######## design 1 ########
Figure 1. Port wiring (design 1).
Scale bar: 50 µm.
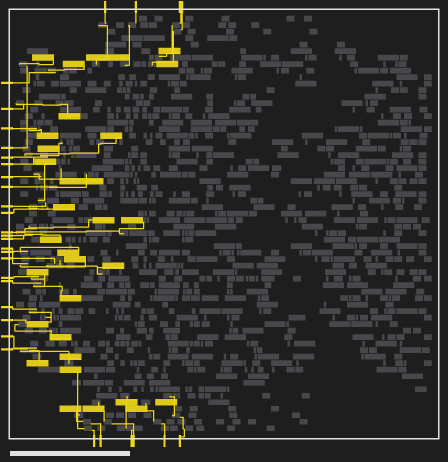

==> config.mk <==
export PLATFORM = sky130hd
export DESIGN_NAME = fetch_ctrl
export DESIGN_NICKNAME = d
export VERILOG_FILES = /design/src/rtl/fetch_ctrl_pkg.sv /design/src/rtl/fetch_ctrl_skid.sv /design/src/rtl/fetch_ctrl.sv
export SDC_FILE = /design/constraint.sdc
export NUM_CORES = 1
export LEC_CHECK = 0
export CAP_MARGIN = 20
export CORE_MARGIN = 2
export CORE_UTILIZATION = 30
export DETAILED_ROUTE_END_ITERATION = 12
export PLACE_DENSITY = 0.5
export SETUP_SLACK_MARGIN = 0.3
export SLEW_MARGIN = 25
export SYNTH_ARGS = -nofsm -noshare
export SYNTH_HDL_FRONTEND = slang
export SYNTH_HIERARCHICAL = 1
export SYNTH_SLANG_ARGS = --single-unit
==> constraint.sdc <==
create_clock -name clk -period 3.6 [get_ports clk]
set_input_delay 0.54 -clock clk [delete_from_list [all_inputs] [get_ports clk]]
set_output_delay 0.54 -clock clk [all_outputs]
set_load 0.01 [all_outputs]
==> src/rtl/fetch_ctrl_pkg.sv <==
// Shared types and constants for the instruction-fetch stage.
package fetch_ctrl_pkg;

   localparam int XLEN = 32;
   localparam logic [XLEN-1:0] NOP_INSTR_DEF = 32'h0000_0000;

   typedef enum logic [1:0] {
      ST_IDLE  = 2'd0,
      ST_FETCH = 2'd1,
      ST_HOLD  = 2'd2,
      ST_DRAIN = 2'd3
   } fetch_state_e;

   function automatic logic [XLEN-1:0] pc_step(input logic [XLEN-1:0] pc_v,
                                               input logic [XLEN-1:0] incr_v);
      return pc_v + incr_v;
   endfunction

endpackage

==> src/rtl/fetch_ctrl_skid.sv <==
// One-entry buffer parking a fetched instruction while ID is stalled.
module fetch_ctrl_skid
   import fetch_ctrl_pkg::*;
#(
   parameter logic [XLEN-1:0] NOP_INSTR = NOP_INSTR_DEF
) (
   input  logic            clk,
   input  logic            rst_n,
   input  logic            load,
   input  logic            clear,
   input  logic            flush,
   input  logic [XLEN-1:0] load_instr,
   input  logic [XLEN-1:0] load_npc,
   output logic [XLEN-1:0] instr,
   output logic [XLEN-1:0] npc,
   output logic            full
);

   logic [XLEN-1:0] instr_r;
   logic [XLEN-1:0] npc_r;
   logic            full_r;

   // Skid entry register: emptied on consume or flush, filled on load.
   always_ff @(posedge clk or negedge rst_n) begin
      if (!rst_n) begin
         instr_r <= NOP_INSTR;
         npc_r   <= 32'h0000_0000;
         full_r  <= 1'b0;
      end else if (clear || flush) begin
         instr_r <= NOP_INSTR;
         npc_r   <= 32'h0000_0000;
         full_r  <= 1'b0;
      end else if (load) begin
         instr_r <= load_instr;
         npc_r   <= load_npc;
         full_r  <= 1'b1;
      end
   end

   assign instr = instr_r;
   assign npc   = npc_r;
   assign full  = full_r;

endmodule

==> src/rtl/fetch_ctrl.sv <==
// IF-stage sequencer: owns the PC, runs the imem req/ready handshake,
// and loads the IF/ID register with stall hold and redirect flush.
module fetch_ctrl
   import fetch_ctrl_pkg::*;
#(
   parameter logic [XLEN-1:0] RESET_PC  = 32'h0000_0000,
   parameter logic [XLEN-1:0] PC_INCR   = 32'd1,
   parameter logic [XLEN-1:0] NOP_INSTR = NOP_INSTR_DEF
) (
   input  logic            clk,
   input  logic            rst_n,
   input  logic            ex_mem_pc_src,
   input  logic [XLEN-1:0] ex_mem_npc,
   input  logic            id_stall,
   output logic            imem_req,
   output logic [XLEN-1:0] imem_addr,
   input  logic            imem_ready,
   input  logic [XLEN-1:0] imem_rdata,
   output logic [XLEN-1:0] pc,
   output logic [XLEN-1:0] if_id_instruction,
   output logic [XLEN-1:0] if_id_npc,
   output logic            if_id_valid
);

   fetch_state_e    state_r, state_s;
   logic [XLEN-1:0] pc_r, pc_s, pc_inc_s;
   logic [XLEN-1:0] ifid_instr_r, ifid_instr_s;
   logic [XLEN-1:0] ifid_npc_r, ifid_npc_s;
   logic            ifid_valid_r, ifid_valid_s;
   logic            req_r;
   logic [XLEN-1:0] addr_r;
   logic            skid_load_s, skid_clear_s, skid_flush_s;
   logic [XLEN-1:0] skid_instr_s, skid_npc_s;
   logic            skid_full_s;

   assign pc_inc_s = pc_step(pc_r, PC_INCR);

   fetch_ctrl_skid #(.NOP_INSTR(NOP_INSTR)) u_skid (
      .clk        (clk),
      .rst_n      (rst_n),
      .load       (skid_load_s),
      .clear      (skid_clear_s),
      .flush      (skid_flush_s),
      .load_instr (imem_rdata),
      .load_npc   (pc_inc_s),
      .instr      (skid_instr_s),
      .npc        (skid_npc_s),
      .full       (skid_full_s)
   );

   // Next-state, next-PC and IF/ID update; a redirect overrides everything.
   always_comb begin
      state_s      = state_r;
      pc_s         = pc_r;
      ifid_instr_s = ifid_instr_r;
      ifid_npc_s   = ifid_npc_r;
      ifid_valid_s = ifid_valid_r;
      skid_load_s  = 1'b0;
      skid_clear_s = 1'b0;
      skid_flush_s = 1'b0;
      if (ex_mem_pc_src) begin
         pc_s         = ex_mem_npc;
         ifid_instr_s = NOP_INSTR;
         ifid_npc_s   = 32'h0000_0000;
         ifid_valid_s = 1'b0;
         skid_flush_s = 1'b1;
         case (state_r)
            ST_FETCH: state_s = imem_ready ? ST_FETCH : ST_DRAIN;
            ST_DRAIN: state_s = ST_DRAIN;
            default:  state_s = ST_FETCH;
         endcase
      end else begin
         case (state_r)
            ST_IDLE: state_s = ST_FETCH;
            ST_FETCH: begin
               if (imem_ready && !id_stall) begin
                  ifid_instr_s = imem_rdata;
                  ifid_npc_s   = pc_inc_s;
                  ifid_valid_s = 1'b1;
                  pc_s         = pc_inc_s;
               end else if (imem_ready) begin
                  skid_load_s = 1'b1;
                  pc_s        = pc_inc_s;
                  state_s     = ST_HOLD;
               end else if (!id_stall) begin
                  ifid_instr_s = NOP_INSTR;
                  ifid_npc_s   = 32'h0000_0000;
                  ifid_valid_s = 1'b0;
               end else begin
                  state_s = ST_FETCH;
               end
            end
            ST_HOLD: begin
               if (!id_stall) begin
                  ifid_instr_s = skid_instr_s;
                  ifid_npc_s   = skid_npc_s;
                  ifid_valid_s = skid_full_s;
                  skid_clear_s = 1'b1;
                  state_s      = ST_FETCH;
               end else begin
                  state_s = ST_HOLD;
               end
            end
            ST_DRAIN: begin
               ifid_instr_s = NOP_INSTR;
               ifid_npc_s   = 32'h0000_0000;
               ifid_valid_s = 1'b0;
               state_s      = imem_ready ? ST_FETCH : ST_DRAIN;
            end
            default: state_s = ST_IDLE;
         endcase
      end
   end

   // State, PC, IF/ID and registered memory-request outputs.
   // In DRAIN the address stays on the abandoned request until it retires.
   always_ff @(posedge clk or negedge rst_n) begin
      if (!rst_n) begin
         state_r      <= ST_IDLE;
         pc_r         <= RESET_PC;
         ifid_instr_r <= NOP_INSTR;
         ifid_npc_r   <= 32'h0000_0000;
         ifid_valid_r <= 1'b0;
         req_r        <= 1'b0;
         addr_r       <= RESET_PC;
      end else begin
         state_r      <= state_s;
         pc_r         <= pc_s;
         ifid_instr_r <= ifid_instr_s;
         ifid_npc_r   <= ifid_npc_s;
         ifid_valid_r <= ifid_valid_s;
         req_r        <= (state_s == ST_FETCH) || (state_s == ST_DRAIN);
         addr_r       <= (state_s == ST_DRAIN) ? addr_r : pc_s;
      end
   end

   assign imem_req          = req_r;
   assign imem_addr         = addr_r;
   assign pc                = pc_r;
   assign if_id_instruction = ifid_instr_r;
   assign if_id_npc         = ifid_npc_r;
   assign if_id_valid       = ifid_valid_r;

endmodule

######## design 2 ########
$ cat config.mk
export PLATFORM = sky130hd
export DESIGN_NAME = commit_unit
export DESIGN_NICKNAME = d
export VERILOG_FILES = /design/src/rtl/r2rv_pkg.sv /design/src/rtl/commit_store_port.sv /design/src/rtl/commit_unit.sv
export SDC_FILE = /design/constraint.sdc
export NUM_CORES = 1
export LEC_CHECK = 0
export ABC_AREA = 1
export ABC_CLOCK_PERIOD_IN_PS = 3700
export CELL_PAD_IN_SITES_DETAIL_PLACEMENT = 0
export CELL_PAD_IN_SITES_GLOBAL_PLACEMENT = 1
export CORE_AREA = 2 2 180 182
export DETAILED_ROUTE_END_ITERATION = 16
export DIE_AREA = 0 0 182 184
export GPL_TIMING_DRIVEN = 1
export HOLD_SLACK_MARGIN = 0.05
export PLACE_DENSITY_LB_ADDON = 0.1
export SLEW_MARGIN = 20
export SYNTH_ARGS = -nofsm -noshare
export SYNTH_HDL_FRONTEND = slang
export SYNTH_SLANG_ARGS = --single-unit
$ cat constraint.sdc
create_clock -name clk -period 3.7 [get_ports clk]
set_input_delay 0.555 -clock clk [delete_from_list [all_inputs] [get_ports clk]]
set_output_delay 0.555 -clock clk [all_outputs]
set_load 0.03 [all_outputs]
$ cat src/rtl/r2rv_pkg.sv
// Shared types for the r2rv out-of-order core: buffer entries, execution units,
// load/store modes and the commit FSM state.
package r2rv_pkg;

    localparam int unsigned BUF_SIZE_LOG = 4;

    typedef logic bool;
    typedef logic [BUF_SIZE_LOG-1:0] tag_t;

    typedef enum logic [1:0] {S_NOT_USED, S_QUEUED, S_EXECUTING, S_EXECUTED} state_t;
    typedef enum logic [2:0] {ALU, MUL, LOAD, STORE, BRANCH} unit_t;
    typedef enum logic [1:0] {BYTE, HALF, WORD} ldst_mode_t;
    typedef enum logic {C_IDLE, C_STORE_WAIT} commit_state_t;

    typedef struct packed {
        state_t      e_state;
        logic [5:0]  speculative_tag;
        unit_t       Unit;
        logic [4:0]  Dest;
        logic [31:0] result;
        tag_t        tag;
        logic [31:0] A;
        logic [31:0] Vk;
        ldst_mode_t  rwmm;
    } entry_t;

    // Executed and no longer under any unresolved branch.
    function automatic bool slot_ready(entry_t e);
        return (e.e_state == S_EXECUTED) && (e.speculative_tag == '0);
    endfunction

endpackage

$ cat src/rtl/commit_store_port.sv
// Store handshake for the commit stage: latches the head store, holds the request
// stable until st_ack, and flags the acknowledge cycle so the store can commit.
module commit_store_port
    import r2rv_pkg::*;
(
    input  logic          clk,
    input  logic          reset,
    input  logic          start,
    input  logic [31:0]   addr,
    input  logic [31:0]   data,
    input  ldst_mode_t    mode,
    input  logic          st_ack,
    output commit_state_t state,
    output logic          ack_commit,
    output logic          st_req,
    output logic [31:0]   st_addr,
    output logic [31:0]   st_data,
    output ldst_mode_t    st_mode
);

    commit_state_t state_q;

    always_ff @(posedge clk or negedge reset) begin
        if (!reset) begin
            state_q <= C_IDLE;
            st_req  <= 1'b0;
            st_addr <= '0;
            st_data <= '0;
            st_mode <= BYTE;
        end else begin
            unique case (state_q)
                C_IDLE: begin
                    if (start) begin
                        state_q <= C_STORE_WAIT;
                        st_req  <= 1'b1;
                        st_addr <= addr;
                        st_data <= data;
                        st_mode <= mode;
                    end
                end
                C_STORE_WAIT: begin
                    // Address/data/mode stay latched; only the request drops.
                    if (st_ack) begin
                        state_q <= C_IDLE;
                        st_req  <= 1'b0;
                    end
                end
                default: state_q <= C_IDLE;
            endcase
        end
    end

    assign state      = state_q;
    assign ack_commit = (state_q == C_STORE_WAIT) && st_ack;

endmodule

$ cat src/rtl/commit_unit.sv
// In-order commit of up to two head entries per cycle, with stores serialised through
// commit_store_port. Performance counters are built only with COMMIT_PERF_CNT_EN.
module commit_unit
    import r2rv_pkg::*;
#(
    parameter int unsigned BUF_SIZE_LOG = 4
) (
    input  logic             clk,
    input  logic             reset,
    input  entry_t [1:0]     head,
    output bool    [1:0]     is_really_commited,
    output bool    [1:0]     is_commited_store,
    output logic   [1:0]     rf_we,
    output logic   [1:0][4:0]  rf_waddr,
    output logic   [1:0][31:0] rf_wdata,
    output tag_t   [1:0]     rf_wtag,
    output logic             st_req,
    output logic   [31:0]    st_addr,
    output logic   [31:0]    st_data,
    output ldst_mode_t       st_mode,
    input  logic             st_ack,
    output logic   [31:0]    commit_count,
    output logic   [31:0]    store_stall_cycles
);

    commit_state_t                   state;
    logic                            store_ack;
    logic                            store_start;
    logic [1:0][BUF_SIZE_LOG-1:0]    slot_tag;

    assign store_start = (state == C_IDLE) && slot_ready(head[0]) && (head[0].Unit == STORE);

    commit_store_port u_store_port (
        .clk       (clk),
        .reset     (reset),
        .start     (store_start),
        .addr      (head[0].A),
        .data      (head[0].Vk),
        .mode      (head[0].rwmm),
        .st_ack    (st_ack),
        .state     (state),
        .ack_commit(store_ack),
        .st_req    (st_req),
        .st_addr   (st_addr),
        .st_data   (st_data),
        .st_mode   (st_mode)
    );

    always_comb begin
        is_really_commited = '0;
        is_commited_store  = '0;
        rf_we              = '0;
        rf_waddr           = '0;
        rf_wdata           = '0;
        slot_tag           = '0;

        is_really_commited[0] = reset && (store_ack ||
            ((state == C_IDLE) && slot_ready(head[0]) && (head[0].Unit != STORE)));
        is_commited_store[0]  = reset && store_ack;
        // Slot 1 only rides along with a non-store slot 0.
        is_really_commited[1] = is_really_commited[0] && (head[0].Unit != STORE) &&
                                slot_ready(head[1]) && (head[1].Unit != STORE);

        for (int k = 0; k < 2; k++) begin
            rf_we[k] = is_really_commited[k] && (head[k].Unit != STORE) && (head[k].Dest != '0);
            if (reset) begin
                rf_waddr[k] = head[k].Dest;
                rf_wdata[k] = head[k].result;
                slot_tag[k] = head[k].tag;
            end
        end
    end

    assign rf_wtag[0] = tag_t'(slot_tag[0]);
    assign rf_wtag[1] = tag_t'(slot_tag[1]);

    logic unused_slot1;
    assign unused_slot1 = ^{head[1].A, head[1].Vk, head[1].rwmm};

`ifdef COMMIT_PERF_CNT_EN
    logic [31:0] commit_count_q;
    logic [31:0] stall_q;

    always_ff @(posedge clk or negedge reset) begin
        if (!reset) begin
            commit_count_q <= '0;
            stall_q        <= '0;
        end else begin
            commit_count_q <= commit_count_q + 32'(is_really_commited[0])
                                             + 32'(is_really_commited[1]);
            stall_q        <= stall_q + 32'((state == C_STORE_WAIT) && !st_ack);
        end
    end

    assign commit_count       = commit_count_q;
    assign store_stall_cycles = stall_q;
`else
    assign commit_count       = '0;
    assign store_stall_cycles = '0;
`endif

endmodule

######## design 3 ########
--- src/rtl/rr_grant_arbiter_pkg.sv ---
// Shared types and helpers for the 8-way round-robin grant arbiter.
// Pure combinational helpers; no latency, no flow control.
package rr_grant_arbiter_pkg;

    localparam int N_REQ = 8;
    localparam int IDX_W = 3;

    typedef enum logic {
        IDLE  = 1'b0,
        OWNED = 1'b1
    } state_t;

    typedef struct packed {
        logic             found;
        logic [IDX_W-1:0] idx;
    } pick_t;

    // Offsets are scanned from farthest to nearest so the nearest set bit after ptr wins;
    // offset N_REQ truncates to ptr itself, giving the previous owner lowest priority.
    function automatic pick_t rr_pick(input logic [N_REQ-1:0] req, input logic [IDX_W-1:0] ptr);
        pick_t            p;
        logic [IDX_W-1:0] cand;
        p = '0;
        for (int i = N_REQ; i >= 1; i--) begin
            cand = ptr + IDX_W'(i);
            if (req[cand]) begin
                p.found = 1'b1;
                p.idx   = cand;
            end
        end
        return p;
    endfunction

endpackage

--- src/rtl/rr_grant_arbiter_dec.sv ---
// 3-to-8 one-hot decoder; purely combinational, zero latency.
// No flow control: output follows idx every cycle.
module rr_grant_arbiter_dec
    import rr_grant_arbiter_pkg::*;
(
    input  logic [IDX_W-1:0] idx,
    output logic [N_REQ-1:0] onehot
);

    always_comb begin
        onehot      = '0;
        onehot[idx] = 1'b1;
    end

endmodule

--- src/rtl/rr_grant_arbiter.sv ---
// Round-robin arbiter for 8 requesters with a MAX_HOLD tenure limit and forced revoke.
// Latency 1 cycle req->grant; no backpressure, owner holds while requesting, 1 idle cycle between tenures.
module rr_grant_arbiter
    import rr_grant_arbiter_pkg::*;
#(
    parameter int MAX_HOLD = 16,
    parameter int CNT_W    = 8
) (
    input  logic             clk,
    input  logic             rst,
    input  logic [N_REQ-1:0] req,
    output logic [N_REQ-1:0] grant,
    output logic [IDX_W-1:0] grant_idx,
    output logic             grant_valid,
    output logic             hold_timeout
);

    localparam logic [CNT_W-1:0] HOLD_LAST = CNT_W'(MAX_HOLD - 1);

    state_t           state, state_nxt;
    logic [CNT_W-1:0] hold_cnt, hold_cnt_nxt;
    logic [IDX_W-1:0] ptr, ptr_nxt;
    logic [IDX_W-1:0] idx_nxt;
    logic             valid_nxt;
    logic             timeout_nxt;
    logic [N_REQ-1:0] dec_out;
    pick_t            pick;

    assign pick = rr_pick(req, ptr);

    always_comb begin
        state_nxt    = state;
        hold_cnt_nxt = hold_cnt;
        ptr_nxt      = ptr;
        idx_nxt      = '0;
        valid_nxt    = 1'b0;
        timeout_nxt  = 1'b0;
        case (state)
            IDLE: begin
                if (pick.found) begin
                    state_nxt    = OWNED;
                    idx_nxt      = pick.idx;
                    valid_nxt    = 1'b1;
                    hold_cnt_nxt = '0;
                end
            end
            OWNED: begin
                // Only the owner's request line matters here; others wait for the next IDLE.
                if (!req[grant_idx]) begin
                    state_nxt = IDLE;
                    ptr_nxt   = grant_idx;
                end else if (hold_cnt == HOLD_LAST) begin
                    state_nxt   = IDLE;
                    ptr_nxt     = grant_idx;
                    timeout_nxt = 1'b1;
                end else begin
                    hold_cnt_nxt = hold_cnt + CNT_W'(1);
                    idx_nxt      = grant_idx;
                    valid_nxt    = 1'b1;
                end
            end
            default: state_nxt = IDLE;
        endcase
    end

    always_ff @(posedge clk or posedge rst) begin
        if (rst) begin
            state        <= IDLE;
            hold_cnt     <= '0;
            ptr          <= IDX_W'(N_REQ - 1);
            grant_idx    <= '0;
            grant_valid  <= 1'b0;
            hold_timeout <= 1'b0;
        end else begin
            state        <= state_nxt;
            hold_cnt     <= hold_cnt_nxt;
            ptr          <= ptr_nxt;
            grant_idx    <= idx_nxt;
            grant_valid  <= valid_nxt;
            hold_timeout <= timeout_nxt;
        end
    end

    rr_grant_arbiter_dec u_dec (
        .idx    (grant_idx),
        .onehot (dec_out)
    );

    assign grant = grant_valid ? dec_out : '0;

endmodule
--- config.mk ---
export PLATFORM = sky130hd
export DESIGN_NAME = rr_grant_arbiter
export DESIGN_NICKNAME = d
export VERILOG_FILES = /design/src/rtl/rr_grant_arbiter_pkg.sv /design/src/rtl/rr_grant_arbiter_dec.sv /design/src/rtl/rr_grant_arbiter.sv
export SDC_FILE = /design/constraint.sdc
export NUM_CORES = 1
export LEC_CHECK = 0
export CAP_MARGIN = 20
export CELL_PAD_IN_SITES_DETAIL_PLACEMENT = 1
export CELL_PAD_IN_SITES_GLOBAL_PLACEMENT = 1
export CORE_UTILIZATION = 47
export CTS_CLUSTER_DIAMETER = 80
export CTS_CLUSTER_SIZE = 20
export DETAILED_ROUTE_END_ITERATION = 12
export MAX_ROUTING_LAYER = met4
export PLACE_DENSITY_LB_ADDON = 0.1
export SYNTH_ARGS = -nofsm -noshare
export SYNTH_HDL_FRONTEND = slang
export SYNTH_SLANG_ARGS = --single-unit
--- constraint.sdc ---
create_clock -name clk -period 6.8 [get_ports clk]
set_clock_uncertainty 0.15 [all_clocks]
set_input_delay 1.7 -clock clk [delete_from_list [all_inputs] [get_ports clk]]
set_output_delay 1.7 -clock clk [all_outputs]
set_load 0.02 [all_outputs]
######## design 4 ########
`config.mk`:
```
export PLATFORM = sky130hd
export DESIGN_NAME = button_event
export DESIGN_NICKNAME = d
export VERILOG_FILES = /design/src/rtl/button_event.sv
export SDC_FILE = /design/constraint.sdc
export NUM_CORES = 1
export LEC_CHECK = 0
export CAP_MARGIN = 20
export CORE_UTILIZATION = 47
export CTS_BUF_LIST = sky130_fd_sc_hd__clkbuf_16
export CTS_CLUSTER_DIAMETER = 60
export DETAILED_ROUTE_END_ITERATION = 16
export GPL_TIMING_DRIVEN = 0
export HOLD_SLACK_MARGIN = 0.12
export PLACE_DENSITY = 0.68
export REMOVE_ABC_BUFFERS = 1
export SETUP_SLACK_MARGIN = 0.02
export SLEW_MARGIN = 0
export SYNTH_ARGS = -nofsm -noshare
export SYNTH_HDL_FRONTEND = slang
export SYNTH_SLANG_ARGS = --single-unit
export TNS_END_PERCENT = 30
```
`constraint.sdc`:
```
create_clock -name clk -period 3.35 [get_ports clk]
set_input_delay 0.335 -clock clk [delete_from_list [all_inputs] [get_ports clk]]
set_output_delay 0.335 -clock clk [all_outputs]
set_load 0.05 [all_outputs]
```
`src/rtl/button_event.sv`:
```
// Button event classifier.
// Takes the debounced button level and turns it into press, release, short-press and
// long-press events. Each event raises a one-cycle pulse and sets a sticky status bit
// (write-1-to-clear). A maskable interrupt and an 8-bit press counter are also provided.
//
// Ports:
//   clk           system clock
//   res           synchronous active-high reset
//   ena           block enable; when low the classifier idles, status and counter hold
//   data_in       debounced button level (1 = pressed)
//   long_time     long-press threshold in ms; 0 disables long detection
//   irq_mask      per-event interrupt enable, same bit order as evt_status
//   evt_clr       write-1-to-clear strobes for evt_status
//   cnt_clr       clears press_cnt
//   press_pulse   one-cycle pulse on an accepted press
//   release_pulse one-cycle pulse on release
//   short_pulse   one-cycle pulse on release before the long threshold
//   long_pulse    one-cycle pulse when the threshold is reached while held
//   evt_status    sticky flags [0]press [1]release [2]short [3]long
//   press_cnt     accepted press count, wraps 255 -> 0
//   irq           |(evt_status & irq_mask)
module button_event #(
  parameter int unsigned TICK_MS = 100000,
  parameter int unsigned LT_W    = 10
) (
  input  logic            clk,
  input  logic            res,
  input  logic            ena,
  input  logic            data_in,
  input  logic [LT_W-1:0] long_time,
  input  logic [3:0]      irq_mask,
  input  logic [3:0]      evt_clr,
  input  logic            cnt_clr,
  output logic            press_pulse,
  output logic            release_pulse,
  output logic            short_pulse,
  output logic            long_pulse,
  output logic [3:0]      evt_status,
  output logic [7:0]      press_cnt,
  output logic            irq
);

  localparam int unsigned TW = (TICK_MS > 1) ? $clog2(TICK_MS) : 1;
  localparam logic [TW-1:0] TickLast = TW'(TICK_MS - 1);

  typedef enum logic [1:0] {
    StIdle,
    StPressed,
    StLongHeld
  } state_e;

  state_e          r_state, w_state_nxt;
  logic [TW-1:0]   r_tick, w_tick_nxt;
  logic [LT_W-1:0] r_ms, w_ms_nxt;
  logic            r_prev_s;
  logic            r_press, r_release, r_short, r_long;
  logic            w_press, w_release, w_short, w_long;
  logic [3:0]      r_status, w_status_nxt;
  logic [7:0]      r_cnt, w_cnt_nxt;

  logic            w_rise, w_fall;
  logic [LT_W:0]   w_ms_inc;

  assign w_rise   = data_in & ~r_prev_s;
  assign w_fall   = ~data_in & r_prev_s;
  // One bit wider so a saturated ms count can never alias onto a small threshold.
  assign w_ms_inc = {1'b0, r_ms} + 1'b1;

  always_comb begin
    w_state_nxt = r_state;
    w_tick_nxt  = r_tick;
    w_ms_nxt    = r_ms;
    w_press     = 1'b0;
    w_release   = 1'b0;
    w_short     = 1'b0;
    w_long      = 1'b0;
    if (!ena) begin
      w_state_nxt = StIdle;
      w_tick_nxt  = '0;
      w_ms_nxt    = '0;
    end else begin
      unique case (r_state)
        StIdle: begin
          if (w_rise) begin
            w_state_nxt = StPressed;
            w_press     = 1'b1;
            w_tick_nxt  = '0;
            w_ms_nxt    = '0;
          end
        end
        StPressed: begin
          // A release coinciding with the threshold counts as a short press.
          if (w_fall) begin
            w_state_nxt = StIdle;
            w_release   = 1'b1;
            w_short     = 1'b1;
          end else if (r_tick == TickLast) begin
            w_tick_nxt = '0;
            if (r_ms != {LT_W{1'b1}}) begin
              w_ms_nxt = r_ms + 1'b1;
            end
            // Live compare: a threshold lowered below the elapsed time never fires.
            if ((long_time != '0) && (w_ms_inc == {1'b0, long_time})) begin
              w_state_nxt = StLongHeld;
              w_long      = 1'b1;
            end
          end else begin
            w_tick_nxt = r_tick + 1'b1;
          end
        end
        StLongHeld: begin
          if (w_fall) begin
            w_state_nxt = StIdle;
            w_release   = 1'b1;
          end
        end
        default: w_state_nxt = StIdle;
      endcase
    end
  end

  // Set beats clear when both land on the same edge.
  always_comb begin
    w_status_nxt = (r_status & ~evt_clr) | {w_long, w_short, w_release, w_press};
  end

  always_comb begin
    w_cnt_nxt = r_cnt;
    if (cnt_clr) begin
      w_cnt_nxt = {7'd0, w_press};
    end else if (w_press) begin
      w_cnt_nxt = r_cnt + 8'd1;
    end
  end

  always_ff @(posedge clk) begin
    if (res) begin
      r_state   <= StIdle;
      r_tick    <= '0;
      r_ms      <= '0;
      r_prev_s  <= 1'b0;
      r_press   <= 1'b0;
      r_release <= 1'b0;
      r_short   <= 1'b0;
      r_long    <= 1'b0;
      r_status  <= '0;
      r_cnt     <= '0;
    end else begin
      r_state   <= w_state_nxt;
      r_tick    <= w_tick_nxt;
      r_ms      <= w_ms_nxt;
      r_prev_s  <= data_in;
      r_press   <= w_press;
      r_release <= w_release;
      r_short   <= w_short;
      r_long    <= w_long;
      r_status  <= w_status_nxt;
      r_cnt     <= w_cnt_nxt;
    end
  end

  assign press_pulse   = r_press;
  assign release_pulse = r_release;
  assign short_pulse   = r_short;
  assign long_pulse    = r_long;
  assign evt_status    = r_status;
  assign press_cnt     = r_cnt;
  assign irq           = |(r_status & irq_mask);

endmodule

```
Figure 2. Cells colored by class (design 1).
Fill, decap, tap and diode cells in gray.
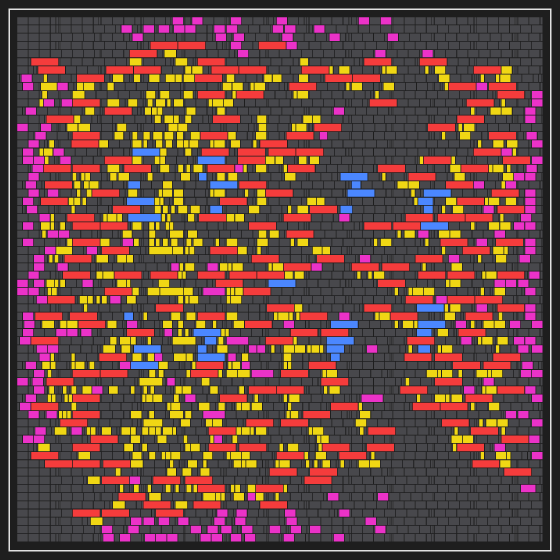
Key: sequential cells = red [cells 196]; remaining logic cells = yellow [cells 572]; remaining buffers and delay cells = magenta [cells 215]; clock drivers and dummy loads = blue [cells 32]

Figure 3. Signal wires on met1 (design 1).
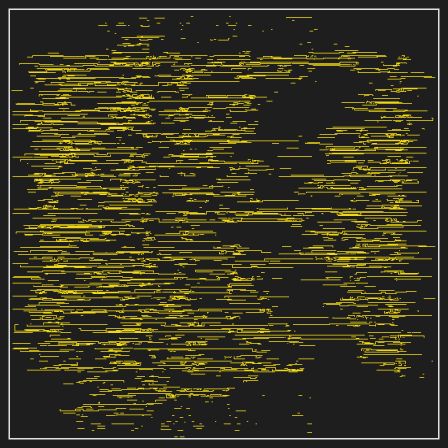
The longest straight run is 58.4 µm. The wires run mostly horizontal. The layer carries 13000 µm of wire.

Notes on Figure 1 above:
Key: imem_addr = yellow [bits 32, direction output, edge 22 left, 6 bottom, 4 top, end cells 32, buffers 32, wire 1150 µm]

==> flow_summary.json, design 1 <==
{
  "status": "completed",
  "cpPeakStageDelay_ns": 0.62,
  "fillers": 2933,
  "layout.cells.most_common": "clkdlybuf4s50_1",
  "largestPowerGroup": "sequential cells",
  "clock_latency_ns": 0.43,
  "timing.fmax_mhz": 362.7,
  "tool_warnings": 26,
  "grt_overflow": 0,
  "vdd_drop_max_mv": 0.2766,
  "worst_hold_slack_ns": 0.1583,
  "pwr-share-clk_pct": 36.0,
  "dp.cells": 1379,
  "comb-power_w": 0.00100,
  "logic_gates": 533,
  "clockBufferDepth": 2,
  "yosys_area_um2": 9191,
  "grt_setup_unrepaired": "false",
  "critical-path-top-delay-family": "simple AND/OR/NAND/NOR gates",
  "syn-instance-count": 833,
  "pwr.group.clock_w": 0.00199,
  "cp_num_cells": 7,
  "grt_max_degree": 86,
  "rr_startpoint": "pc[0]",
  "gp_congestion": 0.7767,
  "grt_pass1_vias": 7115,
  "comb-cell-share_pct": 31.39,
  "synth_nets": 903,
  "cp-startpoint": "pc[0]",
  "largest_class": "sequential cells",
  "crit_buf_inv": 0,
  "fp.dieH_um": 179.0,
  "relSlewSlack_pct": 41.12,
  "worst_pin_slew_ns": 0.8831,
  "most_common_cell": "dfrtp_1",
  "p_seq_w": 0.00253,
  "wl_per_cell_um": 19.20,
  "htree_levels": 4,
  "die_x_um": 179.0,
  "r2r_slack_ns": 0.84,
  "clkTransAtPathRegs_ns": 0.08,
  "chipArea_um2": 32050,
  "yosys.area.top_type_share_pct": 53.36,
  "ys_cells": 833,
  "boundaryPins": 199,
  "met3_usage_pct": 4.198,
  "regToRegEndpoint": "u_skid/npc[30]",
  "grt-busiest-layer": "met2",
  "arrival_ns": 3.11,
  "edf_count": 0,
  "simple_gate_area_share_pct": 13.65,
  "seq_area_um2": 4905,
  "cp-start-kind": "register",
  "avgSynthCellArea_um2": 11.03,
  "mux_area_share_pct": 9.652,
  "layout.nets": 1072,
  "totalWireLength_um": 27090,
  "aoi_share_pct": 11.87,
  "syn_area_um2": 9191,
  "initial_core_util_pct": 30.29,
  "clock_area_share_pct": 4.999,
  "place_hpwl_um": 17880,
  "final_cell_mix": "197 x clkdlybuf4s50_1, 196 x dfrtp_1, 103 x nor2_1, 65 x mux2i_1, 52 x nand2_1",
  "grt_first_pass_wirelength_um": 42060,
  "drt-initial-drc-count": 720,
  "cp-endpoint": "u_skid/npc[30]",
  "required_ns": 3.96,
  "cp_slowest_cell": "nor3_2",
  "p_seq_share_pct": 45.8
}
[design 1: stage by stage]
stage / cell area (µm²) / worst slack [ns] / total power [W] / util, %
final: 12140 / 0.8427 / 0.005521 / 40.00
after global routing: 12140 / 0.7051 / 0.005785 / 40.00
after CTS: 12140 / 0.8122 / 0.005607 / 40.00
after detailed placement: 11530 / 0.7688 / 0.003584 / 38.00
after global placement: 11530 / 0.7651 / 0.003586 / 38.00
after floorplan: 9191 / 1.444 / 0.003000 / -
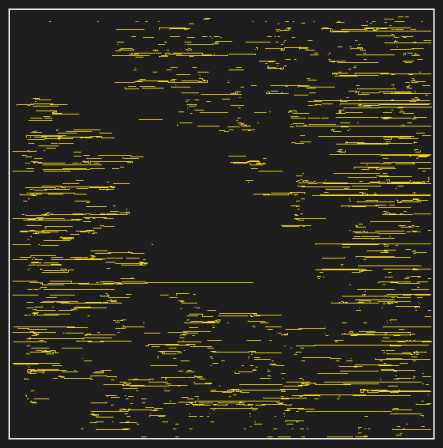
Figure 4: design 2, signal wires on met1.
The layer carries 6800 µm of wire. The longest straight run is 58.0 µm. 900 nets have wire on it. The wires run mostly horizontal. The layer holds 37% of the routed length.

==> flow_summary.json, design 2 <==
{
  "yosys_warnings": 0,
  "status": "completed",
  "post_dp_cell_area_um2": 7402,
  "placementRows": 65,
  "setup_viol": 0,
  "fin_util_pct": 24.47,
  "path_max_fanout": 17,
  "post-place-ws_ns": 0.4704,
  "taps": 402,
  "r2r_cells": 7,
  "fin_crit_sh_pct": 86.68,
  "seq_share_pct": 22.15,
  "signal_buffer_area_fraction_pct": 43.44,
  "drc": 0,
  "cp-start-kind": "input port",
  "p_sw_w": 0.0006814,
  "port-buffer-count": 326
}
## design 2: how the worst max path moves through the flow
stage | from | end | slack, ns | cells past startpoint
after floorplan | st_ack | rf_we[1] | 1.18 | 6
after global placement | head[112] | is_really_commited[1] | 0.49 | 8
after detailed placement | head[112] | is_really_commited[1] | 0.47 | 8
after CTS | reset | is_really_commited[1] | 0.41 | 9
after global routing | reset | is_really_commited[1] | 0.23 | 9
final | reset | rf_we[1] | 0.49 | 9
## design 2: what timing repair did
| item | 4_1_cts | 5_1_grt |
|---|---|---|
| hold buffers | 1 | 0 |
| hold endpoints to repair | 1 | 0 |
| setup endpoints to repair | 0 | 0 |
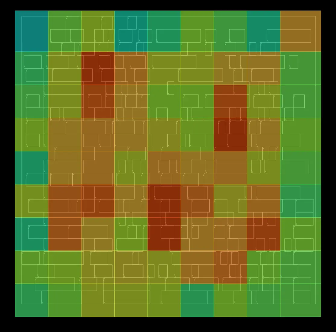
Figure 5: design 3, track usage over the die.
DR WL/cell: 18.63 µm
M2 GR Usage: 46.28%
M1 GR Usage: 31.00%
Final Util: 56.05%

Figure 6. Sequential cells grouped by signal name (design 3).
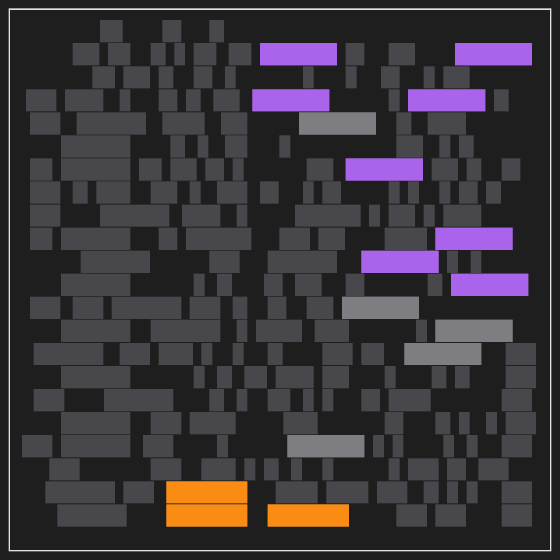
Key: hold_cnt = purple [sequential cells 8]; ptr = orange [sequential cells 3]

==> flow_summary.json, design 3 <==
{
  "p_seq_share_pct": 21.4,
  "comb-power_w": 0.000700,
  "crit_buf_inv": 1,
  "relSlewSlack_pct": 57.45,
  "final_cell_mix": "23 x nand2_1, 22 x clkdlybuf4s50_1, 17 x mux4_2, 14 x nor2_1, 13 x dfrtp_1",
  "worstSetupEndpointType": "register",
  "cts_made_buffers": 3,
  "ys_cells": 181,
  "top_cells_by_area": "mux4_2 21%, dfrtp_1 18%, nand2_1 4.8%, dfstp_2 4.4%, mux2i_1 3.9%",
  "status": "completed",
  "post_dp_cell_area_um2": 1997,
  "timing.fmax_mhz": 257.7,
  "yosys_warnings": 0,
  "hp-class": "register to register",
  "grt_setup_unrepaired": "false",
  "hold_end": "hold_cnt[0]",
  "die_x_um": 63.70,
  "placementRows": 22,
  "edf_count": 0,
  "r2r_slack_ns": 3.26,
  "grt_max_degree": 21,
  "hold-path-cell-count": 1,
  "pwr-share-clk_pct": 8.6,
  "most_common_cell": "nand2_1"
}
==> design 3: area by class of cell <==
type | instances | area [µm²]
Fill cell | 422 | 1609
Multi-Input combinational cell | 146 | 1286
Sequential cell | 16 | 404.1
Timing Repair Buffer | 22 | 220.2
Tap cell | 48 | 60.06
Clock buffer | 4 | 55.05
Inverter | 7 | 26.28
==> design 3: per-layer routing <==
metal / up-vias / routed length [µm]
li1: 719 / -
met5: - / 0
met1: 799 / 1994
met2: 32 / 2389
met3: 6 / 106
met4: 0 / 36
Figure 7. Sequential cells grouped by signal name (design 4).
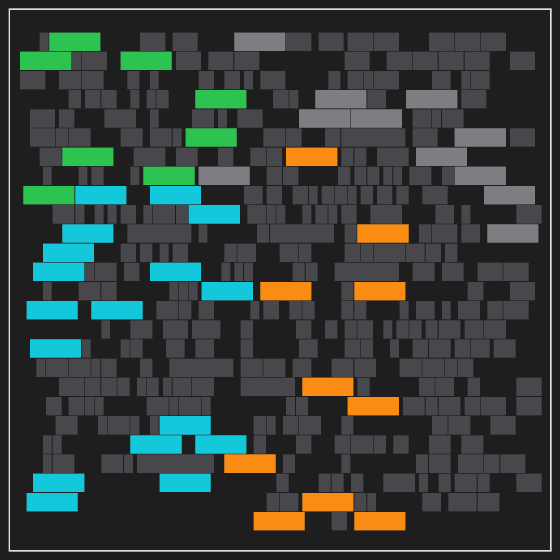
Key: r_ms = orange [sequential cells 10]; r_tick = cyan [sequential cells 17]; press_cnt = green [sequential cells 8, where upper left]
Another 11 sequential cells are not colored.

Figure 8. Port wiring (design 4).
Scale bar: 20 µm.
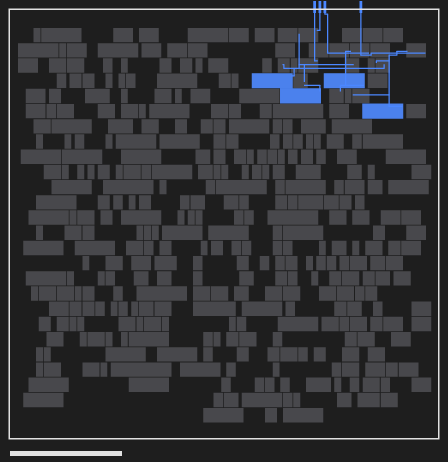
Key: evt_status = blue [bits 4, direction output, edge top, end cells 4, buffers 4, wire 129 µm]

==> flow_summary.json, design 4 <==
{
  "yosys_warnings": 0,
  "comb-cell-share_pct": 50.43,
  "fp.dieH_um": 76.58,
  "min_period_ns": 2.643,
  "place_hpwl_um": 4213,
  "via_count": 2412,
  "vdd_drop_max_mv": 0.3593,
  "post-place-ws_ns": 0.6470,
  "core_um2": 5238,
  "r2r_slack_ns": 0.71,
  "cp-startpoint": "r_state[1]",
  "pwr-share-clk_pct": 45.9,
  "htree_levels": 2,
  "mux_area_share_pct": 0.3830,
  "seq_cells": 46,
  "drive_gt1_share_pct": 4.762,
  "layout.non_clock_inverters": 5,
  "fin_util_pct": 61.11,
  "setup_tns_ns": 0,
  "rr_startpoint": "r_state[1]",
  "edf_count": 0,
  "flop_cell": "dfxtp_1",
  "status": "completed",
  "initial_core_util_pct": 49.90,
  "hold_viol_final": 0,
  "p_comb_share_pct": 9.4,
  "p_seq_w": 0.000554,
  "fillers": 500,
  "ys_cells": 325,
  "top_cells_by_area": "dfxtp_1 35%, nor2_1 5.5%, xor2_1 5.4%, xnor2_1 5.0%, a21oi_1 4.4%",
  "yosysTopAreaCell": "dfxtp_1",
  "cp-endpoint": "r_tick[16]",
  "yosys_area_um2": 2614,
  "grt_setup_unrepaired": "false",
  "signal_buffer_area_fraction_pct": 12.20,
  "layout.cells.most_common": "dfxtp_1",
  "comb-power_w": 0.000116,
  "intPower_w": 0.0009548,
  "aoi_share_pct": 14.79,
  "placementRows": 26,
  "syn-instance-count": 325,
  "switching_share_pct": 22.86,
  "instances_no_fill": 427,
  "worstSetupEndpointType": "register",
  "power_density_nw_per_um2": 386.7,
  "relSlewSlack_pct": 57.36,
  "chipArea_um2": 5864,
  "cts_tree": "done",
  "p_sw_w": 0.0002829,
  "routed_via_density": 5.649,
  "grt_first_pass_wirelength_um": 9970,
  "area_growth_syn_to_layout_pct": 22.45,
  "setup_viol": 0,
  "hold-path-cell-count": 1,
  "clockBufferDepth": 2,
  "logic_area_um2": 1614,
  "worst_pin_slew_ns": 0.6354,
  "post_cts_buffers": 0,
  "wl_per_cell_um": 13.63,
  "p_seq_share_pct": 44.8,
  "port-buffer-count": 39,
  "root_buffer": "clkbuf_16",
  "design_area_um2": 3201
}
-- design 4: critical path, stage by stage (launching register included) --
cell and delay (ns):
dfxtp_1 0.33, inv_1 0.08, ha_1 0.43, nand2b_1 0.13, o21ai_1 0.53, nand2_1 0.38, nand2_1 0.52, nor2_1 0.10
-- design 4: routing by layer --
metal | GRT usage (%) | vias to the layer above | wire, µm | share of wire (%)
met5 | 0 | - | 0 | 0
met4 | 5.769 | 0 | 55 | 0.95
met3 | 4.671 | 7 | 302 | 5.2
met2 | 33.06 | 61 | 2649 | 46
met1 | 28.02 | 1114 | 2812 | 48
li1 | - | 1230 | - | -

######## design 5 ########
Figure 9. Track usage over the die (design 5).
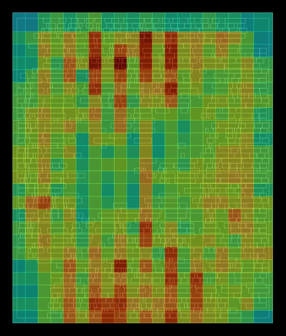

## config.mk

```make
export PLATFORM = sky130hd
export DESIGN_NAME = inst_fetch
export DESIGN_NICKNAME = d
export VERILOG_FILES = /design/src/rtl/rv_pkg.sv /design/src/rtl/fetch_fifo.sv /design/src/rtl/inst_fetch.sv
export SDC_FILE = /design/constraint.sdc
export NUM_CORES = 1
export LEC_CHECK = 0
export CAP_MARGIN = 10
export CORE_ASPECT_RATIO = 1.2
export CORE_MARGIN = 2
export CORE_UTILIZATION = 44
export DETAILED_ROUTE_END_ITERATION = 10
export HOLD_SLACK_MARGIN = 0.15
export PLACE_DENSITY = 0.77
export RECOVER_POWER = 100
export SLEW_MARGIN = 20
export SYNTH_ARGS = -nofsm -noshare
export SYNTH_HDL_FRONTEND = slang
export SYNTH_HIERARCHICAL = 1
export SYNTH_SLANG_ARGS = --single-unit
```

## constraint.sdc

```tcl
create_clock -name clk -period 6.9 [get_ports clk]
set_input_delay 1.38 -clock clk [delete_from_list [all_inputs] [get_ports clk]]
set_output_delay 1.38 -clock clk [all_outputs]
set_load 0.02 [all_outputs]
```

## src/rtl/rv_pkg.sv

```systemverilog
// rv_pkg: shared fetch-unit constants and fetch FSM state encoding
package rv_pkg;
  localparam int XLEN = 64;
  localparam int ILEN = 32;
  localparam int QDEPTH = 2;
  typedef enum logic [1:0] {IDLE, REQ, WAIT} fetch_state_e;
endpackage

```

## src/rtl/fetch_fifo.sv

```systemverilog
// fetch_fifo: small circular queue of {pc, instruction} entries with clear
module fetch_fifo #(
  parameter int W = 96,
  parameter int DEPTH = 2,
  parameter int CW = $clog2(DEPTH + 1)
) (
  input  logic          clk,
  input  logic          rst_n,
  input  logic          push,
  input  logic          pop,
  input  logic          clear,
  input  logic [W-1:0]  din,
  output logic [W-1:0]  dout,
  output logic [CW-1:0] count
);
  localparam int AW = DEPTH > 1 ? $clog2(DEPTH) : 1;
  logic [W-1:0] mem [DEPTH];
  logic [AW-1:0] rp, wp;
  logic do_pop;
  function automatic logic [AW-1:0] nxt(input logic [AW-1:0] p);
    return p == AW'(DEPTH - 1) ? '0 : p + AW'(1);
  endfunction
  assign do_pop = pop && count != '0;
  assign dout = mem[rp];
  // storage write; a write during clear is harmless since pointers reset
  always_ff @(posedge clk)
    if (push) mem[wp] <= din;
  // pointers and occupancy; clear wins over any same-edge pop
  always_ff @(posedge clk)
    if (!rst_n || clear) begin
      rp <= '0;
      wp <= '0;
      count <= '0;
    end else begin
      if (push) wp <= nxt(wp);
      if (do_pop) rp <= nxt(rp);
      count <= count + CW'(push) - CW'(do_pop);
    end
endmodule

```

## src/rtl/inst_fetch.sv

```systemverilog
// inst_fetch: single-outstanding instruction fetch FSM feeding a small queue
module inst_fetch #(
  parameter int XLEN = rv_pkg::XLEN,
  parameter int ILEN = rv_pkg::ILEN,
  parameter int QDEPTH = rv_pkg::QDEPTH
) (
  input  logic            clk,
  input  logic            rst_n,
  input  logic [XLEN-1:0] pc,
  input  logic            pc_valid,
  input  logic            flush,
  output logic            stall,
  output logic            imem_req,
  output logic [XLEN-1:0] imem_addr,
  input  logic            imem_gnt,
  input  logic            imem_rvalid,
  input  logic [ILEN-1:0] imem_rdata,
  output logic            inst_valid,
  output logic [ILEN-1:0] inst,
  output logic [XLEN-1:0] inst_pc,
  input  logic            inst_ready
);
  import rv_pkg::*;
  localparam int CW = $clog2(QDEPTH + 1);
  fetch_state_e state;
  logic [XLEN-1:0] addr;
  logic drop, accept, push;
  logic [CW-1:0] count;
  logic [XLEN+ILEN-1:0] dout;
  assign accept = pc_valid && state == IDLE && count < CW'(QDEPTH) && !flush;
  assign stall = pc_valid && !accept && !flush;
  assign imem_req = state == REQ;
  assign imem_addr = addr;
  assign push = state == WAIT && imem_rvalid && !drop && !flush;
  assign inst_valid = count != '0;
  assign inst = dout[ILEN-1:0];
  assign inst_pc = dout[ILEN+:XLEN];
  // fetch sequencing; drop marks an in-flight response killed by a redirect
  always_ff @(posedge clk)
    if (!rst_n) begin
      state <= IDLE;
      addr <= '0;
      drop <= 1'b0;
    end else
      case (state)
        IDLE: if (accept) begin
          addr <= pc;
          state <= REQ;
        end
        REQ: begin
          if (imem_gnt) state <= WAIT;
          if (flush) drop <= 1'b1;
        end
        WAIT: if (imem_rvalid) begin
          state <= IDLE;
          drop <= 1'b0;
        end else if (flush) drop <= 1'b1;
        default: state <= IDLE;
      endcase
  fetch_fifo #(.W(XLEN + ILEN), .DEPTH(QDEPTH), .CW(CW)) u_fifo (
    .clk(clk),
    .rst_n(rst_n),
    .push(push),
    .pop(inst_valid && inst_ready),
    .clear(flush),
    .din({addr, imem_rdata}),
    .dout(dout),
    .count(count)
  );
endmodule

```

######## design 6 ########
[config.mk]
export PLATFORM = sky130hd
export DESIGN_NAME = lcd_text_driver
export DESIGN_NICKNAME = d
export VERILOG_FILES = /design/src/rtl/lcd_text_driver.sv
export SDC_FILE = /design/constraint.sdc
export NUM_CORES = 1
export LEC_CHECK = 0
export CAP_MARGIN = 25
export CELL_PAD_IN_SITES_DETAIL_PLACEMENT = 1
export CELL_PAD_IN_SITES_GLOBAL_PLACEMENT = 1
export CORE_MARGIN = 3
export CORE_UTILIZATION = 37
export CTS_CLUSTER_DIAMETER = 150
export DETAILED_ROUTE_END_ITERATION = 6
export PLACE_DENSITY_LB_ADDON = 0.1
export SYNTH_ARGS = -nofsm -noshare
export SYNTH_HDL_FRONTEND = slang
export SYNTH_SLANG_ARGS = --single-unit
[constraint.sdc]
create_clock -name clk -period 6.95 [get_ports clk]
set_clock_uncertainty 0.05 [all_clocks]
set_input_delay 0.695 -clock clk [delete_from_list [all_inputs] [get_ports clk]]
set_output_delay 0.695 -clock clk [all_outputs]
set_load 0.02 [all_outputs]
[src/rtl/lcd_text_driver.sv]
// HD44780-style 8-bit character LCD driver: power-up wait, init commands, then
// full-screen refreshes from a text snapshot. Define LCD_HEX_DECODE_EN to show hex digits.
module lcd_text_driver #(
  parameter int DIV           = 50000,
  parameter int CHARS         = 32,
  parameter int POWERUP_TICKS = 20,
  parameter int CLEAR_TICKS   = 2
) (
  input  logic               clk,
  input  logic               rst,
  input  logic               update,
  input  logic [CHARS*8-1:0] text,
  output logic               busy,
  output logic               done,
  output logic               E,
  output logic               RW,
  output logic               RS,
  output logic [7:0]         lcd
);

  localparam int DIV_W    = (DIV > 1) ? $clog2(DIV) : 1;
  localparam int IDX_W    = $clog2(CHARS);
  localparam int WAIT_MAX = (POWERUP_TICKS > CLEAR_TICKS) ? POWERUP_TICKS : CLEAR_TICKS;
  localparam int WAIT_W   = (WAIT_MAX > 1) ? $clog2(WAIT_MAX) : 1;

  localparam logic [DIV_W-1:0]  DIV_LAST = DIV_W'(DIV - 1);
  localparam logic [WAIT_W-1:0] PWR_LAST = WAIT_W'((POWERUP_TICKS > 0) ? POWERUP_TICKS - 1 : 0);
  localparam logic [WAIT_W-1:0] CLR_LAST = WAIT_W'((CLEAR_TICKS > 0) ? CLEAR_TICKS - 1 : 0);
  localparam logic [IDX_W-1:0]  INIT_WAIT = IDX_W'(4);
  localparam logic [IDX_W-1:0]  IDX_LAST  = IDX_W'(CHARS - 1);
  localparam logic [IDX_W-1:0]  IDX_LINE1 = IDX_W'(15);

  typedef enum logic [2:0] {PWRUP, INIT, IDLE, ADDR, CHAR, FIN} state_e;
  typedef enum logic [1:0] {PH_SETUP, PH_STROBE, PH_HOLD} phase_e;

  state_e             state_q, state_d;
  phase_e             phase_q, phase_d;
  logic [DIV_W-1:0]   div_q, div_d;
  logic [IDX_W-1:0]   idx_q, idx_d;
  logic [WAIT_W-1:0]  wait_q, wait_d;
  logic [CHARS*8-1:0] snap_q;
  logic               tick, writing, byte_end, accept;
  logic [7:0]         char_raw;

  function automatic logic [7:0] init_cmd(input logic [1:0] sel);
    case (sel)
      2'd0:    return 8'h38;
      2'd1:    return 8'h0C;
      2'd2:    return 8'h06;
      default: return 8'h01;
    endcase
  endfunction

  function automatic logic [7:0] to_ascii(input logic [7:0] b);
`ifdef LCD_HEX_DECODE_EN
    if (b[3:0] < 4'd10) return 8'h30 + {4'h0, b[3:0]};
    else                return 8'h37 + {4'h0, b[3:0]};
`else
    return b;
`endif
  endfunction

  assign tick     = (div_q == DIV_LAST);
  assign writing  = ((state_q == INIT) && (idx_q < INIT_WAIT)) ||
                    (state_q == ADDR) || (state_q == CHAR);
  assign byte_end = tick && (phase_q == PH_HOLD);
  assign accept   = (state_q == IDLE) && update;

  // NOTE: state registers use non-blocking assignments so every flop samples pre-edge values.
  always_ff @(posedge clk or posedge rst) begin
    if (rst) begin
      state_q <= PWRUP;
      phase_q <= PH_SETUP;
      div_q   <= '0;
      idx_q   <= '0;
      wait_q  <= '0;
    end else begin
      state_q <= state_d;
      phase_q <= phase_d;
      div_q   <= div_d;
      idx_q   <= idx_d;
      wait_q  <= wait_d;
    end
  end

  // NOTE: the snapshot is pure data gated by accept, so it needs no reset and stays a plain register bank.
  always_ff @(posedge clk) begin
    if (accept) snap_q <= text;
  end

  // NOTE: every signal gets a default first so no path through the case infers a latch.
  always_comb begin
    state_d = state_q;
    phase_d = phase_q;
    idx_d   = idx_q;
    wait_d  = wait_q;
    div_d   = tick ? '0 : div_q + DIV_W'(1);

    if (writing && tick)
      phase_d = (phase_q == PH_HOLD) ? PH_SETUP : phase_e'(phase_q + 2'd1);

    case (state_q)
      PWRUP: begin
        if ((POWERUP_TICKS == 0) || (tick && (wait_q == PWR_LAST))) begin
          state_d = INIT;
          wait_d  = '0;
        end else if (tick) begin
          wait_d = wait_q + WAIT_W'(1);
        end
      end
      INIT: begin
        if (idx_q != INIT_WAIT) begin
          if (byte_end) begin
            idx_d = idx_q + IDX_W'(1);
            if ((idx_q == IDX_W'(3)) && (CLEAR_TICKS == 0)) begin
              state_d = IDLE;
              idx_d   = '0;
            end
          end
        end else if (tick) begin
          if (wait_q == CLR_LAST) begin
            state_d = IDLE;
            idx_d   = '0;
            wait_d  = '0;
          end else begin
            wait_d = wait_q + WAIT_W'(1);
          end
        end
      end
      IDLE: begin
        if (update) begin
          state_d = ADDR;
          phase_d = PH_SETUP;
          idx_d   = '0;
        end
      end
      ADDR: begin
        if (byte_end) state_d = CHAR;
      end
      CHAR: begin
        if (byte_end) begin
          if (idx_q == IDX_LAST) begin
            state_d = FIN;
            idx_d   = '0;
          end else begin
            idx_d = idx_q + IDX_W'(1);
            if (idx_q == IDX_LINE1) state_d = ADDR;
          end
        end
      end
      FIN:     state_d = IDLE;
      default: state_d = PWRUP;
    endcase
  end

  always_comb begin
    char_raw = 8'h00;
    for (int i = 0; i < CHARS; i++)
      if (idx_q == IDX_W'(i)) char_raw = snap_q[8*i +: 8];
  end

  // E is decoded from async-reset flops, so rst drops the strobe without waiting for a clock.
  always_comb begin
    E   = 1'b0;
    RS  = 1'b0;
    lcd = 8'h00;
    case (state_q)
      INIT: begin
        if (idx_q < INIT_WAIT) begin
          lcd = init_cmd(idx_q[1:0]);
          E   = (phase_q == PH_STROBE);
        end
      end
      ADDR: begin
        lcd = (idx_q == '0) ? 8'h80 : 8'hC0;
        E   = (phase_q == PH_STROBE);
      end
      CHAR: begin
        RS  = 1'b1;
        lcd = to_ascii(char_raw);
        E   = (phase_q == PH_STROBE);
      end
      default: ;
    endcase
  end

  assign RW   = 1'b0;
  assign busy = (state_q != IDLE);
  assign done = (state_q == FIN);

endmodule

######## design 7 ########
## config.mk

```make
export PLATFORM = sky130hd
export DESIGN_NAME = mem_port_arbiter
export DESIGN_NICKNAME = d
export VERILOG_FILES = /design/src/rtl/mem_port_arbiter_pkg.sv /design/src/rtl/mem_port_arbiter_rr_arbiter_2.sv /design/src/rtl/mem_port_arbiter.sv
export SDC_FILE = /design/constraint.sdc
export NUM_CORES = 1
export LEC_CHECK = 0
export ABC_CLOCK_PERIOD_IN_PS = 3300
export CAP_MARGIN = 15
export CORE_AREA = 3 3 187 189
export DETAILED_ROUTE_END_ITERATION = 6
export DIE_AREA = 0 0 190 192
export HOLD_SLACK_MARGIN = 0.12
export PLACE_DENSITY_LB_ADDON = 0.05
export SLEW_MARGIN = 5
export SYNTH_ARGS = -nofsm -noshare
export SYNTH_HDL_FRONTEND = slang
export SYNTH_HIERARCHICAL = 1
export SYNTH_SLANG_ARGS = --single-unit
export TNS_END_PERCENT = 5
```

## constraint.sdc

```tcl
create_clock -name clk -period 3.3 [get_ports clk]
set_input_delay 0.66 -clock clk [delete_from_list [all_inputs] [get_ports clk]]
set_output_delay 0.66 -clock clk [all_outputs]
set_load 0.02 [all_outputs]
```

## src/rtl/mem_port_arbiter_pkg.sv

```systemverilog
// Shared encodings and widths for the I/D memory port arbiter.
package mem_port_arbiter_pkg;
   localparam int ADDR_W  = 64;
   localparam int DATA_W  = 64;
   localparam int INSTR_W = 32;
   localparam int CNT_W   = 4;

   typedef enum logic [1:0] {
      ST_IDLE   = 2'd0,
      ST_ACCESS = 2'd1,
      ST_RESP   = 2'd2
   } state_t;

   // Owner code doubles as the bit index into the 2-bit request/grant vectors.
   localparam logic OWN_I = 1'b0;
   localparam logic OWN_D = 1'b1;
endpackage

```

## src/rtl/mem_port_arbiter_rr_arbiter_2.sv

```systemverilog
// Two-way combinational arbiter: bit 0 = fetch, bit 1 = data.
module rr_arbiter_2
   import mem_port_arbiter_pkg::*;
(
   input  logic [1:0] req_i,
   input  logic       ptr_i,
   input  logic       prio_mode_i,
   output logic [1:0] gnt_o,
   output logic       next_ptr_o
);
   always_comb begin
      gnt_o      = req_i;
      next_ptr_o = ptr_i;
      if (req_i == 2'b11) begin
         gnt_o = (prio_mode_i || ptr_i == OWN_D) ? 2'b10 : 2'b01;
      end
      // Round-robin hands preference to whoever lost this grant.
      if (!prio_mode_i && gnt_o != 2'b00) begin
         next_ptr_o = gnt_o[OWN_I] ? OWN_D : OWN_I;
      end
   end
endmodule

```

## src/rtl/mem_port_arbiter.sv

```systemverilog
// Shares one fixed-latency memory port between instruction fetch and load/store.
module mem_port_arbiter
   import mem_port_arbiter_pkg::*;
#(
   parameter int MEM_LAT   = 1,
   parameter bit PRIO_MODE = 1'b0
) (
   input  logic               clk,
   input  logic               reset,
   input  logic               i_req,
   input  logic [ADDR_W-1:0]  i_addr,
   output logic               i_gnt,
   output logic               i_rvalid,
   output logic [INSTR_W-1:0] i_rdata,
   input  logic               d_req,
   input  logic               d_we,
   input  logic [ADDR_W-1:0]  d_addr,
   input  logic [DATA_W-1:0]  d_wdata,
   output logic               d_gnt,
   output logic               d_rvalid,
   output logic [DATA_W-1:0]  d_rdata,
   output logic               m_en,
   output logic               m_we,
   output logic [ADDR_W-1:0]  m_addr,
   output logic [DATA_W-1:0]  m_wd,
   input  logic [DATA_W-1:0]  m_rd
);
   state_t             state_q, state_d;
   logic [CNT_W-1:0]   cnt_q, cnt_d;
   logic               owner_q, we_q, rr_ptr_q;
   logic [ADDR_W-1:0]  addr_q;
   logic [DATA_W-1:0]  wdata_q;
   logic [INSTR_W-1:0] i_rdata_q;
   logic [DATA_W-1:0]  d_rdata_q;
   logic [1:0]         arb_req, arb_gnt;
   logic               next_ptr, grant, last_cyc;

   // Grants only in IDLE and never while reset is asserted.
   assign arb_req = {d_req, i_req} & {2{(state_q == ST_IDLE) && !reset}};

   rr_arbiter_2 u_arb (
      .req_i       (arb_req),
      .ptr_i       (rr_ptr_q),
      .prio_mode_i (PRIO_MODE),
      .gnt_o       (arb_gnt),
      .next_ptr_o  (next_ptr)
   );

   assign grant    = |arb_gnt;
   assign last_cyc = (state_q == ST_ACCESS) && (cnt_q == '0);
   assign i_gnt    = arb_gnt[OWN_I];
   assign d_gnt    = arb_gnt[OWN_D];
   assign i_rdata  = i_rdata_q;
   assign d_rdata  = d_rdata_q;
   assign m_wd     = wdata_q;
   assign m_addr   = (owner_q == OWN_D) ? {addr_q[ADDR_W-1:3], 3'b000}
                                        : {addr_q[ADDR_W-1:2], 2'b00};

   always_comb begin
      state_d  = state_q;
      cnt_d    = cnt_q;
      m_en     = 1'b0;
      m_we     = 1'b0;
      i_rvalid = 1'b0;
      d_rvalid = 1'b0;
      unique case (state_q)
         ST_IDLE: begin
            if (grant) begin
               state_d = ST_ACCESS;
               cnt_d   = CNT_W'(MEM_LAT - 1);
            end
         end
         ST_ACCESS: begin
            m_en = 1'b1;
            if (cnt_q == '0) begin
               // Reset wins over a store strobe landing in the same cycle.
               m_we    = we_q & ~reset;
               state_d = ST_RESP;
            end else begin
               cnt_d = cnt_q - 1'b1;
            end
         end
         ST_RESP: begin
            i_rvalid = (owner_q == OWN_I);
            d_rvalid = (owner_q == OWN_D);
            state_d  = ST_IDLE;
         end
         default: state_d = ST_IDLE;
      endcase
   end

   always_ff @(posedge clk) begin
      if (reset) begin
         state_q   <= ST_IDLE;
         cnt_q     <= '0;
         owner_q   <= OWN_I;
         we_q      <= 1'b0;
         rr_ptr_q  <= OWN_I;
         addr_q    <= '0;
         wdata_q   <= '0;
         i_rdata_q <= '0;
         d_rdata_q <= '0;
      end else begin
         state_q <= state_d;
         cnt_q   <= cnt_d;
         if (grant) begin
            owner_q  <= arb_gnt[OWN_D];
            we_q     <= arb_gnt[OWN_D] & d_we;
            addr_q   <= arb_gnt[OWN_D] ? d_addr : i_addr;
            wdata_q  <= arb_gnt[OWN_D] ? d_wdata : '0;
            rr_ptr_q <= next_ptr;
         end
         // Result registers load only for their own owner, so each holds across the other's accesses.
         if (last_cyc) begin
            if (owner_q == OWN_I) i_rdata_q <= addr_q[2] ? m_rd[63:32] : m_rd[31:0];
            else                  d_rdata_q <= we_q ? '0 : m_rd;
         end
      end
   end
endmodule

```

######## design 8 ########
### src/rtl/gray_pkg.sv
// Shared gray-code helpers for the gray decoder path.
// Functions run at a fixed wide width; callers zero-extend their operand and truncate the result.
package gray_pkg;

   localparam int MAXW = 64;

   // MSB-first prefix XOR. Zero upper bits leave the low bits unchanged.
   function automatic logic [MAXW-1:0] gray2bin(input logic [MAXW-1:0] g);
      logic [MAXW-1:0] b;
      b[MAXW-1] = g[MAXW-1];
      for (int i = MAXW-2; i >= 0; i--) begin
         b[i] = b[i+1] ^ g[i];
      end
      return b;
   endfunction

   function automatic logic popcount_gt1(input logic [MAXW-1:0] x);
      return |(x & (x - MAXW'(1)));
   endfunction

endpackage

### src/rtl/gray_pipe_reg.sv
// One valid/ready register slice. It loads when it is empty or when its contents leave in this cycle.
module gray_pipe_reg #(
   parameter int DW = 8
) (
   input  logic          clk,
   input  logic          rst_n,
   input  logic          in_valid,
   input  logic [DW-1:0] in_data,
   output logic          in_ready,
   output logic          out_valid,
   output logic [DW-1:0] out_data,
   input  logic          out_ready
);

   logic          valid_q, valid_d;
   logic [DW-1:0] data_q, data_d;

   assign in_ready  = !valid_q | out_ready;
   assign out_valid = valid_q;
   assign out_data  = data_q;

   always_comb begin
      valid_d = valid_q;
      data_d  = data_q;
      if (in_ready) begin
         valid_d = in_valid;
      end
      if (in_valid && in_ready) begin
         data_d = in_data;
      end
   end

   always_ff @(posedge clk) begin
      if (!rst_n) begin
         valid_q <= 1'b0;
         data_q  <= '0;
      end else begin
         valid_q <= valid_d;
         data_q  <= data_d;
      end
   end

endmodule

### src/rtl/dec_gray2bin_pipe.sv
// Two-stage gray-to-binary decoder with a step monitor. S1 holds the raw gray value.
// S2 holds bin, delta and step_err, which are computed as a sample moves from S1 to S2.
module dec_gray2bin_pipe
   import gray_pkg::*;
#(
   parameter int W = 10
) (
   input  logic         clk,
   input  logic         rst_n,
   input  logic [W-1:0] gray,
   input  logic         in_valid,
   output logic         in_ready,
   output logic [W-1:0] bin,
   output logic [W-1:0] delta,
   output logic         step_err,
   output logic         out_valid,
   input  logic         out_ready,
   output logic         err_sticky
);

   localparam int S2W = 2*W + 1;

   logic           s1_valid;
   logic [W-1:0]   s1_gray;
   logic           s2_in_ready;
   logic [S2W-1:0] s2_data;

   logic [W-1:0]   bin_d, delta_d;
   logic           step_err_d;
   logic           s2_load;

   logic [W-1:0]   prev_gray_q, prev_bin_q;
   logic           have_prev_q;
   logic           err_sticky_q;

   gray_pipe_reg #(.DW(W)) u_s1 (
      .clk       (clk),
      .rst_n     (rst_n),
      .in_valid  (in_valid),
      .in_data   (gray),
      .in_ready  (in_ready),
      .out_valid (s1_valid),
      .out_data  (s1_gray),
      .out_ready (s2_in_ready)
   );

   assign s2_load = s1_valid & s2_in_ready;

   // The first sample after reset has no predecessor, so it reports a zero step.
   always_comb begin
      bin_d      = W'(gray2bin(MAXW'(s1_gray)));
      step_err_d = have_prev_q & popcount_gt1(MAXW'(s1_gray ^ prev_gray_q));
      delta_d    = have_prev_q ? (bin_d - prev_bin_q) : '0;
   end

   always_ff @(posedge clk) begin
      if (!rst_n) begin
         prev_gray_q <= '0;
         prev_bin_q  <= '0;
         have_prev_q <= 1'b0;
      end else if (s2_load) begin
         prev_gray_q <= s1_gray;
         prev_bin_q  <= bin_d;
         have_prev_q <= 1'b1;
      end
   end

   gray_pipe_reg #(.DW(S2W)) u_s2 (
      .clk       (clk),
      .rst_n     (rst_n),
      .in_valid  (s1_valid),
      .in_data   ({bin_d, delta_d, step_err_d}),
      .in_ready  (s2_in_ready),
      .out_valid (out_valid),
      .out_data  (s2_data),
      .out_ready (out_ready)
   );

   assign bin      = s2_data[S2W-1 -: W];
   assign delta    = s2_data[W:1];
   assign step_err = s2_data[0];

   // Only a step error that the consumer actually takes latches the sticky flag.
   always_ff @(posedge clk) begin
      if (!rst_n) begin
         err_sticky_q <= 1'b0;
      end else if (out_valid && out_ready && step_err) begin
         err_sticky_q <= 1'b1;
      end
   end

   assign err_sticky = err_sticky_q;

endmodule

### config.mk
export PLATFORM = sky130hd
export DESIGN_NAME = dec_gray2bin_pipe
export DESIGN_NICKNAME = d
export VERILOG_FILES = /design/src/rtl/gray_pkg.sv /design/src/rtl/gray_pipe_reg.sv /design/src/rtl/dec_gray2bin_pipe.sv
export SDC_FILE = /design/constraint.sdc
export NUM_CORES = 1
export LEC_CHECK = 0
export CAP_MARGIN = 25
export CORE_ASPECT_RATIO = 0.9
export CORE_UTILIZATION = 57
export DETAILED_ROUTE_END_ITERATION = 6
export PLACE_DENSITY = 0.82
export SETUP_SLACK_MARGIN = 0.02
export SYNTH_ARGS = -nofsm -noshare
export SYNTH_HDL_FRONTEND = slang
export SYNTH_SLANG_ARGS = --single-unit
### constraint.sdc
create_clock -name clk -period 9.4 [get_ports clk]
set_input_delay 1.88 -clock clk [delete_from_list [all_inputs] [get_ports clk]]
set_output_delay 1.88 -clock clk [all_outputs]
set_load 0.05 [all_outputs]
######## design 9 ########
--- src/rtl/traceback_alignment_builder.sv ---
// Turns traceback steps (walked from the far corner back to the origin) into aligned
// columns. Columns are stacked in a LIFO and streamed out in forward order.
module traceback_alignment_builder #(
    parameter int N       = 128,
    parameter int BitAddr = $clog2(N + 1),
    parameter int CW      = 2
) (
    input  logic               clk,
    input  logic               rst,
    input  logic               start,
    input  logic               step_valid,
    input  logic [2:0]         symbol,
    input  logic [CW-1:0]      a_char,
    input  logic [CW-1:0]      b_char,
    input  logic               end_c,
    output logic               out_valid,
    input  logic               out_ready,
    output logic [CW:0]        out_a,
    output logic [CW:0]        out_b,
    output logic               out_last,
    output logic [BitAddr+1:0] align_len,
    output logic               busy,
    output logic               done,
    output logic               err_symbol,
    output logic               overflow
);
    localparam int AW = $clog2(2 * N);
    localparam int EW = 2 * (CW + 1);
    localparam logic [BitAddr+1:0] DEPTH    = (BitAddr + 2)'(2 * N);
    localparam logic [BitAddr+1:0] CNT_ONE  = (BitAddr + 2)'(1);
    localparam logic [CW:0]        GAP      = {1'b1, {CW{1'b0}}};
    localparam logic [2:0]         SYM_DIAG = 3'b001;
    localparam logic [2:0]         SYM_UP   = 3'b010;
    localparam logic [2:0]         SYM_LEFT = 3'b100;

    typedef enum logic [1:0] {IDLE, COLLECT, DRAIN, DONE} state_t;

    state_t            state, state_next;
    logic [BitAddr+1:0] count;
    logic [EW-1:0]     lifo_mem [0:2*N-1];
    logic [AW-1:0]     top_idx;
    logic [EW-1:0]     top_entry;
    logic [CW:0]       push_a, push_b;
    logic              sym_legal;
    logic              step_take;
    logic              do_push;
    logic              pop;

    always_comb begin
        sym_legal = 1'b1;
        push_a    = '0;
        push_b    = '0;
        case (symbol)
            SYM_DIAG: begin
                push_a = {1'b0, a_char};
                push_b = {1'b0, b_char};
            end
            SYM_UP: begin
                push_a = {1'b0, a_char};
                push_b = GAP;
            end
            SYM_LEFT: begin
                push_a = GAP;
                push_b = {1'b0, b_char};
            end
            default: sym_legal = 1'b0;
        endcase
    end

    // A restart pulse overrides any step or pop presented in the same cycle.
    assign step_take = (state == COLLECT) && step_valid && !start;
    assign do_push   = step_take && sym_legal && (count != DEPTH);
    assign out_valid = (state == DRAIN) && (count != '0);
    assign pop       = out_valid && out_ready && !start;
    assign out_last  = out_valid && (count == CNT_ONE);
    assign busy      = (state == COLLECT) || (state == DRAIN);
    assign done      = (state == DONE);

    // Top of stack is entry count-1; wraps harmlessly when empty since output is gated.
    assign top_idx   = count[AW-1:0] - AW'(1);
    assign top_entry = lifo_mem[top_idx];
    assign out_a     = out_valid ? top_entry[EW-1:CW+1] : '0;
    assign out_b     = out_valid ? top_entry[CW:0]      : '0;

    always_comb begin
        state_next = state;
        if (start) begin
            state_next = COLLECT;
        end else begin
            case (state)
                IDLE:    state_next = IDLE;
                COLLECT: if (end_c) state_next = DRAIN;
                DRAIN:   if ((count == '0) || (pop && count == CNT_ONE)) state_next = DONE;
                DONE:    state_next = IDLE;
                default: state_next = IDLE;
            endcase
        end
    end

    always_ff @(posedge clk or negedge rst) begin
        if (!rst) begin
            state      <= IDLE;
            count      <= '0;
            align_len  <= '0;
            err_symbol <= 1'b0;
            overflow   <= 1'b0;
        end else begin
            state <= state_next;
            if (start) begin
                count      <= '0;
                align_len  <= '0;
                err_symbol <= 1'b0;
                overflow   <= 1'b0;
            end else begin
                if (step_take && !sym_legal) err_symbol <= 1'b1;
                if (step_take && sym_legal && count == DEPTH) overflow <= 1'b1;
                if (do_push) begin
                    count <= count + CNT_ONE;
                    if (align_len != DEPTH) align_len <= align_len + CNT_ONE;
                end else if (pop) begin
                    count <= count - CNT_ONE;
                end
            end
        end
    end

    always_ff @(posedge clk) begin
        if (do_push) lifo_mem[count[AW-1:0]] <= {push_a, push_b};
    end
endmodule

--- config.mk ---
export PLATFORM = sky130hd
export DESIGN_NAME = traceback_alignment_builder
export DESIGN_NICKNAME = d
export VERILOG_FILES = /design/src/rtl/traceback_alignment_builder.sv
export SDC_FILE = /design/constraint.sdc
export NUM_CORES = 2
export LEC_CHECK = 0
export CORE_ASPECT_RATIO = 0.5
export CORE_MARGIN = 4
export CORE_UTILIZATION = 50
export CTS_BUF_LIST = sky130_fd_sc_hd__clkbuf_4
export DETAILED_ROUTE_END_ITERATION = 8
export PLACE_DENSITY = 0.65
export RECOVER_POWER = 100
export SYNTH_ARGS = -nofsm -noshare
export SYNTH_HDL_FRONTEND = slang
export SYNTH_SLANG_ARGS = --single-unit
--- constraint.sdc ---
create_clock -name clk -period 13.36 [get_ports clk]
set_input_delay 3.34 -clock clk [delete_from_list [all_inputs] [get_ports clk]]
set_output_delay 3.34 -clock clk [all_outputs]
set_load 0.05 [all_outputs]
Figure 10. Sequential cells grouped by signal name (design 9).
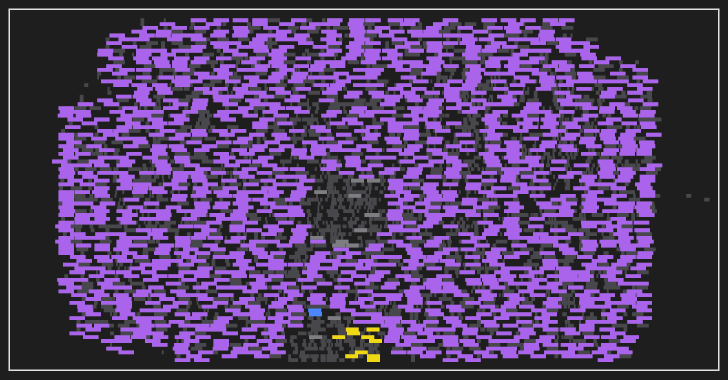
Key: lifo_mem = purple [sequential cells 1536, where spread over the die]; state = blue [sequential cells 2]; align_len = yellow [sequential cells 10, where bottom center]

==> flow_summary.json, design 9 <==
{
  "fin_skew_ns": 0.08401,
  "numSynthFlops": 1560,
  "wl_met1_um": 59610,
  "p_seq_share_pct": 45.8,
  "path_max_fanout": 51,
  "r2r_slack_ns": 7.29,
  "cp-endpoint": "out_b[0]",
  "yosys_warnings": 0,
  "intPower_w": 0.008329,
  "chipArea_um2": 129200,
  "clockBufferDepth": 4,
  "drv_slew": 1718,
  "wl_met3_um": 14210,
  "port-buffer-count": 34,
  "fin_util_pct": 55.92,
  "avgSynthCellArea_um2": 20.34,
  "top_cells_by_area": "edfxtp_1 75%, mux4_2 15%, nor2_1 1.8%, nand2_1 1.1%, dfrtp_1 0.98%",
  "path_class": "register to output pin",
  "cap_violations": 27,
  "pwr.group.clock_w": 0.00374,
  "seq_area_um2": 46730,
  "cts_tree": "done",
  "core_um2": 121400,
  "flop_cell": "edfxtp_1",
  "cp_cell_sequence": "inv_1 > ha_4 > nor3b_1 > xor2_4 > clkbuf_2 > mux2i_1 > a222oi_1 > a31oi_1 > a31oi_1 > a21o_1 > dlygate4sd3_1",
  "wl_per_cell_um": 28.13,
  "antenna_left": 1,
  "hold-path-cell-count": 2,
  "fa_ha_area_share_pct": 0.2032,
  "xor_area_share_pct": 0.3820,
  "violations": "antenna rules, capacitance limit, slew limit",
  "gp_congestion": 0.8453,
  "vdd_drop_max_mv": 0.1416,
  "p_leak_nw": 21.36,
  "p_comb_share_pct": 22.5,
  "cp-start-kind": "register",
  "dr.max_layer_used": "met5",
  "htree_levels": 5,
  "design_area_um2": 67880,
  "grt_use_met2_pct": 33.64,
  "synth_nets": 3050,
  "power_w": 0.01183,
  "largestPowerGroup": "sequential cells",
  "status": "complete, but fails checks",
  "setup_tns_ns": 0,
  "drc": 0,
  "synthArstFlopShare_pct": 1.538,
  "hold_end": "err_symbol",
  "post_cts_buffers": 0,
  "power_density_nw_per_um2": 174.3,
  "crit_buf_inv": 3,
  "drive_gt1_share_pct": 28.07,
  "cp_slowest_cell": "clkbuf_2",
  "via_count": 31416
}
-- design 9: area by class of cell --
cell class | instances | area share (%)
Clock buffer | 528 | 5.839
Multi-Input combinational cell | 1276 | 20.62
Sequential cell | 1560 | 68.84
Tap cell | 1610 | 2.968
Inverter | 13 | 0.07189
Clock inverter | 85 | 0.6820
Antenna cell | 9 | 0.03318
Timing Repair Buffer | 79 | 0.9511
-- design 9: sequential cells by signal, summed over array words and instances, names as in the netlist --
signal      cells
lifo_mem     1536
state           2
count          10
align_len      10
err_symbol      1
overflow        1
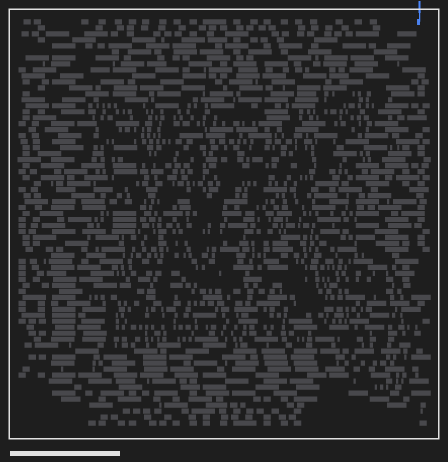
Figure 11: design 6, port wiring.
Scale bar: 50 µm.
Key: RW = blue [bits 1, direction output, edge top, end cells 1, buffers 0, wire 4.90 µm]

==> flow_summary.json, design 6 <==
{
  "post_cts_buffers": 0,
  "topCombFamilyByArea": "simple AND/OR/NAND/NOR gates",
  "chipArea_um2": 37820,
  "grt_first_pass_wirelength_um": 65470,
  "clockBufferDepth": 3,
  "hold-path-cell-count": 1,
  "yosys_warnings": 0,
  "regToRegEndpoint": "idx_q[2]",
  "worstSetupEndpointType": "output pin",
  "boundaryPins": 272,
  "status": "completed",
  "edf_count": 256,
  "r2r_slack_ns": 3.28,
  "design_area_um2": 17210,
  "yosys_area_um2": 13140,
  "cts_hold_buffers": 0,
  "flop_cell": "edfxtp_1",
  "cts_made_buffers": 31,
  "fp.dieH_um": 194.5,
  "top_cells_by_area": "edfxtp_1 58%, dfrtp_1 5.9%, a21oi_1 3.1%, nor2_1 2.3%, o21ai_0 2.1%",
  "totalWireLength_um": 44410,
  "fin_ws_ns": 1.414,
  "root_buffer": "clkbuf_16",
  "cp-startpoint": "idx_q[0]",
  "met3_usage_pct": 3.969,
  "die_x_um": 194.5,
  "timing.fmax_mhz": 180.6,
  "grt_setup_unrepaired": "false",
  "fin_util_pct": 49.45,
  "rr_startpoint": "idx_q[0]",
  "r2r_cells": 10,
  "antenna_found_initial": 0,
  "required_ns": 6.20,
  "antenna_left": 0,
  "p_leak_nw": 5.782,
  "avgSynthCellArea_um2": 12.72,
  "grt_overflow": 0,
  "synthArstFlopShare_pct": 10.80,
  "synth_nets": 1302,
  "post-place-ws_ns": 2.065,
  "mux_area_share_pct": 0.5427,
  "largest_class": "sequential cells",
  "drv_slew": 0,
  "grt_max_degree": 150,
  "grt_pass1_vias": 10416,
  "cts_num_sinks": 287,
  "numSynthFlops": 287,
  "cp_num_cells": 11,
  "cp-endpoint": "lcd[1]",
  "crit_buf_inv": 3,
  "most_common_cell": "edfxtp_1",
  "instances_no_fill": 1762
}
-- design 6: cell families (layout without fill, tap and decap cells) --
kind of cell / Yosys count / count (layout)
mux: 7 / 7
other cells: 1 / 1
fa+ha+maj: 10 / 10
flops: 287 / 287
simple gates: 336 / 336
compound gates: 290 / 290
buf+inv: 88 / 362
xor+xnor: 14 / 14
-- design 6: sequential cells by signal, indices dropped and copies added (netlist names) --
name     count
div_q       16
phase_q      2
snap_q     256
state_q      3
idx_q        5
wait_q       5
-- design 6: power by group --
part           internal, W  switching (W)
Sequential         0.00188              0
Combinational     0.000126      0.0000336
Clock             0.000964       0.000671
Total              0.00297       0.000705
Figure 12. Clock network drawn from the DEF (design 5).
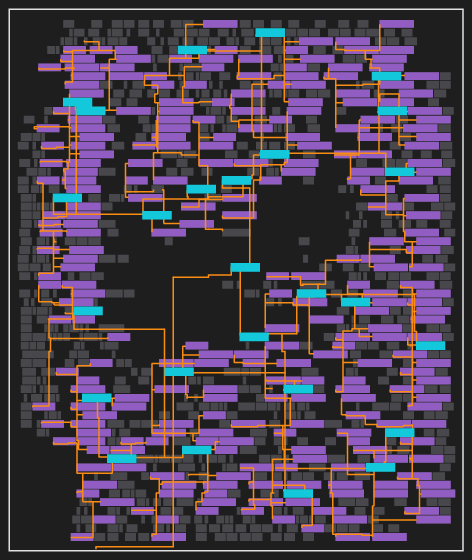
Key: clock-net drivers = cyan [count 26]; flip-flops = purple [count 264]; clock wires = orange [length 2830 µm]
There are 27 routed clock nets.

Notes on Figure 9 above:
DR WL/cell: 17.61 µm
Final Util: 60.64%
M1 GR Usage: 19.67%
busiest grt layer: met2
M2 GR Usage: 30.50%

==> flow_summary.json, design 5 <==
{
  "status": "complete, but fails checks",
  "violations": "capacitance limit, slew limit",
  "cts_num_sinks": 264,
  "routed_via_density": 4.890,
  "drv_slew": 230,
  "power_density_nw_per_um2": 261.3,
  "placementRows": 60,
  "top_cells_by_area": "edfxtp_1 58%, dfxtp_1 14%, mux2_2 6.3%, mux2_4 6.0%, nand2_1 5.0%",
  "p_leak_nw": 4.844,
  "wl_met1_um": 7970,
  "logic_gates": 327,
  "antenna_found_initial": 2,
  "seq_cells": 264,
  "yosysTopAreaCell": "edfxtp_1",
  "port-buffer-count": 265,
  "cpPeakStageDelay_ns": 2.14,
  "largestPowerGroup": "sequential cells",
  "fin_crit_sh_pct": 76.57,
  "setup_tns_ns": 0,
  "timing.fmax_mhz": 189.3,
  "cts_tree": "done",
  "power_w": 0.003546,
  "required_ns": 7.05,
  "relSlewSlack_pct": -100.9,
  "cap_violations": 4,
  "cp-start-kind": "input port",
  "path_class": "input port to register",
  "wl_met2_um": 11200,
  "area_growth_syn_to_layout_pct": 36.05,
  "chipArea_um2": 23890,
  "worstHoldStart": "imem_addr[10]",
  "top_cells_by_count": "192 x edfxtp_1, 134 x nand2_1, 72 x dfxtp_1, 60 x a21boi_1, 56 x mux2_2",
  "cp_slowest_cell": "and2_1",
  "logic_area_um2": 2474,
  "n_antenna_cell": 1,
  "totalWireLength_um": 21090,
  "grtUsageTotal_pct": 16.84,
  "critical-path-top-delay-family": "simple AND/OR/NAND/NOR gates",
  "syn-instance-count": 630,
  "path_max_fanout": 58,
  "rr_startpoint": "state[0]",
  "yosys_warnings": 6,
  "design_area_um2": 13570,
  "hp-class": "register to register",
  "comb-cell-share_pct": 18.23,
  "fillers": 1748,
  "seq_area_um2": 7211,
  "cts_hold_buffers": 0,
  "switching_share_pct": 23.00,
  "boundaryPins": 266,
  "antenna_left": 0,
  "grt_overflow": 0,
  "synth_nets": 740
}
-- design 5: how the worst max path moves through the flow --
stage                start                 to  slack (ns)  depth (start not counted)
6_report             flush  u_fifo/mem[1][90]        1.62                          4
5_1_grt              flush  u_fifo/mem[1][90]        1.32                          4
4_1_cts           register         inst_pc[4]        2.30                          3
3_5_place_dp         flush   u_fifo/mem[1][3]        2.70                          4
3_3_place_gp         flush              stall        2.76                          3
2_1_floorplan  imem_rvalid   u_fifo/mem[0][0]        0.31                          3
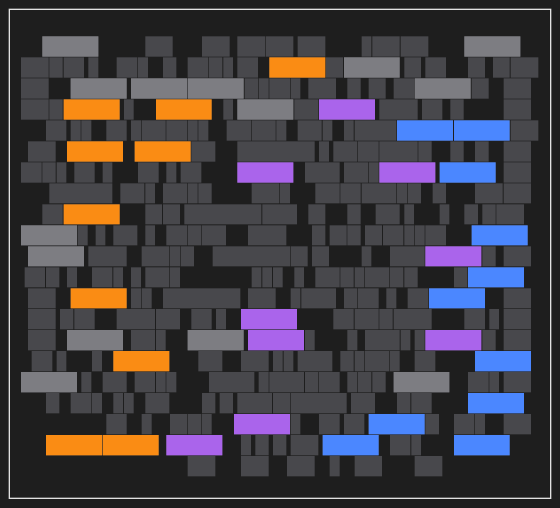
Figure 13: design 8, sequential cells grouped by signal name.
Key: prev_gray_q = orange [sequential cells 10]; u_s2.out_data = blue [sequential cells 11]; prev_bin_q = purple [sequential cells 9]
Another 14 sequential cells are not colored.

Figure 14. Clock network drawn from the DEF (design 8).
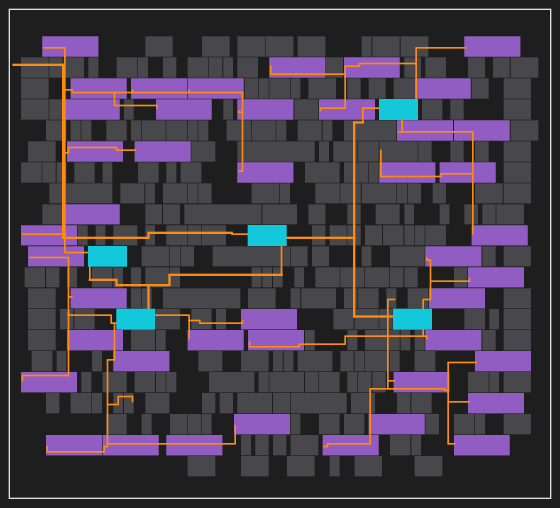
Key: clock-net drivers = cyan [count 5]; flip-flops = purple [count 44]; clock wires = orange [length 530 µm]
Position of the flops: spread over the die.

==> flow_summary.json, design 8 <==
{
  "htree_levels": 2,
  "seq_cells": 44,
  "status": "completed",
  "met3_usage_pct": 4.960,
  "syn_area_um2": 2374,
  "edf_count": 0,
  "routed_via_density": 5.343,
  "first_pass_iters": 4,
  "synthArstFlopShare_pct": 0,
  "clockBufferDepth": 2,
  "timing.fmax_mhz": 177.9,
  "syn-instance-count": 276,
  "cp_slowest_cell": "clkdlybuf4s50_1",
  "drt-initial-drc-count": 90,
  "worst_pin_slew_ns": 0.6116,
  "core_um2": 3862,
  "min_period_ns": 5.620,
  "largest_class": "multi-input combinational cells",
  "largestPowerGroup": "sequential cells",
  "ys_types": 45,
  "seq_share_pct": 31.03,
  "drive_gt1_share_pct": 4.886,
  "p_leak_nw": 1.083,
  "synth_nets": 300,
  "root_buffer": "clkbuf_8",
  "drc": 0,
  "power_density_nw_per_um2": 185.0,
  "chipArea_um2": 4427,
  "intPower_w": 0.0003451,
  "clock_area_share_pct": 3.173,
  "p_sw_w": 0.0001801
}
-- design 8: registers in the layout, indices dropped and copies added, names as in the netlist --
register / cells
u_s2.out_valid: 1
u_s1.out_valid: 1
prev_gray_q: 10
prev_bin_q: 9
u_s2.out_data: 11
err_sticky: 1
have_prev_q: 1
u_s1.out_data: 10
-- design 8: logic make-up after synthesis --
logic type               after synthesis  share of synthesized area [%]
flip-flops                            44                          37.11
XOR/XNOR                              27                          14.02
AND/OR/NAND/NOR                      100                          19.03
buffers and inverters                 32                          5.851
AND-OR/OR-AND                         62                          17.98
adder cells (fa/ha/maj)               11                          6.010
Figure 15. Clock network drawn from the DEF (design 7).
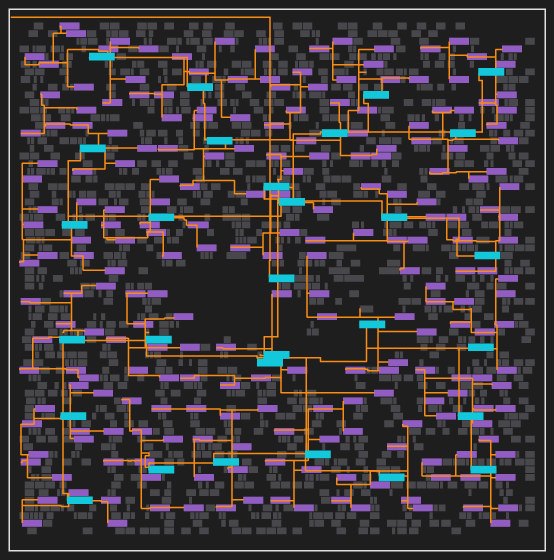
Key: clock wires = orange [length 3690 µm]; flip-flops = purple [count 231]; clock-net drivers = cyan [count 29]
There are 30 routed clock nets.

Figure 16. Sequential cells grouped by signal name (design 7).
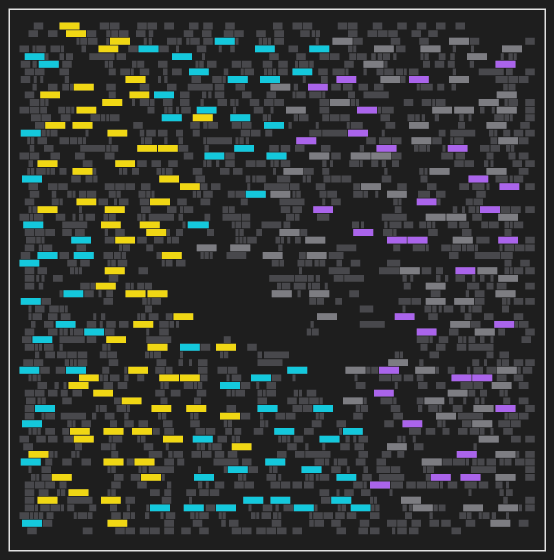
Key: i_rdata = purple [sequential cells 32]; m_wd = yellow [sequential cells 64, where a column on the left]; addr_q = cyan [sequential cells 62]

==> flow_summary.json, design 7 <==
{
  "n_antenna_cell": 2,
  "syn_area_um2": 10210,
  "largestPowerGroup": "sequential cells",
  "status": "completed",
  "met3_usage_pct": 7.410,
  "yosysTopAreaCell": "dfxtp_1",
  "pwr.group.clock_w": 0.00289,
  "worst_pin_slew_ns": 1.167,
  "layout.nets": 1805,
  "chipArea_um2": 36480,
  "drc": 0,
  "design_area_um2": 15710,
  "worstHoldStart": "reset",
  "comb-cell-share_pct": 29.55,
  "cp-start-kind": "register",
  "regToRegEndpoint": "m_wd[21]"
}
design 7: critical path: stages (launching register included):
cell and delay, ns:
dfxtp_1 0.33, nand2b_1 0.31, nor4_1 0.40, and2_1 0.18
clkdlybuf4s50_1 0.66
design 7: logic make-up after synthesis:
| logic type | Yosys count |
|---|---|
| buffers and inverters | 168 |
| adders and majority gates | 2 |
| AOI/OAI and AO/OA | 235 |
| DFF | 231 |
| muxes | 95 |
| and+or+nand+nor | 440 |
| other | 1 |
design 7: registers in the layout (all words and copies together) (netlist names), 2 cells and up:
signal   count
d_rdata     64
m_wd        64
addr_q      62
cnt_q        4
state_q      2
i_rdata     32

######## design 10 ########
--- src/rtl/mesh_term_sink.sv ---
// mesh_term_sink
// Terminal-side receiver for one 4x4 mesh port. It drains the router's
// terminal output through the pndng/pop handshake, checks the destination
// address, and buffers accepted packets for a local valid/ready consumer.
//
// Optional feature macro: MESH_SINK_ADDR_CHECK_EN
//   defined   : packets whose target (row,col) differs from (ROW,COL) are
//               dropped and counted in misroute_cnt / pulsed on misroute.
//   undefined : every captured packet is accepted; misroute outputs tie to 0.
//
// Ports
//   clk          in   clock, rising edge
//   reset        in   asynchronous active-low reset
//   pndng        in   router has a head packet
//   data_out     in   router head packet (pckg_sz bits)
//   pop          out  consume router head (registered)
//   pkt_valid    out  local buffer non-empty
//   pkt_data     out  local buffer head, first-word-fall-through
//   pkt_ready    in   consumer takes head when pkt_valid
//   pkt_cnt      out  accepted-packet counter, wraps
//   misroute_cnt out  dropped-packet counter, saturates at 255
//   misroute     out  one-cycle pulse per dropped packet
module mesh_term_sink #(
  parameter int         pckg_sz    = 50,
  parameter int         fifo_depth = 4,
  parameter logic [3:0] ROW        = 4'd1,
  parameter logic [3:0] COL        = 4'd1
) (
  input  logic               clk,
  input  logic               reset,
  input  logic               pndng,
  input  logic [pckg_sz-1:0] data_out,
  output logic               pop,
  output logic               pkt_valid,
  output logic [pckg_sz-1:0] pkt_data,
  input  logic               pkt_ready,
  output logic [15:0]        pkt_cnt,
  output logic [7:0]         misroute_cnt,
  output logic               misroute
);

  localparam int AW  = $clog2(fifo_depth);
  localparam int CW  = AW + 1;
  localparam int RHI = pckg_sz - 9;
  localparam int CHI = pckg_sz - 13;
  localparam logic [CW-1:0] DEPTH = CW'(fifo_depth);

  typedef enum logic [1:0] {IDLE, CAPT, GAP} state_t;

  state_t              state_q;
  logic                pop_q;
  logic [pckg_sz-1:0]  mem [fifo_depth];
  logic [AW-1:0]       wr_ptr_q, wr_ptr_d;
  logic [AW-1:0]       rd_ptr_q, rd_ptr_d;
  logic [CW-1:0]       count_q, count_d;
  logic [15:0]         pkt_cnt_q, pkt_cnt_d;

  logic addr_match;
  logic addr_ok;
  logic capt;
  logic wr_en;
  logic rd_en;

  always_comb begin
    addr_match = (data_out[RHI -: 4] == ROW) && (data_out[CHI -: 4] == COL);
    capt       = (state_q == CAPT);
    wr_en      = capt && addr_ok;
    rd_en      = (count_q != '0) && pkt_ready;
    wr_ptr_d   = wr_en ? wr_ptr_q + AW'(1) : wr_ptr_q;
    rd_ptr_d   = rd_en ? rd_ptr_q + AW'(1) : rd_ptr_q;
    pkt_cnt_d  = wr_en ? pkt_cnt_q + 16'd1 : pkt_cnt_q;
    count_d    = count_q;
    case ({wr_en, rd_en})
      2'b10:   count_d = count_q + CW'(1);
      2'b01:   count_d = count_q - CW'(1);
      default: count_d = count_q;
    endcase
  end

  // Handshake FSM. The space check looks only at the current count, so a
  // read in the same cycle never lets a capture overrun the buffer.
  always_ff @(posedge clk or negedge reset) begin
    if (!reset) begin
      state_q <= IDLE;
      pop_q   <= 1'b0;
    end else begin
      case (state_q)
        IDLE: begin
          if (pndng && (count_q != DEPTH)) begin
            pop_q   <= 1'b1;
            state_q <= CAPT;
          end else begin
            pop_q   <= 1'b0;
          end
        end
        CAPT: begin
          pop_q   <= 1'b0;
          state_q <= GAP;
        end
        GAP: begin
          pop_q   <= 1'b0;
          state_q <= IDLE;
        end
        default: begin
          pop_q   <= 1'b0;
          state_q <= IDLE;
        end
      endcase
    end
  end

  always_ff @(posedge clk or negedge reset) begin
    if (!reset) begin
      wr_ptr_q  <= '0;
      rd_ptr_q  <= '0;
      count_q   <= '0;
      pkt_cnt_q <= '0;
    end else begin
      wr_ptr_q  <= wr_ptr_d;
      rd_ptr_q  <= rd_ptr_d;
      count_q   <= count_d;
      pkt_cnt_q <= pkt_cnt_d;
    end
  end

  // Storage needs no reset: pointers and count define what is valid.
  always_ff @(posedge clk) begin
    if (wr_en) mem[wr_ptr_q] <= data_out;
  end

`ifdef MESH_SINK_ADDR_CHECK_EN
  logic       mis_q;
  logic [7:0] mis_cnt_q;

  assign addr_ok = addr_match;

  always_ff @(posedge clk or negedge reset) begin
    if (!reset) begin
      mis_q     <= 1'b0;
      mis_cnt_q <= '0;
    end else if (capt && !addr_match) begin
      mis_q <= 1'b1;
      if (mis_cnt_q != '1) mis_cnt_q <= mis_cnt_q + 8'd1;
    end else begin
      mis_q <= 1'b0;
    end
  end

  assign misroute     = mis_q;
  assign misroute_cnt = mis_cnt_q;
`else
  // Address comparison still evaluated, but every packet is accepted.
  assign addr_ok      = addr_match | 1'b1;
  assign misroute     = 1'b0;
  assign misroute_cnt = '0;
`endif

  assign pop       = pop_q;
  assign pkt_valid = (count_q != '0);
  assign pkt_data  = pkt_valid ? mem[rd_ptr_q] : '0;
  assign pkt_cnt   = pkt_cnt_q;

endmodule

--- config.mk ---
export PLATFORM = sky130hd
export DESIGN_NAME = mesh_term_sink
export DESIGN_NICKNAME = d
export VERILOG_FILES = /design/src/rtl/mesh_term_sink.sv
export SDC_FILE = /design/constraint.sdc
export NUM_CORES = 1
export LEC_CHECK = 0
export ABC_AREA = 1
export CAP_MARGIN = 15
export CELL_PAD_IN_SITES_DETAIL_PLACEMENT = 1
export CELL_PAD_IN_SITES_GLOBAL_PLACEMENT = 2
export CORE_ASPECT_RATIO = 1.1
export CORE_UTILIZATION = 36
export DETAILED_ROUTE_END_ITERATION = 8
export PLACE_DENSITY_LB_ADDON = 0.1
export REMOVE_ABC_BUFFERS = 1
export SYNTH_ARGS = -nofsm -noshare
export SYNTH_HDL_FRONTEND = slang
export SYNTH_SLANG_ARGS = --single-unit
--- constraint.sdc ---
create_clock -name clk -period 3.7 [get_ports clk]
set_input_delay 0.37 -clock clk [delete_from_list [all_inputs] [get_ports clk]]
set_output_delay 0.37 -clock clk [all_outputs]
set_load 0.05 [all_outputs]
######## design 11 ########
$ cat src/rtl/deserializer.sv
// rtl/deserializer.sv - serial packet receiver: head-byte frame alignment, XOR checksum, 2-phase req/ack delivery
// deserializer_csum folds the three header/payload bytes into the expected checksum byte.

module deserializer_csum (
  input  logic [31:0] i_frame,
  output logic [7:0]  o_csum,
  output logic        o_match
);
  assign o_csum  = i_frame[31:24] ^ i_frame[23:16] ^ i_frame[15:8];
  assign o_match = (i_frame[7:0] == o_csum);
endmodule

module deserializer #(
  parameter logic [7:0] HEAD_BYTE = 8'hA5
) (
  input  logic        clk,
  input  logic        rst,
  input  logic        din,
  input  logic        en,
  output logic        req,
  input  logic        ack,
  output logic [31:0] data,
  output logic        locked,
  output logic        crc_err,
  output logic        ovf
);

  typedef enum logic {
    S_HUNT = 1'b0,
    S_RECV = 1'b1
  } state_t;

  state_t      r_state;
  logic [31:0] r_sr;
  logic [4:0]  r_bit_cnt;
  logic        r_req;
  logic        r_ack;
  logic [31:0] r_data;
  logic        r_locked;
  logic        r_crc_err;
  logic        r_ovf;

  logic [31:0] w_sr_nxt;
  logic [7:0]  w_csum;
  logic        w_crc_ok;
  logic        w_head_ok;
  logic        w_pending;
  logic        w_frame_end;

  // LSB-first stream: each new bit enters at the top, so after 32 samples the head sits in [31:24].
  assign w_sr_nxt    = {din, r_sr[31:1]};
  assign w_head_ok   = (w_sr_nxt[31:24] == HEAD_BYTE);
  assign w_pending   = r_req ^ r_ack;
  assign w_frame_end = (r_bit_cnt == 5'd31);

  deserializer_csum u_csum (
    .i_frame (w_sr_nxt),
    .o_csum  (w_csum),
    .o_match (w_crc_ok)
  );

  always_ff @(posedge clk or posedge rst) begin
    if (rst) begin
      r_state   <= S_HUNT;
      r_sr      <= 32'd0;
      r_bit_cnt <= 5'd0;
      r_req     <= 1'b0;
      r_ack     <= 1'b0;
      r_data    <= 32'd0;
      r_locked  <= 1'b0;
      r_crc_err <= 1'b0;
      r_ovf     <= 1'b0;
    end else begin
      // ack is registered unconditionally; an ack landing on a frame's last bit is seen one cycle late.
      r_ack     <= ack;
      r_crc_err <= 1'b0;
      r_ovf     <= 1'b0;
      if (en) begin
        r_sr <= w_sr_nxt;
        case (r_state)
          S_HUNT: begin
            if (w_head_ok && w_crc_ok) begin
              if (!w_pending) begin
                r_data <= w_sr_nxt;
                r_req  <= ~r_req;
              end else begin
                r_ovf <= 1'b1;
              end
              r_bit_cnt <= 5'd0;
              r_state   <= S_RECV;
              r_locked  <= 1'b1;
            end
          end
          S_RECV: begin
            r_bit_cnt <= r_bit_cnt + 5'd1;
            if (w_frame_end) begin
              if (!w_head_ok) begin
                r_state  <= S_HUNT;
                r_locked <= 1'b0;
              end else if (!w_crc_ok) begin
                r_crc_err <= 1'b1;
              end else if (!w_pending) begin
                r_data <= w_sr_nxt;
                r_req  <= ~r_req;
              end else begin
                r_ovf <= 1'b1;
              end
            end
          end
          default: begin
            r_state  <= S_HUNT;
            r_locked <= 1'b0;
          end
        endcase
      end
    end
  end

  assign req     = r_req;
  assign data    = r_data;
  assign locked  = r_locked;
  assign crc_err = r_crc_err;
  assign ovf     = r_ovf;

endmodule

$ cat config.mk
export PLATFORM = sky130hd
export DESIGN_NAME = deserializer
export DESIGN_NICKNAME = d
export VERILOG_FILES = /design/src/rtl/deserializer.sv
export SDC_FILE = /design/constraint.sdc
export NUM_CORES = 1
export LEC_CHECK = 0
export CAP_MARGIN = 25
export CORE_ASPECT_RATIO = 0.6
export CORE_MARGIN = 3
export CORE_UTILIZATION = 45
export CTS_BUF_LIST = sky130_fd_sc_hd__clkbuf_2
export DETAILED_ROUTE_END_ITERATION = 16
export PLACE_DENSITY = 0.76
export SETUP_SLACK_MARGIN = 0.02
export SYNTH_ARGS = -nofsm -noshare
export SYNTH_HDL_FRONTEND = slang
export SYNTH_SLANG_ARGS = --single-unit
$ cat constraint.sdc
create_clock -name clk -period 3.4 [get_ports clk]
set_clock_uncertainty 0.05 [all_clocks]
set_input_delay 0.68 -clock clk [delete_from_list [all_inputs] [get_ports clk]]
set_output_delay 0.68 -clock clk [all_outputs]
set_load 0.005 [all_outputs]
######## design 12 ########
<file path="src/rtl/multiplier_seq_signed_if.sv">
// Handshake bundle for multiplier_seq_signed: operand channel (in_*) and result channel (out_*).
// The master drives operands and result acceptance; the slave is the multiplier.
interface multiplier_seq_signed_if #(
    parameter int A_WIDTH   = 16,
    parameter int B_WIDTH   = 16,
    parameter int OUT_WIDTH = 32
);
    logic                 in_valid;
    logic                 in_ready;
    logic [A_WIDTH-1:0]   a;
    logic [B_WIDTH-1:0]   b;
    logic                 out_valid;
    logic                 out_ready;
    logic [OUT_WIDTH-1:0] product;
    logic                 overflow;

    modport master (
        output in_valid,
        output a,
        output b,
        output out_ready,
        input  in_ready,
        input  out_valid,
        input  product,
        input  overflow
    );

    modport slave (
        input  in_valid,
        input  a,
        input  b,
        input  out_ready,
        output in_ready,
        output out_valid,
        output product,
        output overflow
    );
endinterface

</file>
<file path="src/rtl/multiplier_seq_signed.sv">
// Iterative shift-and-add signed multiplier, one product per B_WIDTH+2 cycles, with scaling and overflow.
// Optional macro MULT_SAT_EN: saturate instead of wrap when the scaled product does not fit OUT_WIDTH.
module multiplier_seq_signed #(
    parameter int A_WIDTH   = 16,
    parameter int B_WIDTH   = 16,
    parameter int OUT_WIDTH = 32,
    parameter int SHIFT     = 0
) (
    input  logic                    clk,
    input  logic                    rst,
    multiplier_seq_signed_if.slave  bus
);
    localparam int P     = A_WIDTH + B_WIDTH;
    localparam int CNT_W = $clog2(B_WIDTH + 1);
    localparam int EXCESS = P - OUT_WIDTH;

    typedef enum logic [1:0] {
        S_IDLE,
        S_CALC,
        S_FIX,
        S_DONE
    } state_t;

    state_t state_reg;
    state_t state_next;

    logic [A_WIDTH-1:0]   a_mag_reg;
    logic [B_WIDTH-1:0]   b_mag_reg;
    logic                 sign_reg;
    logic [P-1:0]         acc_reg;
    logic [CNT_W-1:0]     cnt_reg;
    logic [OUT_WIDTH-1:0] product_reg;
    logic                 overflow_reg;

    logic                 in_ready_c;
    logic                 accept;
    logic                 last_iter;
    logic [A_WIDTH-1:0]   a_abs;
    logic [B_WIDTH-1:0]   b_abs;
    logic [P-1:0]         addend;
    logic [P-1:0]         signed_acc;
    logic signed [P-1:0]  shifted;
    logic [EXCESS:0]      excess_diff;
    logic                 fits;
    logic [OUT_WIDTH-1:0] narrow_val;
    logic                 narrow_ovf;

    // ------------------------------------------------------------------
    // Control FSM
    // ------------------------------------------------------------------
    always_ff @(posedge clk) begin
        if (rst) begin
            state_reg <= S_IDLE;
        end else begin
            state_reg <= state_next;
        end
    end

    assign last_iter = (cnt_reg == CNT_W'(B_WIDTH - 1));

    always_comb begin
        state_next = state_reg;
        in_ready_c = 1'b0;
        case (state_reg)
            S_IDLE: begin
                in_ready_c = 1'b1;
                if (bus.in_valid) begin
                    state_next = S_CALC;
                end
            end
            S_CALC: begin
                if (last_iter) begin
                    state_next = S_FIX;
                end
            end
            S_FIX: begin
                state_next = S_DONE;
            end
            S_DONE: begin
                // Releasing the result opens the operand port in the same cycle.
                in_ready_c = bus.out_ready;
                if (bus.out_ready) begin
                    state_next = bus.in_valid ? S_CALC : S_IDLE;
                end
            end
            default: begin
                state_next = S_IDLE;
            end
        endcase
    end

    assign accept        = bus.in_valid && in_ready_c;
    assign bus.in_ready  = in_ready_c;
    assign bus.out_valid = (state_reg == S_DONE);
    assign bus.product   = product_reg;
    assign bus.overflow  = overflow_reg;

    // ------------------------------------------------------------------
    // Operand conditioning: magnitudes are unsigned so the most negative
    // operand value has a representable magnitude.
    // ------------------------------------------------------------------
    always_comb begin
        a_abs = bus.a;
        b_abs = bus.b;
        if (bus.a[A_WIDTH-1]) begin
            a_abs = ~bus.a + A_WIDTH'(1);
        end
        if (bus.b[B_WIDTH-1]) begin
            b_abs = ~bus.b + B_WIDTH'(1);
        end
    end

    assign addend = P'(a_mag_reg) << cnt_reg;

    // ------------------------------------------------------------------
    // Sign restore, scaling and narrowing
    // ------------------------------------------------------------------
    assign signed_acc = sign_reg ? (~acc_reg + P'(1)) : acc_reg;
    assign shifted    = $signed(signed_acc) >>> SHIFT;

    // The value fits when every bit above the output MSB replicates it.
    genvar gi;
    generate
        for (gi = 0; gi <= EXCESS; gi++) begin : g_excess
            assign excess_diff[gi] = shifted[OUT_WIDTH-1+gi] ^ shifted[OUT_WIDTH-1];
        end
    endgenerate

    assign fits = ~|excess_diff;

    always_comb begin
        narrow_val = shifted[OUT_WIDTH-1:0];
        narrow_ovf = ~fits;
`ifdef MULT_SAT_EN
        if (!fits) begin
            narrow_val = shifted[P-1] ? {1'b1, {(OUT_WIDTH-1){1'b0}}}
                                      : {1'b0, {(OUT_WIDTH-1){1'b1}}};
        end
`endif
    end

    // ------------------------------------------------------------------
    // Datapath registers
    // ------------------------------------------------------------------
    always_ff @(posedge clk) begin
        if (rst) begin
            a_mag_reg    <= '0;
            b_mag_reg    <= '0;
            sign_reg     <= 1'b0;
            acc_reg      <= '0;
            cnt_reg      <= '0;
            product_reg  <= '0;
            overflow_reg <= 1'b0;
        end else begin
            case (state_reg)
                S_CALC: begin
                    if (b_mag_reg[0]) begin
                        acc_reg <= acc_reg + addend;
                    end
                    b_mag_reg <= b_mag_reg >> 1;
                    cnt_reg   <= cnt_reg + CNT_W'(1);
                end
                S_FIX: begin
                    product_reg  <= narrow_val;
                    overflow_reg <= narrow_ovf;
                end
                default: begin
                end
            endcase
            // Accept only happens in IDLE or DONE, never alongside a CALC update.
            if (accept) begin
                a_mag_reg <= a_abs;
                b_mag_reg <= b_abs;
                sign_reg  <= bus.a[A_WIDTH-1] ^ bus.b[B_WIDTH-1];
                acc_reg   <= '0;
                cnt_reg   <= '0;
            end
        end
    end
endmodule

</file>
<file path="src/flat_wrapper.sv">
// flat-port wrapper written by rule: the top's interface ports become plain ports
module multiplier_seq_signed_flat 
#(
    parameter int A_WIDTH   = 16,
    parameter int B_WIDTH   = 16,
    parameter int OUT_WIDTH = 32,
    parameter int SHIFT     = 0
)
  (clk, rst, bus_in_valid, bus_a, bus_b, bus_out_ready, bus_in_ready, bus_out_valid, bus_product, bus_overflow);
  multiplier_seq_signed_if #(.A_WIDTH(A_WIDTH), .B_WIDTH(B_WIDTH), .OUT_WIDTH(OUT_WIDTH)) bus_i ();
  input  logic clk;
  input  logic rst;
  input wire logic [$bits(bus_i.in_valid)-1:0] bus_in_valid;
  input wire logic [$bits(bus_i.a)-1:0] bus_a;
  input wire logic [$bits(bus_i.b)-1:0] bus_b;
  input wire logic [$bits(bus_i.out_ready)-1:0] bus_out_ready;
  output wire logic [$bits(bus_i.in_ready)-1:0] bus_in_ready;
  output wire logic [$bits(bus_i.out_valid)-1:0] bus_out_valid;
  output wire logic [$bits(bus_i.product)-1:0] bus_product;
  output wire logic [$bits(bus_i.overflow)-1:0] bus_overflow;
  assign bus_i.in_valid = bus_in_valid;
  assign bus_i.a = bus_a;
  assign bus_i.b = bus_b;
  assign bus_i.out_ready = bus_out_ready;
  assign bus_in_ready = bus_i.in_ready;
  assign bus_out_valid = bus_i.out_valid;
  assign bus_product = bus_i.product;
  assign bus_overflow = bus_i.overflow;
  multiplier_seq_signed #(.A_WIDTH(A_WIDTH), .B_WIDTH(B_WIDTH), .OUT_WIDTH(OUT_WIDTH), .SHIFT(SHIFT)) u_core (.clk(clk), .rst(rst), .bus(bus_i));
endmodule
</file>
<file path="config.mk">
export PLATFORM = sky130hd
export DESIGN_NAME = multiplier_seq_signed_flat
export DESIGN_NICKNAME = d
export VERILOG_FILES = /design/src/rtl/multiplier_seq_signed_if.sv /design/src/rtl/multiplier_seq_signed.sv /design/src/flat_wrapper.sv
export SDC_FILE = /design/constraint.sdc
export NUM_CORES = 1
export LEC_CHECK = 0
export ABC_AREA = 1
export CORE_MARGIN = 1
export CORE_UTILIZATION = 40
export DETAILED_ROUTE_END_ITERATION = 16
export GPL_ROUTABILITY_DRIVEN = 1
export SKIP_LAST_GASP = 1
export SLEW_MARGIN = 10
export SYNTH_ARGS = -nofsm -noshare
export SYNTH_HDL_FRONTEND = slang
export SYNTH_SLANG_ARGS = --single-unit
</file>
<file path="constraint.sdc">
create_clock -name clk -period 7.7 [get_ports clk]
set_clock_uncertainty 0.2 [all_clocks]
set_input_delay 1.54 -clock clk [delete_from_list [all_inputs] [get_ports clk]]
set_output_delay 1.54 -clock clk [all_outputs]
set_load 0.02 [all_outputs]
</file>
######## design 13 ########
## config.mk

```make
export PLATFORM = sky130hd
export DESIGN_NAME = pong_ball_flat
export DESIGN_NICKNAME = d
export VERILOG_FILES = /design/src/rtl/pong_ball_if.sv /design/src/rtl/pong_ball.sv /design/src/flat_wrapper.sv
export SDC_FILE = /design/constraint.sdc
export NUM_CORES = 1
export LEC_CHECK = 0
export CORE_MARGIN = 3
export CORE_UTILIZATION = 35
export DETAILED_ROUTE_END_ITERATION = 8
export DONT_BUFFER_PORTS = 1
export SYNTH_ARGS = -nofsm -noshare
export SYNTH_HDL_FRONTEND = slang
export SYNTH_SLANG_ARGS = --single-unit
export TNS_END_PERCENT = 1
```

## constraint.sdc

```tcl
create_clock -name clk_in -period 16.1 [get_ports clk_in]
set_clock_uncertainty 0.1 [all_clocks]
set_input_delay 4.83 -clock clk_in [delete_from_list [all_inputs] [get_ports clk_in]]
set_output_delay 4.83 -clock clk_in [all_outputs]
set_load 0.05 [all_outputs]
```

## src/rtl/pong_ball_if.sv

```systemverilog
// rtl/pong_ball_if.sv - pixel scan bus between the video timing source and the ball draw stage
interface pong_ball_if;
    logic       o_active;
    logic [9:0] o_x;
    logic [8:0] o_y;
    logic       color;

    modport master (output o_active, output o_x, output o_y, input color);
    modport slave  (input o_active, input o_x, input o_y, output color);
endinterface

```

## src/rtl/pong_ball.sv

```systemverilog
// rtl/pong_ball.sv - Pong ball motion, bounce, scoring and draw flag; PONG_BALL_SPEEDUP_EN shortens the step period on bar hits
module pong_ball #(
    parameter int          X_INIT     = 316,
    parameter int          Y_INIT     = 236,
    parameter int          BALL_SZ    = 8,
    parameter logic [19:0] STEP_DELAY = 20'hFFFFF,
    parameter int          BAR_L_X    = 10,
    parameter int          BAR_R_X    = 620,
    parameter int          BAR_W      = 10,
    parameter int          BAR_H      = 90,
    parameter int          Y_MIN      = 6,
    parameter int          Y_MAX      = 472,
    parameter int          X_MAX      = 639
) (
    input  logic        clk_in,
    input  logic        i_rst,
    input  logic        enablePong,
    input  logic        serve,
    pong_ball_if.slave  pix,
    input  logic [8:0]  bar_l_y,
    input  logic [8:0]  bar_r_y,
    output logic [9:0]  ball_x,
    output logic [8:0]  ball_y,
    output logic [3:0]  score_l,
    output logic [3:0]  score_r,
    output logic        point
);

    typedef enum logic [1:0] {
        ST_IDLE   = 2'd0,
        ST_MOVE   = 2'd1,
        ST_SCORED = 2'd2
    } state_t;

    state_t      state_q;
    logic [9:0]  ball_x_q;
    logic [8:0]  ball_y_q;
    logic        dx_q;
    logic        dy_q;
    logic [19:0] delay_q;
    logic [3:0]  score_l_q;
    logic [3:0]  score_r_q;
    logic        point_q;
    logic        color_q;
    logic [19:0] step_limit;

`ifdef PONG_BALL_SPEEDUP_EN
    logic [19:0] step_limit_q;
    logic [19:0] limit_shrunk;
    logic [19:0] limit_d;

    assign step_limit   = step_limit_q;
    assign limit_shrunk = step_limit_q - (step_limit_q >> 4);
    assign limit_d      = (limit_shrunk < 20'h10000) ? 20'h10000 : limit_shrunk;
`else
    assign step_limit = STEP_DELAY;
`endif

    // All geometry compares are done at 11 bits so ball+size sums never wrap.
    logic [10:0] bx_lo, bx_hi, by_lo, by_hi;
    logic [10:0] bl_top, br_top;
    logic        goal_l, goal_r, hit_l, hit_r;
    logic        dx_d, dy_d;
    logic [9:0]  x_d;
    logic [8:0]  y_d;
    logic        pix_hit;
    logic        step_pending;

    always_comb begin
        bx_lo  = {1'b0, ball_x_q};
        bx_hi  = bx_lo + 11'(BALL_SZ - 1);
        by_lo  = {2'b00, ball_y_q};
        by_hi  = by_lo + 11'(BALL_SZ - 1);
        bl_top = {2'b00, bar_l_y};
        br_top = {2'b00, bar_r_y};

        goal_l = !dx_q && (ball_x_q == 10'd0);
        goal_r = dx_q && (bx_hi == 11'(X_MAX));
        hit_l  = !dx_q && (bx_lo == 11'(BAR_L_X + BAR_W + 1))
                 && (by_hi >= bl_top) && (by_lo <= bl_top + 11'(BAR_H));
        hit_r  = dx_q && (bx_lo + 11'(BALL_SZ) == 11'(BAR_R_X))
                 && (by_hi >= br_top) && (by_lo <= br_top + 11'(BAR_H));

        dx_d = dx_q;
        if (hit_l) begin
            dx_d = 1'b1;
        end else if (hit_r) begin
            dx_d = 1'b0;
        end

        // Walls are independent of x so a corner flips both directions at once.
        dy_d = dy_q;
        if (!dy_q && (by_lo <= 11'(Y_MIN))) begin
            dy_d = 1'b1;
        end else if (dy_q && (by_hi >= 11'(Y_MAX))) begin
            dy_d = 1'b0;
        end

        x_d = dx_d ? ball_x_q + 10'd1 : ball_x_q - 10'd1;
        y_d = dy_d ? ball_y_q + 9'd1  : ball_y_q - 9'd1;

        pix_hit = pix.o_active
                  && ({1'b0, pix.o_x} >= bx_lo) && ({1'b0, pix.o_x} <= bx_hi)
                  && ({2'b00, pix.o_y} >= by_lo) && ({2'b00, pix.o_y} <= by_hi);

        step_pending = (delay_q >= step_limit);
    end

    always_ff @(posedge clk_in) begin
        if (!i_rst) begin
            state_q   <= ST_IDLE;
            ball_x_q  <= 10'(X_INIT);
            ball_y_q  <= 9'(Y_INIT);
            dx_q      <= 1'b1;
            dy_q      <= 1'b1;
            delay_q   <= 20'd0;
            score_l_q <= 4'd0;
            score_r_q <= 4'd0;
            point_q   <= 1'b0;
            color_q   <= 1'b0;
`ifdef PONG_BALL_SPEEDUP_EN
            step_limit_q <= STEP_DELAY;
`endif
        end else if (!enablePong) begin
            color_q <= 1'b0;
            point_q <= 1'b0;
        end else begin
            point_q <= 1'b0;
            color_q <= pix_hit;
            case (state_q)
                ST_IDLE, ST_SCORED: begin
                    if (serve) begin
                        state_q <= ST_MOVE;
                        delay_q <= 20'd0;
                    end
                end
                ST_MOVE: begin
                    if (!step_pending) begin
                        delay_q <= delay_q + 20'd1;
                    end else if (!color_q) begin
                        // Steps wait for the ball to be off the beam so it never tears mid-draw.
                        delay_q <= 20'd0;
                        if (goal_l || goal_r) begin
                            state_q  <= ST_SCORED;
                            ball_x_q <= 10'(X_INIT);
                            ball_y_q <= 9'(Y_INIT);
                            dx_q     <= goal_r;
                            point_q  <= 1'b1;
                            if (goal_l) begin
                                score_r_q <= (score_r_q == 4'd15) ? score_r_q : score_r_q + 4'd1;
                            end else begin
                                score_l_q <= (score_l_q == 4'd15) ? score_l_q : score_l_q + 4'd1;
                            end
`ifdef PONG_BALL_SPEEDUP_EN
                            step_limit_q <= STEP_DELAY;
`endif
                        end else begin
                            dx_q     <= dx_d;
                            dy_q     <= dy_d;
                            ball_x_q <= x_d;
                            ball_y_q <= y_d;
`ifdef PONG_BALL_SPEEDUP_EN
                            if (hit_l || hit_r) begin
                                step_limit_q <= limit_d;
                            end
`endif
                        end
                    end
                end
                default: state_q <= ST_IDLE;
            endcase
        end
    end

    assign pix.color = color_q;
    assign ball_x    = ball_x_q;
    assign ball_y    = ball_y_q;
    assign score_l   = score_l_q;
    assign score_r   = score_r_q;
    assign point     = point_q;

endmodule
```

## src/flat_wrapper.sv

```systemverilog
// flat-port wrapper written by rule: the top's interface ports become plain ports
module pong_ball_flat 
#(
    parameter int          X_INIT     = 316,
    parameter int          Y_INIT     = 236,
    parameter int          BALL_SZ    = 8,
    parameter logic [19:0] STEP_DELAY = 20'hFFFFF,
    parameter int          BAR_L_X    = 10,
    parameter int          BAR_R_X    = 620,
    parameter int          BAR_W      = 10,
    parameter int          BAR_H      = 90,
    parameter int          Y_MIN      = 6,
    parameter int          Y_MAX      = 472,
    parameter int          X_MAX      = 639
)
  (clk_in, i_rst, enablePong, serve, bar_l_y, bar_r_y, ball_x, ball_y, score_l, score_r, point, pix_o_active, pix_o_x, pix_o_y, pix_color);
  pong_ball_if pix_i ();
  input  logic clk_in;
  input  logic i_rst;
  input  logic enablePong;
  input  logic serve;
  input  logic [8:0] bar_l_y;
  input  logic [8:0] bar_r_y;
  output logic [9:0] ball_x;
  output logic [8:0] ball_y;
  output logic [3:0] score_l;
  output logic [3:0] score_r;
  output logic point;
  input wire logic [$bits(pix_i.o_active)-1:0] pix_o_active;
  input wire logic [$bits(pix_i.o_x)-1:0] pix_o_x;
  input wire logic [$bits(pix_i.o_y)-1:0] pix_o_y;
  output wire logic [$bits(pix_i.color)-1:0] pix_color;
  assign pix_i.o_active = pix_o_active;
  assign pix_i.o_x = pix_o_x;
  assign pix_i.o_y = pix_o_y;
  assign pix_color = pix_i.color;
  pong_ball #(.X_INIT(X_INIT), .Y_INIT(Y_INIT), .BALL_SZ(BALL_SZ), .STEP_DELAY(STEP_DELAY), .BAR_L_X(BAR_L_X), .BAR_R_X(BAR_R_X), .BAR_W(BAR_W), .BAR_H(BAR_H), .Y_MIN(Y_MIN), .Y_MAX(Y_MAX), .X_MAX(X_MAX)) u_core (.clk_in(clk_in), .i_rst(i_rst), .enablePong(enablePong), .serve(serve), .pix(pix_i), .bar_l_y(bar_l_y), .bar_r_y(bar_r_y), .ball_x(ball_x), .ball_y(ball_y), .score_l(score_l), .score_r(score_r), .point(point));
endmodule
```

Figure 17. Signal wires on met1 (design 12).
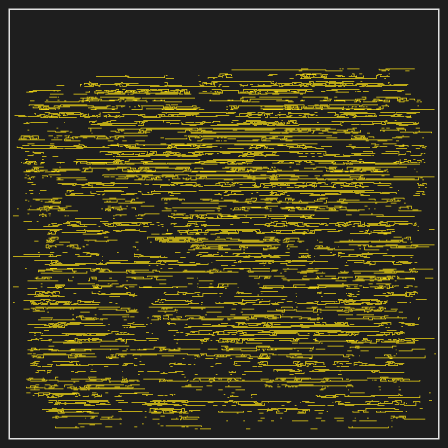
The wires run mostly horizontal. The layer carries 11800 µm of wire.

Figure 18. Track usage over the die (design 12).
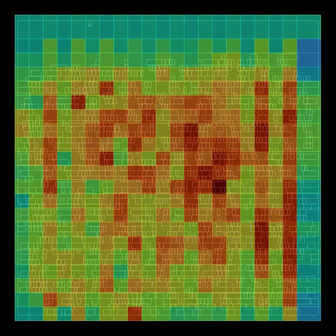
DR WL/cell: 14.59 µm
busiest grt layer: met2
GRT met3 Usage: 3.506%
M1 GR Usage: 29.76%
GR Util All Layers: 23.72%

==> flow_summary.json, design 12 <==
{
  "status": "completed",
  "hold_end": "u_core.b_mag_reg[15]",
  "ys_types": 49,
  "layout.cells.most_common": "nand2_1",
  "relSlewSlack_pct": 34.92,
  "cp_num_cells": 6,
  "r2r_cells": 17,
  "clock_area_share_pct": 2.846,
  "avgSynthCellArea_um2": 5.949,
  "fillers": 2332,
  "required_ns": 5.96,
  "gp_congestion": 0.9459,
  "clkbuf_count": 11,
  "rr_startpoint": "u_core.cnt_reg[2]",
  "cp-endpoint": "bus_in_ready",
  "via_count": 9184,
  "synthArstFlopShare_pct": 0,
  "grt_max_degree": 59,
  "topCombFamilyByArea": "simple AND/OR/NAND/NOR gates",
  "post_dp_cell_area_um2": 9569,
  "design_area_um2": 9849,
  "yosysTopAreaCell": "dfxtp_1",
  "fp.dieH_um": 149.6,
  "worstSetupEndpointType": "output pin",
  "hold_viol_final": 0,
  "drv_slew": 0,
  "syn_area_um2": 8716,
  "yosys.area.top_type_share_pct": 23.89,
  "instances_no_fill": 1780,
  "chipArea_um2": 22380,
  "setup_viol": 0,
  "worst_hold_slack_ns": 0.2751,
  "logic_area_um2": 5570,
  "cap_violations": 0,
  "grt_setup_unrepaired": "false",
  "yosys_warnings": 0,
  "antenna_found_initial": 0,
  "cts_tree": "done",
  "cpPeakStageDelay_ns": 0.59
}
==> design 12: metal layers <==
layer  vias up  routed length (µm)  global-route usage, %
met1      4106               11770                  29.76
li1       4816                   -                      -
met3        52                 994                  3.506
met5         -                   0                      0
met4         0                 707                  7.704
met2       210               12490                  41.25
==> design 12: where the power goes <==
part           total, W  internal [W]  leakage, nW  switching [W]
combinational   0.00122      0.000441         3.84       0.000781
clock          0.000452      0.000231        0.133       0.000221
sequential     0.000768      0.000669        0.848      0.0000988
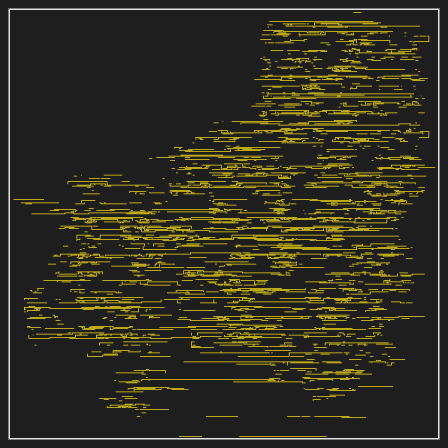
Figure 19: design 13, signal wires on met1.
The layer holds 47% of the routed length. The layer carries 6540 µm of wire. 776 nets have wire on it. The longest straight run is 44.6 µm.

==> flow_summary.json, design 13 <==
{
  "status": "completed",
  "antenna_left": 0,
  "rr_startpoint": "u_core.ball_y[1]",
  "power_w": 0.0002907,
  "p_leak_nw": 2.494,
  "cts_num_sinks": 53,
  "layout.cells.most_common": "ha_1",
  "setup_viol": 0,
  "grt_first_pass_wirelength_um": 22360,
  "grt_pass1_vias": 4564,
  "post-place-ws_ns": 6.674,
  "place_hpwl_um": 10900,
  "grt_use_met2_pct": 27.35,
  "ys_seq_share_pct": 19.44,
  "r2r_cells": 20,
  "hold-path-cell-count": 2,
  "yosys_area_um2": 5459,
  "cp-start-kind": "input port",
  "ys_types": 64,
  "post_cts_buffers": 0,
  "worst_hold_slack_ns": 0.3752,
  "wl_per_cell_um": 15.59,
  "vdd_drop_max_mv": 0.04189,
  "critical-path-top-delay-family": "AND-OR/OR-AND gates",
  "arrival_ns": 9.25,
  "required_ns": 16.21,
  "htree_levels": 2,
  "yosysTopAreaCell": "ha_1",
  "post_dp_cell_area_um2": 5695,
  "hp-class": "register to register",
  "syn-instance-count": 681,
  "die_x_um": 130.9,
  "worst_pin_slew_ns": 0.9748,
  "drive_gt1_share_pct": 4.271,
  "core_um2": 15260,
  "numSynthFlops": 53,
  "most_common_cell": "ha_1",
  "grt-busiest-layer": "met2",
  "grtUsageTotal_pct": 16.23,
  "aoi_share_pct": 17.19,
  "root_buffer": "clkbuf_16",
  "totalWireLength_um": 13870,
  "met3_usage_pct": 2.764,
  "clockBufferDepth": 2,
  "largest_reg_flops": 20,
  "n_antenna_cell": 0,
  "worstSetupEndpointType": "register",
  "fp.dieH_um": 130.9,
  "grt_overflow": 0,
  "drv_slew": 0,
  "worstHoldStart": "u_core.delay_q[1]",
  "path_max_fanout": 9,
  "gp_congestion": 0.9174,
  "largest_register": "u_core.delay_q",
  "cp-startpoint": "bar_r_y[1]",
  "placementRows": 45,
  "avgSynthCellArea_um2": 8.016,
  "r2r_slack_ns": 10.47,
  "dr.max_layer_used": "met4",
  "timing.fmax_mhz": 109.4,
  "boundaryPins": 71,
  "clkTransAtPathRegs_ns": 0.07,
  "gr-usage-met1_pct": 21.54,
  "edf_count": 0,
  "dp.cells": 882,
  "min_period_ns": 9.137,
  "port-buffer-count": 0,
  "yosys.area.top_type_share_pct": 22.92,
  "yosys_warnings": 0
}
## design 13: kinds of logic after synthesis
group	after synthesis
AOI/OAI and AO/OA	141
xor gates and xnor gates	67
adders and majority gates	102
buffers and inverters	74
DFF	53
muxes	5
and+or+nand+nor	239
## design 13: final cells by class
cell class,count,area [µm²]
fill,1602,9395
multi-input combinational,554,4100
sequential,53,1061
tap,211,264.0
inverter,56,210.2
clock buffer,6,128.9
timing repair buffer,8,60.06
clock inverter,2,38.79
## design 13: report_power, final
group	internal, W	switching, W
sequential	0.000131	0.000000672
combinational	0.0000164	0.0000194
clock	0.0000738	0.0000489
total	0.000222	0.0000690
Figure 20. Port wiring (design 10).
Scale bar: 50 µm.
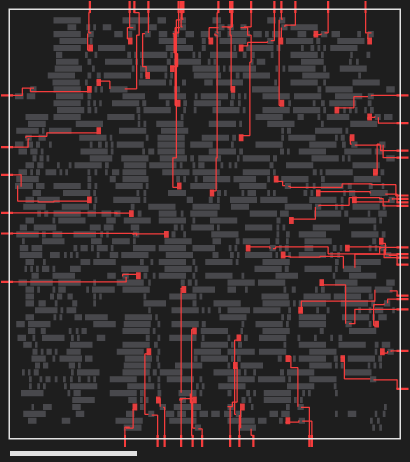
Key: pkt_data = red [bits 50, direction output, edge 17 right, 16 top, 11 bottom, 6 left, end cells 50, buffers 50, wire 1710 µm]

==> flow_summary.json, design 10 <==
{
  "boundaryPins": 131,
  "setup_tns_ns": 0,
  "ys_types": 28,
  "clkTransAtPathRegs_ns": 0.06,
  "clock_latency_ns": 0.51,
  "instances_no_fill": 1191,
  "vdd_drop_max_mv": 0.5229,
  "cts_tree": "done",
  "drc": 0,
  "cts_hold_buffers": 0,
  "cp-start-kind": "register",
  "clock_area_share_pct": 6.894,
  "cp_slowest_cell": "dfrtp_4",
  "fin_crit_sh_pct": 84.83,
  "grtUsageTotal_pct": 17.62,
  "dp.cells": 1145,
  "gp_congestion": 0.7413,
  "fin_skew_ns": 0.01154,
  "status": "completed",
  "top_cells_by_area": "edfxtp_1 66%, nor2_1 8.9%, dfrtp_1 7.2%, o21ai_0 5.7%, a21oi_1 2.8%",
  "worst_pin_slew_ns": 0.9854,
  "dr.max_layer_used": "met4",
  "yosys.area.top_type_share_pct": 66.09,
  "most_common_cell": "nor2_1",
  "post_dp_cell_area_um2": 10610,
  "r2r_cells": 5,
  "via_count": 5924,
  "syn-instance-count": 742,
  "seq_area_um2": 6661,
  "grt_overflow": 0,
  "first_pass_iters": 4,
  "drv_slew": 0,
  "fin_ws_ns": 0.5613,
  "signal_buffer_area_fraction_pct": 11.64,
  "post-place-ws_ns": 1.010,
  "aoi_share_pct": 8.564,
  "mux_area_share_pct": 0,
  "relSlewSlack_pct": 34.21,
  "yosys_area_um2": 9087,
  "critPathMostFrequentCell": "nor2_1",
  "wl_per_cell_um": 18.84,
  "cp_cell_sequence": "buf_4 > nor2_1 > nor2_1 > o21ai_0 > a21oi_1 > buf_12",
  "synthArstFlopShare_pct": 11.50,
  "design_area_um2": 11400,
  "arrival_ns": 2.77,
  "rr_startpoint": "wr_ptr_q[1]",
  "final_cell_mix": "212 x nor2_1, 200 x edfxtp_1, 103 x o21ai_0, 71 x clkdlybuf4s50_1, 51 x a21oi_1",
  "logic_area_um2": 2135,
  "power_w": 0.01105,
  "timing.fmax_mhz": 318.6,
  "avgSynthCellArea_um2": 12.25,
  "fillers": 2541,
  "r2r_slack_ns": 1.67,
  "wl_met2_um": 11590,
  "flop_cell": "edfxtp_1",
  "critical-path-top-delay-family": "buffers and inverters",
  "htree_levels": 1,
  "seq_cells": 226,
  "place_hpwl_um": 13270,
  "grt_first_pass_wirelength_um": 35290
}
-- design 10: state kept, by name, indices dropped and copies added, names as in the netlist --
register	count
wr_ptr_q	2
mem	200
count_q	3
state_q	2
pop	1
rd_ptr_q	2
pkt_cnt	16
-- design 10: report_power, final --
| group | switching (W) | internal, W | total [W] | leakage [nW] |
|---|---|---|---|---|
| clock | 0.000942 | 0.00144 | 0.00238 | 0.375 |
| sequential | 0.000217 | 0.00324 | 0.00346 | 2.15 |
| combinational | 0.00368 | 0.00153 | 0.00521 | 1.55 |
Figure 21. Track usage over the die (design 11).
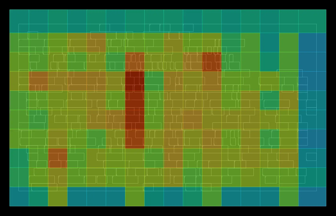
M1 GR Usage: 23.51%
busiest grt layer: met1
Final Util: 58.56%
GRT met3 Usage: 5.974%

Figure 22. Port wiring (design 11).
Scale bar: 20 µm.
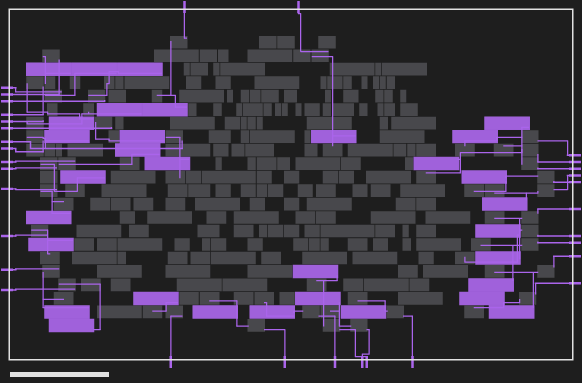
Key: data = purple [bits 32, direction output, edge 14 left, 10 right, 6 bottom, 2 top, end cells 32, buffers 32, wire 846 µm]

==> flow_summary.json, design 11 <==
{
  "status": "completed",
  "p_leak_nw": 1.766,
  "taps": 84,
  "clock_latency_ns": 0.49,
  "cp-startpoint": "r_bit_cnt[0]",
  "top_cells_by_count": "74 x dfrtp_1, 35 x mux2_2, 20 x mux2_1, 20 x xnor2_1, 13 x nand2_1",
  "largest_class": "sequential cells",
  "syn-instance-count": 222,
  "final_cell_mix": "74 x dfrtp_1, 40 x clkdlybuf4s50_1, 35 x mux2_2, 20 x xnor2_1, 20 x mux2_1",
  "hold-path-cell-count": 1,
  "aoi_share_pct": 2.331,
  "regToRegEndpoint": "data[14]",
  "grt_first_pass_wirelength_um": 9501,
  "boundaryPins": 41,
  "critPathMostFrequentCell": "ha_1",
  "most_common_cell": "dfrtp_1",
  "fillers": 537,
  "cp_cell_sequence": "ha_1 > and3_1 > ha_1 > o21ai_0 > or3_4 > nor3_4 > buf_4 > mux2_1",
  "numSynthFlops": 74,
  "initial_core_util_pct": 48.75,
  "rr_startpoint": "r_bit_cnt[0]",
  "seq_share_pct": 49.51,
  "worstSetupEndpointType": "register",
  "fp.dieH_um": 70.43,
  "min_period_ns": 2.477,
  "grt_use_met2_pct": 19.23,
  "design_area_um2": 3740,
  "fa_ha_area_share_pct": 0.8039,
  "post_dp_cell_area_um2": 3612,
  "drt-initial-drc-count": 88,
  "post_cts_resize_count": 0,
  "worst_hold_slack_ns": 0.4235,
  "grtUsageTotal_pct": 15.41,
  "cp-endpoint": "data[14]",
  "placementRows": 22,
  "setup_viol": 0,
  "drv_slew": 0,
  "drive_gt1_share_pct": 21.98,
  "xor_area_share_pct": 7.034,
  "cp_num_cells": 8,
  "ys_types": 32,
  "syn_area_um2": 3113,
  "hold_viol_final": 0,
  "comb-cell-share_pct": 31.82,
  "yosys.area.top_type_share_pct": 59.49,
  "flop_cell": "dfrtp_1",
  "fin_crit_sh_pct": 72.86,
  "simple_gate_area_share_pct": 7.516,
  "yosysTopAreaCell": "dfrtp_1",
  "logic_area_um2": 1190,
  "place_hpwl_um": 3703,
  "tool_warnings": 26,
  "setup_tns_ns": 0,
  "n_antenna_cell": 0
}
## design 11: power breakdown
part | leakage (nW) | internal (W) | switching (W)
sequential | 0.951 | 0.00103 | 0.000183
clock | 0.0792 | 0.000236 | 0.000295
combinational | 0.736 | 0.000310 | 0.000223
total | 1.77 | 0.00157 | 0.000701
## design 11: per-stage QoR
stage | total power (W) | util [%]
3_3_place_gp | 0.001748 | 56.56
6_report | 0.002275 | 58.56
2_1_floorplan | 0.001624 | -
4_1_cts | 0.002302 | 58.56
5_1_grt | 0.002421 | 58.56
3_5_place_dp | 0.001763 | 56.56

==> screenshots <==
Sequential cells grouped by signal name.
panel A
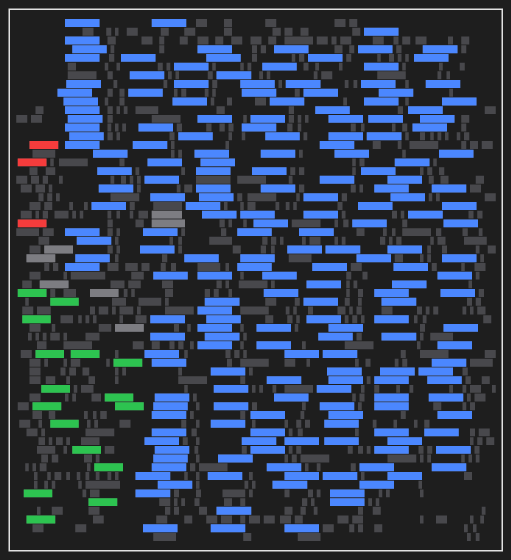
panel B
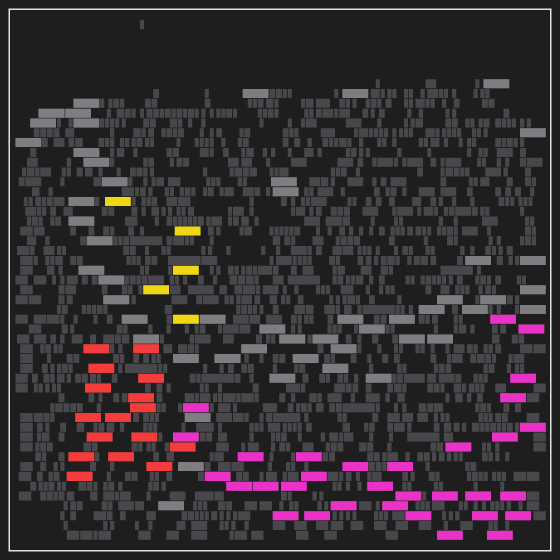
panel C
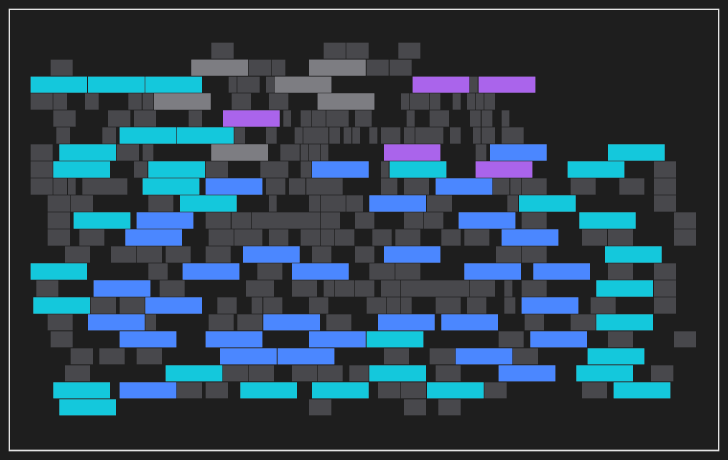
panel D
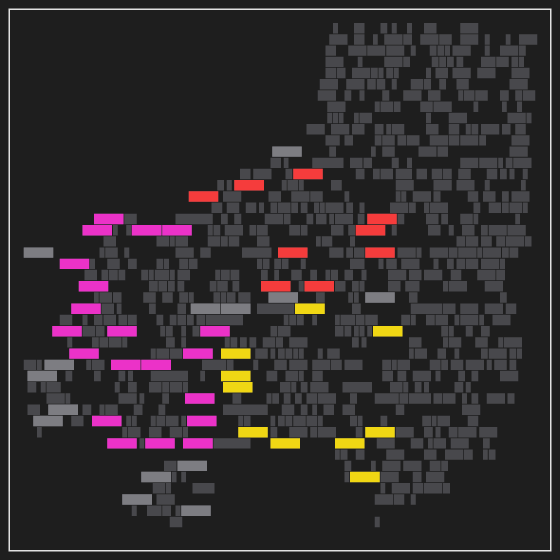
Of these, fewest cells: panel C
Panel D comes from design 13.
Panel B comes from design 12.
Panel C comes from design 11.
Panel A comes from design 10.

Key to panel A:
Key: mem = blue [sequential cells 200, where spread over the die]; count_q = red [sequential cells 3]; pkt_cnt = green [sequential cells 16]


######## design 14 ########
Figure 23. Track usage over the die (design 14).
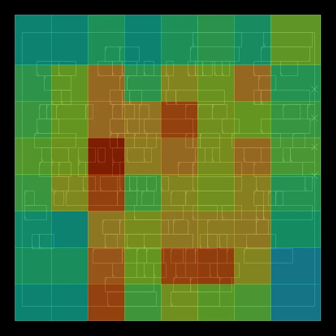

[src/rtl/alu_ctrl_stage.sv]
`default_nettype none
// ============================================================================
// Module      : alu_ctrl_stage
// Description : Decodes the ID-stage MIPS instruction into ALU control fields
//               and registers them across the ID/EX boundary, with stall, flush,
//               valid tracking and a saturating illegal-instruction counter.
// Revision    : 1.0 - initial release
// ============================================================================
module alu_ctrl_stage #(
    parameter int CNT_W = 8
) (
    input  logic             clk,
    input  logic             reset,
    input  logic [31:0]      id_instr,
    input  logic             id_valid,
    input  logic             stall,
    input  logic             flush,
    output logic [4:0]       ex_alu_ctrl,
    output logic             ex_sign,
    output logic             ex_shamt_sel,
    output logic [4:0]       ex_shamt,
    output logic             ex_imm_sel,
    output logic             ex_imm_zext,
    output logic             ex_illegal,
    output logic             ex_valid,
    output logic [CNT_W-1:0] illegal_cnt
);

    localparam logic [4:0] c_ALU_ADD = 5'd0;
    localparam logic [4:0] c_ALU_SUB = 5'd1;
    localparam logic [4:0] c_ALU_AND = 5'd2;
    localparam logic [4:0] c_ALU_OR  = 5'd3;
    localparam logic [4:0] c_ALU_XOR = 5'd4;
    localparam logic [4:0] c_ALU_NOR = 5'd5;
    localparam logic [4:0] c_ALU_SLL = 5'd6;
    localparam logic [4:0] c_ALU_SRL = 5'd7;
    localparam logic [4:0] c_ALU_SRA = 5'd8;
    localparam logic [4:0] c_ALU_SLT = 5'd9;

    localparam logic [CNT_W-1:0] c_CNT_MAX = {CNT_W{1'b1}};

    logic [5:0] w_op;
    logic [5:0] w_funct;
    logic [4:0] w_instr_shamt;

    logic [4:0] w_alu_ctrl;
    logic       w_sign;
    logic       w_shamt_sel;
    logic [4:0] w_shamt;
    logic       w_imm_sel;
    logic       w_imm_zext;
    logic       w_illegal;

    logic       w_load;
    logic       w_count;

    logic [4:0]       r_alu_ctrl;
    logic             r_sign;
    logic             r_shamt_sel;
    logic [4:0]       r_shamt;
    logic             r_imm_sel;
    logic             r_imm_zext;
    logic             r_illegal;
    logic             r_valid;
    logic [CNT_W-1:0] r_illegal_cnt;

    assign w_op          = id_instr[31:26];
    assign w_funct       = id_instr[5:0];
    assign w_instr_shamt = id_instr[10:6];

    always_comb begin
        w_alu_ctrl  = c_ALU_ADD;
        w_sign      = 1'b0;
        w_shamt_sel = 1'b0;
        w_shamt     = 5'd0;
        w_imm_sel   = 1'b0;
        w_imm_zext  = 1'b0;
        w_illegal   = 1'b0;

        if (w_op == 6'h00) begin
            case (w_funct)
                6'h20: begin w_alu_ctrl = c_ALU_ADD; w_sign = 1'b1; end
                6'h21: w_alu_ctrl = c_ALU_ADD;
                6'h22: begin w_alu_ctrl = c_ALU_SUB; w_sign = 1'b1; end
                6'h23: w_alu_ctrl = c_ALU_SUB;
                6'h24: w_alu_ctrl = c_ALU_AND;
                6'h25: w_alu_ctrl = c_ALU_OR;
                6'h26: w_alu_ctrl = c_ALU_XOR;
                6'h27: w_alu_ctrl = c_ALU_NOR;
                6'h2A: begin w_alu_ctrl = c_ALU_SLT; w_sign = 1'b1; end
                6'h2B: w_alu_ctrl = c_ALU_SLT;
                // Constant shifts take the amount from the instruction field
                6'h00: begin
                    w_alu_ctrl  = c_ALU_SLL;
                    w_shamt_sel = 1'b1;
                    w_shamt     = w_instr_shamt;
                end
                6'h02: begin
                    w_alu_ctrl  = c_ALU_SRL;
                    w_shamt_sel = 1'b1;
                    w_shamt     = w_instr_shamt;
                end
                6'h03: begin
                    w_alu_ctrl  = c_ALU_SRA;
                    w_shamt_sel = 1'b1;
                    w_shamt     = w_instr_shamt;
                end
                6'h04: w_alu_ctrl = c_ALU_SLL;
                6'h06: w_alu_ctrl = c_ALU_SRL;
                6'h07: w_alu_ctrl = c_ALU_SRA;
                6'h08: w_alu_ctrl = c_ALU_ADD;
                default: w_illegal = 1'b1;
            endcase
        end else begin
            w_imm_sel = 1'b1;
            case (w_op)
                6'h08: begin w_alu_ctrl = c_ALU_ADD; w_sign = 1'b1; end
                6'h09: w_alu_ctrl = c_ALU_ADD;
                6'h0C: begin w_alu_ctrl = c_ALU_AND; w_imm_zext = 1'b1; end
                6'h0D: begin w_alu_ctrl = c_ALU_OR;  w_imm_zext = 1'b1; end
                6'h0E: begin w_alu_ctrl = c_ALU_XOR; w_imm_zext = 1'b1; end
                6'h0A: begin w_alu_ctrl = c_ALU_SLT; w_sign = 1'b1; end
                6'h0B: w_alu_ctrl = c_ALU_SLT;
                6'h23,
                6'h2B: begin w_alu_ctrl = c_ALU_ADD; w_sign = 1'b1; end
                // lui: immediate shifted left by a fixed 16
                6'h0F: begin
                    w_alu_ctrl  = c_ALU_SLL;
                    w_shamt_sel = 1'b1;
                    w_shamt     = 5'd16;
                end
                6'h04,
                6'h05: begin w_alu_ctrl = c_ALU_SUB; w_imm_sel = 1'b0; end
                6'h02,
                6'h03: w_alu_ctrl = c_ALU_ADD;
                default: begin
                    w_imm_sel = 1'b0;
                    w_illegal = 1'b1;
                end
            endcase
        end
    end

    assign w_load  = !flush && !stall;
    assign w_count = w_load && id_valid && w_illegal && (r_illegal_cnt != c_CNT_MAX);

    // Flush and invalid loads both produce the all-zero bubble
    always_ff @(posedge clk or posedge reset) begin
        if (reset) begin
            r_alu_ctrl  <= c_ALU_ADD;
            r_sign      <= 1'b0;
            r_shamt_sel <= 1'b0;
            r_shamt     <= 5'd0;
            r_imm_sel   <= 1'b0;
            r_imm_zext  <= 1'b0;
            r_illegal   <= 1'b0;
            r_valid     <= 1'b0;
        end else if (flush || (!stall && !id_valid)) begin
            r_alu_ctrl  <= c_ALU_ADD;
            r_sign      <= 1'b0;
            r_shamt_sel <= 1'b0;
            r_shamt     <= 5'd0;
            r_imm_sel   <= 1'b0;
            r_imm_zext  <= 1'b0;
            r_illegal   <= 1'b0;
            r_valid     <= 1'b0;
        end else if (!stall) begin
            r_alu_ctrl  <= w_alu_ctrl;
            r_sign      <= w_sign;
            r_shamt_sel <= w_shamt_sel;
            r_shamt     <= w_shamt;
            r_imm_sel   <= w_imm_sel;
            r_imm_zext  <= w_imm_zext;
            r_illegal   <= w_illegal;
            r_valid     <= 1'b1;
        end
    end

    always_ff @(posedge clk or posedge reset) begin
        if (reset) begin
            r_illegal_cnt <= '0;
        end else if (w_count) begin
            r_illegal_cnt <= r_illegal_cnt + 1'b1;
        end
    end

    assign ex_alu_ctrl  = r_alu_ctrl;
    assign ex_sign      = r_sign;
    assign ex_shamt_sel = r_shamt_sel;
    assign ex_shamt     = r_shamt;
    assign ex_imm_sel   = r_imm_sel;
    assign ex_imm_zext  = r_imm_zext;
    assign ex_illegal   = r_illegal;
    assign ex_valid     = r_valid;
    assign illegal_cnt  = r_illegal_cnt;

endmodule
`default_nettype wire

[config.mk]
export PLATFORM = sky130hd
export DESIGN_NAME = alu_ctrl_stage
export DESIGN_NICKNAME = d
export VERILOG_FILES = /design/src/rtl/alu_ctrl_stage.sv
export SDC_FILE = /design/constraint.sdc
export NUM_CORES = 1
export LEC_CHECK = 0
export CAP_MARGIN = 20
export CELL_PAD_IN_SITES_DETAIL_PLACEMENT = 0
export CELL_PAD_IN_SITES_GLOBAL_PLACEMENT = 1
export CORE_UTILIZATION = 45
export CTS_BUF_LIST = sky130_fd_sc_hd__clkbuf_4 sky130_fd_sc_hd__clkbuf_8
export DETAILED_ROUTE_END_ITERATION = 6
export DONT_BUFFER_PORTS = 1
export GPL_ROUTABILITY_DRIVEN = 0
export GPL_TIMING_DRIVEN = 0
export PLACE_DENSITY = 0.83
export SYNTH_ARGS = -nofsm -noshare
export SYNTH_HDL_FRONTEND = slang
export SYNTH_SLANG_ARGS = --single-unit
[constraint.sdc]
create_clock -name clk -period 2.15 [get_ports clk]
set_input_delay 0.645 -clock clk [delete_from_list [all_inputs] [get_ports clk]]
set_output_delay 0.645 -clock clk [all_outputs]
set_load 0.02 [all_outputs]
######## design 15 ########
File: src/rtl/wc_pkg.sv
// rtl/wc_pkg.sv - shared sample/tile types and window helpers for the wc stage
package wc_pkg;

    localparam int SAMPLE_W    = 10;
    localparam int TAPS_IN     = 5;
    localparam int TILE_STRIDE = 2;

    typedef logic signed [SAMPLE_W-1:0]         sample_t;
    // Element [TAPS_IN-1] is the oldest sample and lands in the MSBs of the tile.
    typedef logic [TAPS_IN-1:0][SAMPLE_W-1:0]   tile_t;

    typedef enum logic {
        FILL   = 1'b0,
        STEADY = 1'b1
    } feed_state_e;

    function automatic tile_t shift_in(input tile_t w, input sample_t s);
        return {w[TAPS_IN-2:0], s};
    endfunction

    // Pushes n zero samples in at the newest end.
    function automatic tile_t zero_pad(input tile_t t, input logic [2:0] n);
        return t << (32'(n) * SAMPLE_W);
    endfunction

endpackage

File: src/rtl/wc_win_shift.sv
// rtl/wc_win_shift.sv - 5-entry sample window with load-enable and synchronous clear
module wc_win_shift
    import wc_pkg::*;
(
    input  logic    clk,
    input  logic    clr_i,
    input  logic    en_i,
    input  sample_t sample_i,
    output tile_t   win_o
);

    tile_t win_q;

    always_ff @(posedge clk) begin
        if (clr_i) begin
            win_q <= '0;
        end else if (en_i) begin
            win_q <= shift_in(win_q, sample_i);
        end
    end

    assign win_o = win_q;

endmodule

File: src/rtl/wc_tile_feeder.sv
// rtl/wc_tile_feeder.sv - overlapping 5-sample tile feeder; WC_FEED_ZPAD_EN zero-pads partial tails instead of dropping them
module wc_tile_feeder
    import wc_pkg::*;
(
    input  logic                        clk,
    input  logic                        rst,
    input  logic                        in_valid,
    input  logic [SAMPLE_W-1:0]         in_data,
    input  logic                        in_last,
    output logic                        in_ready,
    output logic [TAPS_IN*SAMPLE_W-1:0] D,
    output logic                        out_valid,
    input  logic                        out_ready,
    output logic                        out_last,
    output logic                        drop
);

    feed_state_e state_q, state_d;
    logic [2:0]  fill_cnt_q, fill_cnt_d;
    logic        phase_q, phase_d;
    tile_t       d_q, d_d;
    logic        out_valid_q, out_valid_d;
    logic        out_last_q, out_last_d;
    logic        drop_q, drop_d;

    tile_t       win, win_shift;
    logic        accept, complete, win_clr;

    assign in_ready  = ~out_valid_q | out_ready;
    assign accept    = in_valid & in_ready;
    assign win_shift = shift_in(win, sample_t'(in_data));
    assign complete  = (state_q == FILL) ? (fill_cnt_q == 3'(TAPS_IN-1))
                                         : (phase_q == 1'(TILE_STRIDE-1));

`ifdef WC_FEED_ZPAD_EN
    logic [2:0] pad_cnt;
    assign pad_cnt = (state_q == FILL) ? 3'(TAPS_IN-1) - fill_cnt_q : 3'(TILE_STRIDE-1);
`endif

    wc_win_shift u_win (
        .clk      (clk),
        .clr_i    (rst | win_clr),
        .en_i     (accept),
        .sample_i (sample_t'(in_data)),
        .win_o    (win)
    );

    always_comb begin
        state_d     = state_q;
        fill_cnt_d  = fill_cnt_q;
        phase_d     = phase_q;
        d_d         = d_q;
        out_valid_d = out_valid_q & ~out_ready;
        out_last_d  = out_last_q & ~out_ready;
        drop_d      = 1'b0;
        win_clr     = 1'b0;
        if (accept) begin
            if (complete) begin
                // A new tile overwrites any tile consumed this same cycle.
                d_d         = win_shift;
                out_valid_d = 1'b1;
                out_last_d  = in_last;
                state_d     = STEADY;
                phase_d     = 1'b0;
                fill_cnt_d  = '0;
            end else if (state_q == FILL) begin
                fill_cnt_d = fill_cnt_q + 3'd1;
            end else begin
                phase_d = ~phase_q;
            end
            if (in_last) begin
                state_d    = FILL;
                fill_cnt_d = '0;
                phase_d    = 1'b0;
                win_clr    = 1'b1;
                if (!complete) begin
`ifdef WC_FEED_ZPAD_EN
                    d_d         = zero_pad(win_shift, pad_cnt);
                    out_valid_d = 1'b1;
                    out_last_d  = 1'b1;
`else
                    drop_d      = 1'b1;
`endif
                end
            end
        end
    end

    always_ff @(posedge clk) begin
        if (rst) begin
            state_q     <= FILL;
            fill_cnt_q  <= '0;
            phase_q     <= 1'b0;
            d_q         <= '0;
            out_valid_q <= 1'b0;
            out_last_q  <= 1'b0;
            drop_q      <= 1'b0;
        end else begin
            state_q     <= state_d;
            fill_cnt_q  <= fill_cnt_d;
            phase_q     <= phase_d;
            d_q         <= d_d;
            out_valid_q <= out_valid_d;
            out_last_q  <= out_last_d;
            drop_q      <= drop_d;
        end
    end

    assign D         = d_q;
    assign out_valid = out_valid_q;
    assign out_last  = out_last_q;
    assign drop      = drop_q;

endmodule

File: config.mk
export PLATFORM = sky130hd
export DESIGN_NAME = wc_tile_feeder
export DESIGN_NICKNAME = d
export VERILOG_FILES = /design/src/rtl/wc_pkg.sv /design/src/rtl/wc_win_shift.sv /design/src/rtl/wc_tile_feeder.sv
export SDC_FILE = /design/constraint.sdc
export NUM_CORES = 1
export LEC_CHECK = 0
export CORE_MARGIN = 8
export CORE_UTILIZATION = 50
export DETAILED_ROUTE_END_ITERATION = 10
export GPL_TIMING_DRIVEN = 0
export PLACE_DENSITY_LB_ADDON = 0.15
export SYNTH_ARGS = -nofsm -noshare
export SYNTH_HDL_FRONTEND = slang
export SYNTH_HIERARCHICAL = 1
export SYNTH_SLANG_ARGS = --single-unit
File: constraint.sdc
create_clock -name clk -period 2.8 [get_ports clk]
set_clock_uncertainty 0.1 [all_clocks]
set_input_delay 0.56 -clock clk [delete_from_list [all_inputs] [get_ports clk]]
set_output_delay 0.56 -clock clk [all_outputs]
set_load 0.1 [all_outputs]
######## design 16 ########
===== config.mk =====
export PLATFORM = sky130hd
export DESIGN_NAME = matmul_tile_scheduler
export DESIGN_NICKNAME = d
export VERILOG_FILES = /design/src/rtl/matmul_tile_scheduler.sv
export SDC_FILE = /design/constraint.sdc
export NUM_CORES = 1
export LEC_CHECK = 0
export CORE_MARGIN = 3
export CORE_UTILIZATION = 39
export CTS_CLUSTER_DIAMETER = 150
export DETAILED_ROUTE_END_ITERATION = 7
export PLACE_DENSITY = 0.85
export SLEW_MARGIN = 20
export SYNTH_ARGS = -nofsm -noshare
export SYNTH_HDL_FRONTEND = slang
export SYNTH_SLANG_ARGS = --single-unit

===== constraint.sdc =====
create_clock -name clk_i -period 2.85 [get_ports clk_i]
set_clock_uncertainty 0.05 [all_clocks]
set_input_delay 0.4275 -clock clk_i [delete_from_list [all_inputs] [get_ports clk_i]]
set_output_delay 0.4275 -clock clk_i [all_outputs]
set_load 0.005 [all_outputs]

===== src/rtl/matmul_tile_scheduler.sv =====
// Tile scheduler for the systolic matmul core. Walks the output tiles of
// C = A*B one at a time and the K blocks of each tile, driving the A/B BRAM
// reads, core launches and C BRAM writes.
// Latency: K_BLOCKS*(2+READ_LATENCY+D)+1 cycles per tile, where D is the core
// latency from core_start to core_done. Backpressure: stalls in COMPUTE until
// core_done. start is accepted only while ready_o is high and is never queued.
// Ports:
//   clk_i, rst_i              clock, synchronous active-high reset
//   start_i/ready_o/done_o    run request, idle indication, end-of-matrix pulse
//   a_rd_*_o, b_rd_*_o        A/B block read enable and block address
//   core_start_o/acc_clr_o    one-cycle launch of a block MAC, accumulator clear
//   core_done_i               core finished the current block
//   c_wr_en_o/c_wr_addr_o     one write per finished output tile
//   row_blk_o/col_blk_o       current output tile coordinates
module matmul_tile_scheduler #(
    parameter int BLOCK_SIZE      = 2,
    parameter int INNER_DIMENSION = 64,
    parameter int NUM_ROW_BLOCKS  = 4,
    parameter int NUM_COL_BLOCKS  = 4,
    parameter int ADDR_WIDTH      = 16,
    parameter int READ_LATENCY    = 1,
    localparam int RB_W = (NUM_ROW_BLOCKS > 1) ? $clog2(NUM_ROW_BLOCKS) : 1,
    localparam int CB_W = (NUM_COL_BLOCKS > 1) ? $clog2(NUM_COL_BLOCKS) : 1
) (
    input  logic                  clk_i,
    input  logic                  rst_i,
    input  logic                  start_i,
    output logic                  ready_o,
    output logic                  done_o,
    output logic                  a_rd_en_o,
    output logic [ADDR_WIDTH-1:0] a_rd_addr_o,
    output logic                  b_rd_en_o,
    output logic [ADDR_WIDTH-1:0] b_rd_addr_o,
    output logic                  core_start_o,
    output logic                  core_acc_clr_o,
    input  logic                  core_done_i,
    output logic                  c_wr_en_o,
    output logic [ADDR_WIDTH-1:0] c_wr_addr_o,
    output logic [RB_W-1:0]       row_blk_o,
    output logic [CB_W-1:0]       col_blk_o
);

    localparam int K_BLOCKS = INNER_DIMENSION / BLOCK_SIZE;
    localparam int KB_W     = (K_BLOCKS > 1) ? $clog2(K_BLOCKS) : 1;
    localparam int WT_W     = (READ_LATENCY > 1) ? $clog2(READ_LATENCY) : 1;

    localparam logic [KB_W-1:0] K_LAST   = KB_W'(K_BLOCKS - 1);
    localparam logic [RB_W-1:0] ROW_LAST = RB_W'(NUM_ROW_BLOCKS - 1);
    localparam logic [CB_W-1:0] COL_LAST = CB_W'(NUM_COL_BLOCKS - 1);
    localparam logic [WT_W-1:0] WT_LAST  = WT_W'(READ_LATENCY - 1);

    typedef enum logic [2:0] {
        S_IDLE,
        S_READ,
        S_WAIT,
        S_COMPUTE,
        S_WRITE,
        S_DONE
    } state_t;

    state_t          state_q, state_d;
    logic [RB_W-1:0] row_q, row_d;
    logic [CB_W-1:0] col_q, col_d;
    logic [KB_W-1:0] k_q, k_d;
    logic [WT_W-1:0] wait_q, wait_d;
    // Set once core_start has been issued in the current COMPUTE visit; core_done
    // is only honoured while this is set, so a level-high core_done left over
    // from the previous block cannot end the new block in its launch cycle.
    logic            issued_q, issued_d;

    always_ff @(posedge clk_i) begin
        if (rst_i) begin
            state_q  <= S_IDLE;
            row_q    <= '0;
            col_q    <= '0;
            k_q      <= '0;
            wait_q   <= '0;
            issued_q <= 1'b0;
        end else begin
            state_q  <= state_d;
            row_q    <= row_d;
            col_q    <= col_d;
            k_q      <= k_d;
            wait_q   <= wait_d;
            issued_q <= issued_d;
        end
    end

    always_comb begin
        state_d  = state_q;
        row_d    = row_q;
        col_d    = col_q;
        k_d      = k_q;
        wait_d   = wait_q;
        issued_d = issued_q;
        case (state_q)
            S_IDLE: begin
                if (start_i) begin
                    row_d    = '0;
                    col_d    = '0;
                    k_d      = '0;
                    wait_d   = '0;
                    issued_d = 1'b0;
                    state_d  = S_READ;
                end
            end
            S_READ: begin
                wait_d  = '0;
                state_d = S_WAIT;
            end
            S_WAIT: begin
                if (wait_q == WT_LAST) begin
                    wait_d   = '0;
                    issued_d = 1'b0;
                    state_d  = S_COMPUTE;
                end else begin
                    wait_d = wait_q + 1'b1;
                end
            end
            S_COMPUTE: begin
                if (!issued_q) begin
                    issued_d = 1'b1;
                end else if (core_done_i) begin
                    issued_d = 1'b0;
                    if (k_q != K_LAST) begin
                        k_d     = k_q + 1'b1;
                        state_d = S_READ;
                    end else begin
                        state_d = S_WRITE;
                    end
                end
            end
            S_WRITE: begin
                k_d = '0;
                if (col_q != COL_LAST) begin
                    col_d   = col_q + 1'b1;
                    state_d = S_READ;
                end else if (row_q != ROW_LAST) begin
                    col_d   = '0;
                    row_d   = row_q + 1'b1;
                    state_d = S_READ;
                end else begin
                    state_d = S_DONE;
                end
            end
            S_DONE: begin
                // Counters hold so the last tile position stays visible.
                state_d = S_IDLE;
            end
            default: begin
                state_d = S_IDLE;
            end
        endcase
    end

    // Outputs decode registered state only.
    logic rd_phase;
    logic wr_phase;

    assign rd_phase = (state_q == S_READ);
    assign wr_phase = (state_q == S_WRITE);

    assign ready_o        = (state_q == S_IDLE);
    assign done_o         = (state_q == S_DONE);
    assign a_rd_en_o      = rd_phase;
    assign b_rd_en_o      = rd_phase;
    assign core_start_o   = (state_q == S_COMPUTE) && !issued_q;
    assign core_acc_clr_o = core_start_o && (k_q == '0);
    assign c_wr_en_o      = wr_phase;
    assign row_blk_o      = row_q;
    assign col_blk_o      = col_q;

    // Addresses are driven only alongside their enable and read 0 otherwise.
    assign a_rd_addr_o = rd_phase
        ? (ADDR_WIDTH'(row_q) * ADDR_WIDTH'(K_BLOCKS) + ADDR_WIDTH'(k_q))
        : '0;
    assign b_rd_addr_o = rd_phase
        ? (ADDR_WIDTH'(col_q) * ADDR_WIDTH'(K_BLOCKS) + ADDR_WIDTH'(k_q))
        : '0;
    assign c_wr_addr_o = wr_phase
        ? (ADDR_WIDTH'(row_q) * ADDR_WIDTH'(NUM_COL_BLOCKS) + ADDR_WIDTH'(col_q))
        : '0;

endmodule


######## design 17 ########
File: config.mk
export PLATFORM = sky130hd
export DESIGN_NAME = uart_tx
export DESIGN_NICKNAME = d
export VERILOG_FILES = /design/src/rtl/uart_pkg.sv /design/src/rtl/uart_tx_fifo.sv /design/src/rtl/uart_tx.sv
export SDC_FILE = /design/constraint.sdc
export NUM_CORES = 1
export LEC_CHECK = 0
export CORE_MARGIN = 2
export CORE_UTILIZATION = 55
export CTS_BUF_LIST = sky130_fd_sc_hd__clkbuf_2
export DETAILED_ROUTE_END_ITERATION = 10
export MAX_ROUTING_LAYER = met4
export PLACE_DENSITY = 0.83
export SYNTH_ARGS = -nofsm -noshare
export SYNTH_HDL_FRONTEND = slang
export SYNTH_SLANG_ARGS = --single-unit
File: constraint.sdc
create_clock -name clk -period 6.83 [get_ports clk]
set_input_delay 0.683 -clock clk [delete_from_list [all_inputs] [get_ports clk]]
set_output_delay 0.683 -clock clk [all_outputs]
set_load 0.01 [all_outputs]
File: src/rtl/uart_pkg.sv
// Shared definitions for the UART transmitter: FSM encoding, framing constants
// and the clocks-per-bit helper.
package uart_pkg;

   typedef enum logic [2:0] {
      ST_IDLE   = 3'd0,
      ST_START  = 3'd1,
      ST_DATA   = 3'd2,
      ST_PARITY = 3'd3,
      ST_STOP   = 3'd4
   } uart_state_t;

   localparam int   UART_DATA_BITS = 8;
   localparam logic UART_IDLE_LVL  = 1'b1;

   // Truncating division; no fractional baud correction is attempted.
   function automatic int uart_divisor(input int clk_freq, input int baud);
      return clk_freq / baud;
   endfunction

endpackage

File: src/rtl/uart_tx_fifo.sv
// Synchronous byte FIFO with a combinational head read; full/empty come from
// an AW+1 bit occupancy count so pointers can simply wrap.
module uart_tx_fifo #(
   parameter int WIDTH = 8,
   parameter int AW    = 4
) (
   input  logic             clk,
   input  logic             rst,
   input  logic             push,
   input  logic [WIDTH-1:0] push_data,
   input  logic             pop,
   output logic [WIDTH-1:0] head,
   output logic [AW:0]      count,
   output logic             full,
   output logic             empty
);
   localparam int DEPTH = 2 ** AW;

   logic [WIDTH-1:0] mem [DEPTH];
   logic [AW-1:0]    wr_ptr;
   logic [AW-1:0]    rd_ptr;
   logic             do_push;
   logic             do_pop;

   assign full    = (count == (AW+1)'(DEPTH));
   assign empty   = (count == '0);
   assign do_push = push && !full;
   assign do_pop  = pop && !empty;
   assign head    = mem[rd_ptr];

   always_ff @(posedge clk or posedge rst) begin
      if (rst) begin
         wr_ptr <= '0;
         rd_ptr <= '0;
         count  <= '0;
      end else begin
         if (do_push) wr_ptr <= wr_ptr + 1'b1;
         if (do_pop)  rd_ptr <= rd_ptr + 1'b1;
         case ({do_push, do_pop})
            2'b10:   count <= count + 1'b1;
            2'b01:   count <= count - 1'b1;
            default: count <= count;
         endcase
      end
   end

   // Storage carries data only, so it is left out of reset.
   always_ff @(posedge clk) begin
      if (do_push) mem[wr_ptr] <= push_data;
   end

endmodule

File: src/rtl/uart_tx.sv
// UART transmitter, 8N1 LSB first, idle high, fed from a small byte FIFO.
// Define UART_TX_PARITY_EN to insert an even-parity bit (8E1 framing).
module uart_tx
   import uart_pkg::*;
#(
   parameter int CLK_FREQ = 100000000,
   parameter int BAUD     = 115200,
   parameter int FIFO_AW  = 4
) (
   input  logic               clk,
   input  logic               rst,
   input  logic [7:0]         tx_data,
   input  logic               tx_valid,
   output logic               tx_ready,
   output logic               tx,
   output logic               busy,
   output logic [FIFO_AW:0]   fifo_count
);
   localparam int DIVISOR = uart_divisor(CLK_FREQ, BAUD);
   localparam int CW      = $clog2(DIVISOR);

   uart_state_t                 state;
   logic [CW-1:0]               baud_cnt;
   logic [2:0]                  bit_idx;
   logic [UART_DATA_BITS-1:0]   shift;
   logic [UART_DATA_BITS-1:0]   head;
   logic                        full;
   logic                        empty;
   logic                        bit_done;
   logic                        pop;

   assign bit_done = (baud_cnt == CW'(DIVISOR - 1));
   // The FIFO head is consumed either from idle or at the very end of a stop
   // bit, which is what makes back-to-back frames gapless.
   assign pop      = !empty && ((state == ST_IDLE) || (state == ST_STOP && bit_done));
   assign tx_ready = !full;
   assign busy     = (state != ST_IDLE) || !empty;

   uart_tx_fifo #(
      .WIDTH (UART_DATA_BITS),
      .AW    (FIFO_AW)
   ) u_fifo (
      .clk       (clk),
      .rst       (rst),
      .push      (tx_valid),
      .push_data (tx_data),
      .pop       (pop),
      .head      (head),
      .count     (fifo_count),
      .full      (full),
      .empty     (empty)
   );

   always_ff @(posedge clk) begin
      if (pop) shift <= head;
   end

   always_ff @(posedge clk or posedge rst) begin
      if (rst) begin
         state    <= ST_IDLE;
         tx       <= UART_IDLE_LVL;
         baud_cnt <= '0;
         bit_idx  <= '0;
      end else begin
         case (state)
            ST_IDLE: begin
               tx <= UART_IDLE_LVL;
               if (!empty) begin
                  tx       <= 1'b0;
                  baud_cnt <= '0;
                  state    <= ST_START;
               end
            end
            ST_START: begin
               if (bit_done) begin
                  baud_cnt <= '0;
                  bit_idx  <= '0;
                  tx       <= shift[0];
                  state    <= ST_DATA;
               end else begin
                  baud_cnt <= baud_cnt + 1'b1;
               end
            end
            ST_DATA: begin
               if (bit_done) begin
                  baud_cnt <= '0;
                  if (bit_idx == 3'(UART_DATA_BITS - 1)) begin
`ifdef UART_TX_PARITY_EN
                     tx    <= ^shift;
                     state <= ST_PARITY;
`else
                     tx    <= UART_IDLE_LVL;
                     state <= ST_STOP;
`endif
                  end else begin
                     bit_idx <= bit_idx + 3'd1;
                     tx      <= shift[bit_idx + 3'd1];
                  end
               end else begin
                  baud_cnt <= baud_cnt + 1'b1;
               end
            end
`ifdef UART_TX_PARITY_EN
            ST_PARITY: begin
               if (bit_done) begin
                  baud_cnt <= '0;
                  tx       <= UART_IDLE_LVL;
                  state    <= ST_STOP;
               end else begin
                  baud_cnt <= baud_cnt + 1'b1;
               end
            end
`endif
            ST_STOP: begin
               if (bit_done) begin
                  baud_cnt <= '0;
                  if (!empty) begin
                     tx    <= 1'b0;
                     state <= ST_START;
                  end else begin
                     state <= ST_IDLE;
                  end
               end else begin
                  baud_cnt <= baud_cnt + 1'b1;
               end
            end
            default: begin
               tx       <= UART_IDLE_LVL;
               baud_cnt <= '0;
               state    <= ST_IDLE;
            end
         endcase
      end
   end

endmodule

Figure 24. Port wiring (design 15).
Scale bar: 20 µm.
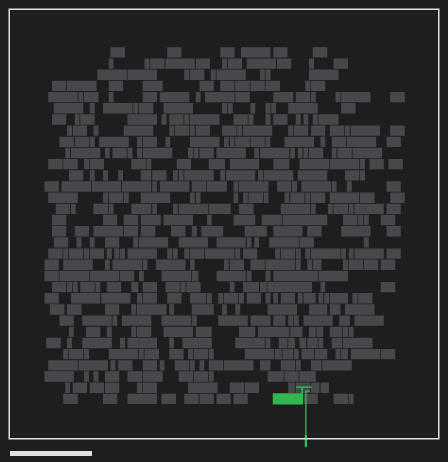
Key: out_valid = green [bits 1, direction output, edge bottom, end cells 1, buffers 1, wire 17.7 µm]

==> flow_summary.json, design 15 <==
{
  "status": "completed",
  "clockBufferDepth": 2,
  "p_seq_share_pct": 53.8,
  "chipArea_um2": 10850,
  "comb-cell-share_pct": 34.18,
  "arrival_ns": 1.92,
  "critical-path-top-delay-family": "buffers and inverters",
  "path_max_fanout": 9,
  "wl_met1_um": 4057,
  "root_buffer": "clkbuf_8",
  "pwr-share-clk_pct": 40.4,
  "first_pass_iters": 4,
  "grt_pass1_vias": 2989,
  "syn_area_um2": 3886,
  "cp-start-kind": "input port",
  "switching_share_pct": 21.79,
  "clock_area_share_pct": 4.756,
  "hold_viol_final": 0,
  "drv_slew": 0,
  "cts_hold_buffers": 0,
  "avgSynthCellArea_um2": 9.716,
  "place_hpwl_um": 6201,
  "die_x_um": 104.2,
  "cts_num_sinks": 98,
  "cp_slowest_cell": "clkdlybuf4s15_2",
  "setup_tns_ns": 0,
  "hp-class": "register to register",
  "fin_ws_ns": 0.2192,
  "cp_cell_sequence": "clkdlybuf4s50_1 > nor2b_1 > buf_6 > inv_1 > clkdlybuf4s15_2",
  "setup_viol": 0,
  "regToRegEndpoint": "D[14]",
  "p_comb_share_pct": 5.8,
  "vdd_drop_max_mv": 0.2863,
  "drive_gt1_share_pct": 6.625,
  "routed_via_density": 5.000,
  "initial_core_util_pct": 50.82,
  "boundaryPins": 69,
  "port-buffer-count": 67,
  "drt-initial-drc-count": 81,
  "seq_cells": 98,
  "placementRows": 32,
  "power_density_nw_per_um2": 536.1,
  "drc": 0,
  "cts_made_buffers": 9,
  "buffers_excl_clock": 97,
  "tool_warnings": 27,
  "clock_latency_ns": 0.36,
  "required_ns": 2.14,
  "rr_startpoint": "fill_cnt_q[0]",
  "cp-endpoint": "in_ready",
  "crit_buf_inv": 4,
  "area_growth_syn_to_layout_pct": 26.59
}
-- design 15: timing repair --
item	CTS	global route
gates resized	3	0
endpoints found under the setup margin	1	0
buffers inserted	0	0
-- design 15: power groups by stage --
| stage | Sequential [W] | Combinational [W] | Clock, W |
|---|---|---|---|
| after floorplan | 0.00145 | 0.0000994 | 0 |
| after global placement | 0.00145 | 0.000151 | 0 |
| after detailed placement | 0.00145 | 0.000153 | 0 |
| after CTS | 0.00142 | 0.000154 | 0.00109 |
| after global routing | 0.00142 | 0.000168 | 0.00115 |
| final | 0.00142 | 0.000153 | 0.00107 |
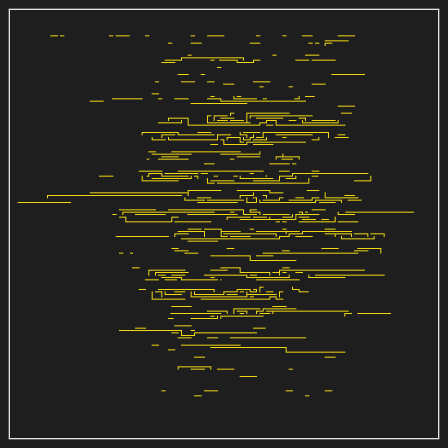
Figure 25: design 16, signal wires on met1.
The longest straight run is 18.9 µm. The layer carries 1050 µm of wire. The layer holds 45% of the routed length.

Figure 26. Clock network drawn from the DEF (design 16).
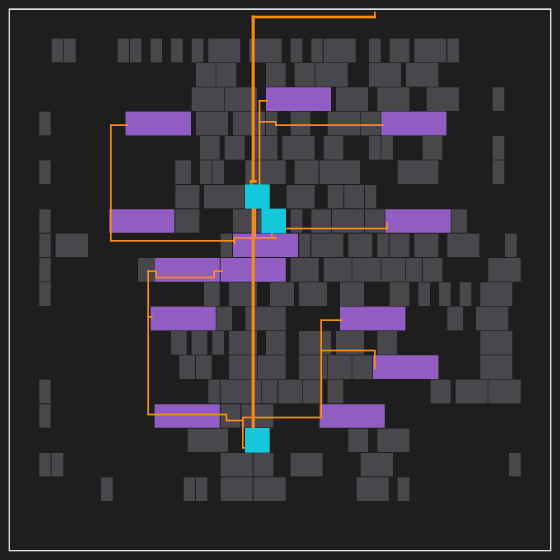
Key: clock-net drivers = cyan [count 3]; clock wires = orange [length 219 µm]; flip-flops = purple [count 13]
There are 4 routed clock nets.

==> flow_summary.json, design 16 <==
{
  "status": "completed",
  "grt_overflow": 0,
  "pwr.group.clock_w": 0.000122,
  "power_density_nw_per_um2": 288.2,
  "crit_buf_inv": 2,
  "syn-instance-count": 143,
  "wl_per_cell_um": 11.86,
  "hold-path-cell-count": 2,
  "cts_hold_buffers": 0,
  "wl_met1_um": 1048,
  "placementRows": 19,
  "ys_types": 35,
  "fin_crit_sh_pct": 90.77,
  "layout.cells.most_common": "clkdlybuf4s50_1",
  "aoi_share_pct": 13.94
}
[design 16: sequential cells by signal, summed over array words and instances, names as in the netlist]
name,flops
k_q,5
row_blk_o,2
issued_q,1
state_q,3
col_blk_o,2
[design 16: cell families (layout without fill, tap and decap cells)]
kind of cell	after synthesis	count (layout)
simple gates	54	54
flops	13	13
mux	2	2
other cells	1	30
fa+ha+maj	5	5
buf+inv	46	40
compound gates	22	22
[design 16: area by class of cell]
class	instances	area, µm²
well taps	31	38.79
clock buffers	4	26.28
inverters	3	11.26
flip-flops and latches	13	260.3
fillers	272	1429
multi-input cells	113	688.2
repair buffers	33	327.8
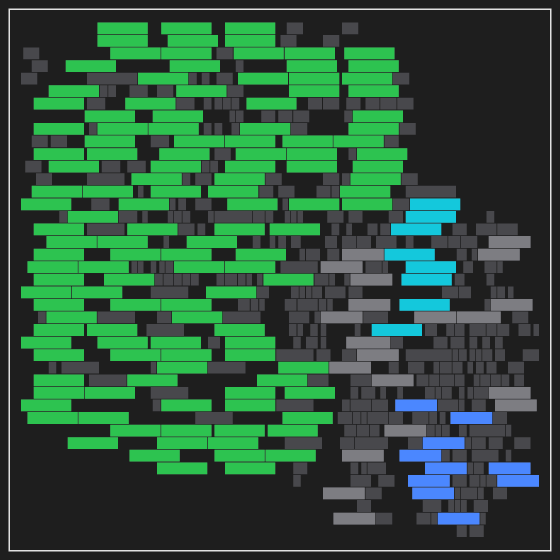
Figure 27: design 17, sequential cells grouped by signal name.
Key: u_fifo.mem = green [sequential cells 128]; shift = cyan [sequential cells 8, where middle right]; baud_cnt = blue [sequential cells 10, where lower right]
Another 20 sequential cells are not colored.

==> flow_summary.json, design 17 <==
{
  "edf_count": 136,
  "fp.dieH_um": 116.8,
  "vdd_drop_max_mv": 0.1883,
  "seq_share_pct": 63.88,
  "yosys_warnings": 0,
  "gp_congestion": 0.8787,
  "grt_max_degree": 52,
  "root_buffer": "clkbuf_2",
  "cp_cell_sequence": "and4b_1 > nand4_4 > a2111oi_4 > ha_1 > ha_1 > a21o_1 > a21oi_1 > xor2_1 > nor2_1 > xor2_1",
  "cts_num_sinks": 166,
  "antenna_found_initial": 0,
  "comb-power_w": 0.000813,
  "logic_gates": 255,
  "cts_tree": "done",
  "mux_area_share_pct": 10.83,
  "p_sw_w": 0.0009272,
  "p_seq_w": 0.00140,
  "post-place-ws_ns": 3.450,
  "fa_ha_area_share_pct": 2.430,
  "final_cell_mix": "136 x edfxtp_1, 33 x nand2_1, 28 x dfrtp_1, 27 x mux2i_1, 26 x nor2_1",
  "core_um2": 12520,
  "timing.fmax_mhz": 293.9,
  "antenna_left": 0,
  "boundaryPins": 19,
  "power_density_nw_per_um2": 360.1,
  "logic_area_um2": 2061,
  "initial_core_util_pct": 55.95,
  "worst_hold_slack_ns": 0.2540,
  "grtUsageTotal_pct": 21.67,
  "worstSetupEndpointType": "register",
  "post_dp_cell_area_um2": 7338,
  "post_cts_resize_count": 0,
  "drv_slew": 0,
  "gr-usage-met1_pct": 27.90,
  "clkbuf_count": 18,
  "path_class": "register to register",
  "dp.cells": 620,
  "topCombFamilyByArea": "multiplexers",
  "clock_area_share_pct": 3.090,
  "pwr-share-clk_pct": 19.0,
  "largest_class": "sequential cells",
  "critical-path-top-delay-family": "AND-OR/OR-AND gates",
  "chipArea_um2": 13650,
  "status": "completed",
  "clock_latency_ns": 0.76,
  "post_cts_buffers": 0,
  "fin_skew_ns": 0.04502,
  "pwr.group.clock_w": 0.000519,
  "totalWireLength_um": 12970,
  "placementRows": 41,
  "layout.nets": 491,
  "htree_levels": 4,
  "die_x_um": 116.8,
  "area_growth_syn_to_layout_pct": 8.129,
  "cap_violations": 0,
  "seq_cells": 166,
  "min_period_ns": 3.403
}
==> design 17: path summary, 6_finish.rpt <==
check	from	to	slack [ns]	cells after the start
worst max-delay path	baud_cnt[7]	u_fifo.count[4]	3.43	10
worst min-delay path	rst	state[0]	0.25	3
worst max register to register	baud_cnt[7]	u_fifo.count[4]	3.43	10
worst min register to register	baud_cnt[0]	baud_cnt[0]	0.53	1
max in group asynchronous	rst	tx	6.27	3
min in group clk	baud_cnt[0]	baud_cnt[0]	0.53	1
==> design 17: metal layers <==
layer,vias up,part of all wire [%]
met1,1888,42
li1,1754,-
met2,148,50
met5,-,0
met4,0,1.6
met3,16,7.0
Figure 28. Port wiring (design 14).
Scale bar: 20 µm.
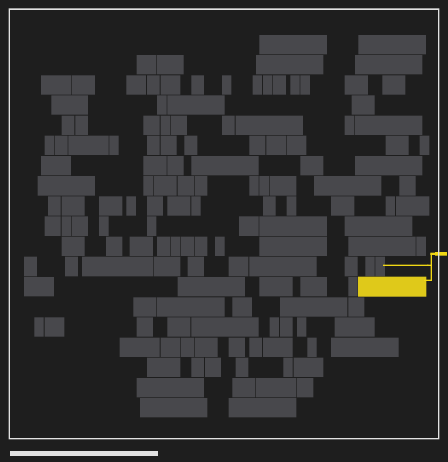
Key: ex_valid = yellow [bits 1, direction output, edge right, end cells 1, buffers 0, wire 11.6 µm]

## Picture notes: Figure 23
GR Util All Layers: 18.24%
GRT met3 Usage: 4.688%
busiest grt layer: met2
DR WL/cell: 16.63 µm

==> flow_summary.json, design 14 <==
{
  "status": "complete, but fails checks",
  "violations": "DRC",
  "cap_violations": 0,
  "dr.max_layer_used": "met4",
  "boundaryPins": 61,
  "numSynthFlops": 23,
  "grt_overflow": 0,
  "ys_types": 44,
  "drc": 4,
  "fin_crit_sh_pct": 91.27,
  "yosysTopAreaCell": "dfrtp_1",
  "regToRegEndpoint": "illegal_cnt[1]",
  "post-place-ws_ns": -0.05548,
  "post_cts_resize_count": 0,
  "tool_warnings": 41
}
==> design 14: stage by stage <==
step / instance area [µm²] / hold WS, ns / std cells / TNS, ns / util (%)
after floorplan: 1396 / 0.5900 / 139 / 0 / -
after global placement: 1435 / 0.6067 / 170 / -0.008441 / 50.31
after detailed placement: 1435 / 0.6110 / 170 / -0.05548 / 50.31
after CTS: 1465 / 0.4150 / 174 / 0 / 51.36
after global routing: 1465 / 0.4368 / 174 / 0 / 51.36
final: 1465 / 0.3826 / 174 / 0 / 51.36


==> layout pictures side by side <==
Port wiring.
Plate I
Scale bar: 50 µm.
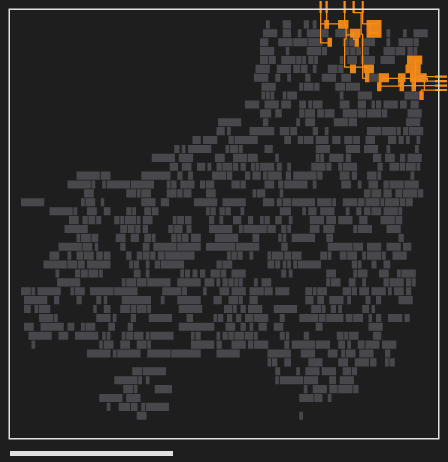
Plate II
Scale bar: 20 µm.
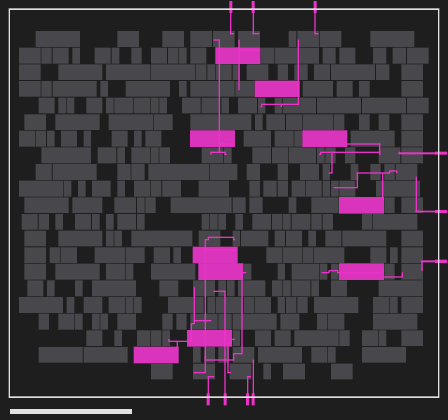
Plate III
Scale bar: 50 µm.
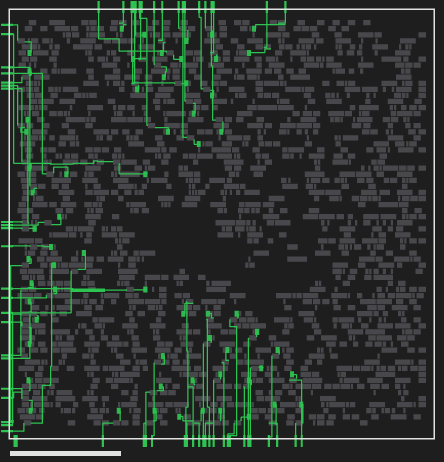
Plate IV
Scale bar: 50 µm.
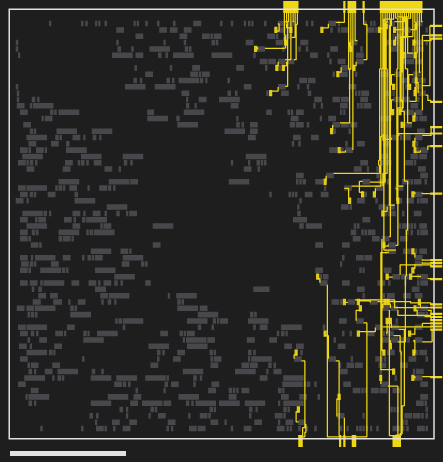
Plate V
Scale bar: 20 µm.
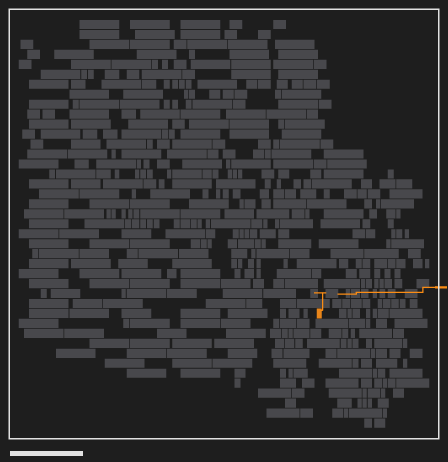
Plate VI
Scale bar: 50 µm.
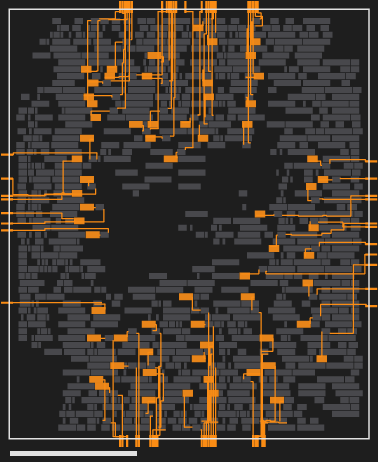
- fewest cells: Plate II
Plate IV is design 2.
Plate VI is design 5.
Plate II is design 8.
Plate III is design 7.
Plate V is design 17.
Plate I is design 13.

Key to Plate VI:
Key: inst_pc = orange [bits 64, direction output, edge 24 top, 21 bottom, 11 right, 8 left, end cells 64, buffers 64, wire 2400 µm]


## Gallery

Port wiring.
picture 1
Scale bar: 20 µm.
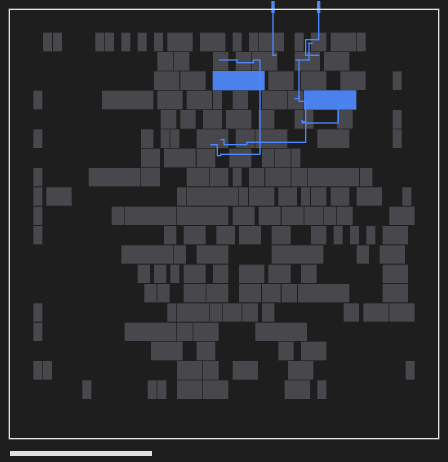
picture 2
Scale bar: 20 µm.
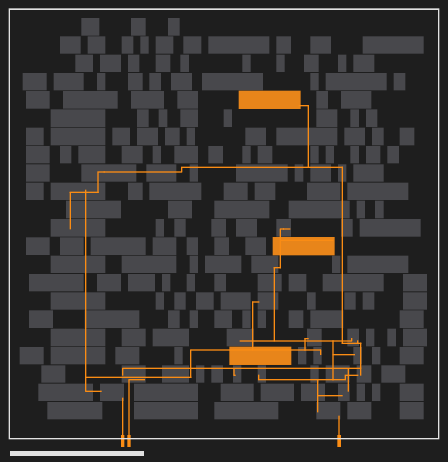
picture 3
Scale bar: 200 µm.
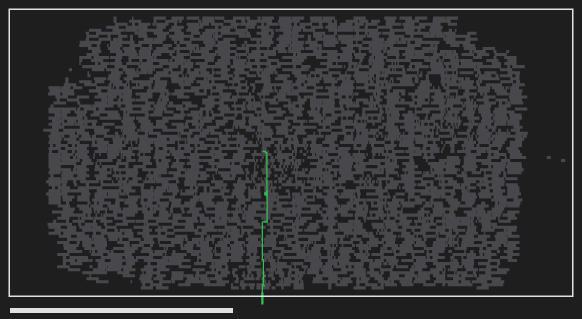
picture 4
Scale bar: 50 µm.
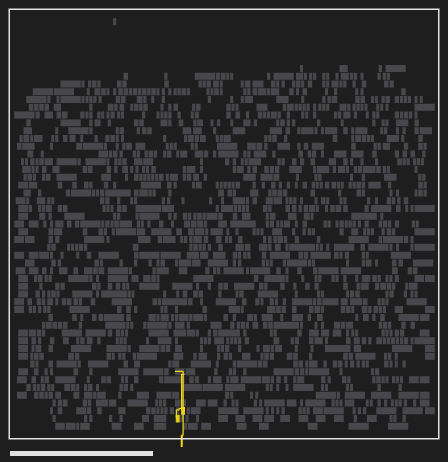
The one with the fewest cells is picture 1.
The one with the largest die is picture 3.
Picture 1 is design 16.
Picture 3 is design 9.
Picture 2 is design 3.
Picture 4 is design 12.

Key to picture 1:
Key: row_blk_o = blue [bits 2, direction output, edge top, end cells 2, buffers 2, wire 86.9 µm]

No activity file was given, so power comes from the tool's default toggle rates.
